==================== serial_add_sub
File: src/rtl/serial_add_sub.sv
// serial_add_sub: bit-serial adder/subtractor, one full-adder slice per clock,
// LSB first, with a registered carry. Produces result, carryout, overflow and
// zero with the same meaning as the combinational ripple add/sub chain.
module serial_add_sub #(
    parameter int WIDTH = 32
) (
    input  logic             clk,
    input  logic             reset_n,
    input  logic             start,
    input  logic             sub,
    input  logic [WIDTH-1:0] a,
    input  logic [WIDTH-1:0] b,
    output logic             busy,
    output logic             done,
    output logic [WIDTH-1:0] result,
    output logic             carryout,
    output logic             overflow,
    output logic             zero
);

    localparam int CNT_W = (WIDTH > 2) ? $clog2(WIDTH) : 1;
    localparam logic [CNT_W-1:0] LAST_BIT = CNT_W'(WIDTH - 1);

    typedef enum logic [1:0] {
        IDLE = 2'd0,
        RUN  = 2'd1,
        DONE = 2'd2
    } state_t;

    state_t           state;
    logic [WIDTH-1:0] a_sr;     // operand A, shifted right one bit per RUN edge
    logic [WIDTH-1:0] b_sr;     // operand B, shifted right one bit per RUN edge
    logic [WIDTH-1:0] sum_sr;   // sum bits enter at the MSB and move toward bit 0
    logic [CNT_W-1:0] cnt;      // index of the bit being added this cycle
    logic             sub_r;
    logic             c;        // carry into the current bit

    logic             bx;
    logic             s;
    logic             c_next;
    logic [WIDTH-1:0] sum_next;

    // One full-adder slice on the current LSBs; B is inverted for subtraction.
    // NOTE: every signal gets a value on every pass through always_comb so no latch is inferred.
    always_comb begin
        bx       = b_sr[0] ^ sub_r;
        s        = a_sr[0] ^ bx ^ c;
        c_next   = (a_sr[0] & bx) | (c & (a_sr[0] ^ bx));
        sum_next = {s, sum_sr[WIDTH-1:1]};
    end

    // Sequencer and datapath: capture on start, one bit per RUN edge, publish at the last bit.
    // NOTE: sequential state uses non-blocking assignments so every flop samples pre-edge values.
    always_ff @(posedge clk) begin
        if (!reset_n) begin
            state    <= IDLE;
            // NOTE: the shift registers are ordinary flops, not a RAM, so they are cleared like the rest.
            a_sr     <= '0;
            b_sr     <= '0;
            sum_sr   <= '0;
            cnt      <= '0;
            sub_r    <= 1'b0;
            c        <= 1'b0;
            busy     <= 1'b0;
            done     <= 1'b0;
            result   <= '0;
            carryout <= 1'b0;
            overflow <= 1'b0;
            zero     <= 1'b0;
        end else begin
            case (state)
                IDLE, DONE: begin
                    done <= 1'b0;
                    if (start) begin
                        a_sr  <= a;
                        b_sr  <= b;
                        sub_r <= sub;
                        c     <= sub;   // +1 completes the two's complement of B
                        cnt   <= '0;
                        busy  <= 1'b1;
                        state <= RUN;
                    end else begin
                        state <= IDLE;
                    end
                end

                RUN: begin
                    a_sr   <= a_sr >> 1;
                    b_sr   <= b_sr >> 1;
                    sum_sr <= sum_next;
                    c      <= c_next;
                    if (cnt == LAST_BIT) begin
                        // c is the carry into the MSB here, c_next the carry out of it.
                        result   <= sum_next;
                        carryout <= c_next;
                        overflow <= c ^ c_next;
                        zero     <= ~|sum_next;
                        busy     <= 1'b0;
                        done     <= 1'b1;
                        state    <= DONE;
                    end else begin
                        cnt <= cnt + CNT_W'(1);
                    end
                end

                default: begin
                    busy  <= 1'b0;
                    done  <= 1'b0;
                    state <= IDLE;
                end
            endcase
        end
    end

endmodule

File: config.mk
export PLATFORM = sky130hd
export DESIGN_NAME = serial_add_sub
export DESIGN_NICKNAME = d
export VERILOG_FILES = /design/src/rtl/serial_add_sub.sv
export SDC_FILE = /design/constraint.sdc
export NUM_CORES = 1
export LEC_CHECK = 0
export ABC_AREA = 1
export CORE_MARGIN = 2
export CORE_UTILIZATION = 55
export CTS_CLUSTER_SIZE = 30
export DETAILED_ROUTE_END_ITERATION = 7
export PLACE_DENSITY = 0.84
export SLEW_MARGIN = 25
export SYNTH_ARGS = -nofsm -noshare
export SYNTH_HDL_FRONTEND = slang
export SYNTH_SLANG_ARGS = --single-unit
File: constraint.sdc
create_clock -name clk -period 2.6 [get_ports clk]
set_input_delay 0.52 -clock clk [delete_from_list [all_inputs] [get_ports clk]]
set_output_delay 0.52 -clock clk [all_outputs]
set_load 0.1 [all_outputs]
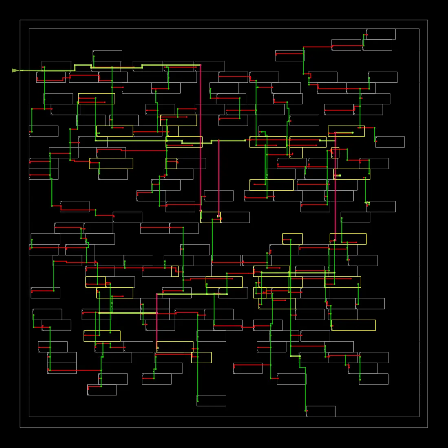
Figure 1: serial_add_sub, clock wiring as the flow saved it.
CLK BUF: 20
clock skew: 0.0140 ns
CTS Sinks: 141

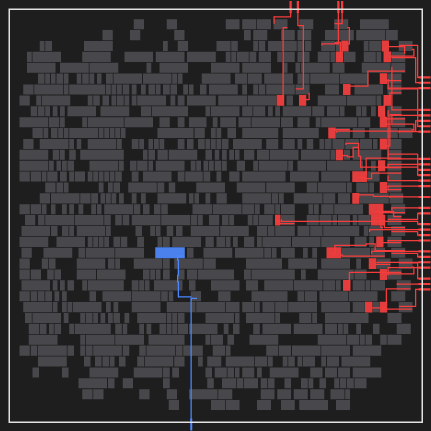
Figure 2: serial_add_sub, nets reached from selected ports.
(4 px per µm)
| color | port | bits | direction | edge | end cells | buffers | wire |
|---|---|---|---|---|---|---|---|
| blue | overflow | 1 | output | bottom | 1 | 1 | 47.2 µm |
| red | b | 32 | input | 28 right, 4 top | 32 | 32 | 674 µm |

==> impl_metrics.csv <==
group,metric,value,unit
power_and_ir_drop,pwr-share-clk,45.4,%
yosys,synth_flops,141,
timing,final_max_slew_viol_count,0,
yosys,logic_family,"simple AND/OR/NAND/NOR gates",
yosys,ys_sh_xor,0.326,%
finish,register_area,2820,µm²
finish,comb_share,32.1,%
run_status,outcome,"completed",
clock_network,clk_pin_slew_worst_paths,0.06,ns
yosys,yosys_area,5370,µm²
setup_path,r2r_cells,8,
yosys,synth_top_area_share,52.5,%
power_and_ir_drop,p_switching,1.33,mW
yosys,syn_area,5370,µm²
yosys,synth-main-ff-cell,"dfxtp_1",
place,place_hpwl,8170,µm
floorplanning,num_rows,36,
-- registers in the layout, summed over array words and instances, names as in the netlist, 2 cells and up --
| register | cells |
|---|---|
| sum_sr | 31 |
| state | 2 |
| result | 32 |
| a_sr | 32 |
| cnt | 5 |
| b_sr | 32 |
-- per-layer routing --
metal  track usage, %  up-vias  part of all wire [%]
li1                 -     2446                     -
met1             32.1     2314                    44
met2             44.6      169                    48
met3             6.44       19                   6.7
met4             8.20        0                   1.4
met5                0        -                     0
-- layout by cell type, fill, tap and decap left out, types with 4 or more instances in the layout --
master,n
nor2_1,143
clkdlybuf4s50_1,66
o221ai_1,61
o21ai_0,38
buf_4,45
inv_1,14
a21oi_1,44
o21ai_1,12
nand3_1,6
nand2_1,53
clkbuf_16,16
bufinv_16,4
dfxtp_1,141
inv_2,4
clkbuf_8,4
nor3_1,66
-- per-stage QoR --
step / instances / power [mW] / setup slack, ns / hold slack (ns)
floorplan: 650 / 2.83 / 0.936 / 0.439
global placement: 845 / 3.02 / 0.622 / 0.455
detailed placement: 845 / 3.05 / 0.485 / 0.460
CTS: 875 / 5.55 / 0.460 / 0.470
global route: 875 / 5.73 / 0.125 / 0.489
finish: 876 / 5.54 / 0.472 / 0.474

==================== gpu_raster_engine_flat
Figure 3. Routed metal, one color a layer (gpu_raster_engine_flat).
(2 px per µm)
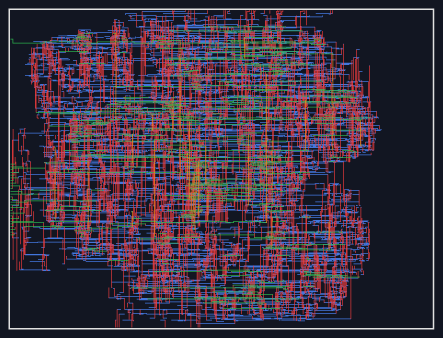
Figure 4. Gate-type map (gpu_raster_engine_flat).
(2 px per µm)
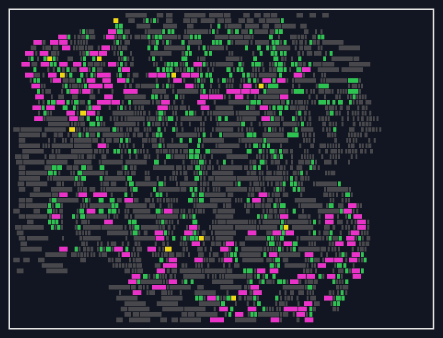
Figure 5. Clock wiring as the flow saved it (gpu_raster_engine_flat).
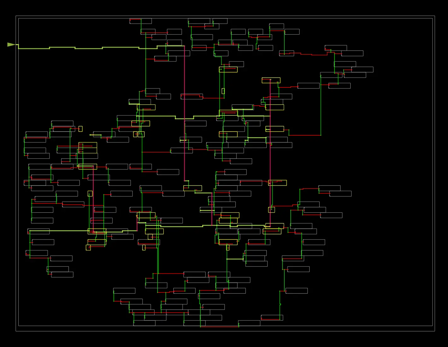
<file path="src/rtl/gpu_raster_engine_if.sv">
// Raster command opcodes and the CPU/GPU command + framebuffer bundle.
// The engine sits on the slave side; the command issuer is the master.
package common;
    typedef enum logic [2:0] {
        CMD_FILL  = 3'd0,
        CMD_POINT = 3'd1,
        CMD_LINE  = 3'd2,
        CMD_RECT  = 3'd3
    } raster_command_t;
endpackage

interface gpu_raster_if #(
    parameter int ADDR_W = 16
);
    import common::*;

    raster_command_t   gpu_command;
    logic [7:0]        gpu_x0;
    logic [7:0]        gpu_y0;
    logic [7:0]        gpu_x1;
    logic [7:0]        gpu_y1;
    logic [2:0]        gpu_colour;
    logic              gpu_execute_request;
    logic              gpu_busy;
    logic [ADDR_W-1:0] fb_addr;
    logic [2:0]        fb_data;
    logic              fb_write;

    modport master (
        output gpu_command,
        output gpu_x0, gpu_y0,
        output gpu_x1, gpu_y1,
        output gpu_colour,
        output gpu_execute_request,
        input  gpu_busy,
        input  fb_addr, fb_data,
        input  fb_write
    );

    modport slave (
        input  gpu_command,
        input  gpu_x0, gpu_y0,
        input  gpu_x1, gpu_y1,
        input  gpu_colour,
        input  gpu_execute_request,
        output gpu_busy,
        output fb_addr, fb_data,
        output fb_write
    );
endinterface

</file>
<file path="src/rtl/gpu_raster_engine.sv">
// Raster engine: FILL/POINT/LINE/RECT, one candidate pixel per clock,
// driving a registered single-port framebuffer write port.
module gpu_raster_engine
    import common::*;
#(
    parameter int SCREEN_W = 214,
    parameter int SCREEN_H = 160,
    parameter int ADDR_W   = 16
) (
    input  logic       clk,
    input  logic       rst_sync,
    gpu_raster_if.slave gpu_if
);

    typedef enum logic [1:0] {
        S_IDLE,
        S_SETUP,
        S_DRAW
    } state_e;

    localparam logic [ADDR_W-1:0] ROW_STEP = ADDR_W'(SCREEN_W);

    state_e            state_q, state_d;
    raster_command_t   cmd_q, cmd_d;
    logic [7:0]        x0_q, x0_d, y0_q, y0_d;
    logic [7:0]        x1_q, x1_d, y1_q, y1_d;
    logic [2:0]        col_q, col_d;
    logic [9:0]        x_q, x_d, y_q, y_d;
    logic [9:0]        xmin_q, xmin_d, xmax_q, xmax_d;
    logic [9:0]        ymax_q, ymax_d;
    logic signed [10:0] dx_q, dx_d, dy_q, dy_d;
    logic signed [10:0] err_q, err_d;
    logic              sxn_q, sxn_d, syn_q, syn_d;
    logic [ADDR_W-1:0] base_q, base_d;
    logic [ADDR_W-1:0] fb_addr_q, fb_addr_d;
    logic [2:0]        fb_data_q, fb_data_d;
    logic              fb_write_q, fb_write_d;

    logic [9:0]         nx, ny;
    logic [ADDR_W-1:0]  nbase;
    logic signed [10:0] nerr, ddx, ddy, adx, ady;
    logic signed [11:0] e2, dxw, dyw;
    logic               last;

    // Constant-coefficient row base as a shift-add chain.
    function automatic logic [ADDR_W-1:0] row_base(
        input logic [9:0] y
    );
        logic [ADDR_W-1:0] acc;
        acc = '0;
        for (int i = 0; i < 31; i++) begin
            if (SCREEN_W[i]) begin
                acc = acc + (ADDR_W'(y) << i);
            end
        end
        return acc;
    endfunction

    function automatic logic on_screen(
        input logic [9:0] x,
        input logic [9:0] y
    );
        return (int'(x) < SCREEN_W) && (int'(y) < SCREEN_H);
    endfunction

    assign gpu_if.gpu_busy = (state_q != S_IDLE);
    assign gpu_if.fb_addr  = fb_addr_q;
    assign gpu_if.fb_data  = fb_data_q;
    assign gpu_if.fb_write = fb_write_q;

    assign ddx = $signed({3'b000, x1_q}) - $signed({3'b000, x0_q});
    assign ddy = $signed({3'b000, y1_q}) - $signed({3'b000, y0_q});
    assign adx = ddx[10] ? -ddx : ddx;
    assign ady = ddy[10] ? -ddy : ddy;
    assign e2  = {err_q, 1'b0};
    assign dxw = {dx_q[10], dx_q};
    assign dyw = {dy_q[10], dy_q};

    always_comb begin
        state_d    = state_q;
        cmd_d      = cmd_q;
        x0_d       = x0_q;
        y0_d       = y0_q;
        x1_d       = x1_q;
        y1_d       = y1_q;
        col_d      = col_q;
        x_d        = x_q;
        y_d        = y_q;
        xmin_d     = xmin_q;
        xmax_d     = xmax_q;
        ymax_d     = ymax_q;
        dx_d       = dx_q;
        dy_d       = dy_q;
        err_d      = err_q;
        sxn_d      = sxn_q;
        syn_d      = syn_q;
        base_d     = base_q;
        fb_addr_d  = fb_addr_q;
        fb_data_d  = fb_data_q;
        fb_write_d = 1'b0;
        nx         = x_q;
        ny         = y_q;
        nbase      = base_q;
        nerr       = err_q;
        last       = 1'b0;

        unique case (state_q)
            S_IDLE: begin
                if (gpu_if.gpu_execute_request) begin
                    cmd_d   = gpu_if.gpu_command;
                    x0_d    = gpu_if.gpu_x0;
                    y0_d    = gpu_if.gpu_y0;
                    x1_d    = gpu_if.gpu_x1;
                    y1_d    = gpu_if.gpu_y1;
                    col_d   = gpu_if.gpu_colour;
                    state_d = S_SETUP;
                end
            end

            S_SETUP: begin
                state_d = S_DRAW;
                dx_d    = adx;
                dy_d    = ady;
                err_d   = adx - ady;
                sxn_d   = ddx[10];
                syn_d   = ddy[10];
                unique case (cmd_q)
                    CMD_FILL: begin
                        xmin_d = '0;
                        xmax_d = 10'(SCREEN_W - 1);
                        ymax_d = 10'(SCREEN_H - 1);
                        nx     = '0;
                        ny     = '0;
                    end
                    CMD_RECT: begin
                        xmin_d = {2'b00, (x0_q < x1_q) ? x0_q : x1_q};
                        xmax_d = {2'b00, (x0_q < x1_q) ? x1_q : x0_q};
                        ymax_d = {2'b00, (y0_q < y1_q) ? y1_q : y0_q};
                        nx     = xmin_d;
                        ny     = {2'b00, (y0_q < y1_q) ? y0_q : y1_q};
                    end
                    CMD_POINT, CMD_LINE: begin
                        nx = {2'b00, x0_q};
                        ny = {2'b00, y0_q};
                    end
                    default: state_d = S_IDLE;
                endcase
                nbase = row_base(ny);
                if (state_d == S_DRAW) begin
                    x_d        = nx;
                    y_d        = ny;
                    base_d     = nbase;
                    fb_write_d = on_screen(nx, ny);
                    fb_addr_d  = nbase + ADDR_W'(nx);
                    fb_data_d  = col_q;
                end
            end

            S_DRAW: begin
                unique case (cmd_q)
                    CMD_POINT: last = 1'b1;
                    CMD_LINE: begin
                        last = (x_q == {2'b00, x1_q}) &&
                               (y_q == {2'b00, y1_q});
                    end
                    default: begin
                        last = (x_q == xmax_q) && (y_q == ymax_q);
                    end
                endcase
                if (last) begin
                    state_d = S_IDLE;
                end else begin
                    if (cmd_q == CMD_LINE) begin
                        // Both steps may fire together on a diagonal move.
                        if (e2 > -dyw) begin
                            nerr = nerr - dy_q;
                            nx   = sxn_q ? x_q - 10'd1 : x_q + 10'd1;
                        end
                        if (e2 < dxw) begin
                            nerr  = nerr + dx_q;
                            ny    = syn_q ? y_q - 10'd1 : y_q + 10'd1;
                            nbase = syn_q ? base_q - ROW_STEP
                                          : base_q + ROW_STEP;
                        end
                    end else if (x_q == xmax_q) begin
                        nx    = xmin_q;
                        ny    = y_q + 10'd1;
                        nbase = base_q + ROW_STEP;
                    end else begin
                        nx = x_q + 10'd1;
                    end
                    x_d        = nx;
                    y_d        = ny;
                    base_d     = nbase;
                    err_d      = nerr;
                    fb_write_d = on_screen(nx, ny);
                    fb_addr_d  = nbase + ADDR_W'(nx);
                    fb_data_d  = col_q;
                end
            end

            default: state_d = S_IDLE;
        endcase
    end

    always_ff @(posedge clk) begin
        if (rst_sync) begin
            state_q    <= S_IDLE;
            fb_write_q <= 1'b0;
            fb_addr_q  <= '0;
            fb_data_q  <= '0;
        end else begin
            state_q    <= state_d;
            fb_write_q <= fb_write_d;
            fb_addr_q  <= fb_addr_d;
            fb_data_q  <= fb_data_d;
        end
    end

    // Datapath holds only meaningful values outside IDLE; no reset needed.
    always_ff @(posedge clk) begin
        cmd_q  <= cmd_d;
        x0_q   <= x0_d;
        y0_q   <= y0_d;
        x1_q   <= x1_d;
        y1_q   <= y1_d;
        col_q  <= col_d;
        x_q    <= x_d;
        y_q    <= y_d;
        xmin_q <= xmin_d;
        xmax_q <= xmax_d;
        ymax_q <= ymax_d;
        dx_q   <= dx_d;
        dy_q   <= dy_d;
        err_q  <= err_d;
        sxn_q  <= sxn_d;
        syn_q  <= syn_d;
        base_q <= base_d;
    end

endmodule

</file>
<file path="src/flat_wrapper.sv">
// flat-port wrapper written by rule: the top's interface ports become plain ports
module gpu_raster_engine_flat import common::*;
#(
    parameter int SCREEN_W = 214,
    parameter int SCREEN_H = 160,
    parameter int ADDR_W   = 16
)
  (clk, rst_sync, gpu_if_gpu_command, gpu_if_gpu_x0, gpu_if_gpu_y0, gpu_if_gpu_x1, gpu_if_gpu_y1, gpu_if_gpu_colour, gpu_if_gpu_execute_request, gpu_if_gpu_busy, gpu_if_fb_addr, gpu_if_fb_data, gpu_if_fb_write);
  gpu_raster_if #(.ADDR_W(ADDR_W)) gpu_if_i ();
  input  logic clk;
  input  logic rst_sync;
  input wire logic [$bits(gpu_if_i.gpu_command)-1:0] gpu_if_gpu_command;
  input wire logic [$bits(gpu_if_i.gpu_x0)-1:0] gpu_if_gpu_x0;
  input wire logic [$bits(gpu_if_i.gpu_y0)-1:0] gpu_if_gpu_y0;
  input wire logic [$bits(gpu_if_i.gpu_x1)-1:0] gpu_if_gpu_x1;
  input wire logic [$bits(gpu_if_i.gpu_y1)-1:0] gpu_if_gpu_y1;
  input wire logic [$bits(gpu_if_i.gpu_colour)-1:0] gpu_if_gpu_colour;
  input wire logic [$bits(gpu_if_i.gpu_execute_request)-1:0] gpu_if_gpu_execute_request;
  output wire logic [$bits(gpu_if_i.gpu_busy)-1:0] gpu_if_gpu_busy;
  output wire logic [$bits(gpu_if_i.fb_addr)-1:0] gpu_if_fb_addr;
  output wire logic [$bits(gpu_if_i.fb_data)-1:0] gpu_if_fb_data;
  output wire logic [$bits(gpu_if_i.fb_write)-1:0] gpu_if_fb_write;
  assign gpu_if_i.gpu_command = gpu_if_gpu_command;
  assign gpu_if_i.gpu_x0 = gpu_if_gpu_x0;
  assign gpu_if_i.gpu_y0 = gpu_if_gpu_y0;
  assign gpu_if_i.gpu_x1 = gpu_if_gpu_x1;
  assign gpu_if_i.gpu_y1 = gpu_if_gpu_y1;
  assign gpu_if_i.gpu_colour = gpu_if_gpu_colour;
  assign gpu_if_i.gpu_execute_request = gpu_if_gpu_execute_request;
  assign gpu_if_gpu_busy = gpu_if_i.gpu_busy;
  assign gpu_if_fb_addr = gpu_if_i.fb_addr;
  assign gpu_if_fb_data = gpu_if_i.fb_data;
  assign gpu_if_fb_write = gpu_if_i.fb_write;
  gpu_raster_engine #(.SCREEN_W(SCREEN_W), .SCREEN_H(SCREEN_H), .ADDR_W(ADDR_W)) u_core (.clk(clk), .rst_sync(rst_sync), .gpu_if(gpu_if_i));
endmodule
</file>
<file path="config.mk">
export PLATFORM = sky130hd
export DESIGN_NAME = gpu_raster_engine_flat
export DESIGN_NICKNAME = d
export VERILOG_FILES = /design/src/rtl/gpu_raster_engine_if.sv /design/src/rtl/gpu_raster_engine.sv /design/src/flat_wrapper.sv
export SDC_FILE = /design/constraint.sdc
export NUM_CORES = 1
export LEC_CHECK = 0
export ABC_AREA = 1
export CORE_ASPECT_RATIO = 0.75
export CORE_MARGIN = 1
export CORE_UTILIZATION = 45
export DETAILED_ROUTE_END_ITERATION = 7
export PLACE_DENSITY = 0.72
export SYNTH_ARGS = -nofsm -noshare
export SYNTH_HDL_FRONTEND = slang
export SYNTH_SLANG_ARGS = --single-unit
</file>
<file path="constraint.sdc">
create_clock -name clk -period 9.06 [get_ports clk]
set_input_delay 1.359 -clock clk [delete_from_list [all_inputs] [get_ports clk]]
set_output_delay 1.359 -clock clk [all_outputs]
set_load 0.02 [all_outputs]
</file>
==> impl_metrics.csv <==
group,metric,value,unit
run_status,outcome,"completed",
yosys,yosysTopAreaCell,"edfxtp_1",
yosys,synth-edff-count,132,
setup_path,cp.required,9.44,ns
yosys,synth_flops,154,
global_route,antenna_found_initial,0,
timing,period_needed,8.15,ns
finish,lay_top_cells,"498 x nand2_1, 262 x inv_1, 144 x a21oi_1, 138 x o21ai_0, 135 x ha_1",
yosys,syn_area,14800,µm²
setup_path,worst_setup_path_end_kind,"flip-flop",
place,placedCellCount,2476,
finish,diodes,0,
setup_path,crit_slowest_cell,"nand2_1",
timing,fmax,123,MHz
global_route,grt_pass1_wl,69200,µm
global_route,grt_overflow,0,
yosys,synth-main-ff-cell,"edfxtp_1",
finish,num-nonclk-buffers,75,
clock_network,clk_pin_slew_worst_paths,0.07,ns
yosys,aoi_share,16.3,%
finish,nonClkBufAreaFrac,4.36,%
yosys,mux_share,0,%
finish,nNetsFinal,2241,
finish,fill_cells,3095,
yosys,logic_family,"simple AND/OR/NAND/NOR gates",
finish,comb_share,55.5,%
floorplanning,fp-utilization,45.7,%
finish,seq_cells,154,
route,drc,0,
timing,finalSetupTns,0,ns
floorplanning,fp.coreArea,32400,µm²
finish,final-comb-area,9110,µm²
timing,hold_viol,0,
finish,nMultiInputCombCells,1532,
place,io_buffers,61,
finish,final_util,50.7,%
route,drt_first_iter_violations,1575,
finish,drive_gt1_share,4.84,%
yosys,ys_sh_xor,8.11,%
place,place_congestion,0.975,
flow_run,max-cap-violations,0,
timing,clock-skew-final,0.0175,ns
place,place_hpwl,34100,µm
clock_network,post-cts-setup-buffers,0,
setup_path,start_kind,"flip-flop",
clock_network,cts-root-buf,"clkbuf_16",
timing,final_max_slew_viol_count,0,
route,drt.antenna.violating_nets,0,
yosys,synth.area.top_cells,"edfxtp_1 27%, nand2_1 13%, ha_1 12%, inv_1 6.6%, xor2_1 6.3%",
finish,largest_register_ffs,16,
finish,register_area,4400,µm²
floorplanning,dieArea,33600,µm²
yosys,simple_gate_area_share,24.0,%
global_route,grt_pass1_vias,12991,
setup_path,worstReg2RegStart,"u_core.y0_q[7]$_DFFE_PP_",
timing,setup_viol,0,
finish,clock_buffers,25,
About Figure 3:
| color | layer | wire length |
|---|---|---|
| blue | metal 1 | 19800 µm |
| red | metal 2 | 18600 µm |
| green | metal 3 | 4690 µm |
| orange | metal 4 | 732 µm |

About Figure 4:
| color | family | cells |
|---|---|---|
| magenta | adder and majority cells | 147 |
| yellow | AND-OR and OR-AND gates | 12 |
| green | inverting AOI/OAI gates | 402 |

About Figure 5:
Skew-Pair Late Insertion Delay: 0.45 ns

## critical path: cells and delay by family (launching register included)
| family | cells | cell delay (ns) |
|---|---|---|
| AOI/OAI and AO/OA | 14 | 2.38 |
| xor gates and xnor gates | 5 | 0.90 |
| adders and majority gates | 6 | 2.06 |
| buffers and inverters | 6 | 0.96 |
| DFF | 1 | 0.39 |
| and+or+nand+nor | 9 | 1.40 |
## final timing paths
kind | end | slack (ns) | cells after the start
worst max-delay path | u_core.gpu_if.fb_addr[15]$_SDFFE_PP0P_ | 0.91 | 40
worst min-delay path | u_core.gpu_if.fb_addr[3]$_SDFFE_PP0P_ | 0.47 | 2
worst max register to register | u_core.gpu_if.fb_addr[15]$_SDFFE_PP0P_ | 0.91 | 40
worst min register to register | u_core.gpu_if.fb_addr[3]$_SDFFE_PP0P_ | 0.47 | 2
## routing by layer
metal  vias up  wire length (µm)  global-route usage, %
met1      6480             19800                   38.9
met3        63              4690                   4.75
met5         -                 0                      0
met2       732             18600                   39.2
li1       6836                 -                      -
met4         0               731                   6.55

==================== redas_pe_mw
**src/rtl/redas_pe_mw.sv**
```systemverilog
// redas_pe_mw: multi-weight roundabout processing element.
// Reconfigurable crossbar datapath with a stationary bank, a registered beat
// pipeline and a handshaked config shadow register.
module redas_pe_mw #(
  parameter int DATA_WIDTH = 8,
  parameter int STAT_DEPTH = 4,
  parameter int SATURATE   = 1
) (
  input  logic                          clk,
  input  logic                          rst_n,
  input  logic [DATA_WIDTH-1:0]         in_from_left,
  input  logic [DATA_WIDTH-1:0]         in_from_right,
  input  logic [DATA_WIDTH-1:0]         in_from_top,
  input  logic [DATA_WIDTH-1:0]         in_from_bottom,
  input  logic                          in_valid,
  input  logic                          store_stationary,
  input  logic                          stat_ptr_clr,
  input  logic                          cfg_valid,
  output logic                          cfg_ready,
  input  logic [3:0]                    cfg_movement,
  input  logic [4:0]                    cfg_pattern,
  input  logic                          cfg_right_angle,
  input  logic                          cfg_auto_inc,
  output logic [DATA_WIDTH-1:0]         out_to_left,
  output logic [DATA_WIDTH-1:0]         out_to_right,
  output logic [DATA_WIDTH-1:0]         out_to_top,
  output logic [DATA_WIDTH-1:0]         out_to_bottom,
  output logic                          out_valid,
  output logic                          sat_flag,
  output logic [$clog2(STAT_DEPTH)-1:0] stat_ptr
);
  localparam int PW = $clog2(STAT_DEPTH);
  localparam int FW = 2 * DATA_WIDTH + 1;

  // Config shadow registers
  logic [3:0] mv;
  logic [4:0] pt;
  logic       right_angle;
  logic       auto_inc;

  logic signed [DATA_WIDTH-1:0] bank [STAT_DEPTH];

  logic signed [DATA_WIDTH-1:0] ha, hb, va, vb, p, q, m1, m2, bk;
  logic signed [DATA_WIDTH-1:0] mac, xa, xb, bot_a, bot_b, rgt_a, rgt_b;
  logic signed [FW-1:0]         mac_full;
  logic [DATA_WIDTH+1:0]        top_bits;
  logic                         ovf;
  logic [DATA_WIDTH-1:0]        nxt_left, nxt_right, nxt_top, nxt_bottom;
  logic                         beat, cfg_xfer;

  assign cfg_ready = !in_valid;
  assign cfg_xfer  = cfg_valid && cfg_ready;
  assign beat      = in_valid;
  assign bk        = bank[stat_ptr];

  // Crossbar datapath and MAC for the current beat
  always_comb begin
    ha = mv[0] ? $signed(in_from_left)   : $signed(in_from_right);
    hb = mv[0] ? $signed(in_from_right)  : $signed(in_from_left);
    va = mv[1] ? $signed(in_from_bottom) : $signed(in_from_top);
    vb = mv[1] ? $signed(in_from_top)    : $signed(in_from_bottom);
    p  = pt[0] ? ha : va;
    q  = pt[0] ? va : ha;
    m1 = pt[1] ? q  : bk;
    m2 = pt[1] ? bk : q;
    mac_full = FW'(p) * FW'(m1) + FW'(m2);
    // Result fits in DATA_WIDTH only when all bits from the sign down agree
    top_bits = mac_full[FW-1:DATA_WIDTH-1];
    ovf = !((&top_bits) || !(|top_bits));
    if ((SATURATE != 0) && ovf)
      mac = mac_full[FW-1] ? {1'b1, {(DATA_WIDTH-1){1'b0}}}
                           : {1'b0, {(DATA_WIDTH-1){1'b1}}};
    else
      mac = mac_full[DATA_WIDTH-1:0];
    xa    = pt[2] ? p   : mac;
    xb    = pt[2] ? mac : p;
    bot_a = pt[3] ? va  : xa;
    rgt_a = pt[4] ? ha  : xb;
    bot_b = right_angle ? hb : vb;
    rgt_b = right_angle ? vb : hb;
    nxt_right  = mv[2] ? rgt_a : rgt_b;
    nxt_left   = mv[2] ? rgt_b : rgt_a;
    nxt_top    = mv[3] ? bot_a : bot_b;
    nxt_bottom = mv[3] ? bot_b : bot_a;
  end

  // Config shadow load on handshake; sticky overflow flag
  always_ff @(posedge clk or negedge rst_n) begin
    if (!rst_n) begin
      mv          <= 4'b1111;
      pt          <= 5'b00111;
      right_angle <= 1'b0;
      auto_inc    <= 1'b0;
      sat_flag    <= 1'b0;
    end else begin
      if (cfg_xfer) begin
        mv          <= cfg_movement;
        pt          <= cfg_pattern;
        right_angle <= cfg_right_angle;
        auto_inc    <= cfg_auto_inc;
        sat_flag    <= 1'b0;
      end else if (beat && (SATURATE != 0) && ovf) begin
        sat_flag <= 1'b1;
      end
    end
  end

  // Output registers, loaded only on a beat
  always_ff @(posedge clk or negedge rst_n) begin
    if (!rst_n) begin
      out_to_left   <= '0;
      out_to_right  <= '0;
      out_to_top    <= '0;
      out_to_bottom <= '0;
      out_valid     <= 1'b0;
    end else begin
      out_valid <= beat;
      if (beat) begin
        out_to_left   <= nxt_left;
        out_to_right  <= nxt_right;
        out_to_top    <= nxt_top;
        out_to_bottom <= nxt_bottom;
      end
    end
  end

  // Stationary bank write and pointer; write uses the pre-edge index
  always_ff @(posedge clk or negedge rst_n) begin
    if (!rst_n) begin
      for (int unsigned i = 0; i < STAT_DEPTH; i++) bank[i] <= '0;
      stat_ptr <= '0;
    end else begin
      if (beat && store_stationary) bank[stat_ptr] <= mac;
      if (stat_ptr_clr)
        stat_ptr <= '0;
      else if (beat && store_stationary && auto_inc)
        stat_ptr <= stat_ptr + PW'(1);
    end
  end

endmodule

```
**config.mk**
```make
export PLATFORM = sky130hd
export DESIGN_NAME = redas_pe_mw
export DESIGN_NICKNAME = d
export VERILOG_FILES = /design/src/rtl/redas_pe_mw.sv
export SDC_FILE = /design/constraint.sdc
export NUM_CORES = 1
export LEC_CHECK = 0
export ABC_AREA = 1
export CELL_PAD_IN_SITES_DETAIL_PLACEMENT = 1
export CELL_PAD_IN_SITES_GLOBAL_PLACEMENT = 2
export CORE_MARGIN = 8
export CORE_UTILIZATION = 35
export CTS_CLUSTER_SIZE = 25
export DETAILED_ROUTE_END_ITERATION = 6
export PLACE_DENSITY = 0.94
export SYNTH_ARGS = -nofsm -noshare
export SYNTH_HDL_FRONTEND = slang
export SYNTH_SLANG_ARGS = --single-unit
export TNS_END_PERCENT = 5
```
**constraint.sdc**
```tcl
create_clock -name clk -period 11.2 [get_ports clk]
set_clock_uncertainty 0.2 [all_clocks]
set_input_delay 3.36 -clock clk [delete_from_list [all_inputs] [get_ports clk]]
set_output_delay 3.36 -clock clk [all_outputs]
set_load 0.01 [all_outputs]
```
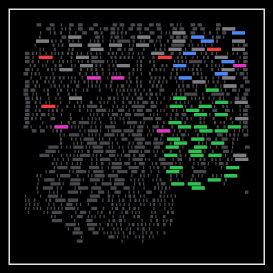
Figure 6: redas_pe_mw, sequential cells colored by netlist name.
(1.5 px per µm) Other sequential cells in the stronger gray, the rest of the logic in the fainter gray.
| color | signal | placed flops |
|---|---|---|
| magenta | pt | 5 |
| blue | out_to_top | 8 |
| green | bank | 32 |
| red | mv | 4 |

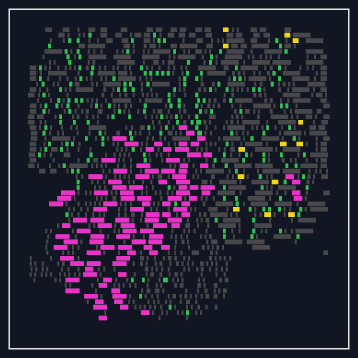
Figure 7: redas_pe_mw, gate-type map.
(2 px per µm)
| color | family | cells |
|---|---|---|
| green | inverting AOI/OAI gates | 185 |
| magenta | adder and majority cells | 108 |
| yellow | AND-OR and OR-AND gates | 13 |

==> impl_metrics.csv <==
group,metric,value,unit
floorplanning,fp.coreArea,23200,µm²
finish,largest_class,"logic gates",
yosys,synthTopCellsByCount,"422 x nand2_1, 192 x inv_1, 109 x o21ai_0",
clock_network,clk_pin_slew_worst_paths,0.07,ns
finish,comb_share,54.6,%
global_route,grt_usage,19.7,%
clock_network,post-cts-setup-buffers,0,
clock_network,h-tree-depth,3,
timing,holdWs,0.278,ns
finish,instances_no_fill,1586,
clock_network,ctsHoldBuffers,0,
setup_path,r2r_slack,3.22,ns
finish,num-nonclk-buffers,94,
global_route,grt_pass1_wl,44300,µm
route,routed_wl,27600,µm
setup_path,worst_setup_path_end_kind,"flip-flop",
finish,fill_cells,2989,
timing,finalSetupTns,0,ns
finish,seq_cells,79,
setup_path,crit_slowest_cell,"o21ai_1",
yosys,yosysTopAreaCell,"dfrtp_1",
finish,inv_count,199,
setup_path,reg2reg_to,"out_to_left[5]$_DFFE_PN0P_",
timing,fin_ws,1.03,ns
place,place_congestion,0.898,
run_status,outcome,"completed",
finish,lay_top_cells,"422 x nand2_1, 191 x inv_1, 109 x o21ai_0, 84 x clkdlybuf4s50_1, 72 x dfrtp_1",
route,via_count,7955,
setup_path,crit_cells,31,
setup_path,path_class,"in2reg",
route,drt_first_iter_violations,519,
place,placedCellCount,1570,
yosys,most_common_cell,"nand2_1",
setup_path,crit_start,"in_from_right[1]",
route,first_pass_iters,5,
timing,slew_headroom,36.2,%
yosys,syn_inst,1202,
global_route,grt_overflow,0,
finish,clkCellAreaFrac,2.99,%
clock_network,ctsResizeCount,0,
setup_path,r2r_cells,30,
yosys,synth_top_area_share,22.0,%
timing,fin_crit_sh,90.8,%
floorplanning,dieArea,28600,µm²
finish,clock_buffers,12,
yosys,synth_flops,79,
place,place_hpwl,22200,µm
clock_network,cts_tree,"built",
timing,hold_viol,0,
global_route,antenna_found_initial,0,
yosys,synth.area.top_cells,"dfrtp_1 22%, nand2_1 19%, fa_1 16%, inv_1 8.8%, o21ai_0 6.7%",
finish,drive_gt1_share,3.87,%
setup_path,start_kind,"input port",
timing,setup_viol,0,
finish,finish.instance_area,9550,µm²
[worst register-to-register path: cells and delay by family (launching register included)]
kind                       cells  cell delay [ns]
DFF                            1             0.81
AOI/OAI and AO/OA              3             0.73
and+or+nand+nor               15             2.07
buffers and inverters          6             1.25
adders and majority gates      6             2.81
[metal layers]
layer | part of all wire (%) | up-vias | GRT usage (%)
li1 | - | 3853 | -
met1 | 47 | 3897 | 26.5
met2 | 47 | 177 | 32.4
met3 | 5.5 | 28 | 3.82
met4 | 1.3 | 0 | 4.04
met5 | 0 | - | 0
[cell families after synthesis]
kind of cell,count (synthesis),share of synthesized area [%]
AOI/OAI and AO/OA,198,12.9
xor gates and xnor gates,1,0.107
adders and majority gates,108,22.5
buffers and inverters,244,12.0
DFF,79,24.2
and+or+nand+nor,572,28.2
[flip-flops by register name, indices dropped and copies added, names as in the netlist]
name and count:
out_to_right 8, right_angle 1, bank 32, pt 5, stat_ptr 2, out_valid 1
out_to_bottom 8, mv 4, out_to_top 8, out_to_left 8, sat_flag 1, auto_inc 1

==================== uart_ctrl
### src/rtl/uart_pkg.sv
// Shared types, LED bit map and timing helper for the buffered UART.
// Optional even-parity support is selected with the UART_PARITY_EN macro.
package uart_pkg;

  typedef enum logic [2:0] {
    TxIdle,
    TxStart,
    TxData,
`ifdef UART_PARITY_EN
    TxParity,
`endif
    TxStop
  } tx_state_t;

  typedef enum logic [2:0] {
    RxIdle,
    RxStart,
    RxData,
`ifdef UART_PARITY_EN
    RxParity,
`endif
    RxStop
  } rx_state_t;

  localparam int unsigned LedOutValid = 0;
  localparam int unsigned LedTxBusy   = 1;
  localparam int unsigned LedFrameErr = 2;
  localparam int unsigned LedOverrun  = 3;
  localparam int unsigned LedRxLo     = 4;

  // Mid-bit offset used by the receiver to centre on the start bit.
  function automatic int unsigned div_half(input int unsigned div);
    return div / 2;
  endfunction

endpackage

### src/rtl/uart_fifo.sv
// Synchronous FIFO with occupancy count; pointers carry an extra wrap bit so
// full and empty are distinguishable. Pushes when full and pops when empty are ignored.
module uart_fifo #(
  parameter int unsigned WIDTH = 8,
  parameter int unsigned DEPTH = 16
) (
  input  logic                           clock,
  input  logic                           reset,
  input  logic [WIDTH-1:0]               push_data,
  input  logic                           push,
  input  logic                           pop,
  output logic [WIDTH-1:0]               pop_data,
  output logic                           full,
  output logic                           empty,
  output logic [$clog2(DEPTH+1)-1:0]     count
);

  localparam int unsigned AW = $clog2(DEPTH);
  localparam int unsigned CW = $clog2(DEPTH + 1);

  logic [WIDTH-1:0] mem [DEPTH];
  logic [AW:0]      wptr_q, rptr_q;
  logic             do_push, do_pop;

  assign full    = (wptr_q[AW] != rptr_q[AW]) && (wptr_q[AW-1:0] == rptr_q[AW-1:0]);
  assign empty   = (wptr_q == rptr_q);
  assign do_push = push && !full;
  assign do_pop  = pop && !empty;

  always_ff @(posedge clock) begin
    if (reset) begin
      wptr_q <= '0;
      rptr_q <= '0;
    end else begin
      if (do_push) wptr_q <= wptr_q + 1'b1;
      if (do_pop)  rptr_q <= rptr_q + 1'b1;
    end
  end

  always_ff @(posedge clock) begin
    if (do_push) mem[wptr_q[AW-1:0]] <= push_data;
  end

  assign pop_data = mem[rptr_q[AW-1:0]];
  assign count    = CW'(wptr_q - rptr_q);

endmodule

### src/rtl/uart_ctrl.sv
// Buffered UART transceiver: TX/RX FIFOs, bit-timed TX/RX FSMs, sticky errors, LED status.
// Define UART_PARITY_EN to add an even-parity bit to every frame.
module uart_ctrl
  import uart_pkg::*;
#(
  parameter int unsigned DIV    = 217,
  parameter int unsigned DATA_W = 8,
  parameter int unsigned DEPTH  = 16
) (
  input  logic                       clock,
  input  logic                       reset,
  input  logic                       rx,
  output logic                       tx,
  input  logic [DATA_W-1:0]          in_data,
  input  logic                       in_valid,
  output logic                       in_ready,
  output logic [DATA_W-1:0]          out_data,
  output logic                       out_valid,
  input  logic                       out_ready,
  input  logic                       clear_err,
  output logic [$clog2(DEPTH+1)-1:0] tx_count,
  output logic [$clog2(DEPTH+1)-1:0] rx_count,
  output logic                       frame_err,
  output logic                       overrun,
  output logic [7:0]                 led
);

  localparam int unsigned TW = $clog2(DIV);
  localparam int unsigned BW = $clog2(DATA_W);
  localparam logic [TW-1:0] TLast = TW'(DIV - 1);
  localparam logic [TW-1:0] THalf = TW'(div_half(DIV));
  localparam logic [BW-1:0] BLast = BW'(DATA_W - 1);

  logic              tx_full, tx_empty, tx_pop;
  logic [DATA_W-1:0] tx_head;
  logic              rx_full, rx_empty, rx_push;

  uart_fifo #(.WIDTH(DATA_W), .DEPTH(DEPTH)) u_tx_fifo (
    .clock     (clock),
    .reset     (reset),
    .push_data (in_data),
    .push      (in_valid),
    .pop       (tx_pop),
    .pop_data  (tx_head),
    .full      (tx_full),
    .empty     (tx_empty),
    .count     (tx_count)
  );

  assign in_ready = !tx_full;

  // ---------------- TX ----------------
  tx_state_t         tx_state_q, tx_state_d;
  logic [TW-1:0]     tx_timer_q, tx_timer_d;
  logic [BW-1:0]     tx_bit_q, tx_bit_d;
  logic [DATA_W-1:0] tx_shift_q, tx_shift_d;
  logic              tx_tick;
`ifdef UART_PARITY_EN
  logic              tx_par_q, tx_par_d;
`endif

  always_comb begin
    tx_state_d = tx_state_q;
    tx_timer_d = '0;
    tx_bit_d   = tx_bit_q;
    tx_shift_d = tx_shift_q;
    tx_pop     = 1'b0;
`ifdef UART_PARITY_EN
    tx_par_d   = tx_par_q;
`endif
    tx_tick = (tx_timer_q == TLast);
    if (tx_state_q != TxIdle && !tx_tick) tx_timer_d = tx_timer_q + 1'b1;
    unique case (tx_state_q)
      TxIdle: begin
        if (!tx_empty) begin
          tx_pop     = 1'b1;
          tx_state_d = TxStart;
        end
      end
      TxStart: begin
        if (tx_tick) begin
          tx_state_d = TxData;
          tx_bit_d   = '0;
        end
      end
      TxData: begin
        if (tx_tick) begin
          tx_shift_d = tx_shift_q >> 1;
          if (tx_bit_q == BLast) begin
`ifdef UART_PARITY_EN
            tx_state_d = TxParity;
`else
            tx_state_d = TxStop;
`endif
          end else begin
            tx_bit_d = tx_bit_q + 1'b1;
          end
        end
      end
`ifdef UART_PARITY_EN
      TxParity: if (tx_tick) tx_state_d = TxStop;
`endif
      TxStop: begin
        // Back-to-back frames: chain straight into the next start bit.
        if (tx_tick) begin
          if (!tx_empty) begin
            tx_pop     = 1'b1;
            tx_state_d = TxStart;
          end else begin
            tx_state_d = TxIdle;
          end
        end
      end
      default: tx_state_d = TxIdle;
    endcase
    if (tx_pop) begin
      tx_shift_d = tx_head;
`ifdef UART_PARITY_EN
      tx_par_d   = ^tx_head;
`endif
    end
  end

  always_ff @(posedge clock) begin
    if (reset) begin
      tx_state_q <= TxIdle;
      tx_timer_q <= '0;
      tx_bit_q   <= '0;
      tx_shift_q <= '0;
`ifdef UART_PARITY_EN
      tx_par_q   <= 1'b0;
`endif
    end else begin
      tx_state_q <= tx_state_d;
      tx_timer_q <= tx_timer_d;
      tx_bit_q   <= tx_bit_d;
      tx_shift_q <= tx_shift_d;
`ifdef UART_PARITY_EN
      tx_par_q   <= tx_par_d;
`endif
    end
  end

  always_comb begin
    tx = 1'b1;
    case (tx_state_q)
      TxStart:  tx = 1'b0;
      TxData:   tx = tx_shift_q[0];
`ifdef UART_PARITY_EN
      TxParity: tx = tx_par_q;
`endif
      default:  tx = 1'b1;
    endcase
  end

  // ---------------- RX ----------------
  logic [1:0]        rx_sync_q;
  logic              rx_s;
  rx_state_t         rx_state_q, rx_state_d;
  logic [TW-1:0]     rx_timer_q, rx_timer_d;
  logic [BW-1:0]     rx_bit_q, rx_bit_d;
  logic [DATA_W-1:0] rx_shift_q, rx_shift_d;
  logic              rx_tick, rx_par_ok, frame_set, overrun_set;
  logic              frame_err_q, overrun_q;
  logic [3:0]        led_nib_q;
`ifdef UART_PARITY_EN
  logic              rx_par_q, rx_par_d;
  assign rx_par_ok = (rx_par_q == ^rx_shift_q);
`else
  assign rx_par_ok = 1'b1;
`endif

  assign rx_s = rx_sync_q[1];

  always_comb begin
    rx_state_d  = rx_state_q;
    rx_timer_d  = (rx_state_q == RxIdle) ? '0 : rx_timer_q + 1'b1;
    rx_bit_d    = rx_bit_q;
    rx_shift_d  = rx_shift_q;
    rx_push     = 1'b0;
    frame_set   = 1'b0;
    overrun_set = 1'b0;
`ifdef UART_PARITY_EN
    rx_par_d    = rx_par_q;
`endif
    rx_tick = (rx_timer_q == TLast);
    unique case (rx_state_q)
      RxIdle: if (!rx_s) rx_state_d = RxStart;
      RxStart: begin
        if (rx_timer_q == THalf) begin
          rx_timer_d = '0;
          rx_bit_d   = '0;
          rx_state_d = rx_s ? RxIdle : RxData;
        end
      end
      RxData: begin
        if (rx_tick) begin
          rx_timer_d = '0;
          rx_shift_d = {rx_s, rx_shift_q[DATA_W-1:1]};
          if (rx_bit_q == BLast) begin
`ifdef UART_PARITY_EN
            rx_state_d = RxParity;
`else
            rx_state_d = RxStop;
`endif
          end else begin
            rx_bit_d = rx_bit_q + 1'b1;
          end
        end
      end
`ifdef UART_PARITY_EN
      RxParity: begin
        if (rx_tick) begin
          rx_timer_d = '0;
          rx_par_d   = rx_s;
          rx_state_d = RxStop;
        end
      end
`endif
      RxStop: begin
        // Return to idle at the stop sample so the next start edge is caught early.
        if (rx_tick) begin
          rx_state_d = RxIdle;
          if (rx_s && rx_par_ok) begin
            if (rx_full) overrun_set = 1'b1;
            else         rx_push     = 1'b1;
          end else begin
            frame_set = 1'b1;
          end
        end
      end
      default: rx_state_d = RxIdle;
    endcase
  end

  always_ff @(posedge clock) begin
    if (reset) begin
      rx_sync_q   <= 2'b11;
      rx_state_q  <= RxIdle;
      rx_timer_q  <= '0;
      rx_bit_q    <= '0;
      rx_shift_q  <= '0;
      frame_err_q <= 1'b0;
      overrun_q   <= 1'b0;
      led_nib_q   <= '0;
`ifdef UART_PARITY_EN
      rx_par_q    <= 1'b0;
`endif
    end else begin
      rx_sync_q  <= {rx_sync_q[0], rx};
      rx_state_q <= rx_state_d;
      rx_timer_q <= rx_timer_d;
      rx_bit_q   <= rx_bit_d;
      rx_shift_q <= rx_shift_d;
`ifdef UART_PARITY_EN
      rx_par_q   <= rx_par_d;
`endif
      if (frame_set)      frame_err_q <= 1'b1;
      else if (clear_err) frame_err_q <= 1'b0;
      if (overrun_set)    overrun_q   <= 1'b1;
      else if (clear_err) overrun_q   <= 1'b0;
      if (rx_push)        led_nib_q   <= rx_shift_q[3:0];
    end
  end

  uart_fifo #(.WIDTH(DATA_W), .DEPTH(DEPTH)) u_rx_fifo (
    .clock     (clock),
    .reset     (reset),
    .push_data (rx_shift_q),
    .push      (rx_push),
    .pop       (out_ready),
    .pop_data  (out_data),
    .full      (rx_full),
    .empty     (rx_empty),
    .count     (rx_count)
  );

  assign out_valid = !rx_empty;
  assign frame_err = frame_err_q;
  assign overrun   = overrun_q;

  always_comb begin
    led                  = '0;
    led[LedOutValid]     = out_valid;
    led[LedTxBusy]       = (tx_state_q != TxIdle);
    led[LedFrameErr]     = frame_err_q;
    led[LedOverrun]      = overrun_q;
    led[LedRxLo +: 4]    = led_nib_q;
  end

endmodule

### config.mk
export PLATFORM = sky130hd
export DESIGN_NAME = uart_ctrl
export DESIGN_NICKNAME = d
export VERILOG_FILES = /design/src/rtl/uart_pkg.sv /design/src/rtl/uart_fifo.sv /design/src/rtl/uart_ctrl.sv
export SDC_FILE = /design/constraint.sdc
export NUM_CORES = 1
export LEC_CHECK = 0
export CORE_MARGIN = 5
export CORE_UTILIZATION = 57
export DETAILED_ROUTE_END_ITERATION = 16
export GPL_ROUTABILITY_DRIVEN = 0
export GPL_TIMING_DRIVEN = 0
export PLACE_DENSITY = 0.75
export SETUP_SLACK_MARGIN = 0.1
export SLEW_MARGIN = 25
export SYNTH_ARGS = -nofsm -noshare
export SYNTH_HDL_FRONTEND = slang
export SYNTH_SLANG_ARGS = --single-unit
export TNS_END_PERCENT = 1
### constraint.sdc
create_clock -name clock -period 6.82 [get_ports clock]
set_clock_uncertainty 0.1 [all_clocks]
set_input_delay 0.682 -clock clock [delete_from_list [all_inputs] [get_ports clock]]
set_output_delay 0.682 -clock clock [all_outputs]
set_load 0.005 [all_outputs]
==> impl_metrics.csv <==
group,metric,value,unit
floorplanning,fp.dieH,167,µm
worst_hold_path,hold_path_class,"reg2reg",
setup_path,cp_top_family,"buffers and inverters",
clock_network,clkLatencyLatePin,0.53,ns
finish,lay_top_cells,"256 x edfxtp_1, 78 x dfxtp_1, 72 x mux4_2, 71 x nor2_1, 43 x clkdlybuf4s50_1",
yosys,fp_nets,946,
floorplanning,fp.coreArea,24300,µm²
place,preCtsSetupSlack,3.53,ns
timing,holdWs,0.308,ns
clock_network,cts_sinks,334,
clock_network,clk_pin_slew_worst_paths,0.06,ns
yosys,simple_gate_area_share,7.18,%
timing,hold_viol,0,
yosys,syn_area,14100,µm²
yosys,yosys_area,14100,µm²
yosys,fa_ha_area_share,3.30,%
route,via_count,7912,
clock_network,cts-root-buf,"clkbuf_16",
setup_path,crit_slowest_cell,"mux4_2",
run_status,outcome,"completed",
yosys,synth.area.top_cells,"edfxtp_1 55%, mux4_2 11%, dfxtp_1 11%, ha_1 3.0%, mux2i_1 2.0%",
global_route,met2_usage,36.7,%
route,met3WireLength,1620,µm
floorplanning,fp-utilization,58.0,%
clock_network,ctsResizeCount,0,
## registers in the layout, indices dropped and copies added, names as in the netlist, named ones only
signal	count
u_rx_fifo.wptr_q	5
tx_bit_q	3
u_rx_fifo.rptr_q	5
u_tx_fifo.mem	128
u_tx_fifo.wptr_q	5
tx_state_q	2
rx_sync_q	2
frame_err	1
overrun	1
led_nib_q	4
rx_bit_q	3
u_tx_fifo.rptr_q	5
rx_timer_q	8
rx_shift_q	8
rx_state_q	2
tx_timer_q	8
u_rx_fifo.mem	128
tx_shift_q	8
## final cells by class
cell class	instances	share of cell area, %
clock buffer	41	5.45
multi-input combinational	485	28.3
sequential	334	57.5
tap	324	2.52
clock inverter	21	1.39
buffer	47	1.46
inverter	30	0.700
timing repair buffer	43	2.68
## report_power, final
group | leakage, nW | switching (mW) | total [mW] | internal [mW]
combinational | 1.76 | 0.307 | 0.576 | 0.269
clock | 0.536 | 0.758 | 1.84 | 1.08
sequential | 2.97 | 0.0329 | 2.25 | 2.22
## worst register-to-register path: stages (launching register included)
cell	delay, ns
dfxtp_1	0.57
ha_1	0.35
and4_1	0.25
nand2b_1	0.14
and2_1	0.17
buf_2	0.26
nand2_1	0.19
nor3_2	0.72
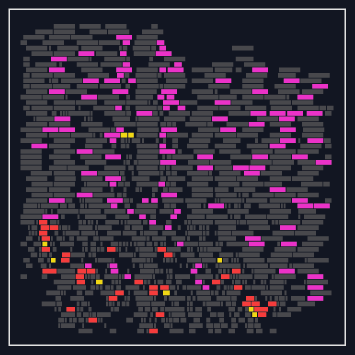
Figure 8: uart_ctrl, gate-type map.
(2 px per µm)
| color | family | cells |
|---|---|---|
| yellow | AND-OR and OR-AND gates | 9 |
| red | adder and majority cells | 36 |
| magenta | multiplexers | 110 |

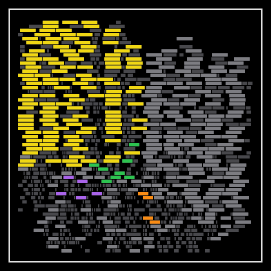
Figure 9: uart_ctrl, sequential cells colored by netlist name.
(1.5 px per µm) Other sequential cells in the stronger gray, the rest of the logic in the fainter gray.
| color | signal | placed flops |
|---|---|---|
| orange | led_nib_q | 4 |
| yellow | u_tx_fifo.mem | 128 |
| purple | u_tx_fifo.rptr_q | 5 |
| green | tx_shift_q | 8 |
not colored: 189


==================== rr_operand_arbiter
<file path="src/rtl/rr_operand_arbiter.sv">
// Four-way round-robin operand arbiter feeding a single registered output slot.
// Optional burst locking is compiled in with `define RR_ARB_BURST_EN.
module rr_operand_arbiter #(
    parameter int WIDTH     = 16,
    parameter int BURST_LEN = 4
) (
    input  logic             clock,
    input  logic             reset,
    input  logic [WIDTH-1:0] req_data_0,
    input  logic [WIDTH-1:0] req_data_1,
    input  logic [WIDTH-1:0] req_data_2,
    input  logic [WIDTH-1:0] req_data_3,
    input  logic [3:0]       req_valid,
    output logic [3:0]       req_ready,
    output logic [WIDTH-1:0] out_data,
    output logic [1:0]       out_src,
    output logic             out_valid,
    input  logic             out_ready,
    output logic             idle
);

`ifdef RR_ARB_BURST_EN
    localparam bit BURST = 1'b1;
`else
    localparam bit BURST = 1'b0;
`endif

    localparam int             CW       = $clog2(BURST_LEN + 1);
    localparam logic [CW-1:0]  BEAT_MAX = CW'(BURST_LEN);
    localparam logic [CW-1:0]  BEAT_ONE = CW'(1);

    typedef enum logic {
        IDLE,
        LOCKED
    } state_t;

    state_t           r_state;
    state_t           w_state_nxt;
    logic [1:0]       r_ptr;
    logic [1:0]       w_ptr_nxt;
    logic [1:0]       r_lock;
    logic [1:0]       w_lock_nxt;
    logic [CW-1:0]    r_beat;
    logic [CW-1:0]    w_beat_nxt;

    logic [WIDTH-1:0] r_out_data;
    logic [1:0]       r_out_src;
    logic             r_out_valid;

    logic             w_load_en;
    logic             w_locked;
    logic             w_lock_hold;
    logic [1:0]       w_base;
    logic             w_grant_vld;
    logic [1:0]       w_grant_idx;
    logic             w_xfer;
    logic [WIDTH-1:0] w_sel_data;

    assign w_load_en   = !r_out_valid || out_ready;
    assign w_locked    = BURST && (r_state == LOCKED);
    assign w_lock_hold = w_locked && req_valid[r_lock];
    // A lock whose owner has gone quiet is released in the same cycle, so
    // the search restarts after the lock owner with no dead load cycle.
    assign w_base      = w_locked ? (r_lock + 2'd1) : r_ptr;

    always_comb begin
        logic [1:0] cand;
        cand        = w_base;
        w_grant_vld = 1'b0;
        w_grant_idx = w_base;
        if (w_lock_hold) begin
            w_grant_vld = 1'b1;
            w_grant_idx = r_lock;
        end else begin
            for (int unsigned k = 0; k < 4; k++) begin
                cand = w_base + 2'(k);
                if (!w_grant_vld && req_valid[cand]) begin
                    w_grant_vld = 1'b1;
                    w_grant_idx = cand;
                end
            end
        end
    end

    assign w_xfer    = w_load_en && w_grant_vld && !reset;
    assign req_ready = w_xfer ? (4'b0001 << w_grant_idx) : 4'b0000;

    always_comb begin
        w_sel_data = req_data_0;
        case (w_grant_idx)
            2'd0:    w_sel_data = req_data_0;
            2'd1:    w_sel_data = req_data_1;
            2'd2:    w_sel_data = req_data_2;
            default: w_sel_data = req_data_3;
        endcase
    end

    always_comb begin
        w_state_nxt = r_state;
        w_ptr_nxt   = r_ptr;
        w_lock_nxt  = r_lock;
        w_beat_nxt  = r_beat;
        if (w_xfer) begin
            if (!BURST) begin
                w_ptr_nxt = w_grant_idx + 2'd1;
            end else if (w_lock_hold) begin
                if (r_beat + BEAT_ONE == BEAT_MAX) begin
                    w_state_nxt = IDLE;
                    w_ptr_nxt   = r_lock + 2'd1;
                    w_beat_nxt  = '0;
                end else begin
                    w_beat_nxt = r_beat + BEAT_ONE;
                end
            end else if (BEAT_MAX == BEAT_ONE) begin
                w_state_nxt = IDLE;
                w_ptr_nxt   = w_grant_idx + 2'd1;
                w_beat_nxt  = '0;
            end else begin
                w_state_nxt = LOCKED;
                w_lock_nxt  = w_grant_idx;
                w_beat_nxt  = BEAT_ONE;
            end
        end else if (w_locked && w_load_en && !req_valid[r_lock]) begin
            w_state_nxt = IDLE;
            w_ptr_nxt   = r_lock + 2'd1;
            w_beat_nxt  = '0;
        end
    end

    always_ff @(posedge clock or posedge reset) begin
        if (reset) begin
            r_state <= IDLE;
            r_ptr   <= '0;
            r_lock  <= '0;
            r_beat  <= '0;
        end else begin
            r_state <= w_state_nxt;
            r_ptr   <= w_ptr_nxt;
            r_lock  <= w_lock_nxt;
            r_beat  <= w_beat_nxt;
        end
    end

    always_ff @(posedge clock or posedge reset) begin
        if (reset) begin
            r_out_data  <= '0;
            r_out_src   <= '0;
            r_out_valid <= 1'b0;
        end else if (w_xfer) begin
            r_out_data  <= w_sel_data;
            r_out_src   <= w_grant_idx;
            r_out_valid <= 1'b1;
        end else if (out_ready) begin
            r_out_valid <= 1'b0;
        end
    end

    assign out_data  = r_out_data;
    assign out_src   = r_out_src;
    assign out_valid = r_out_valid;
    assign idle      = !r_out_valid && (req_valid == 4'b0000);

endmodule

</file>
<file path="config.mk">
export PLATFORM = sky130hd
export DESIGN_NAME = rr_operand_arbiter
export DESIGN_NICKNAME = d
export VERILOG_FILES = /design/src/rtl/rr_operand_arbiter.sv
export SDC_FILE = /design/constraint.sdc
export NUM_CORES = 1
export LEC_CHECK = 0
export ABC_AREA = 1
export CORE_ASPECT_RATIO = 0.75
export CORE_MARGIN = 2
export CORE_UTILIZATION = 40
export DETAILED_ROUTE_END_ITERATION = 12
export PLACE_DENSITY_LB_ADDON = 0.2
export SLEW_MARGIN = 10
export SYNTH_ARGS = -nofsm -noshare
export SYNTH_HDL_FRONTEND = slang
export SYNTH_SLANG_ARGS = --single-unit
</file>
<file path="constraint.sdc">
create_clock -name clock -period 6.42 [get_ports clock]
set_input_delay 0.642 -clock clock [delete_from_list [all_inputs] [get_ports clock]]
set_output_delay 0.642 -clock clock [all_outputs]
set_load 0.1 [all_outputs]
</file>
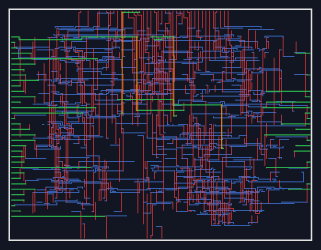
Figure 10: rr_operand_arbiter, routed metal, one color a layer.
(4 px per µm)
| color | layer | wire length |
|---|---|---|
| green | metal 3 | 368 µm |
| blue | metal 1 | 2040 µm |
| orange | metal 4 | 74.1 µm |
| red | metal 2 | 2130 µm |

==> impl_metrics.csv <==
group,metric,value,unit
run_status,outcome,"completed",
timing,clock-skew-final,0.00310,ns
finish,final-comb-area,875,µm²
setup_path,worst_setup_path_end_kind,"output pin",
worst_hold_path,hold_depth,2,
yosys,syn_area,1520,µm²
route,via_count,1806,
floorplanning,tap-cell-count,52,
timing,fin_ws,1.68,ns
floorplanning,num_rows,19,
global_route,grt_usage,22.1,%
setup_path,crit_end,"req_ready[2]",
finish,comb_share,34.7,%
clock_network,clk_path_buf_depth,2,
timing,period_needed,4.74,ns
finish,clock_buffers,3,
setup_path,reg2reg_to,"out_data[14]$_DFFE_PP0P_",
worst_hold_path,hold_path_class,"reg2reg",
yosys,synth-edff-count,0,
finish,seq_cells,21,
yosys,yosysTopAreaCell,"dfrtp_1",
setup_path,worst_path_most_repeated_cell,"inv_1",
clock_network,cts_tree,"built",
setup_path,cp_num_buf_inv,7,
finish,fill_cells,339,
finish,num-nonclk-buffers,95,
setup_path,cp_top_family,"buffers and inverters",
yosys,synth_flops,21,
yosys,synth.area.top_cells,"dfrtp_1 35%, nand2_1 21%, o21ai_0 11%, nand3_1 7.2%, a21oi_1 4.9%",
[placed cells by master, fill, tap and decap left out, drive strengths merged]
master,synthesis,routed
o31ai,1,1
nand3b,1,1
nand2,95,95
ha,5,5
clkinv,1,1
dfrtp,21,21
a21oi,16,16
a221oi,1,1
clkinvlp,0,1
clkbuf,13,3
o21ai,33,33
nand3,23,23
inv,15,15
clkdlybuf4s50,0,94
xor2,1,1
buf,1,1
nor2,9,9
[tightest hold or removal path, stage by stage (launching register included)]
cell	delay, ns
dfrtp_1	0.35
nand2_1	0.05
o21ai_0	0.05
[per-layer routing]
metal	track usage [%]	vias to the layer above	wire length, µm
met5	0	-	0
met4	5.26	0	74
met3	7.95	8	367
met2	36.5	61	2130
met1	27.8	806	2040
li1	-	931	-
[through the flow]
stage	hold slack [ns]	instances
floorplan	0.627	236
global placement	0.465	369
detailed placement	0.473	369
CTS	0.491	373
global route	0.517	373
finish	0.486	373
[flip-flops by register name (all words and copies together), names as in the netlist]
register	cells
out_data	16
out_src	2
r_ptr	2
out_valid	1

==================== pong_match_ctrl
==> src/rtl/pong_pkg.sv <==
// Shared encodings and widths for the PONG match sequencer.
package pong_pkg;

   typedef enum logic [2:0] {
      ATTRACT = 3'd0,
      CLEAR   = 3'd1,
      SERVE   = 3'd2,
      PLAY    = 3'd3,
      HOLD    = 3'd4,
      POINT   = 3'd5,
      OVER    = 3'd6
   } state_e;

   localparam int CLEAR_CYCLES = 2;
   localparam int TIMER_W      = 10;
   localparam int TICK_W       = 27;

endpackage

==> src/rtl/pong_btn_edge.sv <==
// Raw button to single-cycle pulse: 2-flop synchroniser, delay flop and
// a registered rising-edge detector (input-to-pulse latency of 3 cycles).
module pong_btn_edge (
   input  logic i_clk,
   input  logic i_rst_n,
   input  logic i_btn,
   output logic o_pulse
);

   logic r_sync1;
   logic r_sync2;
   logic r_sync3;
   logic r_pulse;

   // Synchronise the asynchronous button and register its rising edge
   always_ff @(posedge i_clk or negedge i_rst_n) begin
      if (!i_rst_n) begin
         r_sync1 <= 1'b0;
         r_sync2 <= 1'b0;
         r_sync3 <= 1'b0;
         r_pulse <= 1'b0;
      end else begin
         r_sync1 <= i_btn;
         r_sync2 <= r_sync1;
         r_sync3 <= r_sync2;
         r_pulse <= r_sync2 & ~r_sync3;
      end
   end

   assign o_pulse = r_pulse;

endmodule

==> src/rtl/pong_match_ctrl.sv <==
// Match sequencer driving the PONG core's PAUSE and RESET inputs.
// Walks attract, clear, serve countdown, play, hold, point freeze and
// game-over phases from the core's score/win flags and two board buttons.
module pong_match_ctrl
   import pong_pkg::*;
#(
   parameter int TICK_DIV    = 312500,
   parameter int SERVE_TICKS = 120,
   parameter int POINT_TICKS = 60
) (
   input  logic         CLK,
   input  logic         RESET,
   input  logic         START,
   input  logic         PAUSE_BTN,
   input  logic [4:0]   Score_1,
   input  logic [4:0]   Score_2,
   input  logic         WIN1,
   input  logic         WIN2,
   output logic         core_pause,
   output logic         core_reset_n,
   output logic [2:0]   state,
   output logic [9:0]   timer,
   output logic [1:0]   point_flag,
   output logic [1:0]   winner
);

   localparam logic [TICK_W-1:0]  TICK_LAST = TICK_W'(TICK_DIV - 1);
   localparam logic [TIMER_W-1:0] SERVE_LD  = TIMER_W'(SERVE_TICKS);
   localparam logic [TIMER_W-1:0] POINT_LD  = TIMER_W'(POINT_TICKS);
   localparam logic [TIMER_W-1:0] TIMER_ONE = TIMER_W'(1);
   localparam logic [1:0]         CLR_LAST  = 2'(CLEAR_CYCLES - 1);

   logic               w_start_p;
   logic               w_pause_p;
   logic               w_tick;
   logic               w_scored;
   logic               w_win;

   logic [TICK_W-1:0]  r_tick_cnt;
   logic [4:0]         r_prev1;
   logic [4:0]         r_prev2;
   state_e             r_state;
   logic               r_core_pause;
   logic               r_core_reset_n;
   logic [TIMER_W-1:0] r_timer;
   logic [1:0]         r_point_flag;
   logic [1:0]         r_winner;
   logic [1:0]         r_clr_cnt;

   pong_btn_edge u_start_edge (
      .i_clk   (CLK),
      .i_rst_n (RESET),
      .i_btn   (START),
      .o_pulse (w_start_p)
   );

   pong_btn_edge u_pause_edge (
      .i_clk   (CLK),
      .i_rst_n (RESET),
      .i_btn   (PAUSE_BTN),
      .o_pulse (w_pause_p)
   );

   assign w_tick   = (r_tick_cnt == TICK_LAST);
   assign w_scored = (Score_1 != r_prev1) | (Score_2 != r_prev2);
   assign w_win    = WIN1 | WIN2;

   // Free-running game tick divider, independent of the match phase
   always_ff @(posedge CLK or negedge RESET) begin
      if (!RESET) begin
         r_tick_cnt <= '0;
      end else if (w_tick) begin
         r_tick_cnt <= '0;
      end else begin
         r_tick_cnt <= r_tick_cnt + 1'b1;
      end
   end

   // Previous scores track the core in every phase so no stale change leaks into PLAY
   always_ff @(posedge CLK or negedge RESET) begin
      if (!RESET) begin
         r_prev1 <= '0;
         r_prev2 <= '0;
      end else begin
         r_prev1 <= Score_1;
         r_prev2 <= Score_2;
      end
   end

   // Match phase sequencer with registered core controls and status
   always_ff @(posedge CLK or negedge RESET) begin
      if (!RESET) begin
         r_state        <= ATTRACT;
         r_core_pause   <= 1'b1;
         r_core_reset_n <= 1'b1;
         r_timer        <= '0;
         r_point_flag   <= '0;
         r_winner       <= '0;
         r_clr_cnt      <= '0;
      end else begin
         case (r_state)
            ATTRACT: begin
               if (w_start_p) begin
                  r_state        <= CLEAR;
                  r_core_pause   <= 1'b0;
                  r_core_reset_n <= 1'b0;
                  r_clr_cnt      <= '0;
               end
            end
            CLEAR: begin
               // core only honours its reset while unpaused, so pause stays low here
               if (r_clr_cnt == CLR_LAST) begin
                  r_state        <= SERVE;
                  r_core_pause   <= 1'b1;
                  r_core_reset_n <= 1'b1;
                  r_timer        <= SERVE_LD;
               end else begin
                  r_clr_cnt <= r_clr_cnt + 1'b1;
               end
            end
            SERVE: begin
               if (w_tick) begin
                  if (r_timer == TIMER_ONE) begin
                     r_state      <= PLAY;
                     r_core_pause <= 1'b0;
                     r_timer      <= '0;
                  end else if (r_timer != '0) begin
                     r_timer <= r_timer - 1'b1;
                  end
               end
            end
            PLAY: begin
               if (w_win) begin
                  r_state      <= OVER;
                  r_core_pause <= 1'b1;
                  r_winner     <= {WIN2, WIN1};
               end else if (w_scored) begin
                  r_state      <= POINT;
                  r_core_pause <= 1'b1;
                  r_point_flag <= {Score_2 != r_prev2, Score_1 != r_prev1};
                  r_timer      <= POINT_LD;
               end else if (w_pause_p) begin
                  r_state      <= HOLD;
                  r_core_pause <= 1'b1;
               end
            end
            HOLD: begin
               if (w_pause_p) begin
                  r_state      <= PLAY;
                  r_core_pause <= 1'b0;
               end else if (w_start_p) begin
                  r_state        <= CLEAR;
                  r_core_pause   <= 1'b0;
                  r_core_reset_n <= 1'b0;
                  r_clr_cnt      <= '0;
               end
            end
            POINT: begin
               if (w_win) begin
                  r_state      <= OVER;
                  r_winner     <= {WIN2, WIN1};
                  r_point_flag <= '0;
                  r_timer      <= '0;
               end else if (w_tick) begin
                  if (r_timer == TIMER_ONE) begin
                     r_state      <= SERVE;
                     r_timer      <= SERVE_LD;
                     r_point_flag <= '0;
                  end else if (r_timer != '0) begin
                     r_timer <= r_timer - 1'b1;
                  end
               end
            end
            OVER: begin
               if (w_start_p) begin
                  r_state        <= CLEAR;
                  r_core_pause   <= 1'b0;
                  r_core_reset_n <= 1'b0;
                  r_clr_cnt      <= '0;
                  r_winner       <= '0;
               end
            end
            default: begin
               r_state        <= ATTRACT;
               r_core_pause   <= 1'b1;
               r_core_reset_n <= 1'b1;
               r_timer        <= '0;
               r_point_flag   <= '0;
               r_winner       <= '0;
            end
         endcase
      end
   end

   assign core_pause   = r_core_pause;
   assign core_reset_n = r_core_reset_n;
   assign state        = r_state;
   assign timer        = r_timer;
   assign point_flag   = r_point_flag;
   assign winner       = r_winner;

endmodule
==> config.mk <==
export PLATFORM = sky130hd
export DESIGN_NAME = pong_match_ctrl
export DESIGN_NICKNAME = d
export VERILOG_FILES = /design/src/rtl/pong_pkg.sv /design/src/rtl/pong_btn_edge.sv /design/src/rtl/pong_match_ctrl.sv
export SDC_FILE = /design/constraint.sdc
export NUM_CORES = 1
export LEC_CHECK = 0
export ABC_AREA = 1
export CELL_PAD_IN_SITES_DETAIL_PLACEMENT = 0
export CELL_PAD_IN_SITES_GLOBAL_PLACEMENT = 1
export CORE_MARGIN = 2
export CORE_UTILIZATION = 46
export CTS_CLUSTER_SIZE = 14
export DETAILED_ROUTE_END_ITERATION = 6
export PLACE_DENSITY = 0.93
export RECOVER_POWER = 50
export SLEW_MARGIN = 20
export SYNTH_ARGS = -nofsm -noshare
export SYNTH_HDL_FRONTEND = slang
export SYNTH_SLANG_ARGS = --single-unit
==> constraint.sdc <==
create_clock -name CLK -period 2.85 [get_ports CLK]
set_input_delay 0.4275 -clock CLK [delete_from_list [all_inputs] [get_ports CLK]]
set_output_delay 0.4275 -clock CLK [all_outputs]
set_load 0.01 [all_outputs]
==> impl_metrics.csv <==
group,metric,value,unit
run_status,outcome,"finished, violations left",
run_status,violations,"max-capacitance violations, max-slew violations",
route,routed_wl,8390,µm
timing,slew_headroom,-6.13,%
floorplanning,fp-utilization,47.9,%
floorplanning,dieArea,8820,µm²
yosys,synth.area.top_cells,"dfrtp_1 43%, nand2_1 12%, inv_1 7.6%, nor2_1 5.9%, nand3_1 5.0%",
yosys,ys_types,29,
timing,clock-skew-final,0.00739,ns
route,drt_first_iter_violations,143,
yosys,syn_area,3720,µm²
clock_network,h-tree-depth,3,
floorplanning,fp.dieH,93.9,µm
place,placedCellCount,628,
setup_path,worstReg2RegStart,"timer[0]$_DFFE_PN0P_",
flow_run,warning_count,27,
global_route,grt_pass1_wl,14100,µm
setup_path,critical_path.max_stage_delay,0.43,ns
finish,nMultiInputCombCells,346,
finish,num-nonclk-buffers,38,
power_and_ir_drop,pwr.group.clock,0.760,mW
timing,final_max_slew_viol_count,67,
route,viasPerCell,5.06,
global_route,grt_use_met3,4.57,%
yosys,postSynthSeqShare,44.5,%
global_route,grt_overflow,0,
yosys,most_common_cell,"nand2_1",
global_route,antenna_found_initial,0,
timing,fmax,482,MHz
yosys,yosys_area,3720,µm²
global_route,met2_usage,34.9,%
clock_network,cts-root-buf,"clkbuf_8",
finish,clock_buffers,10,
worst_hold_path,hold_path_class,"reg2reg",
yosys,avgSynthCellArea,7.56,µm²
finish,seq_cells,66,
clock_network,clkLatencyLatePin,0.35,ns
floorplanning,io_pins,35,
timing,worst_pin_slew,1.59,ns
finish,area_growth,17.5,%
place,io_buffers,34,
power_and_ir_drop,vdd_drop_max,0.318,mV
power_and_ir_drop,power_frac_comb,44.1,%
setup_path,crit_end,"timer[1]$_DFFE_PN0P_",
finish,diodes,0,
setup_path,cp.required,3.12,ns
setup_path,arrival,2.34,ns
power_and_ir_drop,p_leak,2.20,nW
route,first_pass_iters,4,
power_and_ir_drop,pwr-share-clk,21.4,%
setup_path,start_kind,"flip-flop",
finish,final-comb-area,1760,µm²
yosys,postSynth.asyncResetShare,100,%
yosys,yosysWarnings,0,
power_and_ir_drop,powerComb,1.57,mW
global_route,grt_pass1_vias,3043,
setup_path,crit_start,"timer[0]$_DFFE_PN0P_",
finish,nNetsFinal,557,
floorplanning,die_x,93.9,µm
flow_run,max-cap-violations,1,
floorplanning,tap-cell-count,102,
yosys,synth_flops,66,
yosys,synth-edff-count,0,
route,met2_wirelength,4070,µm
power_and_ir_drop,power.internal,2.10,mW
clock_network,cts_sinks,66,
## cells by family (layout without fill, tap and decap cells)
logic type | Yosys count | after routing | synth area share, %
adders and majority gates | 4 | 4 | 1.35
xor gates and xnor gates | 28 | 28 | 6.59
and+or+nand+nor | 264 | 264 | 32.2
buffers and inverters | 80 | 129 | 8.34
AOI/OAI and AO/OA | 50 | 50 | 7.03
DFF | 66 | 66 | 44.5
## metrics by stage
step | utilization (%) | total power, mW | hold slack [ns]
finish | 56.3 | 3.56 | 0.353
global route | 56.3 | 3.86 | 0.360
CTS | 56.3 | 3.59 | 0.288
detailed placement | 53.9 | 2.82 | 0.338
global placement | 53.9 | 2.78 | 0.334
floorplan | - | 2.30 | 0.132
## worst register-to-register path: stages (launching register included)
cell	delay, ns
dfrtp_1	0.43
inv_1	0.17
ha_1	0.27
inv_1	0.08
nor2_1	0.21
nand3_1	0.10
buf_4	0.21
o21ai_0	0.22
nand4_1	0.11
nand2_1	0.08
nand2_1	0.04
o21ai_0	0.07
## flip-flops by register name, indices dropped and copies added, names as in the netlist, 2 cells and up
register	count
point_flag	2
r_clr_cnt	2
r_prev1	5
r_prev2	5
r_tick_cnt	27
state	3
timer	10
winner	2
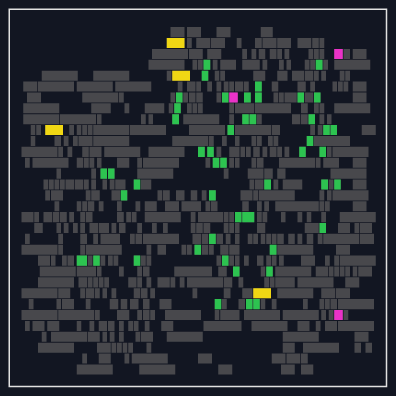
Figure 11: pong_match_ctrl, gate-type map.
(4 px per µm)
| color | family | cells |
|---|---|---|
| yellow | adder and majority cells | 4 |
| magenta | AND and OR gates | 3 |
| green | inverting AOI/OAI gates | 48 |


==================== inj_trig_sequencer
Figure 12. Routed metal, one color a layer (inj_trig_sequencer).
(3 px per µm)
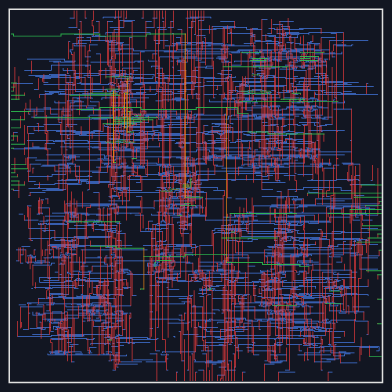
Figure 13. Sequential cells colored by netlist name (inj_trig_sequencer).
(2 px per µm) Other sequential cells in the stronger gray, the rest of the logic in the fainter gray.
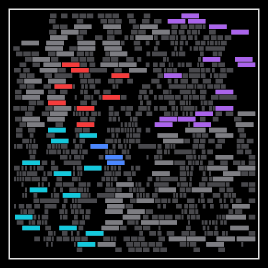
Figure 14. Nets reached from selected ports (inj_trig_sequencer).
(4 px per µm)
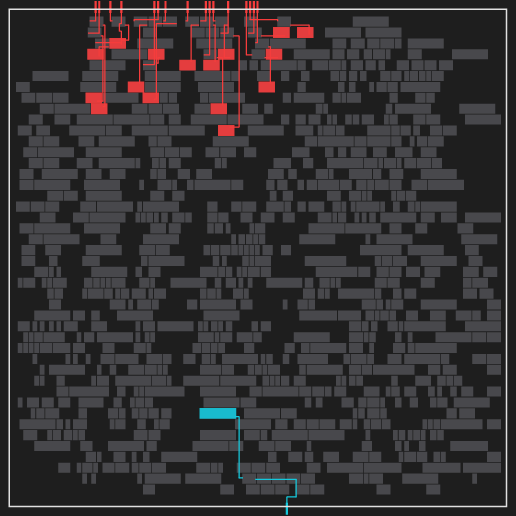
[src/rtl/fe65p2_seq_pkg.sv]
// Shared types and default sizing for the injection/trigger sequencer.
package fe65p2_seq_pkg;

    localparam int unsigned CNT_WIDTH_DEF     = 16;
    localparam int unsigned DLY_WIDTH_DEF     = 8;
    localparam int unsigned DRAIN_TIMEOUT_DEF = 4096;

    typedef enum logic [2:0] {
        IDLE     = 3'd0,
        INJ_HI   = 3'd1,
        TRIG_DLY = 3'd2,
        TRIG_HI  = 3'd3,
        QUIET    = 3'd4,
        DRAIN    = 3'd5,
        FINISH   = 3'd6
    } seq_state_t;

    // Bits needed to hold a cycle count of n.
    function automatic int unsigned timer_width(input int unsigned n);
        return (n < 2) ? 1 : $clog2(n + 1);
    endfunction

endpackage

[src/rtl/seq_down_counter.sv]
// Loadable down-counter with zero flag; stops at zero, load value may be forced to >= 1.
module seq_down_counter #(
    parameter int unsigned WIDTH = 16
) (
    input  logic             clk,
    input  logic             rst_n,
    input  logic             load,
    input  logic             min_one,
    input  logic [WIDTH-1:0] load_val,
    input  logic             dec,
    output logic             zero_c
);

    logic [WIDTH-1:0] count;
    logic [WIDTH-1:0] load_eff;

    // A duration of N cycles is held as N-1; zero-length loads without min_one are skipped by the caller.
    always_comb begin
        load_eff = load_val;
        if (min_one && (load_val == '0)) begin
            load_eff = WIDTH'(1);
        end
    end

    always_ff @(posedge clk or negedge rst_n) begin
        if (!rst_n) begin
            count <= '0;
        end else if (load) begin
            count <= load_eff - WIDTH'(1);
        end else if (dec && (count != '0)) begin
            count <= count - WIDTH'(1);
        end
    end

    assign zero_c = (count == '0);

endmodule

[src/rtl/inj_trig_sequencer.sv]
// Autonomous injection/trigger scheduler: repeats INJ pulse, delayed TRIG pulse,
// quiet window and FIFO drain hold for a latched number of injections.
module inj_trig_sequencer
    import fe65p2_seq_pkg::*;
#(
    parameter int unsigned CNT_WIDTH     = CNT_WIDTH_DEF,
    parameter int unsigned DLY_WIDTH     = DLY_WIDTH_DEF,
    parameter int unsigned DRAIN_TIMEOUT = DRAIN_TIMEOUT_DEF
) (
    input  logic                 CLK,
    input  logic                 RST_N,
    input  logic                 START,
    input  logic                 ABORT,
    input  logic [CNT_WIDTH-1:0] CFG_REPEAT,
    input  logic [DLY_WIDTH-1:0] CFG_INJ_WIDTH,
    input  logic [DLY_WIDTH-1:0] CFG_TRIG_DELAY,
    input  logic [DLY_WIDTH-1:0] CFG_TRIG_WIDTH,
    input  logic [CNT_WIDTH-1:0] CFG_WAIT,
    input  logic                 FIFO_BUSY,
    output logic                 INJ,
    output logic                 TRIG,
    output logic                 BUSY,
    output logic                 DONE,
    output logic [CNT_WIDTH-1:0] INJ_CNT,
    output logic                 TIMEOUT_ERR
);

    localparam int unsigned DRN_W = timer_width(DRAIN_TIMEOUT);

    seq_state_t state, state_nxt;

    logic [CNT_WIDTH-1:0] rep_q, wait_q, inj_cnt, inj_cnt_inc;
    logic [DLY_WIDTH-1:0] injw_q, dly_q, trigw_q;
    logic                 inj_q, trig_q, busy_q, done_q, timeout_q;

    logic                 start_acc, cnt_inc, to_set;
    logic                 dur_load, dur_dec, dur_min1, dur_zero;
    logic [CNT_WIDTH-1:0] dur_val;
    logic                 drn_load, drn_dec, drn_zero;

    assign inj_cnt_inc = inj_cnt + CNT_WIDTH'(1);
    assign drn_dec     = (state == DRAIN);

    seq_down_counter #(.WIDTH(CNT_WIDTH)) u_dur_cnt (
        .clk      (CLK),
        .rst_n    (RST_N),
        .load     (dur_load),
        .min_one  (dur_min1),
        .load_val (dur_val),
        .dec      (dur_dec),
        .zero_c   (dur_zero)
    );

    seq_down_counter #(.WIDTH(DRN_W)) u_drn_cnt (
        .clk      (CLK),
        .rst_n    (RST_N),
        .load     (drn_load),
        .min_one  (1'b1),
        .load_val (DRN_W'(DRAIN_TIMEOUT)),
        .dec      (drn_dec),
        .zero_c   (drn_zero)
    );

    // State register.
    always_ff @(posedge CLK or negedge RST_N) begin
        if (!RST_N) begin
            state <= IDLE;
        end else begin
            state <= state_nxt;
        end
    end

    // Next-state and timer control; ABORT overrides everything including a same-cycle START.
    always_comb begin
        state_nxt = state;
        start_acc = 1'b0;
        cnt_inc   = 1'b0;
        to_set    = 1'b0;
        dur_load  = 1'b0;
        dur_dec   = 1'b0;
        dur_min1  = 1'b0;
        dur_val   = '0;
        drn_load  = 1'b0;
        if (ABORT) begin
            state_nxt = IDLE;
        end else begin
            case (state)
                IDLE: begin
                    if (START) begin
                        start_acc = 1'b1;
                        if (CFG_REPEAT == '0) begin
                            state_nxt = FINISH;
                        end else begin
                            state_nxt = INJ_HI;
                            dur_load  = 1'b1;
                            dur_min1  = 1'b1;
                            dur_val   = CNT_WIDTH'(CFG_INJ_WIDTH);
                        end
                    end
                end
                INJ_HI: begin
                    if (dur_zero) begin
                        dur_load = 1'b1;
                        if (dly_q != '0) begin
                            state_nxt = TRIG_DLY;
                            dur_val   = CNT_WIDTH'(dly_q);
                        end else begin
                            state_nxt = TRIG_HI;
                            dur_min1  = 1'b1;
                            dur_val   = CNT_WIDTH'(trigw_q);
                        end
                    end else begin
                        dur_dec = 1'b1;
                    end
                end
                TRIG_DLY: begin
                    if (dur_zero) begin
                        state_nxt = TRIG_HI;
                        dur_load  = 1'b1;
                        dur_min1  = 1'b1;
                        dur_val   = CNT_WIDTH'(trigw_q);
                    end else begin
                        dur_dec = 1'b1;
                    end
                end
                TRIG_HI: begin
                    if (dur_zero) begin
                        if (wait_q != '0) begin
                            state_nxt = QUIET;
                            dur_load  = 1'b1;
                            dur_val   = wait_q;
                        end else begin
                            state_nxt = DRAIN;
                            drn_load  = 1'b1;
                        end
                    end else begin
                        dur_dec = 1'b1;
                    end
                end
                QUIET: begin
                    if (dur_zero) begin
                        state_nxt = DRAIN;
                        drn_load  = 1'b1;
                    end else begin
                        dur_dec = 1'b1;
                    end
                end
                DRAIN: begin
                    if (!FIFO_BUSY || drn_zero) begin
                        cnt_inc = 1'b1;
                        to_set  = FIFO_BUSY;
                        if (inj_cnt_inc == rep_q) begin
                            state_nxt = FINISH;
                        end else begin
                            state_nxt = INJ_HI;
                            dur_load  = 1'b1;
                            dur_min1  = 1'b1;
                            dur_val   = CNT_WIDTH'(injw_q);
                        end
                    end
                end
                FINISH: begin
                    state_nxt = IDLE;
                end
                default: begin
                    state_nxt = IDLE;
                end
            endcase
        end
    end

    // Strobes are registered from the next state so they line up with the state register.
    always_ff @(posedge CLK or negedge RST_N) begin
        if (!RST_N) begin
            inj_q  <= 1'b0;
            trig_q <= 1'b0;
            busy_q <= 1'b0;
            done_q <= 1'b0;
        end else begin
            inj_q  <= (state_nxt == INJ_HI);
            trig_q <= (state_nxt == TRIG_HI);
            busy_q <= (state_nxt != IDLE);
            done_q <= (state_nxt == FINISH);
        end
    end

    // Run configuration, injection count and sticky drain-timeout flag.
    always_ff @(posedge CLK or negedge RST_N) begin
        if (!RST_N) begin
            rep_q     <= '0;
            wait_q    <= '0;
            injw_q    <= '0;
            dly_q     <= '0;
            trigw_q   <= '0;
            inj_cnt   <= '0;
            timeout_q <= 1'b0;
        end else begin
            if (start_acc) begin
                rep_q     <= CFG_REPEAT;
                wait_q    <= CFG_WAIT;
                injw_q    <= CFG_INJ_WIDTH;
                dly_q     <= CFG_TRIG_DELAY;
                trigw_q   <= CFG_TRIG_WIDTH;
                inj_cnt   <= '0;
                timeout_q <= 1'b0;
            end
            if (cnt_inc) begin
                inj_cnt <= inj_cnt_inc;
            end
            if (to_set) begin
                timeout_q <= 1'b1;
            end
        end
    end

    assign INJ         = inj_q;
    assign TRIG        = trig_q;
    assign BUSY        = busy_q;
    assign DONE        = done_q;
    assign INJ_CNT     = inj_cnt;
    assign TIMEOUT_ERR = timeout_q;

endmodule

[config.mk]
export PLATFORM = sky130hd
export DESIGN_NAME = inj_trig_sequencer
export DESIGN_NICKNAME = d
export VERILOG_FILES = /design/src/rtl/fe65p2_seq_pkg.sv /design/src/rtl/seq_down_counter.sv /design/src/rtl/inj_trig_sequencer.sv
export SDC_FILE = /design/constraint.sdc
export NUM_CORES = 1
export LEC_CHECK = 0
export CAP_MARGIN = 20
export CORE_UTILIZATION = 46
export CTS_CLUSTER_SIZE = 25
export DETAILED_ROUTE_END_ITERATION = 8
export PLACE_DENSITY_LB_ADDON = 0.05
export RECOVER_POWER = 25
export SLEW_MARGIN = 10
export SYNTH_ARGS = -nofsm -noshare
export SYNTH_HDL_FRONTEND = slang
export SYNTH_HIERARCHICAL = 1
export SYNTH_SLANG_ARGS = --single-unit
[constraint.sdc]
create_clock -name CLK -period 4.77 [get_ports CLK]
set_clock_uncertainty 0.05 [all_clocks]
set_input_delay 0.477 -clock CLK [delete_from_list [all_inputs] [get_ports CLK]]
set_output_delay 0.477 -clock CLK [all_outputs]
set_load 0.1 [all_outputs]
==> impl_metrics.csv <==
group,metric,value,unit
global_route,grt_max_degree,56,
floorplanning,fp.dieH,124,µm
run_status,outcome,"finished, violations left",
setup_path,cp_top_family,"simple AND/OR/NAND/NOR gates",
clock_network,clk_path_buf_depth,2,
power_and_ir_drop,p_seq,1.23,mW
power_and_ir_drop,finalPower,2.75,mW
worst_hold_path,hold_start,"injw_q[3]$_DFFE_PN0P_",
route,met3WireLength,758,µm
floorplanning,num_rows,44,
finish,final_util,58.3,%
global_route,grt_pass1_vias,5503,
flow_run,max-cap-violations,1,
yosys,postSynthSeqShare,39.9,%
clock_network,cts-root-buf,"clkbuf_16",
route,first_pass_iters,5,
route,drc,0,
yosys,syn_inst,684,
route,viasPerCell,5.79,
setup_path,crit_slowest_cell,"or4_4",
timing,hold_viol,0,
timing,setup_viol,0,
power_and_ir_drop,powerComb,0.735,mW
power_and_ir_drop,power_frac_comb,26.7,%
yosys,postSynth.asyncResetShare,100,%
power_and_ir_drop,power_density,325,nW/µm²
floorplanning,die_x,124,µm
setup_path,worst_path_most_repeated_cell,"mux2i_1",
finish,nNetsFinal,871,
global_route,grtUsageMet1,33.1,%
timing,fin_ws,0.215,ns
power_and_ir_drop,p_leak,3.19,nW
setup_path,reg2reg_to,"u_dur_cnt/count[10]$_DFFE_PN0P_",
setup_path,arrival,4.75,ns
setup_path,worstPathCellList,"ha_4, and3_1, mux2i_1, mux2i_1, a21oi_1, or4_4, nor4_4, nor2_4, o311a_1, and4bb_2, and2_2, o21ai_1, ha_2, and2_1, o21ai_4, a2111oi_4, xnor2_1, mux2i_1",
place,dpl_cell_area,8120,µm²
clock_network,cts_tree,"built",
setup_path,worst_setup_path_end_kind,"flip-flop",
clock_network,h-tree-depth,3,
timing,slew_headroom,-50.5,%
yosys,yosys_area,6840,µm²
timing,rsz0062_at_grt,"no",
finish,final-comb-area,4170,µm²
yosys,yosys-stat-cells,684,
flow_run,warning_count,26,
setup_path,r2r_slack,0.22,ns
timing,fin_crit_sh,95.5,%
clock_network,clk_pin_slew_worst_paths,0.08,ns
route,via_count,5765,
setup_path,r2r_cells,18,
run_status,violations,"max-capacitance violations, max-slew violations",
route,routed_wl,17200,µm
route,met2_wirelength,8180,µm
timing,worst_pin_slew,2.26,ns
timing,finalSetupTns,0,ns
timing,final_max_slew_viol_count,42,
floorplanning,dieArea,15400,µm²
yosys,yosysTopAreaCell,"dfrtp_1",
yosys,synthTopCellsByCount,"109 x dfrtp_1, 59 x mux2_2, 50 x nor2_1",
yosys,synth_flops,109,
setup_path,worstReg2RegStart,"INJ_CNT[0]$_DFFE_PN0P_",
yosys,ys_types,81,
global_route,grt_pass1_wl,28300,µm
global_route,met2_usage,38.5,%
setup_path,crit_cells,18,
## Picture notes: Figure 12
| color | layer | wire length |
|---|---|---|
| green | metal 3 | 758 µm |
| blue | metal 1 | 8080 µm |
| red | metal 2 | 8180 µm |
| orange | metal 4 | 178 µm |

## Picture notes: Figure 13
| color | signal | placed flops |
|---|---|---|
| red | injw_q | 8 |
| purple | u_dur_cnt/count | 16 |
| cyan | u_drn_cnt/count | 13 |
| blue | state | 3 |

## Picture notes: Figure 14
| color | port | bits | direction | edge | end cells | buffers | wire |
|---|---|---|---|---|---|---|---|
| cyan | TRIG | 1 | output | bottom | 1 | 1 | 35.9 µm |
| red | CFG_WAIT | 16 | input | top | 16 | 16 | 316 µm |

area by class of cell:
type                    count  area share (%)
multi-input cells         573            49.1
flip-flops and latches    109            32.6
repair buffers            103            11.4
well taps                 184            2.72
clock buffers               9            2.66
clock inverters             7            1.05
inverters                  11           0.487
cells by family after synthesis:
family | Yosys count | synth area share [%]
DFF | 109 | 39.9
AOI/OAI and AO/OA | 125 | 13.6
xor gates and xnor gates | 62 | 7.94
adders and majority gates | 3 | 0.549
buffers and inverters | 42 | 2.62
and+or+nand+nor | 248 | 20.6
muxes | 93 | 14.7
other | 2 | 0.110
placed cells by master (no fill, tap or decap), types with 4 or more instances in the layout:
master	n
a21oi_1	27
a222oi_1	8
a31o_2	5
and2_1	7
and3_1	13
and4_1	4
buf_4	19
clkbuf_16	9
clkdlybuf4s50_1	80
conb_1	42
dfrtp_1	97
dfrtp_2	5
dfrtp_4	7
inv_1	10
mux2_2	59
mux2i_1	32
nand2_1	42
nand2b_1	6
nand3_1	21
nand4_1	12
nor2_1	49
nor2b_1	8
nor3_1	19
nor3b_1	5
nor4_1	22
o211ai_1	6
o21ai_0	27
o21ai_1	4
o31ai_1	7
or4_1	5
or4_4	4
xnor2_1	36
xor2_1	26

==================== cf_sram_arbiter_flat
Figure 15. Sequential cells colored by netlist name (cf_sram_arbiter_flat).
(2 px per µm) Other sequential cells in the stronger gray, the rest of the logic in the fainter gray.
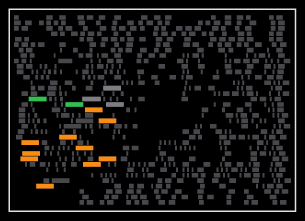
Figure 16. Clock wiring as the flow saved it (cf_sram_arbiter_flat).
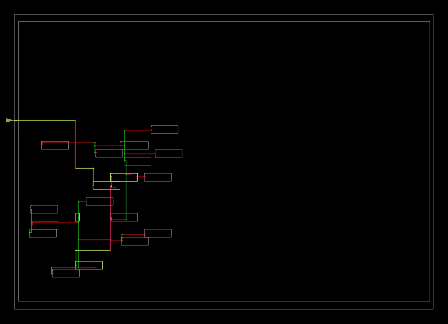
<file path="src/rtl/cf_sram_arbiter_pkg.sv">
// cf_sram_pkg: shared types and helpers for the CF_SRAM_1024x32 arbiter.
//   CF_SRAM_AW / CF_SRAM_DW : macro address / data widths
//   state_t                 : top-level sequencer states
//   be_to_ben()             : byte enables -> macro bit-level write mask
package cf_sram_pkg;

  localparam int CF_SRAM_AW = 10;
  localparam int CF_SRAM_DW = 32;

  typedef enum logic [1:0] {
    BOOT,
    CLEAR,
    RUN
  } state_t;

  function automatic logic [CF_SRAM_DW-1:0] be_to_ben(input logic [3:0] be);
    logic [CF_SRAM_DW-1:0] ben;
    ben = '0;
    for (int unsigned k = 0; k < 4; k++) begin
      ben[8*k +: 8] = {8{be[k]}};
    end
    return ben;
  endfunction

endpackage

</file>
<file path="src/rtl/cf_sram_arbiter_if.sv">
// cf_sram_arbiter_if: one word-access requester port of the SRAM arbiter.
//   valid/ready : request handshake (ready is combinational from valid)
//   we, addr, be, wdata : request fields (be used on writes only)
//   rvalid/rdata : read response, one cycle after acceptance, no backpressure
//   master = requester side, slave = arbiter side
interface cf_sram_arbiter_if;
  import cf_sram_pkg::*;

  logic                  valid;
  logic                  ready;
  logic                  we;
  logic [CF_SRAM_AW-1:0] addr;
  logic [3:0]            be;
  logic [CF_SRAM_DW-1:0] wdata;
  logic                  rvalid;
  logic [CF_SRAM_DW-1:0] rdata;

  modport master (output valid, we, addr, be, wdata, input ready, rvalid, rdata);
  modport slave  (input valid, we, addr, be, wdata, output ready, rvalid, rdata);

endinterface

</file>
<file path="src/rtl/cf_sram_arbiter_rr2.sv">
// cf_sram_rr2: two-way round-robin grant.
//   clk, rst  : clock, asynchronous active-high reset
//   req[1:0]  : request valids (bit n = port n)
//   accept    : the granted request was taken this cycle
//   gnt_valid : some request is present
//   gnt_idx   : index of the winning port
// last_grant resets to 1 so port 0 wins the first tie; it only moves on accept.
module cf_sram_rr2 (
  input  logic       clk,
  input  logic       rst,
  input  logic [1:0] req,
  input  logic       accept,
  output logic       gnt_valid,
  output logic       gnt_idx
);

  logic last_grant;

  always_comb begin
    gnt_valid = |req;
    if (req == 2'b11) begin
      gnt_idx = ~last_grant;
    end else begin
      gnt_idx = req[1];
    end
  end

  always_ff @(posedge clk or posedge rst) begin
    if (rst) begin
      last_grant <= 1'b1;
    end else if (accept) begin
      last_grant <= gnt_idx;
    end
  end

endmodule

</file>
<file path="src/rtl/cf_sram.sv">
// cf_sram_arbiter: two-port round-robin arbiter/sequencer for CF_SRAM_1024x32.
//   CLKin, rst   : clock shared with the macro, asynchronous active-high reset
//   p0, p1       : requester ports (cf_sram_arbiter_if.slave)
//   sram_en, sram_r_wb, sram_ad, sram_ben, sram_di : macro inputs
//   sram_do      : macro read data
//   init_done    : array cleared (if enabled), requests now served
// After reset: BOOT for one cycle, optional CLEAR of all words, then RUN.
module cf_sram_arbiter
  import cf_sram_pkg::*;
#(
  parameter bit CLEAR_ON_RESET = 1'b1,
  parameter int NWORDS         = 1024
) (
  input  logic                  CLKin,
  input  logic                  rst,
  cf_sram_arbiter_if.slave      p0,
  cf_sram_arbiter_if.slave      p1,
  output logic                  sram_en,
  output logic                  sram_r_wb,
  output logic [CF_SRAM_AW-1:0] sram_ad,
  output logic [CF_SRAM_DW-1:0] sram_ben,
  output logic [CF_SRAM_DW-1:0] sram_di,
  input  logic [CF_SRAM_DW-1:0] sram_do,
  output logic                  init_done
);

  localparam logic [CF_SRAM_AW-1:0] LAST_WORD = CF_SRAM_AW'(NWORDS - 1);

  state_t                state, state_nxt;
  logic [CF_SRAM_AW-1:0] clr_cnt, clr_nxt;
  logic                  rd_pend, rd_port;
  logic                  gnt_valid, gnt_idx, accept;

  logic                  sel_we;
  logic [CF_SRAM_AW-1:0] sel_addr;
  logic [3:0]            sel_be;
  logic [CF_SRAM_DW-1:0] sel_wdata;

  cf_sram_rr2 u_rr2 (
    .clk       (CLKin),
    .rst       (rst),
    .req       ({p1.valid, p0.valid}),
    .accept    (accept),
    .gnt_valid (gnt_valid),
    .gnt_idx   (gnt_idx)
  );

  assign sel_we    = gnt_idx ? p1.we    : p0.we;
  assign sel_addr  = gnt_idx ? p1.addr  : p0.addr;
  assign sel_be    = gnt_idx ? p1.be    : p0.be;
  assign sel_wdata = gnt_idx ? p1.wdata : p0.wdata;

  always_comb begin
    state_nxt = state;
    clr_nxt   = clr_cnt;
    accept    = 1'b0;
    sram_en   = 1'b0;
    sram_r_wb = 1'b0;
    sram_ad   = '0;
    sram_ben  = '0;
    sram_di   = '0;
    p0.ready  = 1'b0;
    p1.ready  = 1'b0;
    case (state)
      BOOT: begin
        state_nxt = CLEAR_ON_RESET ? CLEAR : RUN;
      end
      CLEAR: begin
        sram_en   = 1'b1;
        sram_r_wb = 1'b0;
        sram_ad   = clr_cnt;
        sram_ben  = '1;
        sram_di   = '0;
        clr_nxt   = clr_cnt + 1'b1;
        if (clr_cnt == LAST_WORD) begin
          state_nxt = RUN;
        end
      end
      RUN: begin
        if (gnt_valid) begin
          accept    = 1'b1;
          p0.ready  = ~gnt_idx;
          p1.ready  = gnt_idx;
          sram_en   = 1'b1;
          sram_r_wb = ~sel_we;
          sram_ad   = sel_addr;
          sram_di   = sel_wdata;
          // BEN is ignored by the macro on reads; all ones keeps it well defined.
          sram_ben  = sel_we ? be_to_ben(sel_be) : '1;
        end
      end
      default: begin
        state_nxt = BOOT;
      end
    endcase
  end

  always_ff @(posedge CLKin or posedge rst) begin
    if (rst) begin
      state   <= BOOT;
      clr_cnt <= '0;
      rd_pend <= 1'b0;
      rd_port <= 1'b0;
    end else begin
      state   <= state_nxt;
      clr_cnt <= clr_nxt;
      rd_pend <= accept & ~sel_we;
      if (accept) begin
        rd_port <= gnt_idx;
      end
    end
  end

  // The macro presents DO in the cycle after a read; it is shared by both ports
  // and only qualified by the per-port rvalid.
  assign p0.rvalid = rd_pend & ~rd_port;
  assign p1.rvalid = rd_pend & rd_port;
  assign p0.rdata  = sram_do;
  assign p1.rdata  = sram_do;
  assign init_done = (state == RUN);

endmodule

</file>
<file path="src/flat_wrapper.sv">
// flat-port wrapper written by rule: the top's interface ports become plain ports
module cf_sram_arbiter_flat import cf_sram_pkg::*;
#(
  parameter bit CLEAR_ON_RESET = 1'b1,
  parameter int NWORDS         = 1024
)
  (CLKin, rst, sram_en, sram_r_wb, sram_ad, sram_ben, sram_di, sram_do, init_done, p0_valid, p0_we, p0_addr, p0_be, p0_wdata, p0_ready, p0_rvalid, p0_rdata, p1_valid, p1_we, p1_addr, p1_be, p1_wdata, p1_ready, p1_rvalid, p1_rdata);
  cf_sram_arbiter_if p0_i ();
  cf_sram_arbiter_if p1_i ();
  input  logic CLKin;
  input  logic rst;
  output logic sram_en;
  output logic sram_r_wb;
  output logic [CF_SRAM_AW-1:0] sram_ad;
  output logic [CF_SRAM_DW-1:0] sram_ben;
  output logic [CF_SRAM_DW-1:0] sram_di;
  input  logic [CF_SRAM_DW-1:0] sram_do;
  output logic init_done;
  input wire logic [$bits(p0_i.valid)-1:0] p0_valid;
  input wire logic [$bits(p0_i.we)-1:0] p0_we;
  input wire logic [$bits(p0_i.addr)-1:0] p0_addr;
  input wire logic [$bits(p0_i.be)-1:0] p0_be;
  input wire logic [$bits(p0_i.wdata)-1:0] p0_wdata;
  output wire logic [$bits(p0_i.ready)-1:0] p0_ready;
  output wire logic [$bits(p0_i.rvalid)-1:0] p0_rvalid;
  output wire logic [$bits(p0_i.rdata)-1:0] p0_rdata;
  input wire logic [$bits(p1_i.valid)-1:0] p1_valid;
  input wire logic [$bits(p1_i.we)-1:0] p1_we;
  input wire logic [$bits(p1_i.addr)-1:0] p1_addr;
  input wire logic [$bits(p1_i.be)-1:0] p1_be;
  input wire logic [$bits(p1_i.wdata)-1:0] p1_wdata;
  output wire logic [$bits(p1_i.ready)-1:0] p1_ready;
  output wire logic [$bits(p1_i.rvalid)-1:0] p1_rvalid;
  output wire logic [$bits(p1_i.rdata)-1:0] p1_rdata;
  assign p0_i.valid = p0_valid;
  assign p0_i.we = p0_we;
  assign p0_i.addr = p0_addr;
  assign p0_i.be = p0_be;
  assign p0_i.wdata = p0_wdata;
  assign p0_ready = p0_i.ready;
  assign p0_rvalid = p0_i.rvalid;
  assign p0_rdata = p0_i.rdata;
  assign p1_i.valid = p1_valid;
  assign p1_i.we = p1_we;
  assign p1_i.addr = p1_addr;
  assign p1_i.be = p1_be;
  assign p1_i.wdata = p1_wdata;
  assign p1_ready = p1_i.ready;
  assign p1_rvalid = p1_i.rvalid;
  assign p1_rdata = p1_i.rdata;
  cf_sram_arbiter #(.CLEAR_ON_RESET(CLEAR_ON_RESET), .NWORDS(NWORDS)) u_core (.CLKin(CLKin), .rst(rst), .p0(p0_i), .p1(p1_i), .sram_en(sram_en), .sram_r_wb(sram_r_wb), .sram_ad(sram_ad), .sram_ben(sram_ben), .sram_di(sram_di), .sram_do(sram_do), .init_done(init_done));
endmodule
</file>
<file path="config.mk">
export PLATFORM = sky130hd
export DESIGN_NAME = cf_sram_arbiter_flat
export DESIGN_NICKNAME = d
export VERILOG_FILES = /design/src/rtl/cf_sram_arbiter_pkg.sv /design/src/rtl/cf_sram_arbiter_if.sv /design/src/rtl/cf_sram_arbiter_rr2.sv /design/src/rtl/cf_sram.sv /design/src/flat_wrapper.sv
export SDC_FILE = /design/constraint.sdc
export NUM_CORES = 1
export LEC_CHECK = 0
export ABC_AREA = 1
export CAP_MARGIN = 40
export CELL_PAD_IN_SITES_DETAIL_PLACEMENT = 1
export CELL_PAD_IN_SITES_GLOBAL_PLACEMENT = 1
export CORE_ASPECT_RATIO = 0.7
export CORE_UTILIZATION = 17
export DETAILED_ROUTE_END_ITERATION = 8
export GPL_TIMING_DRIVEN = 0
export PLACE_DENSITY_LB_ADDON = 0.1
export SYNTH_ARGS = -nofsm -noshare
export SYNTH_HDL_FRONTEND = slang
export SYNTH_SLANG_ARGS = --single-unit
</file>
<file path="constraint.sdc">
create_clock -name CLKin -period 7 [get_ports CLKin]
set_clock_uncertainty 0.1 [all_clocks]
set_input_delay 2.1 -clock CLKin [delete_from_list [all_inputs] [get_ports CLKin]]
set_output_delay 2.1 -clock CLKin [all_outputs]
set_load 0.01 [all_outputs]
</file>
==> impl_metrics.csv <==
group,metric,value,unit
run_status,outcome,"completed",
timing,slew_headroom,58.2,%
yosys,fa_ha_area_share,2.67,%
timing,final_max_slew_viol_count,0,
finish,fill_cells,1685,
yosys,synth_flops,15,
place,place_congestion,0.752,
floorplanning,dieArea,14300,µm²
yosys,postSynth.asyncResetShare,100,%
power_and_ir_drop,switching_share,21.7,%
yosys,avgSynthCellArea,6.03,µm²
place,place_hpwl,9900,µm
global_route,top_usage_layer,"met2",
finish,register_area,377,µm²
timing,finalSetupTns,0,ns
worst_hold_path,hold_start,"u_core.u_rr2.last_grant$_DFFE_PP1P_",
worst_hold_path,hold_depth,2,
setup_path,crit_end,"sram_ben[7]",
yosys,syn_area,2350,µm²
setup_path,cp.required,4.80,ns
yosys,yosys-stat-cells,389,
setup_path,path_class,"in2out",
flow_run,warning_count,29,
yosys,synth-main-ff-cell,"dfrtp_1",
yosys,fp_nets,524,
yosys,synth_top_area_share,30.1,%
floorplanning,fp.coreArea,13300,µm²
yosys,logic_family,"buffers and inverters",
power_and_ir_drop,power_density,67.1,nW/µm²
finish,area_growth,116,%
route,drc,0,
floorplanning,io_pins,275,
global_route,grt_usage,15.1,%
finish,comb_share,20.5,%
route,first_pass_iters,4,
clock_network,ctsResizeCount,0,
route,drt.antenna.violating_nets,0,
yosys,synth-edff-count,0,
floorplanning,fp.dieH,100,µm
clock_network,clk_pin_slew_worst_paths,0.05,ns
floorplanning,num_rows,35,
power_and_ir_drop,power_leader,"combinational logic",
finish,nNetsFinal,770,
setup_path,worst_setup_path_end_kind,"output pin",
timing,period_needed,6.41,ns
yosys,synthTopCellsByCount,"153 x nand2_1, 94 x buf_4, 39 x inv_1",
yosys,yosysTopAreaCell,"buf_4",
route,drt_first_iter_violations,53,
power_and_ir_drop,pwr-share-clk,33.8,%
clock_network,h-tree-depth,1,
power_and_ir_drop,pwr.group.clock,0.115,mW
floorplanning,die_x,142,µm
power_and_ir_drop,power_frac_comb,40.7,%
yosys,ys_types,25,
flow_run,max-cap-violations,0,
finish,largest_class,"non-clock buffers",
finish,final-comb-area,1040,µm²
power_and_ir_drop,p_switching,0.0737,mW
## Picture notes: Figure 15
| color | signal | placed flops |
|---|---|---|
| orange | u_core.clr_cnt | 10 |
| green | u_core.state | 2 |
not colored: 3

## Picture notes: Figure 16
Skew-Pair Late Insertion Delay: 0.25 ns
CTS Sinks: 15
registers: 15

## worst max-delay path: stages
cell,delay (ns)
clkdlybuf4s50_1,0.48
nand2_2,0.20
nand2_4,0.14
nand2_1,0.10
nand3_2,0.13
nand3_1,0.12
nand2_1,0.05
inv_1,0.18
buf_4,0.15
clkdlybuf4s50_1,0.53
## per-stage QoR
step | util, % | std cells | power (mW) | hold slack (ns) | area (µm²)
5_1_grt | 38.1 | 819 | 0.355 | 0.412 | 5070
6_report | 38.1 | 819 | 0.340 | 0.384 | 5070
4_1_cts | 38.1 | 819 | 0.344 | 0.385 | 5070
3_5_place_dp | 37.5 | 815 | 0.227 | 0.369 | 4990
2_1_floorplan | - | 389 | 0.133 | 0.349 | 2350
3_3_place_gp | 37.5 | 815 | 0.225 | 0.363 | 4990
## per-layer routing
layer	vias up	part of all wire (%)
met1	1340	41
met5	-	0.11
li1	1554	-
met3	6	7.2
met4	2	0.34
met2	111	51
## flip-flops by register name (all words and copies together) (netlist names)
name,cells
u_core.clr_cnt,10
u_core.rd_pend,1
u_core.rd_port,1
u_core.state,2
u_core.u_rr2.last_grant,1

==================== muldiv_unit_flat
Figure 17. Clock wiring as the flow saved it (muldiv_unit_flat).
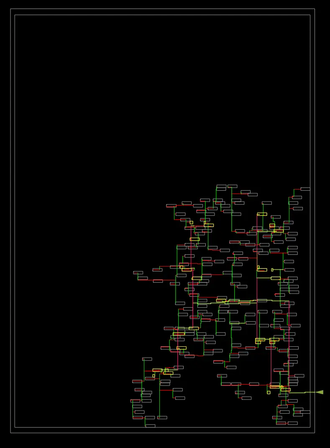
Figure 18. Nets reached from selected ports (muldiv_unit_flat).
(1 px per µm)
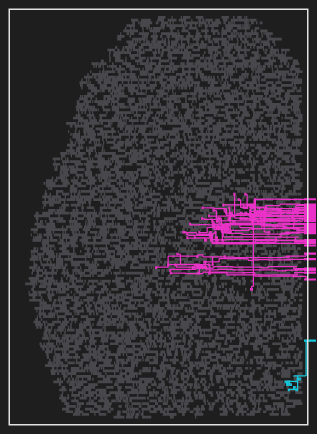
Figure 19. Routed metal, one color a layer (muldiv_unit_flat).
(1 px per µm)
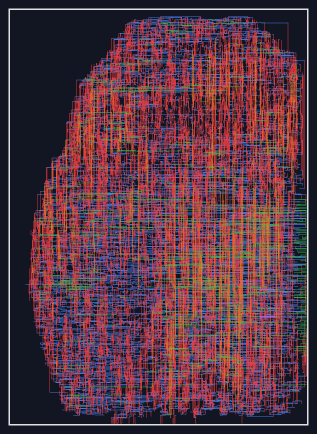
File: src/rtl/muldiv_unit_if.sv
// muldiv_unit_if: handshake and result bus of the HI/LO multiply-divide unit
// master (pipeline side) drives start/op/a/b/flush and receives ready/busy and the HI/LO write strobes with data;
// slave (muldiv_unit) is the mirror image.
interface muldiv_unit_if;
   logic        start;
   logic [1:0]  op;
   logic [31:0] a;
   logic [31:0] b;
   logic        flush;
   logic        ready;
   logic        busy;
   logic        hi_write;
   logic        lo_write;
   logic [31:0] hi_data;
   logic [31:0] lo_data;
   modport master (
      output start, op, a, b, flush,
      input  ready, busy, hi_write, lo_write, hi_data, lo_data
   );
   modport slave (
      input  start, op, a, b, flush,
      output ready, busy, hi_write, lo_write, hi_data, lo_data
   );
endinterface

File: src/rtl/muldiv_unit.sv
// muldiv_unit: MIPS-style HI/LO multiply (1 cycle) and restoring divide (32 cycles) unit
// clk/resetn: rising-edge clock, asynchronous active-low reset.
// bus (slave): start/op/a/b accepted when start & ready; flush aborts MUL/DIV;
//              ready/busy track IDLE; hi/lo strobes and data are nonzero only in DONE.
module muldiv_unit (
   input  logic         clk,
   input  logic         resetn,
   muldiv_unit_if.slave bus
);
   typedef enum logic [1:0] {IDLE, MUL, DIV, DONE} state_e;
   state_e      state_q, state_d;
   logic        sgn_q, sgn_d;
   logic [31:0] a_q, a_d, b_q, b_d;
   logic [31:0] rem_q, rem_d, quo_q, quo_d;
   logic [31:0] hi_q, hi_d, lo_q, lo_d;
   logic [4:0]  cnt_q, cnt_d;
   logic [63:0] prod;
   logic [31:0] dvs, rem_nx, quo_nx, hi_div, lo_div;
   logic [32:0] r_sh, diff;
   // operands sign-extended to 64 bits when signed, so one unsigned multiply covers MULT and MULTU
   assign prod = {{32{sgn_q & a_q[31]}}, a_q} * {{32{sgn_q & b_q[31]}}, b_q};
   assign dvs = (sgn_q & b_q[31]) ? -b_q : b_q;
   // quo_q starts as the dividend magnitude and shifts its bits into the partial remainder
   assign r_sh = {rem_q, quo_q[31]};
   assign diff = r_sh - {1'b0, dvs};
   assign rem_nx = diff[32] ? r_sh[31:0] : diff[31:0];
   assign quo_nx = {quo_q[30:0], ~diff[32]};
   // divide-by-zero is reported as all-ones quotient with the raw dividend as remainder
   assign hi_div = (b_q == '0) ? a_q : (sgn_q & a_q[31]) ? -rem_nx : rem_nx;
   assign lo_div = (b_q == '0) ? '1 : (sgn_q & (a_q[31] ^ b_q[31])) ? -quo_nx : quo_nx;
   always_comb begin
      state_d = state_q;
      sgn_d = sgn_q;
      a_d = a_q;
      b_d = b_q;
      cnt_d = cnt_q;
      rem_d = rem_q;
      quo_d = quo_q;
      hi_d = hi_q;
      lo_d = lo_q;
      case (state_q)
         IDLE: if (bus.start && !bus.flush) begin
            state_d = bus.op[1] ? DIV : MUL;
            sgn_d = ~bus.op[0];
            a_d = bus.a;
            b_d = bus.b;
            cnt_d = '0;
            rem_d = '0;
            quo_d = (~bus.op[0] & bus.a[31]) ? -bus.a : bus.a;
         end
         MUL: begin
            state_d = bus.flush ? IDLE : DONE;
            {hi_d, lo_d} = bus.flush ? {hi_q, lo_q} : prod;
         end
         DIV: begin
            cnt_d = cnt_q + 5'd1;
            rem_d = rem_nx;
            quo_d = quo_nx;
            state_d = bus.flush ? IDLE : (cnt_q == 5'd31) ? DONE : DIV;
            hi_d = (!bus.flush && cnt_q == 5'd31) ? hi_div : hi_q;
            lo_d = (!bus.flush && cnt_q == 5'd31) ? lo_div : lo_q;
         end
         default: state_d = IDLE;
      endcase
   end
   always_ff @(posedge clk or negedge resetn) begin
      if (!resetn) begin
         state_q <= IDLE;
         sgn_q <= 1'b0;
         a_q <= '0;
         b_q <= '0;
         cnt_q <= '0;
         rem_q <= '0;
         quo_q <= '0;
         hi_q <= '0;
         lo_q <= '0;
      end else begin
         state_q <= state_d;
         sgn_q <= sgn_d;
         a_q <= a_d;
         b_q <= b_d;
         cnt_q <= cnt_d;
         rem_q <= rem_d;
         quo_q <= quo_d;
         hi_q <= hi_d;
         lo_q <= lo_d;
      end
   end
   assign bus.ready = (state_q == IDLE);
   assign bus.busy = (state_q != IDLE);
   assign bus.hi_write = (state_q == DONE);
   assign bus.lo_write = (state_q == DONE);
   assign bus.hi_data = (state_q == DONE) ? hi_q : '0;
   assign bus.lo_data = (state_q == DONE) ? lo_q : '0;
endmodule
File: src/flat_wrapper.sv
// flat-port wrapper written by rule: the top's interface ports become plain ports
module muldiv_unit_flat 
  (clk, resetn, bus_start, bus_op, bus_a, bus_b, bus_flush, bus_ready, bus_busy, bus_hi_write, bus_lo_write, bus_hi_data, bus_lo_data);
  muldiv_unit_if bus_i ();
  input  logic clk;
  input  logic resetn;
  input wire logic [$bits(bus_i.start)-1:0] bus_start;
  input wire logic [$bits(bus_i.op)-1:0] bus_op;
  input wire logic [$bits(bus_i.a)-1:0] bus_a;
  input wire logic [$bits(bus_i.b)-1:0] bus_b;
  input wire logic [$bits(bus_i.flush)-1:0] bus_flush;
  output wire logic [$bits(bus_i.ready)-1:0] bus_ready;
  output wire logic [$bits(bus_i.busy)-1:0] bus_busy;
  output wire logic [$bits(bus_i.hi_write)-1:0] bus_hi_write;
  output wire logic [$bits(bus_i.lo_write)-1:0] bus_lo_write;
  output wire logic [$bits(bus_i.hi_data)-1:0] bus_hi_data;
  output wire logic [$bits(bus_i.lo_data)-1:0] bus_lo_data;
  assign bus_i.start = bus_start;
  assign bus_i.op = bus_op;
  assign bus_i.a = bus_a;
  assign bus_i.b = bus_b;
  assign bus_i.flush = bus_flush;
  assign bus_ready = bus_i.ready;
  assign bus_busy = bus_i.busy;
  assign bus_hi_write = bus_i.hi_write;
  assign bus_lo_write = bus_i.lo_write;
  assign bus_hi_data = bus_i.hi_data;
  assign bus_lo_data = bus_i.lo_data;
  muldiv_unit u_core (.clk(clk), .resetn(resetn), .bus(bus_i));
endmodule
File: config.mk
export PLATFORM = sky130hd
export DESIGN_NAME = muldiv_unit_flat
export DESIGN_NICKNAME = d
export VERILOG_FILES = /design/src/rtl/muldiv_unit_if.sv /design/src/rtl/muldiv_unit.sv /design/src/flat_wrapper.sv
export SDC_FILE = /design/constraint.sdc
export NUM_CORES = 2
export LEC_CHECK = 0
export ABC_CLOCK_PERIOD_IN_PS = 8900
export CORE_AREA = 4 4 293 410
export DETAILED_ROUTE_END_ITERATION = 6
export DIE_AREA = 0 0 297 414
export PLACE_DENSITY_LB_ADDON = 0.2
export SLEW_MARGIN = 20
export SYNTH_ARGS = -nofsm -noshare
export SYNTH_HDL_FRONTEND = slang
export SYNTH_SLANG_ARGS = --single-unit
File: constraint.sdc
create_clock -name clk -period 8.9 [get_ports clk]
set_clock_uncertainty 0.2 [all_clocks]
set_input_delay 2.225 -clock clk [delete_from_list [all_inputs] [get_ports clk]]
set_output_delay 2.225 -clock clk [all_outputs]
set_load 0.05 [all_outputs]
==> impl_metrics.csv <==
group,metric,value,unit
flow_run,warning_count,29,
route,wl_met1,68200,µm
finish,nMultiInputCombCells,4237,
run_status,outcome,"completed",
global_route,top_usage_layer,"met2",
global_route,grt_pass1_wl,274000,µm
place,place_congestion,0.935,
floorplanning,dieArea,123000,µm²
yosys,most_common_cell,"inv_1",
route,post_drt_wl_per_cell,23.5,µm
setup_path,cp.required,9.04,ns
flow_run,max-cap-violations,0,
setup_path,crit_end,"u_core.hi_q[26]$_DFFE_PN0P_",
finish,layout_top_cell,"inv_1",
yosys,synth_flops,200,
setup_path,path_class,"reg2reg",
yosys,postSynthSeqShare,9.61,%
setup_path,cp_top_family,"adder cells",
route,met3WireLength,9900,µm
setup_path,arrival,8.80,ns
floorplanning,tap-cell-count,1500,
finish,nonClkBufAreaFrac,7.28,%
yosys,synth-main-ff-cell,"dfrtp_1",
setup_path,worst_setup_path_end_kind,"flip-flop",
setup_path,r2r_cells,28,
floorplanning,fp.coreArea,116000,µm²
setup_path,r2r_slack,0.24,ns
finish,largest_class,"logic gates",
yosys,synthTopCellsByCount,"1131 x inv_1, 1126 x fa_1, 1015 x nand2_1",
global_route,grt_use_met3,3.52,%
route,first_pass_iters,6,
global_route,antenna_found_initial,11,
finish,comb_share,72.3,%
finish,diodes,1,
route,via_count,41970,
setup_path,start_kind,"flip-flop",
worst_hold_path,hold_path_class,"reg2reg",
finish,lay_top_cells,"1127 x inv_1, 1121 x fa_1, 1012 x nand2_1, 370 x and2_1, 248 x ha_1",
global_route,grt_pass1_vias,45233,
global_route,grt_usage,29.0,%
yosys,fa_ha_area_share,49.3,%
finish,clkCellAreaFrac,0.957,%
yosys,logic_family,"adder cells",
yosys,yosysWarnings,0,
global_route,met2_usage,50.7,%
global_route,grt_overflow,0,
clock_network,post-cts-setup-buffers,0,
## Picture notes: Figure 17
CTS Sinks: 200
cts bufs inserted: 17

## Picture notes: Figure 18
| color | port | bits | direction | edge | end cells | buffers | wire |
|---|---|---|---|---|---|---|---|
| cyan | bus_flush | 1 | input | right | 6 | 1 | 88.5 µm |
| magenta | bus_a | 32 | input | right | 96 | 32 | 3930 µm |

## Picture notes: Figure 19
| color | layer | wire length |
|---|---|---|
| red | metal 2 | 88.7 mm |
| orange | metal 4 | 9920 µm |
| blue | metal 1 | 68.2 mm |
| green | metal 3 | 9900 µm |
| purple | metal 5 | 27.6 µm |

## stage by stage
step,util (%),setup TNS (ns)
finish,49.4,0
floorplan,-,0
global route,49.4,-0.0612
global placement,48.8,-0.00327
detailed placement,48.8,-0.328
CTS,49.3,0
## worst min-delay path by stage
stage	endpoint	from	cells after the start
5_1_grt	u_core.lo_q[7]$_DFFE_PN0P_	u_core.lo_q[7]$_DFFE_PN0P_	1
2_1_floorplan	u_core.lo_q[22]$_DFFE_PN0P_	u_core.lo_q[22]$_DFFE_PN0P_	2
6_report	u_core.hi_q[6]$_DFFE_PN0P_	u_core.hi_q[6]$_DFFE_PN0P_	2
3_3_place_gp	u_core.lo_q[22]$_DFFE_PN0P_	u_core.lo_q[22]$_DFFE_PN0P_	2
3_5_place_dp	u_core.hi_q[6]$_DFFE_PN0P_	u_core.hi_q[6]$_DFFE_PN0P_	2
4_1_cts	u_core.hi_q[6]$_DFFE_PN0P_	u_core.hi_q[6]$_DFFE_PN0P_	2

==================== fp16_mul_sequencer
Figure 20. Sequential cells colored by netlist name (fp16_mul_sequencer).
(2 px per µm) Other sequential cells in the stronger gray, the rest of the logic in the fainter gray.
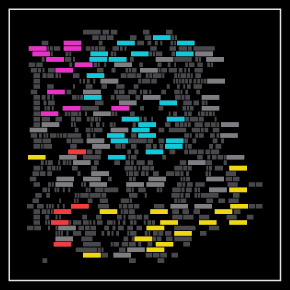
**src/rtl/fp16_pkg.sv**
```systemverilog
// Shared types and constants for the half-precision multiply sequencer.
package fp16_pkg;

  typedef enum logic [1:0] {
    IDLE = 2'd0,
    MULT = 2'd1,
    NORM = 2'd2,
    DONE = 2'd3
  } state_t;

  localparam int          EXP_W   = 5;
  localparam int          MAN_W   = 10;
  localparam int          BIAS    = 15;
  localparam int          EXP_MAX = 31;
  localparam logic [15:0] QNAN    = 16'h7E00;
  localparam logic [15:0] PINF    = 16'h7C00;

endpackage

```
**src/rtl/fp16_mant_extract.sv**
```systemverilog
// Combinational normalization: exponent sum, mantissa pick (truncating), overflow/underflow saturation.
module fp16_mant_extract
  import fp16_pkg::*;
(
  input  logic [MAN_W+1:0] prod_hi,  // product bits [21:10]
  input  logic [EXP_W-1:0] ea,
  input  logic [EXP_W-1:0] eb,
  input  logic             sign,
  output logic [15:0]      result,
  output logic             ovf,
  output logic             unf
);

  logic signed [6:0]  exp_s;
  logic [MAN_W-1:0]   mant;

  // Exponent in 7-bit signed arithmetic; product bit 21 set means one extra binade.
  always_comb begin
    exp_s  = $signed({2'b00, ea}) + $signed({2'b00, eb}) - 7'(BIAS)
           + (prod_hi[MAN_W+1] ? 7'sd1 : 7'sd0);
    mant   = prod_hi[MAN_W+1] ? prod_hi[MAN_W:1] : prod_hi[MAN_W-1:0];
    ovf    = 1'b0;
    unf    = 1'b0;
    result = {sign, exp_s[EXP_W-1:0], mant};
    if (exp_s >= 7'(EXP_MAX)) begin
      ovf    = 1'b1;
      result = {sign, 15'b0} | PINF;
    end else if (exp_s <= 7'sd0) begin
      unf    = 1'b1;
      result = {sign, 15'b0};
    end
  end

endmodule

```
**src/rtl/fp16_mul_sequencer.sv**
```systemverilog
// Sequential FP16 multiplier: 11-cycle shift-add significand product, one normalization cycle, done pulse.
module fp16_mul_sequencer
  import fp16_pkg::*;
(
  input  logic        clk,
  input  logic        rst_n,
  input  logic        start,
  input  logic [15:0] a,
  input  logic [15:0] b,
  output logic        busy,
  output logic        done,
  output logic [15:0] result,
  output logic        ovf,
  output logic        unf
);

  localparam logic [EXP_W-1:0] EXP_ONES = '1;
  localparam int               PROD_W   = 2 * (MAN_W + 1);

  state_t              state, state_nxt;
  logic [PROD_W-1:0]   acc;
  logic [PROD_W-1:0]   mcand;
  logic [MAN_W:0]      mplier;
  logic [3:0]          cnt;
  logic [EXP_W-1:0]    ea_r, eb_r;
  logic                sign_r;
  logic                spec_r;
  logic [15:0]         spec_val_r;

  logic [EXP_W-1:0]    a_exp, b_exp;
  logic                a_nan, b_nan, a_inf, b_inf, a_zero, b_zero;
  logic                spec_in;
  logic [15:0]         spec_val_in;
  logic                sign_in;

  logic [15:0]         ext_result;
  logic                ext_ovf, ext_unf;

  // Classify operands at accept time; special results bypass the arithmetic but keep full latency.
  always_comb begin
    a_exp       = a[14:10];
    b_exp       = b[14:10];
    sign_in     = a[15] ^ b[15];
    a_nan       = (a_exp == EXP_ONES) && (a[9:0] != '0);
    b_nan       = (b_exp == EXP_ONES) && (b[9:0] != '0);
    a_inf       = (a_exp == EXP_ONES) && (a[9:0] == '0);
    b_inf       = (b_exp == EXP_ONES) && (b[9:0] == '0);
    a_zero      = (a_exp == '0);
    b_zero      = (b_exp == '0);
    spec_in     = 1'b1;
    spec_val_in = '0;
    if (a_nan || b_nan || (a_inf && b_zero) || (b_inf && a_zero))
      spec_val_in = QNAN;
    else if (a_inf || b_inf)
      spec_val_in = {sign_in, 15'b0} | PINF;
    else if (a_zero || b_zero)
      spec_val_in = {sign_in, 15'b0};
    else
      spec_in = 1'b0;
  end

  // State register.
  always_ff @(posedge clk or negedge rst_n) begin
    if (!rst_n) state <= IDLE;
    else        state <= state_nxt;
  end

  // Next-state and status outputs.
  always_comb begin
    state_nxt = state;
    busy      = (state != IDLE);
    done      = (state == DONE);
    case (state)
      IDLE:    if (start) state_nxt = MULT;
      MULT:    if (cnt == 4'd10) state_nxt = NORM;
      NORM:    state_nxt = DONE;
      DONE:    state_nxt = IDLE;
      default: state_nxt = IDLE;
    endcase
  end

  // Operand latch, shift-add product accumulation and result registration.
  always_ff @(posedge clk or negedge rst_n) begin
    if (!rst_n) begin
      acc        <= '0;
      mcand      <= '0;
      mplier     <= '0;
      cnt        <= '0;
      ea_r       <= '0;
      eb_r       <= '0;
      sign_r     <= 1'b0;
      spec_r     <= 1'b0;
      spec_val_r <= '0;
      result     <= '0;
      ovf        <= 1'b0;
      unf        <= 1'b0;
    end else begin
      case (state)
        IDLE: if (start) begin
          acc        <= '0;
          cnt        <= '0;
          mcand      <= {{(PROD_W-MAN_W-1){1'b0}}, 1'b1, a[9:0]};
          mplier     <= {1'b1, b[9:0]};
          ea_r       <= a_exp;
          eb_r       <= b_exp;
          sign_r     <= sign_in;
          spec_r     <= spec_in;
          spec_val_r <= spec_val_in;
        end
        MULT: begin
          acc    <= acc + (mplier[0] ? mcand : '0);
          mcand  <= mcand << 1;
          mplier <= mplier >> 1;
          cnt    <= cnt + 4'd1;
        end
        NORM: begin
          result <= spec_r ? spec_val_r : ext_result;
          ovf    <= !spec_r && ext_ovf;
          unf    <= !spec_r && ext_unf;
        end
        default: ;
      endcase
    end
  end

  fp16_mant_extract u_extract (
    .prod_hi (acc[PROD_W-1:MAN_W]),
    .ea      (ea_r),
    .eb      (eb_r),
    .sign    (sign_r),
    .result  (ext_result),
    .ovf     (ext_ovf),
    .unf     (ext_unf)
  );

endmodule

```
**config.mk**
```make
export PLATFORM = sky130hd
export DESIGN_NAME = fp16_mul_sequencer
export DESIGN_NICKNAME = d
export VERILOG_FILES = /design/src/rtl/fp16_pkg.sv /design/src/rtl/fp16_mant_extract.sv /design/src/rtl/fp16_mul_sequencer.sv
export SDC_FILE = /design/constraint.sdc
export NUM_CORES = 1
export LEC_CHECK = 0
export CAP_MARGIN = 20
export CORE_MARGIN = 8
export CORE_UTILIZATION = 40
export DETAILED_ROUTE_END_ITERATION = 16
export HOLD_SLACK_MARGIN = 0.03
export SYNTH_ARGS = -nofsm -noshare
export SYNTH_HDL_FRONTEND = slang
export SYNTH_SLANG_ARGS = --single-unit
```
**constraint.sdc**
```tcl
create_clock -name clk -period 3.7 [get_ports clk]
set_clock_uncertainty 0.1 [all_clocks]
set_input_delay 0.555 -clock clk [delete_from_list [all_inputs] [get_ports clk]]
set_output_delay 0.555 -clock clk [all_outputs]
set_load 0.005 [all_outputs]
```
==> impl_metrics.csv <==
group,metric,value,unit
run_status,outcome,"completed",
clock_network,cts_sinks,94,
route,first_pass_iters,6,
setup_path,start_kind,"flip-flop",
finish,seq_cells,94,
clock_network,cts-root-buf,"clkbuf_16",
global_route,antenna_found_initial,0,
floorplanning,fp-utilization,40.8,%
finish,lay_top_cells,"94 x dfrtp_1, 93 x nand2_1, 61 x o21ai_0, 53 x clkdlybuf4s50_1, 34 x ha_1",
power_and_ir_drop,finalPower,5.75,mW
route,drc,0,
finish,diodes,0,
finish,final_util,48.4,%
timing,fmax,303,MHz
yosys,yosys-stat-cells,587,
flow_run,max-cap-violations,0,
yosys,ys_types,66,
global_route,grt_usage,14.7,%
setup_path,arrival,3.44,ns
power_and_ir_drop,p_seq,1.82,mW
floorplanning,fp.coreArea,13800,µm²
timing,fin_crit_sh,89.2,%
power_and_ir_drop,vdd_drop_max,0.650,mV
finish,nonClkBufAreaFrac,8.79,%
finish,area_growth,18.4,%
setup_path,worst_setup_path_end_kind,"flip-flop",
floorplanning,tap-cell-count,180,
power_and_ir_drop,power_density,860,nW/µm²
yosys,synth.area.top_cells,"dfrtp_1 42%, ha_1 7.5%, nand2_1 6.2%, mux2i_1 5.5%, o21ai_0 5.4%",
place,preCtsSetupSlack,0.327,ns
yosys,syn_area,5650,µm²
floorplanning,die_x,135,µm
route,wl_met1,5930,µm
clock_network,clkLatencyLatePin,0.35,ns
power_and_ir_drop,p_leak,3.01,nW
route,top_layer,"met4",
global_route,grt_pass1_wl,21800,µm
setup_path,reg2reg_to,"acc[14]$_DFFE_PN0P_",
yosys,synthTopCellsByCount,"94 x dfrtp_1, 93 x nand2_1, 61 x o21ai_0",
setup_path,r2r_cells,11,
place,place_hpwl,9270,µm
finish,fill_cells,1306,
place,placedCellCount,800,
timing,hold_viol,0,
clock_network,numCtsBuffers,9,
yosys,yosysWarnings,0,
## Picture notes: Figure 20
| color | signal | placed flops |
|---|---|---|
| red | ea_r | 5 |
| cyan | mcand | 22 |
| yellow | result | 16 |
| magenta | mplier | 11 |

-- worst max-delay path, cell delays in order (launching register included) --
cell	delay, ns
dfrtp_1	0.61
and2_1	0.26
ha_1	0.21
fa_1	0.42
a21o_1	0.18
a21oi_1	0.27
o2111ai_1	0.23
a31oi_1	0.29
o21bai_1	0.11
a31oi_1	0.21
mux2i_1	0.21
nand3_1	0.08
-- worst min path at each step --
stage | to | cells after the start | from
4_1_cts | ea_r[4]$_DFFE_PN0P_ | 1 | rst_n
2_1_floorplan | acc[0]$_DFFE_PN0P_ | 0 | rst_n
3_3_place_gp | sign_r$_DFFE_PN0P_ | 2 | sign_r$_DFFE_PN0P_
5_1_grt | ea_r[3]$_DFFE_PN0P_ | 1 | rst_n
6_report | ea_r[4]$_DFFE_PN0P_ | 1 | rst_n
3_5_place_dp | mplier[1]$_DFFE_PN0P_ | 2 | mplier[1]$_DFFE_PN0P_
-- cell families (layout without fill, tap and decap cells) --
kind of cell    after synthesis  after routing  synth area share (%)
mux                          33             33                  5.89
xor+xnor                     22             22                  3.68
flops                        94             94                  41.6
fa+ha+maj                    37             37                  8.44
buf+inv                      38             86                  2.99
simple gates                201            201                  17.1
compound gates              162            162                  20.3

==================== id_ex_stage
--- src/rtl/id_ex_stage.sv ---
// ID/EX pipeline register with load-use hazard detection, branch squash and WB->ID bypass.
// Optional WB->ID operand bypass is enabled by defining ID_EX_WB_BYPASS_EN.
module id_ex_stage #(
  parameter int unsigned ADDRESS = 5,
  parameter int unsigned DATA    = 32,
  parameter int unsigned CTRL_W  = 16
) (
  input  logic               clk,
  input  logic               rst,
  input  logic               id_valid,
  input  logic [ADDRESS-1:0] id_A1,
  input  logic [ADDRESS-1:0] id_A2,
  input  logic [DATA-1:0]    id_RD1,
  input  logic [DATA-1:0]    id_RD2,
  input  logic [ADDRESS-1:0] id_rd,
  input  logic [DATA-1:0]    id_imm,
  input  logic [DATA-1:0]    id_pc,
  input  logic [CTRL_W-1:0]  id_ctrl,
  input  logic               id_reg_write,
  input  logic               id_mem_read,
  input  logic               flush,
  input  logic               wb_WE3,
  input  logic [ADDRESS-1:0] wb_A3,
  input  logic [DATA-1:0]    wb_WD3,
  output logic               ex_valid,
  output logic [DATA-1:0]    ex_RD1,
  output logic [DATA-1:0]    ex_RD2,
  output logic [DATA-1:0]    ex_imm,
  output logic [DATA-1:0]    ex_pc,
  output logic [ADDRESS-1:0] ex_A1,
  output logic [ADDRESS-1:0] ex_A2,
  output logic [ADDRESS-1:0] ex_rd,
  output logic [CTRL_W-1:0]  ex_ctrl,
  output logic               ex_reg_write,
  output logic               ex_mem_read,
  output logic               stall_id,
  output logic [31:0]        stall_cnt,
  output logic [31:0]        flush_cnt
);

  logic               r_valid;
  logic [DATA-1:0]    r_rd1;
  logic [DATA-1:0]    r_rd2;
  logic [DATA-1:0]    r_imm;
  logic [DATA-1:0]    r_pc;
  logic [ADDRESS-1:0] r_a1;
  logic [ADDRESS-1:0] r_a2;
  logic [ADDRESS-1:0] r_rd;
  logic [CTRL_W-1:0]  r_ctrl;
  logic               r_reg_write;
  logic               r_mem_read;
  logic [31:0]        r_stall_cnt;
  logic [31:0]        r_flush_cnt;

  logic               w_hz;
  logic [DATA-1:0]    w_op1;
  logic [DATA-1:0]    w_op2;

  assign w_hz = id_valid & r_valid & r_mem_read & (r_rd != '0) &
                ((r_rd == id_A1) | (r_rd == id_A2));
  assign stall_id = w_hz & ~flush;

  // x0 reads as zero even though its storage may hold a written value.
  always_comb begin
    w_op1 = id_RD1;
    w_op2 = id_RD2;
`ifdef ID_EX_WB_BYPASS_EN
    if (wb_WE3 && (wb_A3 == id_A1)) w_op1 = wb_WD3;
    if (wb_WE3 && (wb_A3 == id_A2)) w_op2 = wb_WD3;
`endif
    if (id_A1 == '0) w_op1 = '0;
    if (id_A2 == '0) w_op2 = '0;
  end

  always_ff @(posedge clk or posedge rst) begin
    if (rst) begin
      r_valid     <= 1'b0;
      r_rd1       <= '0;
      r_rd2       <= '0;
      r_imm       <= '0;
      r_pc        <= '0;
      r_a1        <= '0;
      r_a2        <= '0;
      r_rd        <= '0;
      r_ctrl      <= '0;
      r_reg_write <= 1'b0;
      r_mem_read  <= 1'b0;
    end else if (flush || w_hz) begin
      r_valid     <= 1'b0;
      r_rd1       <= '0;
      r_rd2       <= '0;
      r_imm       <= '0;
      r_pc        <= '0;
      r_a1        <= '0;
      r_a2        <= '0;
      r_rd        <= '0;
      r_ctrl      <= '0;
      r_reg_write <= 1'b0;
      r_mem_read  <= 1'b0;
    end else begin
      r_valid     <= id_valid;
      r_rd1       <= w_op1;
      r_rd2       <= w_op2;
      r_imm       <= id_imm;
      r_pc        <= id_pc;
      r_a1        <= id_A1;
      r_a2        <= id_A2;
      r_rd        <= id_rd;
      r_ctrl      <= id_ctrl;
      r_reg_write <= id_reg_write & id_valid;
      r_mem_read  <= id_mem_read & id_valid;
    end
  end

  // Both counters saturate rather than wrap.
  always_ff @(posedge clk or posedge rst) begin
    if (rst) begin
      r_stall_cnt <= '0;
      r_flush_cnt <= '0;
    end else begin
      if (flush && (r_flush_cnt != 32'hFFFF_FFFF)) r_flush_cnt <= r_flush_cnt + 32'd1;
      if (stall_id && (r_stall_cnt != 32'hFFFF_FFFF)) r_stall_cnt <= r_stall_cnt + 32'd1;
    end
  end

  assign ex_valid     = r_valid;
  assign ex_RD1       = r_rd1;
  assign ex_RD2       = r_rd2;
  assign ex_imm       = r_imm;
  assign ex_pc        = r_pc;
  assign ex_A1        = r_a1;
  assign ex_A2        = r_a2;
  assign ex_rd        = r_rd;
  assign ex_ctrl      = r_ctrl;
  assign ex_reg_write = r_reg_write;
  assign ex_mem_read  = r_mem_read;
  assign stall_cnt    = r_stall_cnt;
  assign flush_cnt    = r_flush_cnt;

endmodule
--- config.mk ---
export PLATFORM = sky130hd
export DESIGN_NAME = id_ex_stage
export DESIGN_NICKNAME = d
export VERILOG_FILES = /design/src/rtl/id_ex_stage.sv
export SDC_FILE = /design/constraint.sdc
export NUM_CORES = 1
export LEC_CHECK = 0
export CAP_MARGIN = 20
export CORE_AREA = 2 2 166 168
export CTS_CLUSTER_SIZE = 25
export DETAILED_ROUTE_END_ITERATION = 8
export DIE_AREA = 0 0 168 170
export PLACE_DENSITY = 0.66
export SETUP_SLACK_MARGIN = 0.1
export SYNTH_ARGS = -nofsm -noshare
export SYNTH_HDL_FRONTEND = slang
export SYNTH_SLANG_ARGS = --single-unit
--- constraint.sdc ---
create_clock -name clk -period 19 [get_ports clk]
set_clock_uncertainty 0.2 [all_clocks]
set_input_delay 3.8 -clock clk [delete_from_list [all_inputs] [get_ports clk]]
set_output_delay 3.8 -clock clk [all_outputs]
set_load 0.01 [all_outputs]
==> impl_metrics.csv <==
group,metric,value,unit
finish,layout_top_cell,"clkdlybuf4s50_1",
power_and_ir_drop,p_seq_share,45.1,%
setup_path,path_max_fanout,11,
setup_path,worst_setup_path_end_kind,"output pin",
route,post_drt_wl_per_cell,18.0,µm
global_route,met2_usage,30.1,%
finish,instances_no_fill,1419,
global_route,grt_use_met3,7.30,%
finish,seq_share,41.7,%
setup_path,cp_num_buf_inv,2,
place,dpl_cell_area,12700,µm²
power_and_ir_drop,switching_share,23.3,%
yosys,syn_inst,654,
finish,comb_share,19.6,%
yosys,synth.area.top_cells,"dfrtp_1 67%, and2_1 7.4%, and2_2 5.7%, xnor2_1 4.5%, xor2_1 2.7%",
finish,clkCellAreaFrac,6.16,%
finish,num-nonclk-buffers,394,
yosys,yosysWarnings,0,
yosys,yosysTopAreaCell,"dfrtp_1",
finish,lay_top_cells,"391 x clkdlybuf4s50_1, 226 x dfrtp_1, 100 x and2_1, 64 x and2_2, 44 x xnor2_1",
power_and_ir_drop,p_leak,5.94,nW
yosys,aoi_share,0.972,%
clock_network,ctsHoldBuffers,0,
yosys,synth_flops,226,
floorplanning,dieArea,28600,µm²
clock_network,h-tree-depth,1,
flow_run,warning_count,66,
setup_path,worstPathCellList,"clkdlybuf4s50_1, xnor2_1, nand3_1, o22ai_1, and2_1, clkdlybuf4s50_1",
floorplanning,fp.dieH,170,µm
timing,slew_headroom,35.2,%
yosys,fp_nets,859,
setup_path,crit_start,"id_A2[0]",
timing,worst_pin_slew,0.972,ns
global_route,grt_max_degree,101,
setup_path,start_kind,"input port",
finish,register_area,5660,µm²
timing,hold_viol,0,
global_route,grt_pass1_wl,38700,µm
run_status,outcome,"completed",
Yosys cell counts (all sizes together), types with 4 or more instances:
cell type,count
nor3,18
inv,12
nor4,5
nand2,30
and4,5
xnor2,44
and3,12
buf,12
nand3,28
nand4,23
clkbuf,7
nor2,21
xor2,26
and2,164
dfrtp,226
mux2,4
sequential cells by signal, indices dropped and copies added (netlist names), 16 cells and up:
name,count
stall_cnt,32
ex_pc,32
ex_ctrl,16
ex_RD2,32
ex_RD1,32
flush_cnt,32
ex_imm,32
per-stage QoR:
stage	hold slack, ns	setup WS [ns]
6_report	0.288	8.75
3_3_place_gp	0.276	8.70
5_1_grt	0.305	8.53
4_1_cts	0.293	8.68
2_1_floorplan	0.315	8.81
3_5_place_dp	0.285	8.68
power groups by stage:
stage | Combinational [mW] | Clock, mW | Sequential (mW)
floorplan | 0.0423 | 0 | 0.544
global placement | 0.156 | 0 | 0.532
detailed placement | 0.157 | 0 | 0.533
CTS | 0.158 | 0.502 | 0.525
global route | 0.167 | 0.521 | 0.528
finish | 0.155 | 0.483 | 0.524
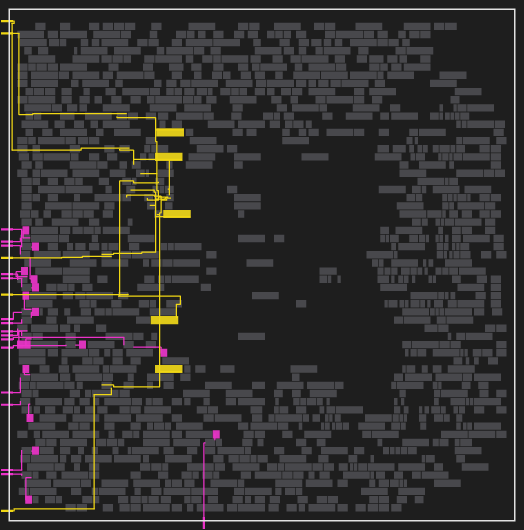
Figure 21: id_ex_stage, nets reached from selected ports.
(3 px per µm)
| color | port | bits | direction | edge | end cells | buffers | wire |
|---|---|---|---|---|---|---|---|
| yellow | ex_rd | 5 | output | left | 5 | 5 | 655 µm |
| magenta | id_ctrl | 16 | input | 15 left, 1 bottom | 16 | 16 | 235 µm |

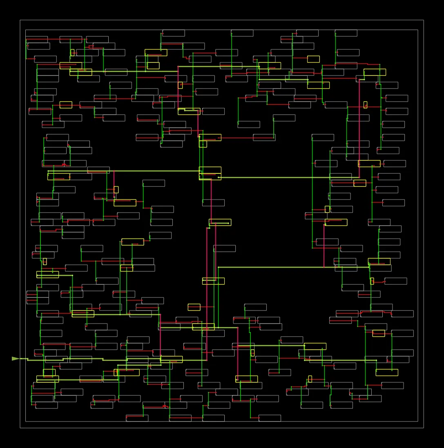
Figure 22: id_ex_stage, clock wiring as the flow saved it.
CLK BUF: 42
cts bufs inserted: 26

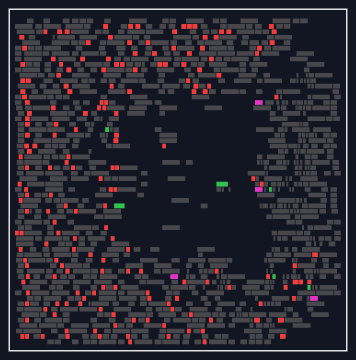
Figure 23: id_ex_stage, gate-type map.
(2 px per µm)
| color | family | cells |
|---|---|---|
| magenta | multiplexers | 4 |
| green | inverting AOI/OAI gates | 6 |
| red | AND and OR gates | 184 |


==================== lsu_ctrl
Figure 24. Gate-type map (lsu_ctrl).
(2 px per µm)
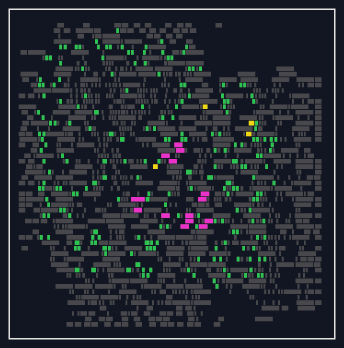
Figure 25. Cells by drive strength (lsu_ctrl).
(2 px per µm)
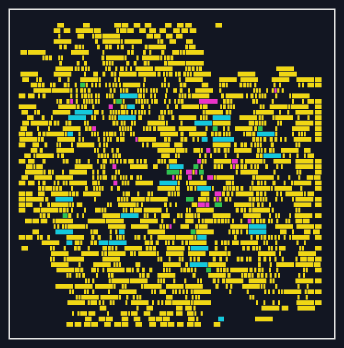
File: config.mk
export PLATFORM = sky130hd
export DESIGN_NAME = lsu_ctrl
export DESIGN_NICKNAME = d
export VERILOG_FILES = /design/src/rtl/lsu_ctrl.sv
export SDC_FILE = /design/constraint.sdc
export NUM_CORES = 1
export LEC_CHECK = 0
export ABC_AREA = 1
export CAP_MARGIN = 20
export CORE_AREA = 4 4 158 160
export DETAILED_ROUTE_END_ITERATION = 16
export DIE_AREA = 0 0 162 164
export HOLD_SLACK_MARGIN = 0.15
export MAX_ROUTING_LAYER = met4
export SLEW_MARGIN = 15
export SYNTH_ARGS = -nofsm -noshare
export SYNTH_HDL_FRONTEND = slang
export SYNTH_SLANG_ARGS = --single-unit
File: constraint.sdc
create_clock -name clk -period 6.8 [get_ports clk]
set_clock_uncertainty 0.1 [all_clocks]
set_input_delay 1.02 -clock clk [delete_from_list [all_inputs] [get_ports clk]]
set_output_delay 1.02 -clock clk [all_outputs]
set_load 0.005 [all_outputs]
File: src/rtl/lsu_ctrl.sv
// lsu_ctrl: byte-serial load/store sequencer between the memory stage and a
// byte-wide data memory. One RV32I load/store per request handshake, one byte
// per cycle on the memory port, little-endian assembly with sign/zero extension.
module lsu_ctrl #(
    parameter bit ALIGN_CHECK = 1'b1
) (
    input  logic        clk,
    input  logic        rst,
    input  logic        req_valid,
    output logic        req_ready,
    input  logic        req_we,
    input  logic [2:0]  req_funct3,
    input  logic [31:0] req_addr,
    input  logic [31:0] req_wdata,
    output logic        rsp_valid,
    input  logic        rsp_ready,
    output logic [31:0] rsp_rdata,
    output logic        rsp_err,
    output logic        mem_en,
    output logic        mem_we,
    output logic [31:0] mem_addr,
    output logic [7:0]  mem_wdata,
    input  logic [7:0]  mem_rdata,
    output logic        busy
);

    typedef enum logic [1:0] {StIdle, StAccess, StResp} state_t;

    state_t      state;
    logic        we_q;
    logic [2:0]  funct3_q;
    logic [31:0] base_q;
    logic [31:0] wdata_q;
    logic [31:0] buf_q;
    logic [1:0]  cnt_q;

    logic        req_illegal;
    logic        req_misaligned;
    logic [1:0]  last_cnt;
    logic [1:0]  cnt_nxt;
    logic [31:0] buf_nxt;

    // Select byte lane idx of a 32-bit word (lane 0 = bits [7:0]).
    function automatic logic [7:0] byte_lane(input logic [31:0] w, input logic [1:0] idx);
        logic [7:0] b;
        b = w[7:0];
        case (idx)
            2'd0:    b = w[7:0];
            2'd1:    b = w[15:8];
            2'd2:    b = w[23:16];
            default: b = w[31:24];
        endcase
        return b;
    endfunction

    // Sign- or zero-extend the assembled load buffer according to funct3.
    function automatic logic [31:0] extend(input logic [31:0] b, input logic [2:0] f3);
        logic [31:0] r;
        r = b;
        case (f3[1:0])
            2'b00:   r = f3[2] ? {24'b0, b[7:0]}  : {{24{b[7]}}, b[7:0]};
            2'b01:   r = f3[2] ? {16'b0, b[15:0]} : {{16{b[15]}}, b[15:0]};
            default: r = b;
        endcase
        return r;
    endfunction

    // Request decode: illegal encodings and (optionally) natural-alignment violations.
    always_comb begin
        req_illegal = (req_funct3[1:0] == 2'b11)
                   || (!req_we && (req_funct3[2:1] == 2'b11))
                   || (req_we && req_funct3[2]);
        req_misaligned = ALIGN_CHECK
                      && (((req_funct3[1:0] == 2'b01) && req_addr[0])
                       || ((req_funct3[1:0] == 2'b10) && (req_addr[1:0] != 2'b00)));
    end

    // Byte index of the final access and the buffer with the current read byte merged in.
    always_comb begin
        case (funct3_q[1:0])
            2'b00:   last_cnt = 2'd0;
            2'b01:   last_cnt = 2'd1;
            default: last_cnt = 2'd3;
        endcase
        cnt_nxt = cnt_q + 2'd1;
        buf_nxt = buf_q;
        case (cnt_q)
            2'd0:    buf_nxt[7:0]   = mem_rdata;
            2'd1:    buf_nxt[15:8]  = mem_rdata;
            2'd2:    buf_nxt[23:16] = mem_rdata;
            default: buf_nxt[31:24] = mem_rdata;
        endcase
    end

    // Sequencer: state, request latches and all registered outputs.
    always_ff @(posedge clk or posedge rst) begin
        if (rst) begin
            state     <= StIdle;
            we_q      <= 1'b0;
            funct3_q  <= 3'b0;
            base_q    <= 32'b0;
            wdata_q   <= 32'b0;
            buf_q     <= 32'b0;
            cnt_q     <= 2'b0;
            req_ready <= 1'b1;
            busy      <= 1'b0;
            rsp_valid <= 1'b0;
            rsp_rdata <= 32'b0;
            rsp_err   <= 1'b0;
            mem_en    <= 1'b0;
            mem_we    <= 1'b0;
            mem_addr  <= 32'b0;
            mem_wdata <= 8'b0;
        end else begin
            case (state)
                StIdle: begin
                    if (req_valid) begin
                        we_q      <= req_we;
                        funct3_q  <= req_funct3;
                        base_q    <= req_addr;
                        wdata_q   <= req_wdata;
                        buf_q     <= 32'b0;
                        cnt_q     <= 2'b0;
                        req_ready <= 1'b0;
                        busy      <= 1'b1;
                        if (req_illegal || req_misaligned) begin
                            // Error responses skip the memory entirely.
                            state     <= StResp;
                            rsp_valid <= 1'b1;
                            rsp_err   <= 1'b1;
                            rsp_rdata <= 32'b0;
                        end else begin
                            state     <= StAccess;
                            mem_en    <= 1'b1;
                            mem_we    <= req_we;
                            mem_addr  <= req_addr;
                            mem_wdata <= req_wdata[7:0];
                        end
                    end
                end
                StAccess: begin
                    if (!we_q) begin
                        buf_q <= buf_nxt;
                    end
                    cnt_q <= cnt_nxt;
                    if (cnt_q == last_cnt) begin
                        state     <= StResp;
                        mem_en    <= 1'b0;
                        mem_we    <= 1'b0;
                        mem_addr  <= 32'b0;
                        mem_wdata <= 8'b0;
                        rsp_valid <= 1'b1;
                        rsp_err   <= 1'b0;
                        rsp_rdata <= we_q ? 32'b0 : extend(buf_nxt, funct3_q);
                    end else begin
                        // Address wraps modulo 2^32 naturally.
                        mem_addr  <= base_q + {30'b0, cnt_nxt};
                        mem_wdata <= byte_lane(wdata_q, cnt_nxt);
                    end
                end
                StResp: begin
                    if (rsp_ready) begin
                        state     <= StIdle;
                        rsp_valid <= 1'b0;
                        rsp_err   <= 1'b0;
                        rsp_rdata <= 32'b0;
                        req_ready <= 1'b1;
                        busy      <= 1'b0;
                    end
                end
                default: begin
                    state     <= StIdle;
                    req_ready <= 1'b1;
                    busy      <= 1'b0;
                end
            endcase
        end
    end

endmodule

==> impl_metrics.csv <==
group,metric,value,unit
setup_path,cp.required,7.03,ns
clock_network,clk_pin_slew_worst_paths,0.07,ns
setup_path,crit_start,"state[1]$_DFFE_PP0P_",
timing,fin_ws,3.02,ns
yosys,postSynth.asyncResetShare,100,%
place,io_buffers,157,
setup_path,worst_path_most_repeated_cell,"inv_1",
setup_path,cp_top_family,"buffers and inverters",
yosys,yosys-stat-cells,1232,
global_route,grt_max_degree,81,
setup_path,path_max_fanout,47,
route,via_count,8390,
finish,area_growth,25.1,%
setup_path,worstPathCellList,"inv_1, ha_1, inv_2, o21ai_2, buf_4, inv_1, a21oi_2, inv_1, a22o_1",
floorplanning,fp-utilization,39.5,%
clock_network,clk_path_buf_depth,2,
finish,drive_gt1_share,4.60,%
setup_path,arrival,4.01,ns
finish,final_util,49.4,%
power_and_ir_drop,p_seq,1.86,mW
run_status,outcome,"completed",
setup_path,path_class,"reg2reg",
place,preCtsSetupSlack,2.15,ns
setup_path,cp_num_buf_inv,5,
global_route,grt_pass1_wl,42900,µm
power_and_ir_drop,power_density,439,nW/µm²
setup_path,worstReg2RegStart,"state[1]$_DFFE_PP0P_",
yosys,synth_flops,182,
yosys,synth-main-ff-cell,"dfrtp_1",
floorplanning,die_x,162,µm
timing,slew_headroom,31.4,%
worst_hold_path,whs_endpoint,"rsp_rdata[21]$_DFFE_PP0P_",
setup_path,crit_cells,9,
yosys,syn_inst,1232,
finish,finish.instance_area,11600,µm²
yosys,syn_area,9240,µm²
floorplanning,io_pins,158,
clock_network,ctsHoldBuffers,0,
setup_path,start_kind,"flip-flop",
place,place_hpwl,18500,µm
setup_path,reg2reg_to,"buf_q[1]$_DFFE_PP0P_",
worst_hold_path,hold_depth,2,
power_and_ir_drop,p_switching,2.12,mW
timing,worst_pin_slew,1.03,ns
route,drc,0,
global_route,antenna_found_initial,1,
route,drt.antenna.violating_nets,0,
yosys,avgSynthCellArea,7.50,µm²
power_and_ir_drop,p_seq_share,36.7,%
finish,nNetsFinal,1452,
power_and_ir_drop,pwr.group.clock,0.979,mW
place,dpl_cell_area,11000,µm²
power_and_ir_drop,power.internal,2.96,mW
power_and_ir_drop,power_leader,"combinational logic",
setup_path,r2r_cells,9,
timing,rsz0062_at_grt,"no",
setup_path,crit_slowest_cell,"a21oi_2",
yosys,synthTopCellsByCount,"426 x nand2_1, 181 x dfrtp_1, 149 x nor2_1",
clock_network,clkLatencyLatePin,0.44,ns
place,placedCellCount,1657,
setup_path,worst_setup_path_end_kind,"flip-flop",
power_and_ir_drop,p_leak,5.27,nW
timing,finalSetupTns,0,ns
yosys,yosysWarnings,0,
Notes on Figure 24 above:
| color | family | cells |
|---|---|---|
| magenta | adder and majority cells | 14 |
| green | inverting AOI/OAI gates | 213 |
| yellow | AND-OR and OR-AND gates | 4 |

Notes on Figure 25 above:
| color | size | cells |
|---|---|---|
| yellow | _0 and _1 cells | 1308 |
| cyan | _6 and larger | 28 |
| green | _3 and _4 cells | 12 |
| magenta | _2 cells | 23 |

[routing by layer]
layer / part of all wire [%] / global-route usage [%] / up-vias / wire [µm]
met5: 0 / - / - / 0
met4: 1.7 / 5.65 / 0 / 450
met3: 5.3 / 3.54 / 34 / 1400
met2: 47 / 32.7 / 250 / 12400
met1: 46 / 28.0 / 3929 / 12200
li1: - / - / 4177 / -
[layout make-up]
cell class / count / area, µm²
flip-flops and latches: 182 / 4560
inverters: 97 / 369
repair buffers: 163 / 1630
diodes: 1 / 2.50
well taps: 319 / 399
clock inverters: 12 / 118
multi-input cells: 897 / 4040
fillers: 2361 / 11800
clock buffers: 20 / 457
[state kept, by name (all words and copies together) (netlist names), 2 cells and up]
register,flops
rsp_rdata,32
state,2
base_q,32
wdata_q,32
mem_addr,32
buf_q,32
cnt_q,2
mem_wdata,8
funct3_q,3
[cells by family (layout without fill, tap and decap cells)]
group | after synthesis | after routing | share of synthesized area [%]
AND/OR/NAND/NOR | 662 | 662 | 28.9
AND-OR/OR-AND | 217 | 217 | 12.4
flip-flops | 182 | 182 | 49.3
buffers and inverters | 153 | 292 | 7.09
adder cells (fa/ha/maj) | 14 | 14 | 1.98
XOR/XNOR | 4 | 4 | 0.379
other | 0 | 1 | 0

==================== pdm_window_counter_flat
File: src/rtl/pdm_window_counter_if.sv
// pdm_window_counter_if: run control, PDM pins and density output of the window counter.
interface pdm_window_counter_if;
    logic       en;
    logic       pdm_data;
    logic       pdm_clk;
    logic [9:0] cntr;
    logic       cntr_valid;
    modport master(output en, pdm_data, input pdm_clk, cntr, cntr_valid);
    modport slave(input en, pdm_data, output pdm_clk, cntr, cntr_valid);
endinterface

File: src/rtl/pdm_window_counter.sv
// pdm_window_counter: drives the PDM mic clock, counts ones per WINDOW samples.
// Define PDM_SYNC_EN to pass pdm_data through a 2-FF synchronizer (needs DIV >= 2).
module pdm_window_counter #(
    parameter int DIV    = 2,
    parameter int WINDOW = 1000
) (
    input logic clk,
    input logic rst,
    pdm_window_counter_if.slave bus
);
    localparam logic [7:0] PRE_LAST = 8'(DIV - 1);
    localparam logic [9:0] IDX_LAST = 10'(WINDOW - 1);
    logic [7:0] pre;
    logic [9:0] idx;
    logic [9:0] acc;
    logic       s;
    logic       wrap;
    logic       tick;
    logic       last;
`ifdef PDM_SYNC_EN
    logic [1:0] sync;
    always_ff @(posedge clk or posedge rst) begin
        if (rst) sync <= '0;
        else     sync <= {sync[0], bus.pdm_data};
    end
    assign s = sync[1];
`else
    assign s = bus.pdm_data;
`endif
    // Sample on the last cycle of the high half, just before pdm_clk falls.
    always_comb begin
        wrap = pre == PRE_LAST;
        tick = bus.en && wrap && bus.pdm_clk;
        last = idx == IDX_LAST;
    end
    always_ff @(posedge clk or posedge rst) begin
        if (rst) begin
            pre            <= '0;
            idx            <= '0;
            acc            <= '0;
            bus.pdm_clk    <= 1'b0;
            bus.cntr       <= '0;
            bus.cntr_valid <= 1'b0;
        end else if (!bus.en) begin
            pre            <= '0;
            idx            <= '0;
            acc            <= '0;
            bus.pdm_clk    <= 1'b0;
            bus.cntr_valid <= 1'b0;
        end else begin
            pre            <= wrap ? '0 : pre + 8'd1;
            bus.pdm_clk    <= wrap ? ~bus.pdm_clk : bus.pdm_clk;
            bus.cntr_valid <= tick && last;
            if (tick) begin
                acc <= last ? '0 : acc + 10'(s);
                idx <= last ? '0 : idx + 10'd1;
                if (last) bus.cntr <= acc + 10'(s);
            end
        end
    end
endmodule

File: src/flat_wrapper.sv
// flat-port wrapper written by rule: the top's interface ports become plain ports
module pdm_window_counter_flat 
#(
    parameter int DIV    = 2,
    parameter int WINDOW = 1000
)
  (clk, rst, bus_en, bus_pdm_data, bus_pdm_clk, bus_cntr, bus_cntr_valid);
  pdm_window_counter_if bus_i ();
  input logic clk;
  input logic rst;
  input wire logic [$bits(bus_i.en)-1:0] bus_en;
  input wire logic [$bits(bus_i.pdm_data)-1:0] bus_pdm_data;
  output wire logic [$bits(bus_i.pdm_clk)-1:0] bus_pdm_clk;
  output wire logic [$bits(bus_i.cntr)-1:0] bus_cntr;
  output wire logic [$bits(bus_i.cntr_valid)-1:0] bus_cntr_valid;
  assign bus_i.en = bus_en;
  assign bus_i.pdm_data = bus_pdm_data;
  assign bus_pdm_clk = bus_i.pdm_clk;
  assign bus_cntr = bus_i.cntr;
  assign bus_cntr_valid = bus_i.cntr_valid;
  pdm_window_counter #(.DIV(DIV), .WINDOW(WINDOW)) u_core (.clk(clk), .rst(rst), .bus(bus_i));
endmodule
File: config.mk
export PLATFORM = sky130hd
export DESIGN_NAME = pdm_window_counter_flat
export DESIGN_NICKNAME = d
export VERILOG_FILES = /design/src/rtl/pdm_window_counter_if.sv /design/src/rtl/pdm_window_counter.sv /design/src/flat_wrapper.sv
export SDC_FILE = /design/constraint.sdc
export NUM_CORES = 1
export LEC_CHECK = 0
export ABC_AREA = 0
export CAP_MARGIN = 25
export CORE_MARGIN = 1.5
export CORE_UTILIZATION = 52
export CTS_CLUSTER_DIAMETER = 60
export DETAILED_ROUTE_END_ITERATION = 7
export MAX_ROUTING_LAYER = met4
export PLACE_DENSITY = 0.77
export SLEW_MARGIN = 0
export SYNTH_ARGS = -nofsm -noshare
export SYNTH_HDL_FRONTEND = slang
export SYNTH_SLANG_ARGS = --single-unit
File: constraint.sdc
create_clock -name clk -period 1.7 [get_ports clk]
set_clock_uncertainty 0.05 [all_clocks]
set_input_delay 0.51 -clock clk [delete_from_list [all_inputs] [get_ports clk]]
set_output_delay 0.51 -clock clk [all_outputs]
set_load 0.02 [all_outputs]
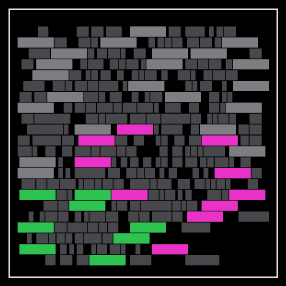
Figure 26: pdm_window_counter_flat, sequential cells colored by netlist name.
(4 px per µm) Other sequential cells in the stronger gray, the rest of the logic in the fainter gray.
| color | signal | placed flops |
|---|---|---|
| magenta | u_core.idx | 10 |
| green | u_core.pre | 8 |

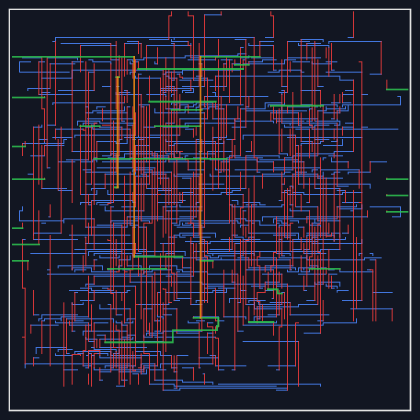
Figure 27: pdm_window_counter_flat, routed metal, one color a layer.
(6 px per µm)
| color | layer | wire length |
|---|---|---|
| green | metal 3 | 202 µm |
| orange | metal 4 | 95.2 µm |
| red | metal 2 | 2480 µm |
| blue | metal 1 | 2360 µm |

==> impl_metrics.csv <==
group,metric,value,unit
finish,diodes,0,
timing,holdWs,0.432,ns
setup_path,path_class,"reg2reg",
worst_hold_path,hold_start,"u_core.bus.cntr[9]$_DFFE_PP0P_",
global_route,grt_overflow,0,
setup_path,path_max_fanout,6,
clock_network,ctsHoldBuffers,0,
place,place_congestion,0.824,
timing,setup_viol,30,
global_route,grt_pass1_wl,8540,µm
setup_path,worst_setup_path_end_kind,"flip-flop",
yosys,avgSynthCellArea,10.0,µm²
floorplanning,die_x,66.6,µm
yosys,synth-edff-count,0,
power_and_ir_drop,finalPower,1.85,mW
yosys,most_common_cell,"dfrtp_1",
timing,finalSetupTns,-4.10,ns
route,viasPerCell,5.80,
route,drc,0,
worst_hold_path,hold_depth,2,
power_and_ir_drop,power_frac_comb,14.0,%
worst_hold_path,hold_path_class,"reg2reg",
yosys,mux_share,2.14,%
setup_path,crit_start,"u_core.pre[1]$_DFF_PP0_",
yosys,synth.area.top_cells,"dfrtp_1 48%, nand3_1 5.5%, nand2_1 5.0%, xor2_1 3.3%, ha_1 3.0%",
yosys,synthTopCellsByCount,"40 x dfrtp_1, 28 x nand2_1, 23 x nand3_1",
route,routed_wl,5140,µm
power_and_ir_drop,vdd_drop_max,0.534,mV
setup_path,r2r_slack,-0.23,ns
setup_path,cp_num_buf_inv,2,
power_and_ir_drop,pwr.group.clock,0.606,mW
run_status,violations,"negative setup slack",
power_and_ir_drop,switching_share,25.9,%
route,drt.antenna.violating_nets,0,
floorplanning,fp.coreArea,3770,µm²
power_and_ir_drop,power.internal,1.37,mW
route,drt_first_iter_violations,192,
run_status,outcome,"finished, violations left",
setup_path,crit_slowest_cell,"or4_1",
yosys,syn_area,2100,µm²
clock_network,cts_sinks,40,
finish,area_growth,36.1,%
global_route,grt_max_degree,41,
clock_network,clk_pin_slew_worst_paths,0.07,ns
power_and_ir_drop,p_seq_share,53.3,%
finish,final_util,75.9,%
route,wl_met1,2360,µm
yosys,aoi_share,9.87,%
route,met3WireLength,202,µm
place,dpl_cell_area,2670,µm²
place,preCtsSetupSlack,-0.636,ns
floorplanning,io_pins,16,
route,via_count,1875,
clock_network,cts_tree,"built",
setup_path,start_kind,"flip-flop",
floorplanning,dieArea,4440,µm²
route,met2_wirelength,2480,µm
timing,worst_pin_slew,0.340,ns
power_and_ir_drop,pwr-share-clk,32.8,%
setup_path,crit_end,"u_core.idx[9]$_DFFE_PP0P_",
flow_run,warning_count,30,
setup_path,critical_path.max_stage_delay,0.50,ns
place,placedCellCount,310,
power_and_ir_drop,p_switching,0.479,mW
timing,fin_ws,-0.233,ns
finish,nNetsFinal,284,
route,first_pass_iters,4,
clock_network,clkLatencyLatePin,0.30,ns
finish,fill_cells,248,
==> what timing repair did <==
action,CTS,global route
setup endpoints to repair,41,39
gates resized,30,8
pin swaps,6,16
setup buffers,3,3
cloned,1,0
==> cells in the final DEF (no fill, tap or decap), drive strengths merged, types with 3 or more instances in the layout <==
cell type	instances
nor4	4
nand4	7
or2	3
nand3	23
mux2	4
ha	5
buf	50
o21ai	15
nand4b	5
xnor2	7
xor2	8
clkbuf	6
nor2	16
dlygate4sd2	13
inv	5
nor3	5
nand2	29
a22o	3
or4b	3
dfrtp	40
o211ai	4
==> routing by layer <==
layer,vias to the layer above,track usage [%]
met3,8,5.07
met1,929,34.5
met4,0,10.2
li1,895,-
met5,-,-
met2,43,41.3
==> layout make-up <==
| cell class | count | share of cell area (%) |
|---|---|---|
| multi-input combinational | 158 | 40.0 |
| sequential | 40 | 34.9 |
| timing repair buffer | 65 | 19.6 |
| clock buffer | 6 | 2.53 |
| tap | 48 | 2.10 |
| inverter | 5 | 0.655 |
| clock inverter | 1 | 0.175 |

==================== cordic_ctrl_seq
Figure 28. Clock wiring as the flow saved it (cordic_ctrl_seq).
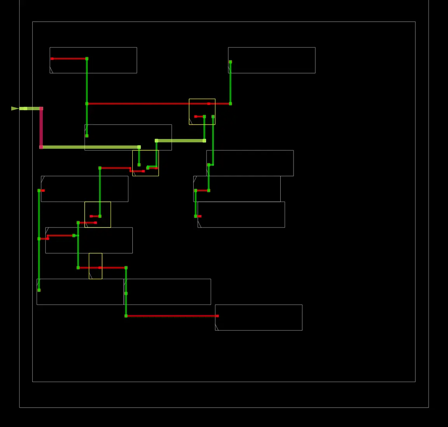
`src/rtl/cordic_ctrl_seq.sv`:
```
// Control sequencer for an iterative CORDIC datapath. It owns the iteration counter
// and per-run mode, and drives the load strobes and the micro-rotation direction.
module cordic_ctrl_seq #(
  parameter int unsigned ITER_W    = 4,
  parameter bit          FIN_PULSE = 1'b1
) (
  input  logic              clk,
  input  logic              rst_b,
  input  logic              bgn,
  input  logic              mode_in,
  input  logic [ITER_W-1:0] iter_max,
  input  logic              abort,
  input  logic              ack,
  input  logic              z_neg,
  input  logic              y_neg,
  output logic              rdy,
  output logic              busy,
  output logic              init,
  output logic              ld,
  output logic [ITER_W-1:0] itr,
  output logic              rot_neg,
  output logic              mode_o,
  output logic              fin
);

  localparam logic [1:0] S_IDLE = 2'd0;
  localparam logic [1:0] S_ITER = 2'd1;
  localparam logic [1:0] S_DONE = 2'd2;

  logic [1:0]        state_q,    state_d;
  logic [ITER_W-1:0] itr_q,      itr_d;
  logic [ITER_W-1:0] iter_max_q, iter_max_d;
  logic              mode_q,     mode_d;
  logic              accept;

  assign accept = (state_q == S_IDLE) && bgn && !abort;

  always_comb begin
    state_d    = state_q;
    itr_d      = itr_q;
    iter_max_d = iter_max_q;
    mode_d     = mode_q;
    case (state_q)
      S_IDLE: begin
        if (accept) begin
          mode_d     = mode_in;
          iter_max_d = iter_max;
          itr_d      = '0;
          state_d    = S_ITER;
        end
      end
      S_ITER: begin
        // Abort outranks completion, so a last-iteration abort never reaches DONE.
        if (abort) begin
          state_d = S_IDLE;
          itr_d   = '0;
        end else if (itr_q == iter_max_q) begin
          state_d = S_DONE;
          itr_d   = '0;
        end else begin
          itr_d = itr_q + 1'b1;
        end
      end
      S_DONE: begin
        itr_d = '0;
        if (abort || FIN_PULSE || ack) begin
          state_d = S_IDLE;
        end
      end
      default: begin
        state_d = S_IDLE;
        itr_d   = '0;
      end
    endcase
  end

  always_ff @(posedge clk or negedge rst_b) begin
    if (!rst_b) begin
      state_q    <= S_IDLE;
      itr_q      <= '0;
      iter_max_q <= '0;
      mode_q     <= 1'b0;
    end else begin
      state_q    <= state_d;
      itr_q      <= itr_d;
      iter_max_q <= iter_max_d;
      mode_q     <= mode_d;
    end
  end

  always_comb begin
    rdy     = (state_q == S_IDLE);
    busy    = (state_q == S_ITER);
    fin     = (state_q == S_DONE);
    init    = accept;
    ld      = accept || busy;
    itr     = itr_q;
    mode_o  = mode_q;
    // Rotation drives z toward zero, vectoring drives y toward zero.
    rot_neg = busy && (mode_q ? !y_neg : z_neg);
  end

endmodule

```
`config.mk`:
```
export PLATFORM = sky130hd
export DESIGN_NAME = cordic_ctrl_seq
export DESIGN_NICKNAME = d
export VERILOG_FILES = /design/src/rtl/cordic_ctrl_seq.sv
export SDC_FILE = /design/constraint.sdc
export NUM_CORES = 1
export LEC_CHECK = 0
export ABC_AREA = 0
export CAP_MARGIN = 20
export CELL_PAD_IN_SITES_DETAIL_PLACEMENT = 0
export CELL_PAD_IN_SITES_GLOBAL_PLACEMENT = 1
export CORE_UTILIZATION = 33
export DETAILED_ROUTE_END_ITERATION = 8
export PLACE_DENSITY_LB_ADDON = 0.12
export SLEW_MARGIN = 30
export SYNTH_ARGS = -nofsm -noshare
export SYNTH_HDL_FRONTEND = slang
export SYNTH_SLANG_ARGS = --single-unit
```
`constraint.sdc`:
```
create_clock -name clk -period 2.9 [get_ports clk]
set_input_delay 0.58 -clock clk [delete_from_list [all_inputs] [get_ports clk]]
set_output_delay 0.58 -clock clk [all_outputs]
set_load 0.01 [all_outputs]
```
==> impl_metrics.csv <==
group,metric,value,unit
run_status,outcome,"completed",
power_and_ir_drop,p_seq,0.217,mW
clock_network,cts-root-buf,"clkbuf_4",
global_route,met2_usage,24.5,%
finish,nNetsFinal,89,
worst_hold_path,hold_path_class,"reg2reg",
setup_path,crit_end,"init",
finish,fill_cells,153,
global_route,grt_pass1_wl,1990,µm
yosys,yosys-stat-cells,50,
yosys,most_common_cell,"dfrtp_1",
clock_network,clk_path_buf_depth,2,
place,place_congestion,0.743,
yosys,avgSynthCellArea,11.2,µm²
worst_hold_path,hold_start,"iter_max_q[3]$_DFFE_PN0P_",
global_route,grt_overflow,0,
power_and_ir_drop,vdd_drop_max,0.450,mV
floorplanning,io_pins,23,
yosys,ys_sh_xor,6.24,%
route,routed_wl,1070,µm
setup_path,cp.required,2.32,ns
route,top_layer,"met4",
setup_path,arrival,2.03,ns
route,drt_first_iter_violations,3,
power_and_ir_drop,p_seq_share,43.3,%
setup_path,r2r_cells,4,
finish,diodes,0,
power_and_ir_drop,pwr-share-clk,20.4,%
yosys,synth.area.top_cells,"dfrtp_1 49%, mux2_2 10%, xor2_1 6.2%, o41ai_4 4.9%, nand2_1 4.0%",
yosys,synthTopCellsByCount,"11 x dfrtp_1, 6 x nand2_1, 5 x mux2_2",
setup_path,reg2reg_to,"itr[3]$_DFFE_PN0P_",
timing,slew_headroom,66.3,%
power_and_ir_drop,power_leader,"registers",
worst_hold_path,whs_endpoint,"iter_max_q[3]$_DFFE_PN0P_",
yosys,mux_share,10.0,%
yosys,synth-main-ff-cell,"dfrtp_1",
yosys,yosysTopAreaCell,"dfrtp_1",
yosys,syn_inst,50,
setup_path,worst_setup_path_end_kind,"output pin",
route,first_pass_iters,3,
global_route,grtUsageMet1,17.1,%
yosys,syn_area,562,µm²
route,met3WireLength,79,µm
route,drc,0,
power_and_ir_drop,power_frac_comb,36.3,%
route,wl_met1,497,µm
floorplanning,fp-utilization,36.4,%
yosys,fa_ha_area_share,2.23,%
setup_path,start_kind,"input port",
route,drt.antenna.violating_nets,0,
power_and_ir_drop,power_density,611,nW/µm²
finish,final_util,53.1,%
yosys,fp_nets,63,
flow_run,warning_count,27,
yosys,yosysWarnings,0,
timing,period_needed,2.61,ns
yosys,simple_gate_area_share,18.3,%
yosys,ys_types,24,
setup_path,crit_start,"abort",
floorplanning,dieArea,1870,µm²
route,via_count,442,
route,met2_wirelength,492,µm
timing,rsz0062_at_grt,"no",
About Figure 28:
registers: 11
CLK BUF: 4
Clock group: 0.102 mW

[final cells by class]
type	instances	area, µm²	area share [%]
well taps	16	20.0	2.45
repair buffers	21	210	25.7
clock buffers	4	26.3	3.21
inverters	3	11.3	1.38
multi-input cells	36	275	33.6
flip-flops and latches	11	275	33.6
[metrics by stage]
stage / cells / setup WS [ns] / area, µm² / hold WS, ns / power, mW
2_1_floorplan: 50 / 1.33 / 562 / 0.284 / 0.319
3_3_place_gp: 87 / 0.272 / 792 / 0.515 / 0.401
3_5_place_dp: 87 / 0.276 / 792 / 0.524 / 0.403
4_1_cts: 91 / 0.263 / 818 / 0.540 / 0.507
5_1_grt: 91 / 0.189 / 818 / 0.547 / 0.540
6_report: 91 / 0.288 / 818 / 0.533 / 0.500
[layout by cell type (no fill, tap or decap), types with 2 or more instances in the layout]
master,Yosys,layout
inv_1,2,2
clkdlybuf4s50_1,0,21
clkbuf_4,0,3
mux2_2,5,5
dfrtp_1,11,11
nor3_1,2,2
nand2_1,6,6
xor2_1,4,4
nor2_1,3,3
[critical path, delay by kind of cell]
family / cells / cell delay [ns]
buf+inv: 3 / 1.12
simple gates: 2 / 0.33


==> screenshots <==
Gate-type map.
image #1
(4 px per µm)
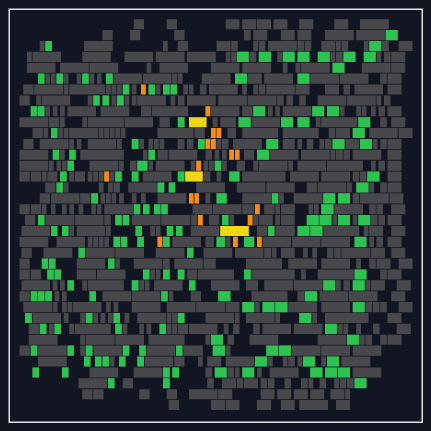
image #2
(6 px per µm)
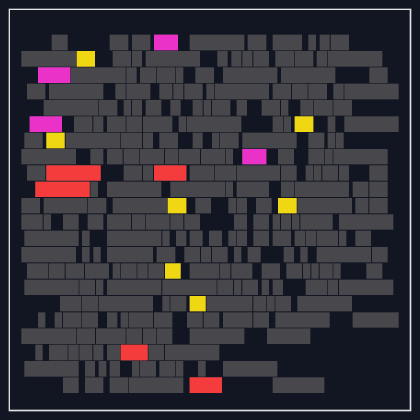
image #3
(3 px per µm)
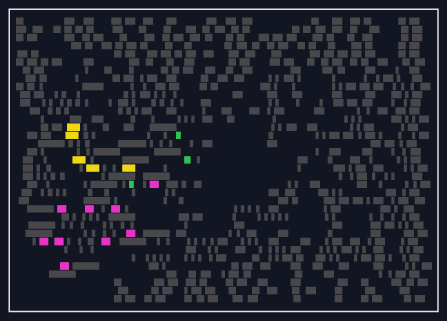
image #4
(4 px per µm)
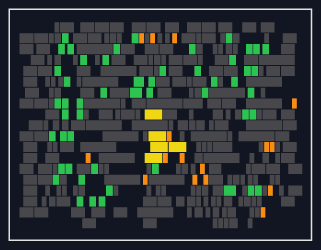
image #5
(3 px per µm)
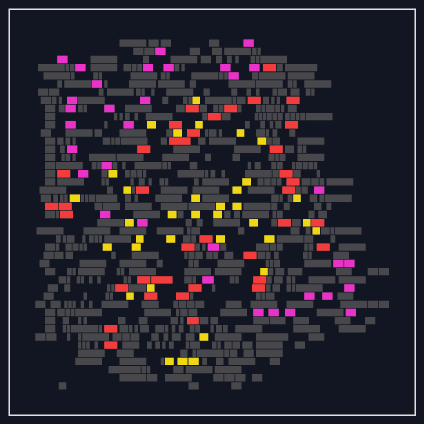
image #6
(8 px per µm)
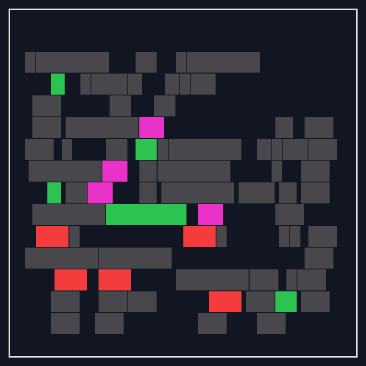
- image #3 = cf_sram_arbiter_flat
- image #4 = rr_operand_arbiter
- image #6 = cordic_ctrl_seq
- image #2 = pdm_window_counter_flat
- image #5 = fp16_mul_sequencer
- image #1 = serial_add_sub


==> gallery <==
Nets reached from selected ports.
(a)
(4 px per µm)
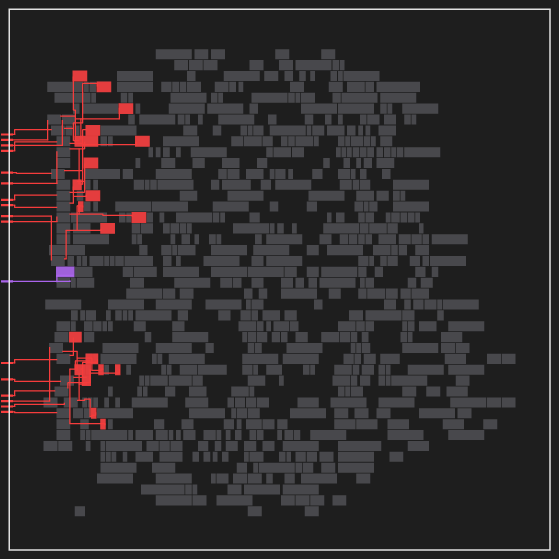
(b)
(3 px per µm)
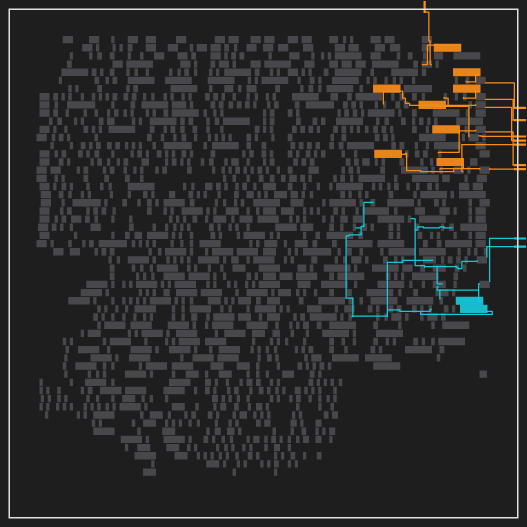
(c)
(3 px per µm)
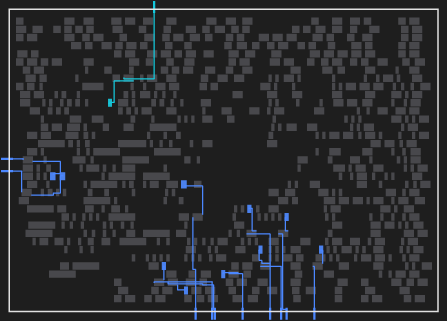
(d)
(3 px per µm)
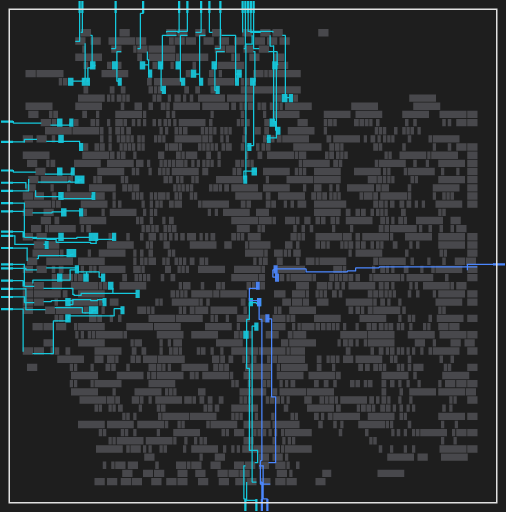
(e)
(4 px per µm)
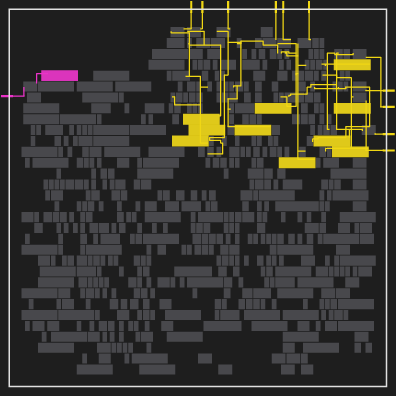
(f)
(2 px per µm)
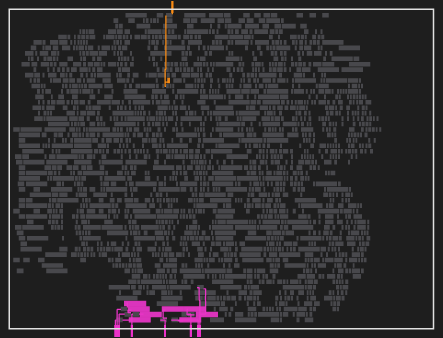
(c) is cf_sram_arbiter_flat.
(f) is gpu_raster_engine_flat.
(a) is fp16_mul_sequencer.
(e) is pong_match_ctrl.
(b) is redas_pe_mw.
(d) is lsu_ctrl.
- smallest die: (e)

Power and IR drop assume default switching activity.
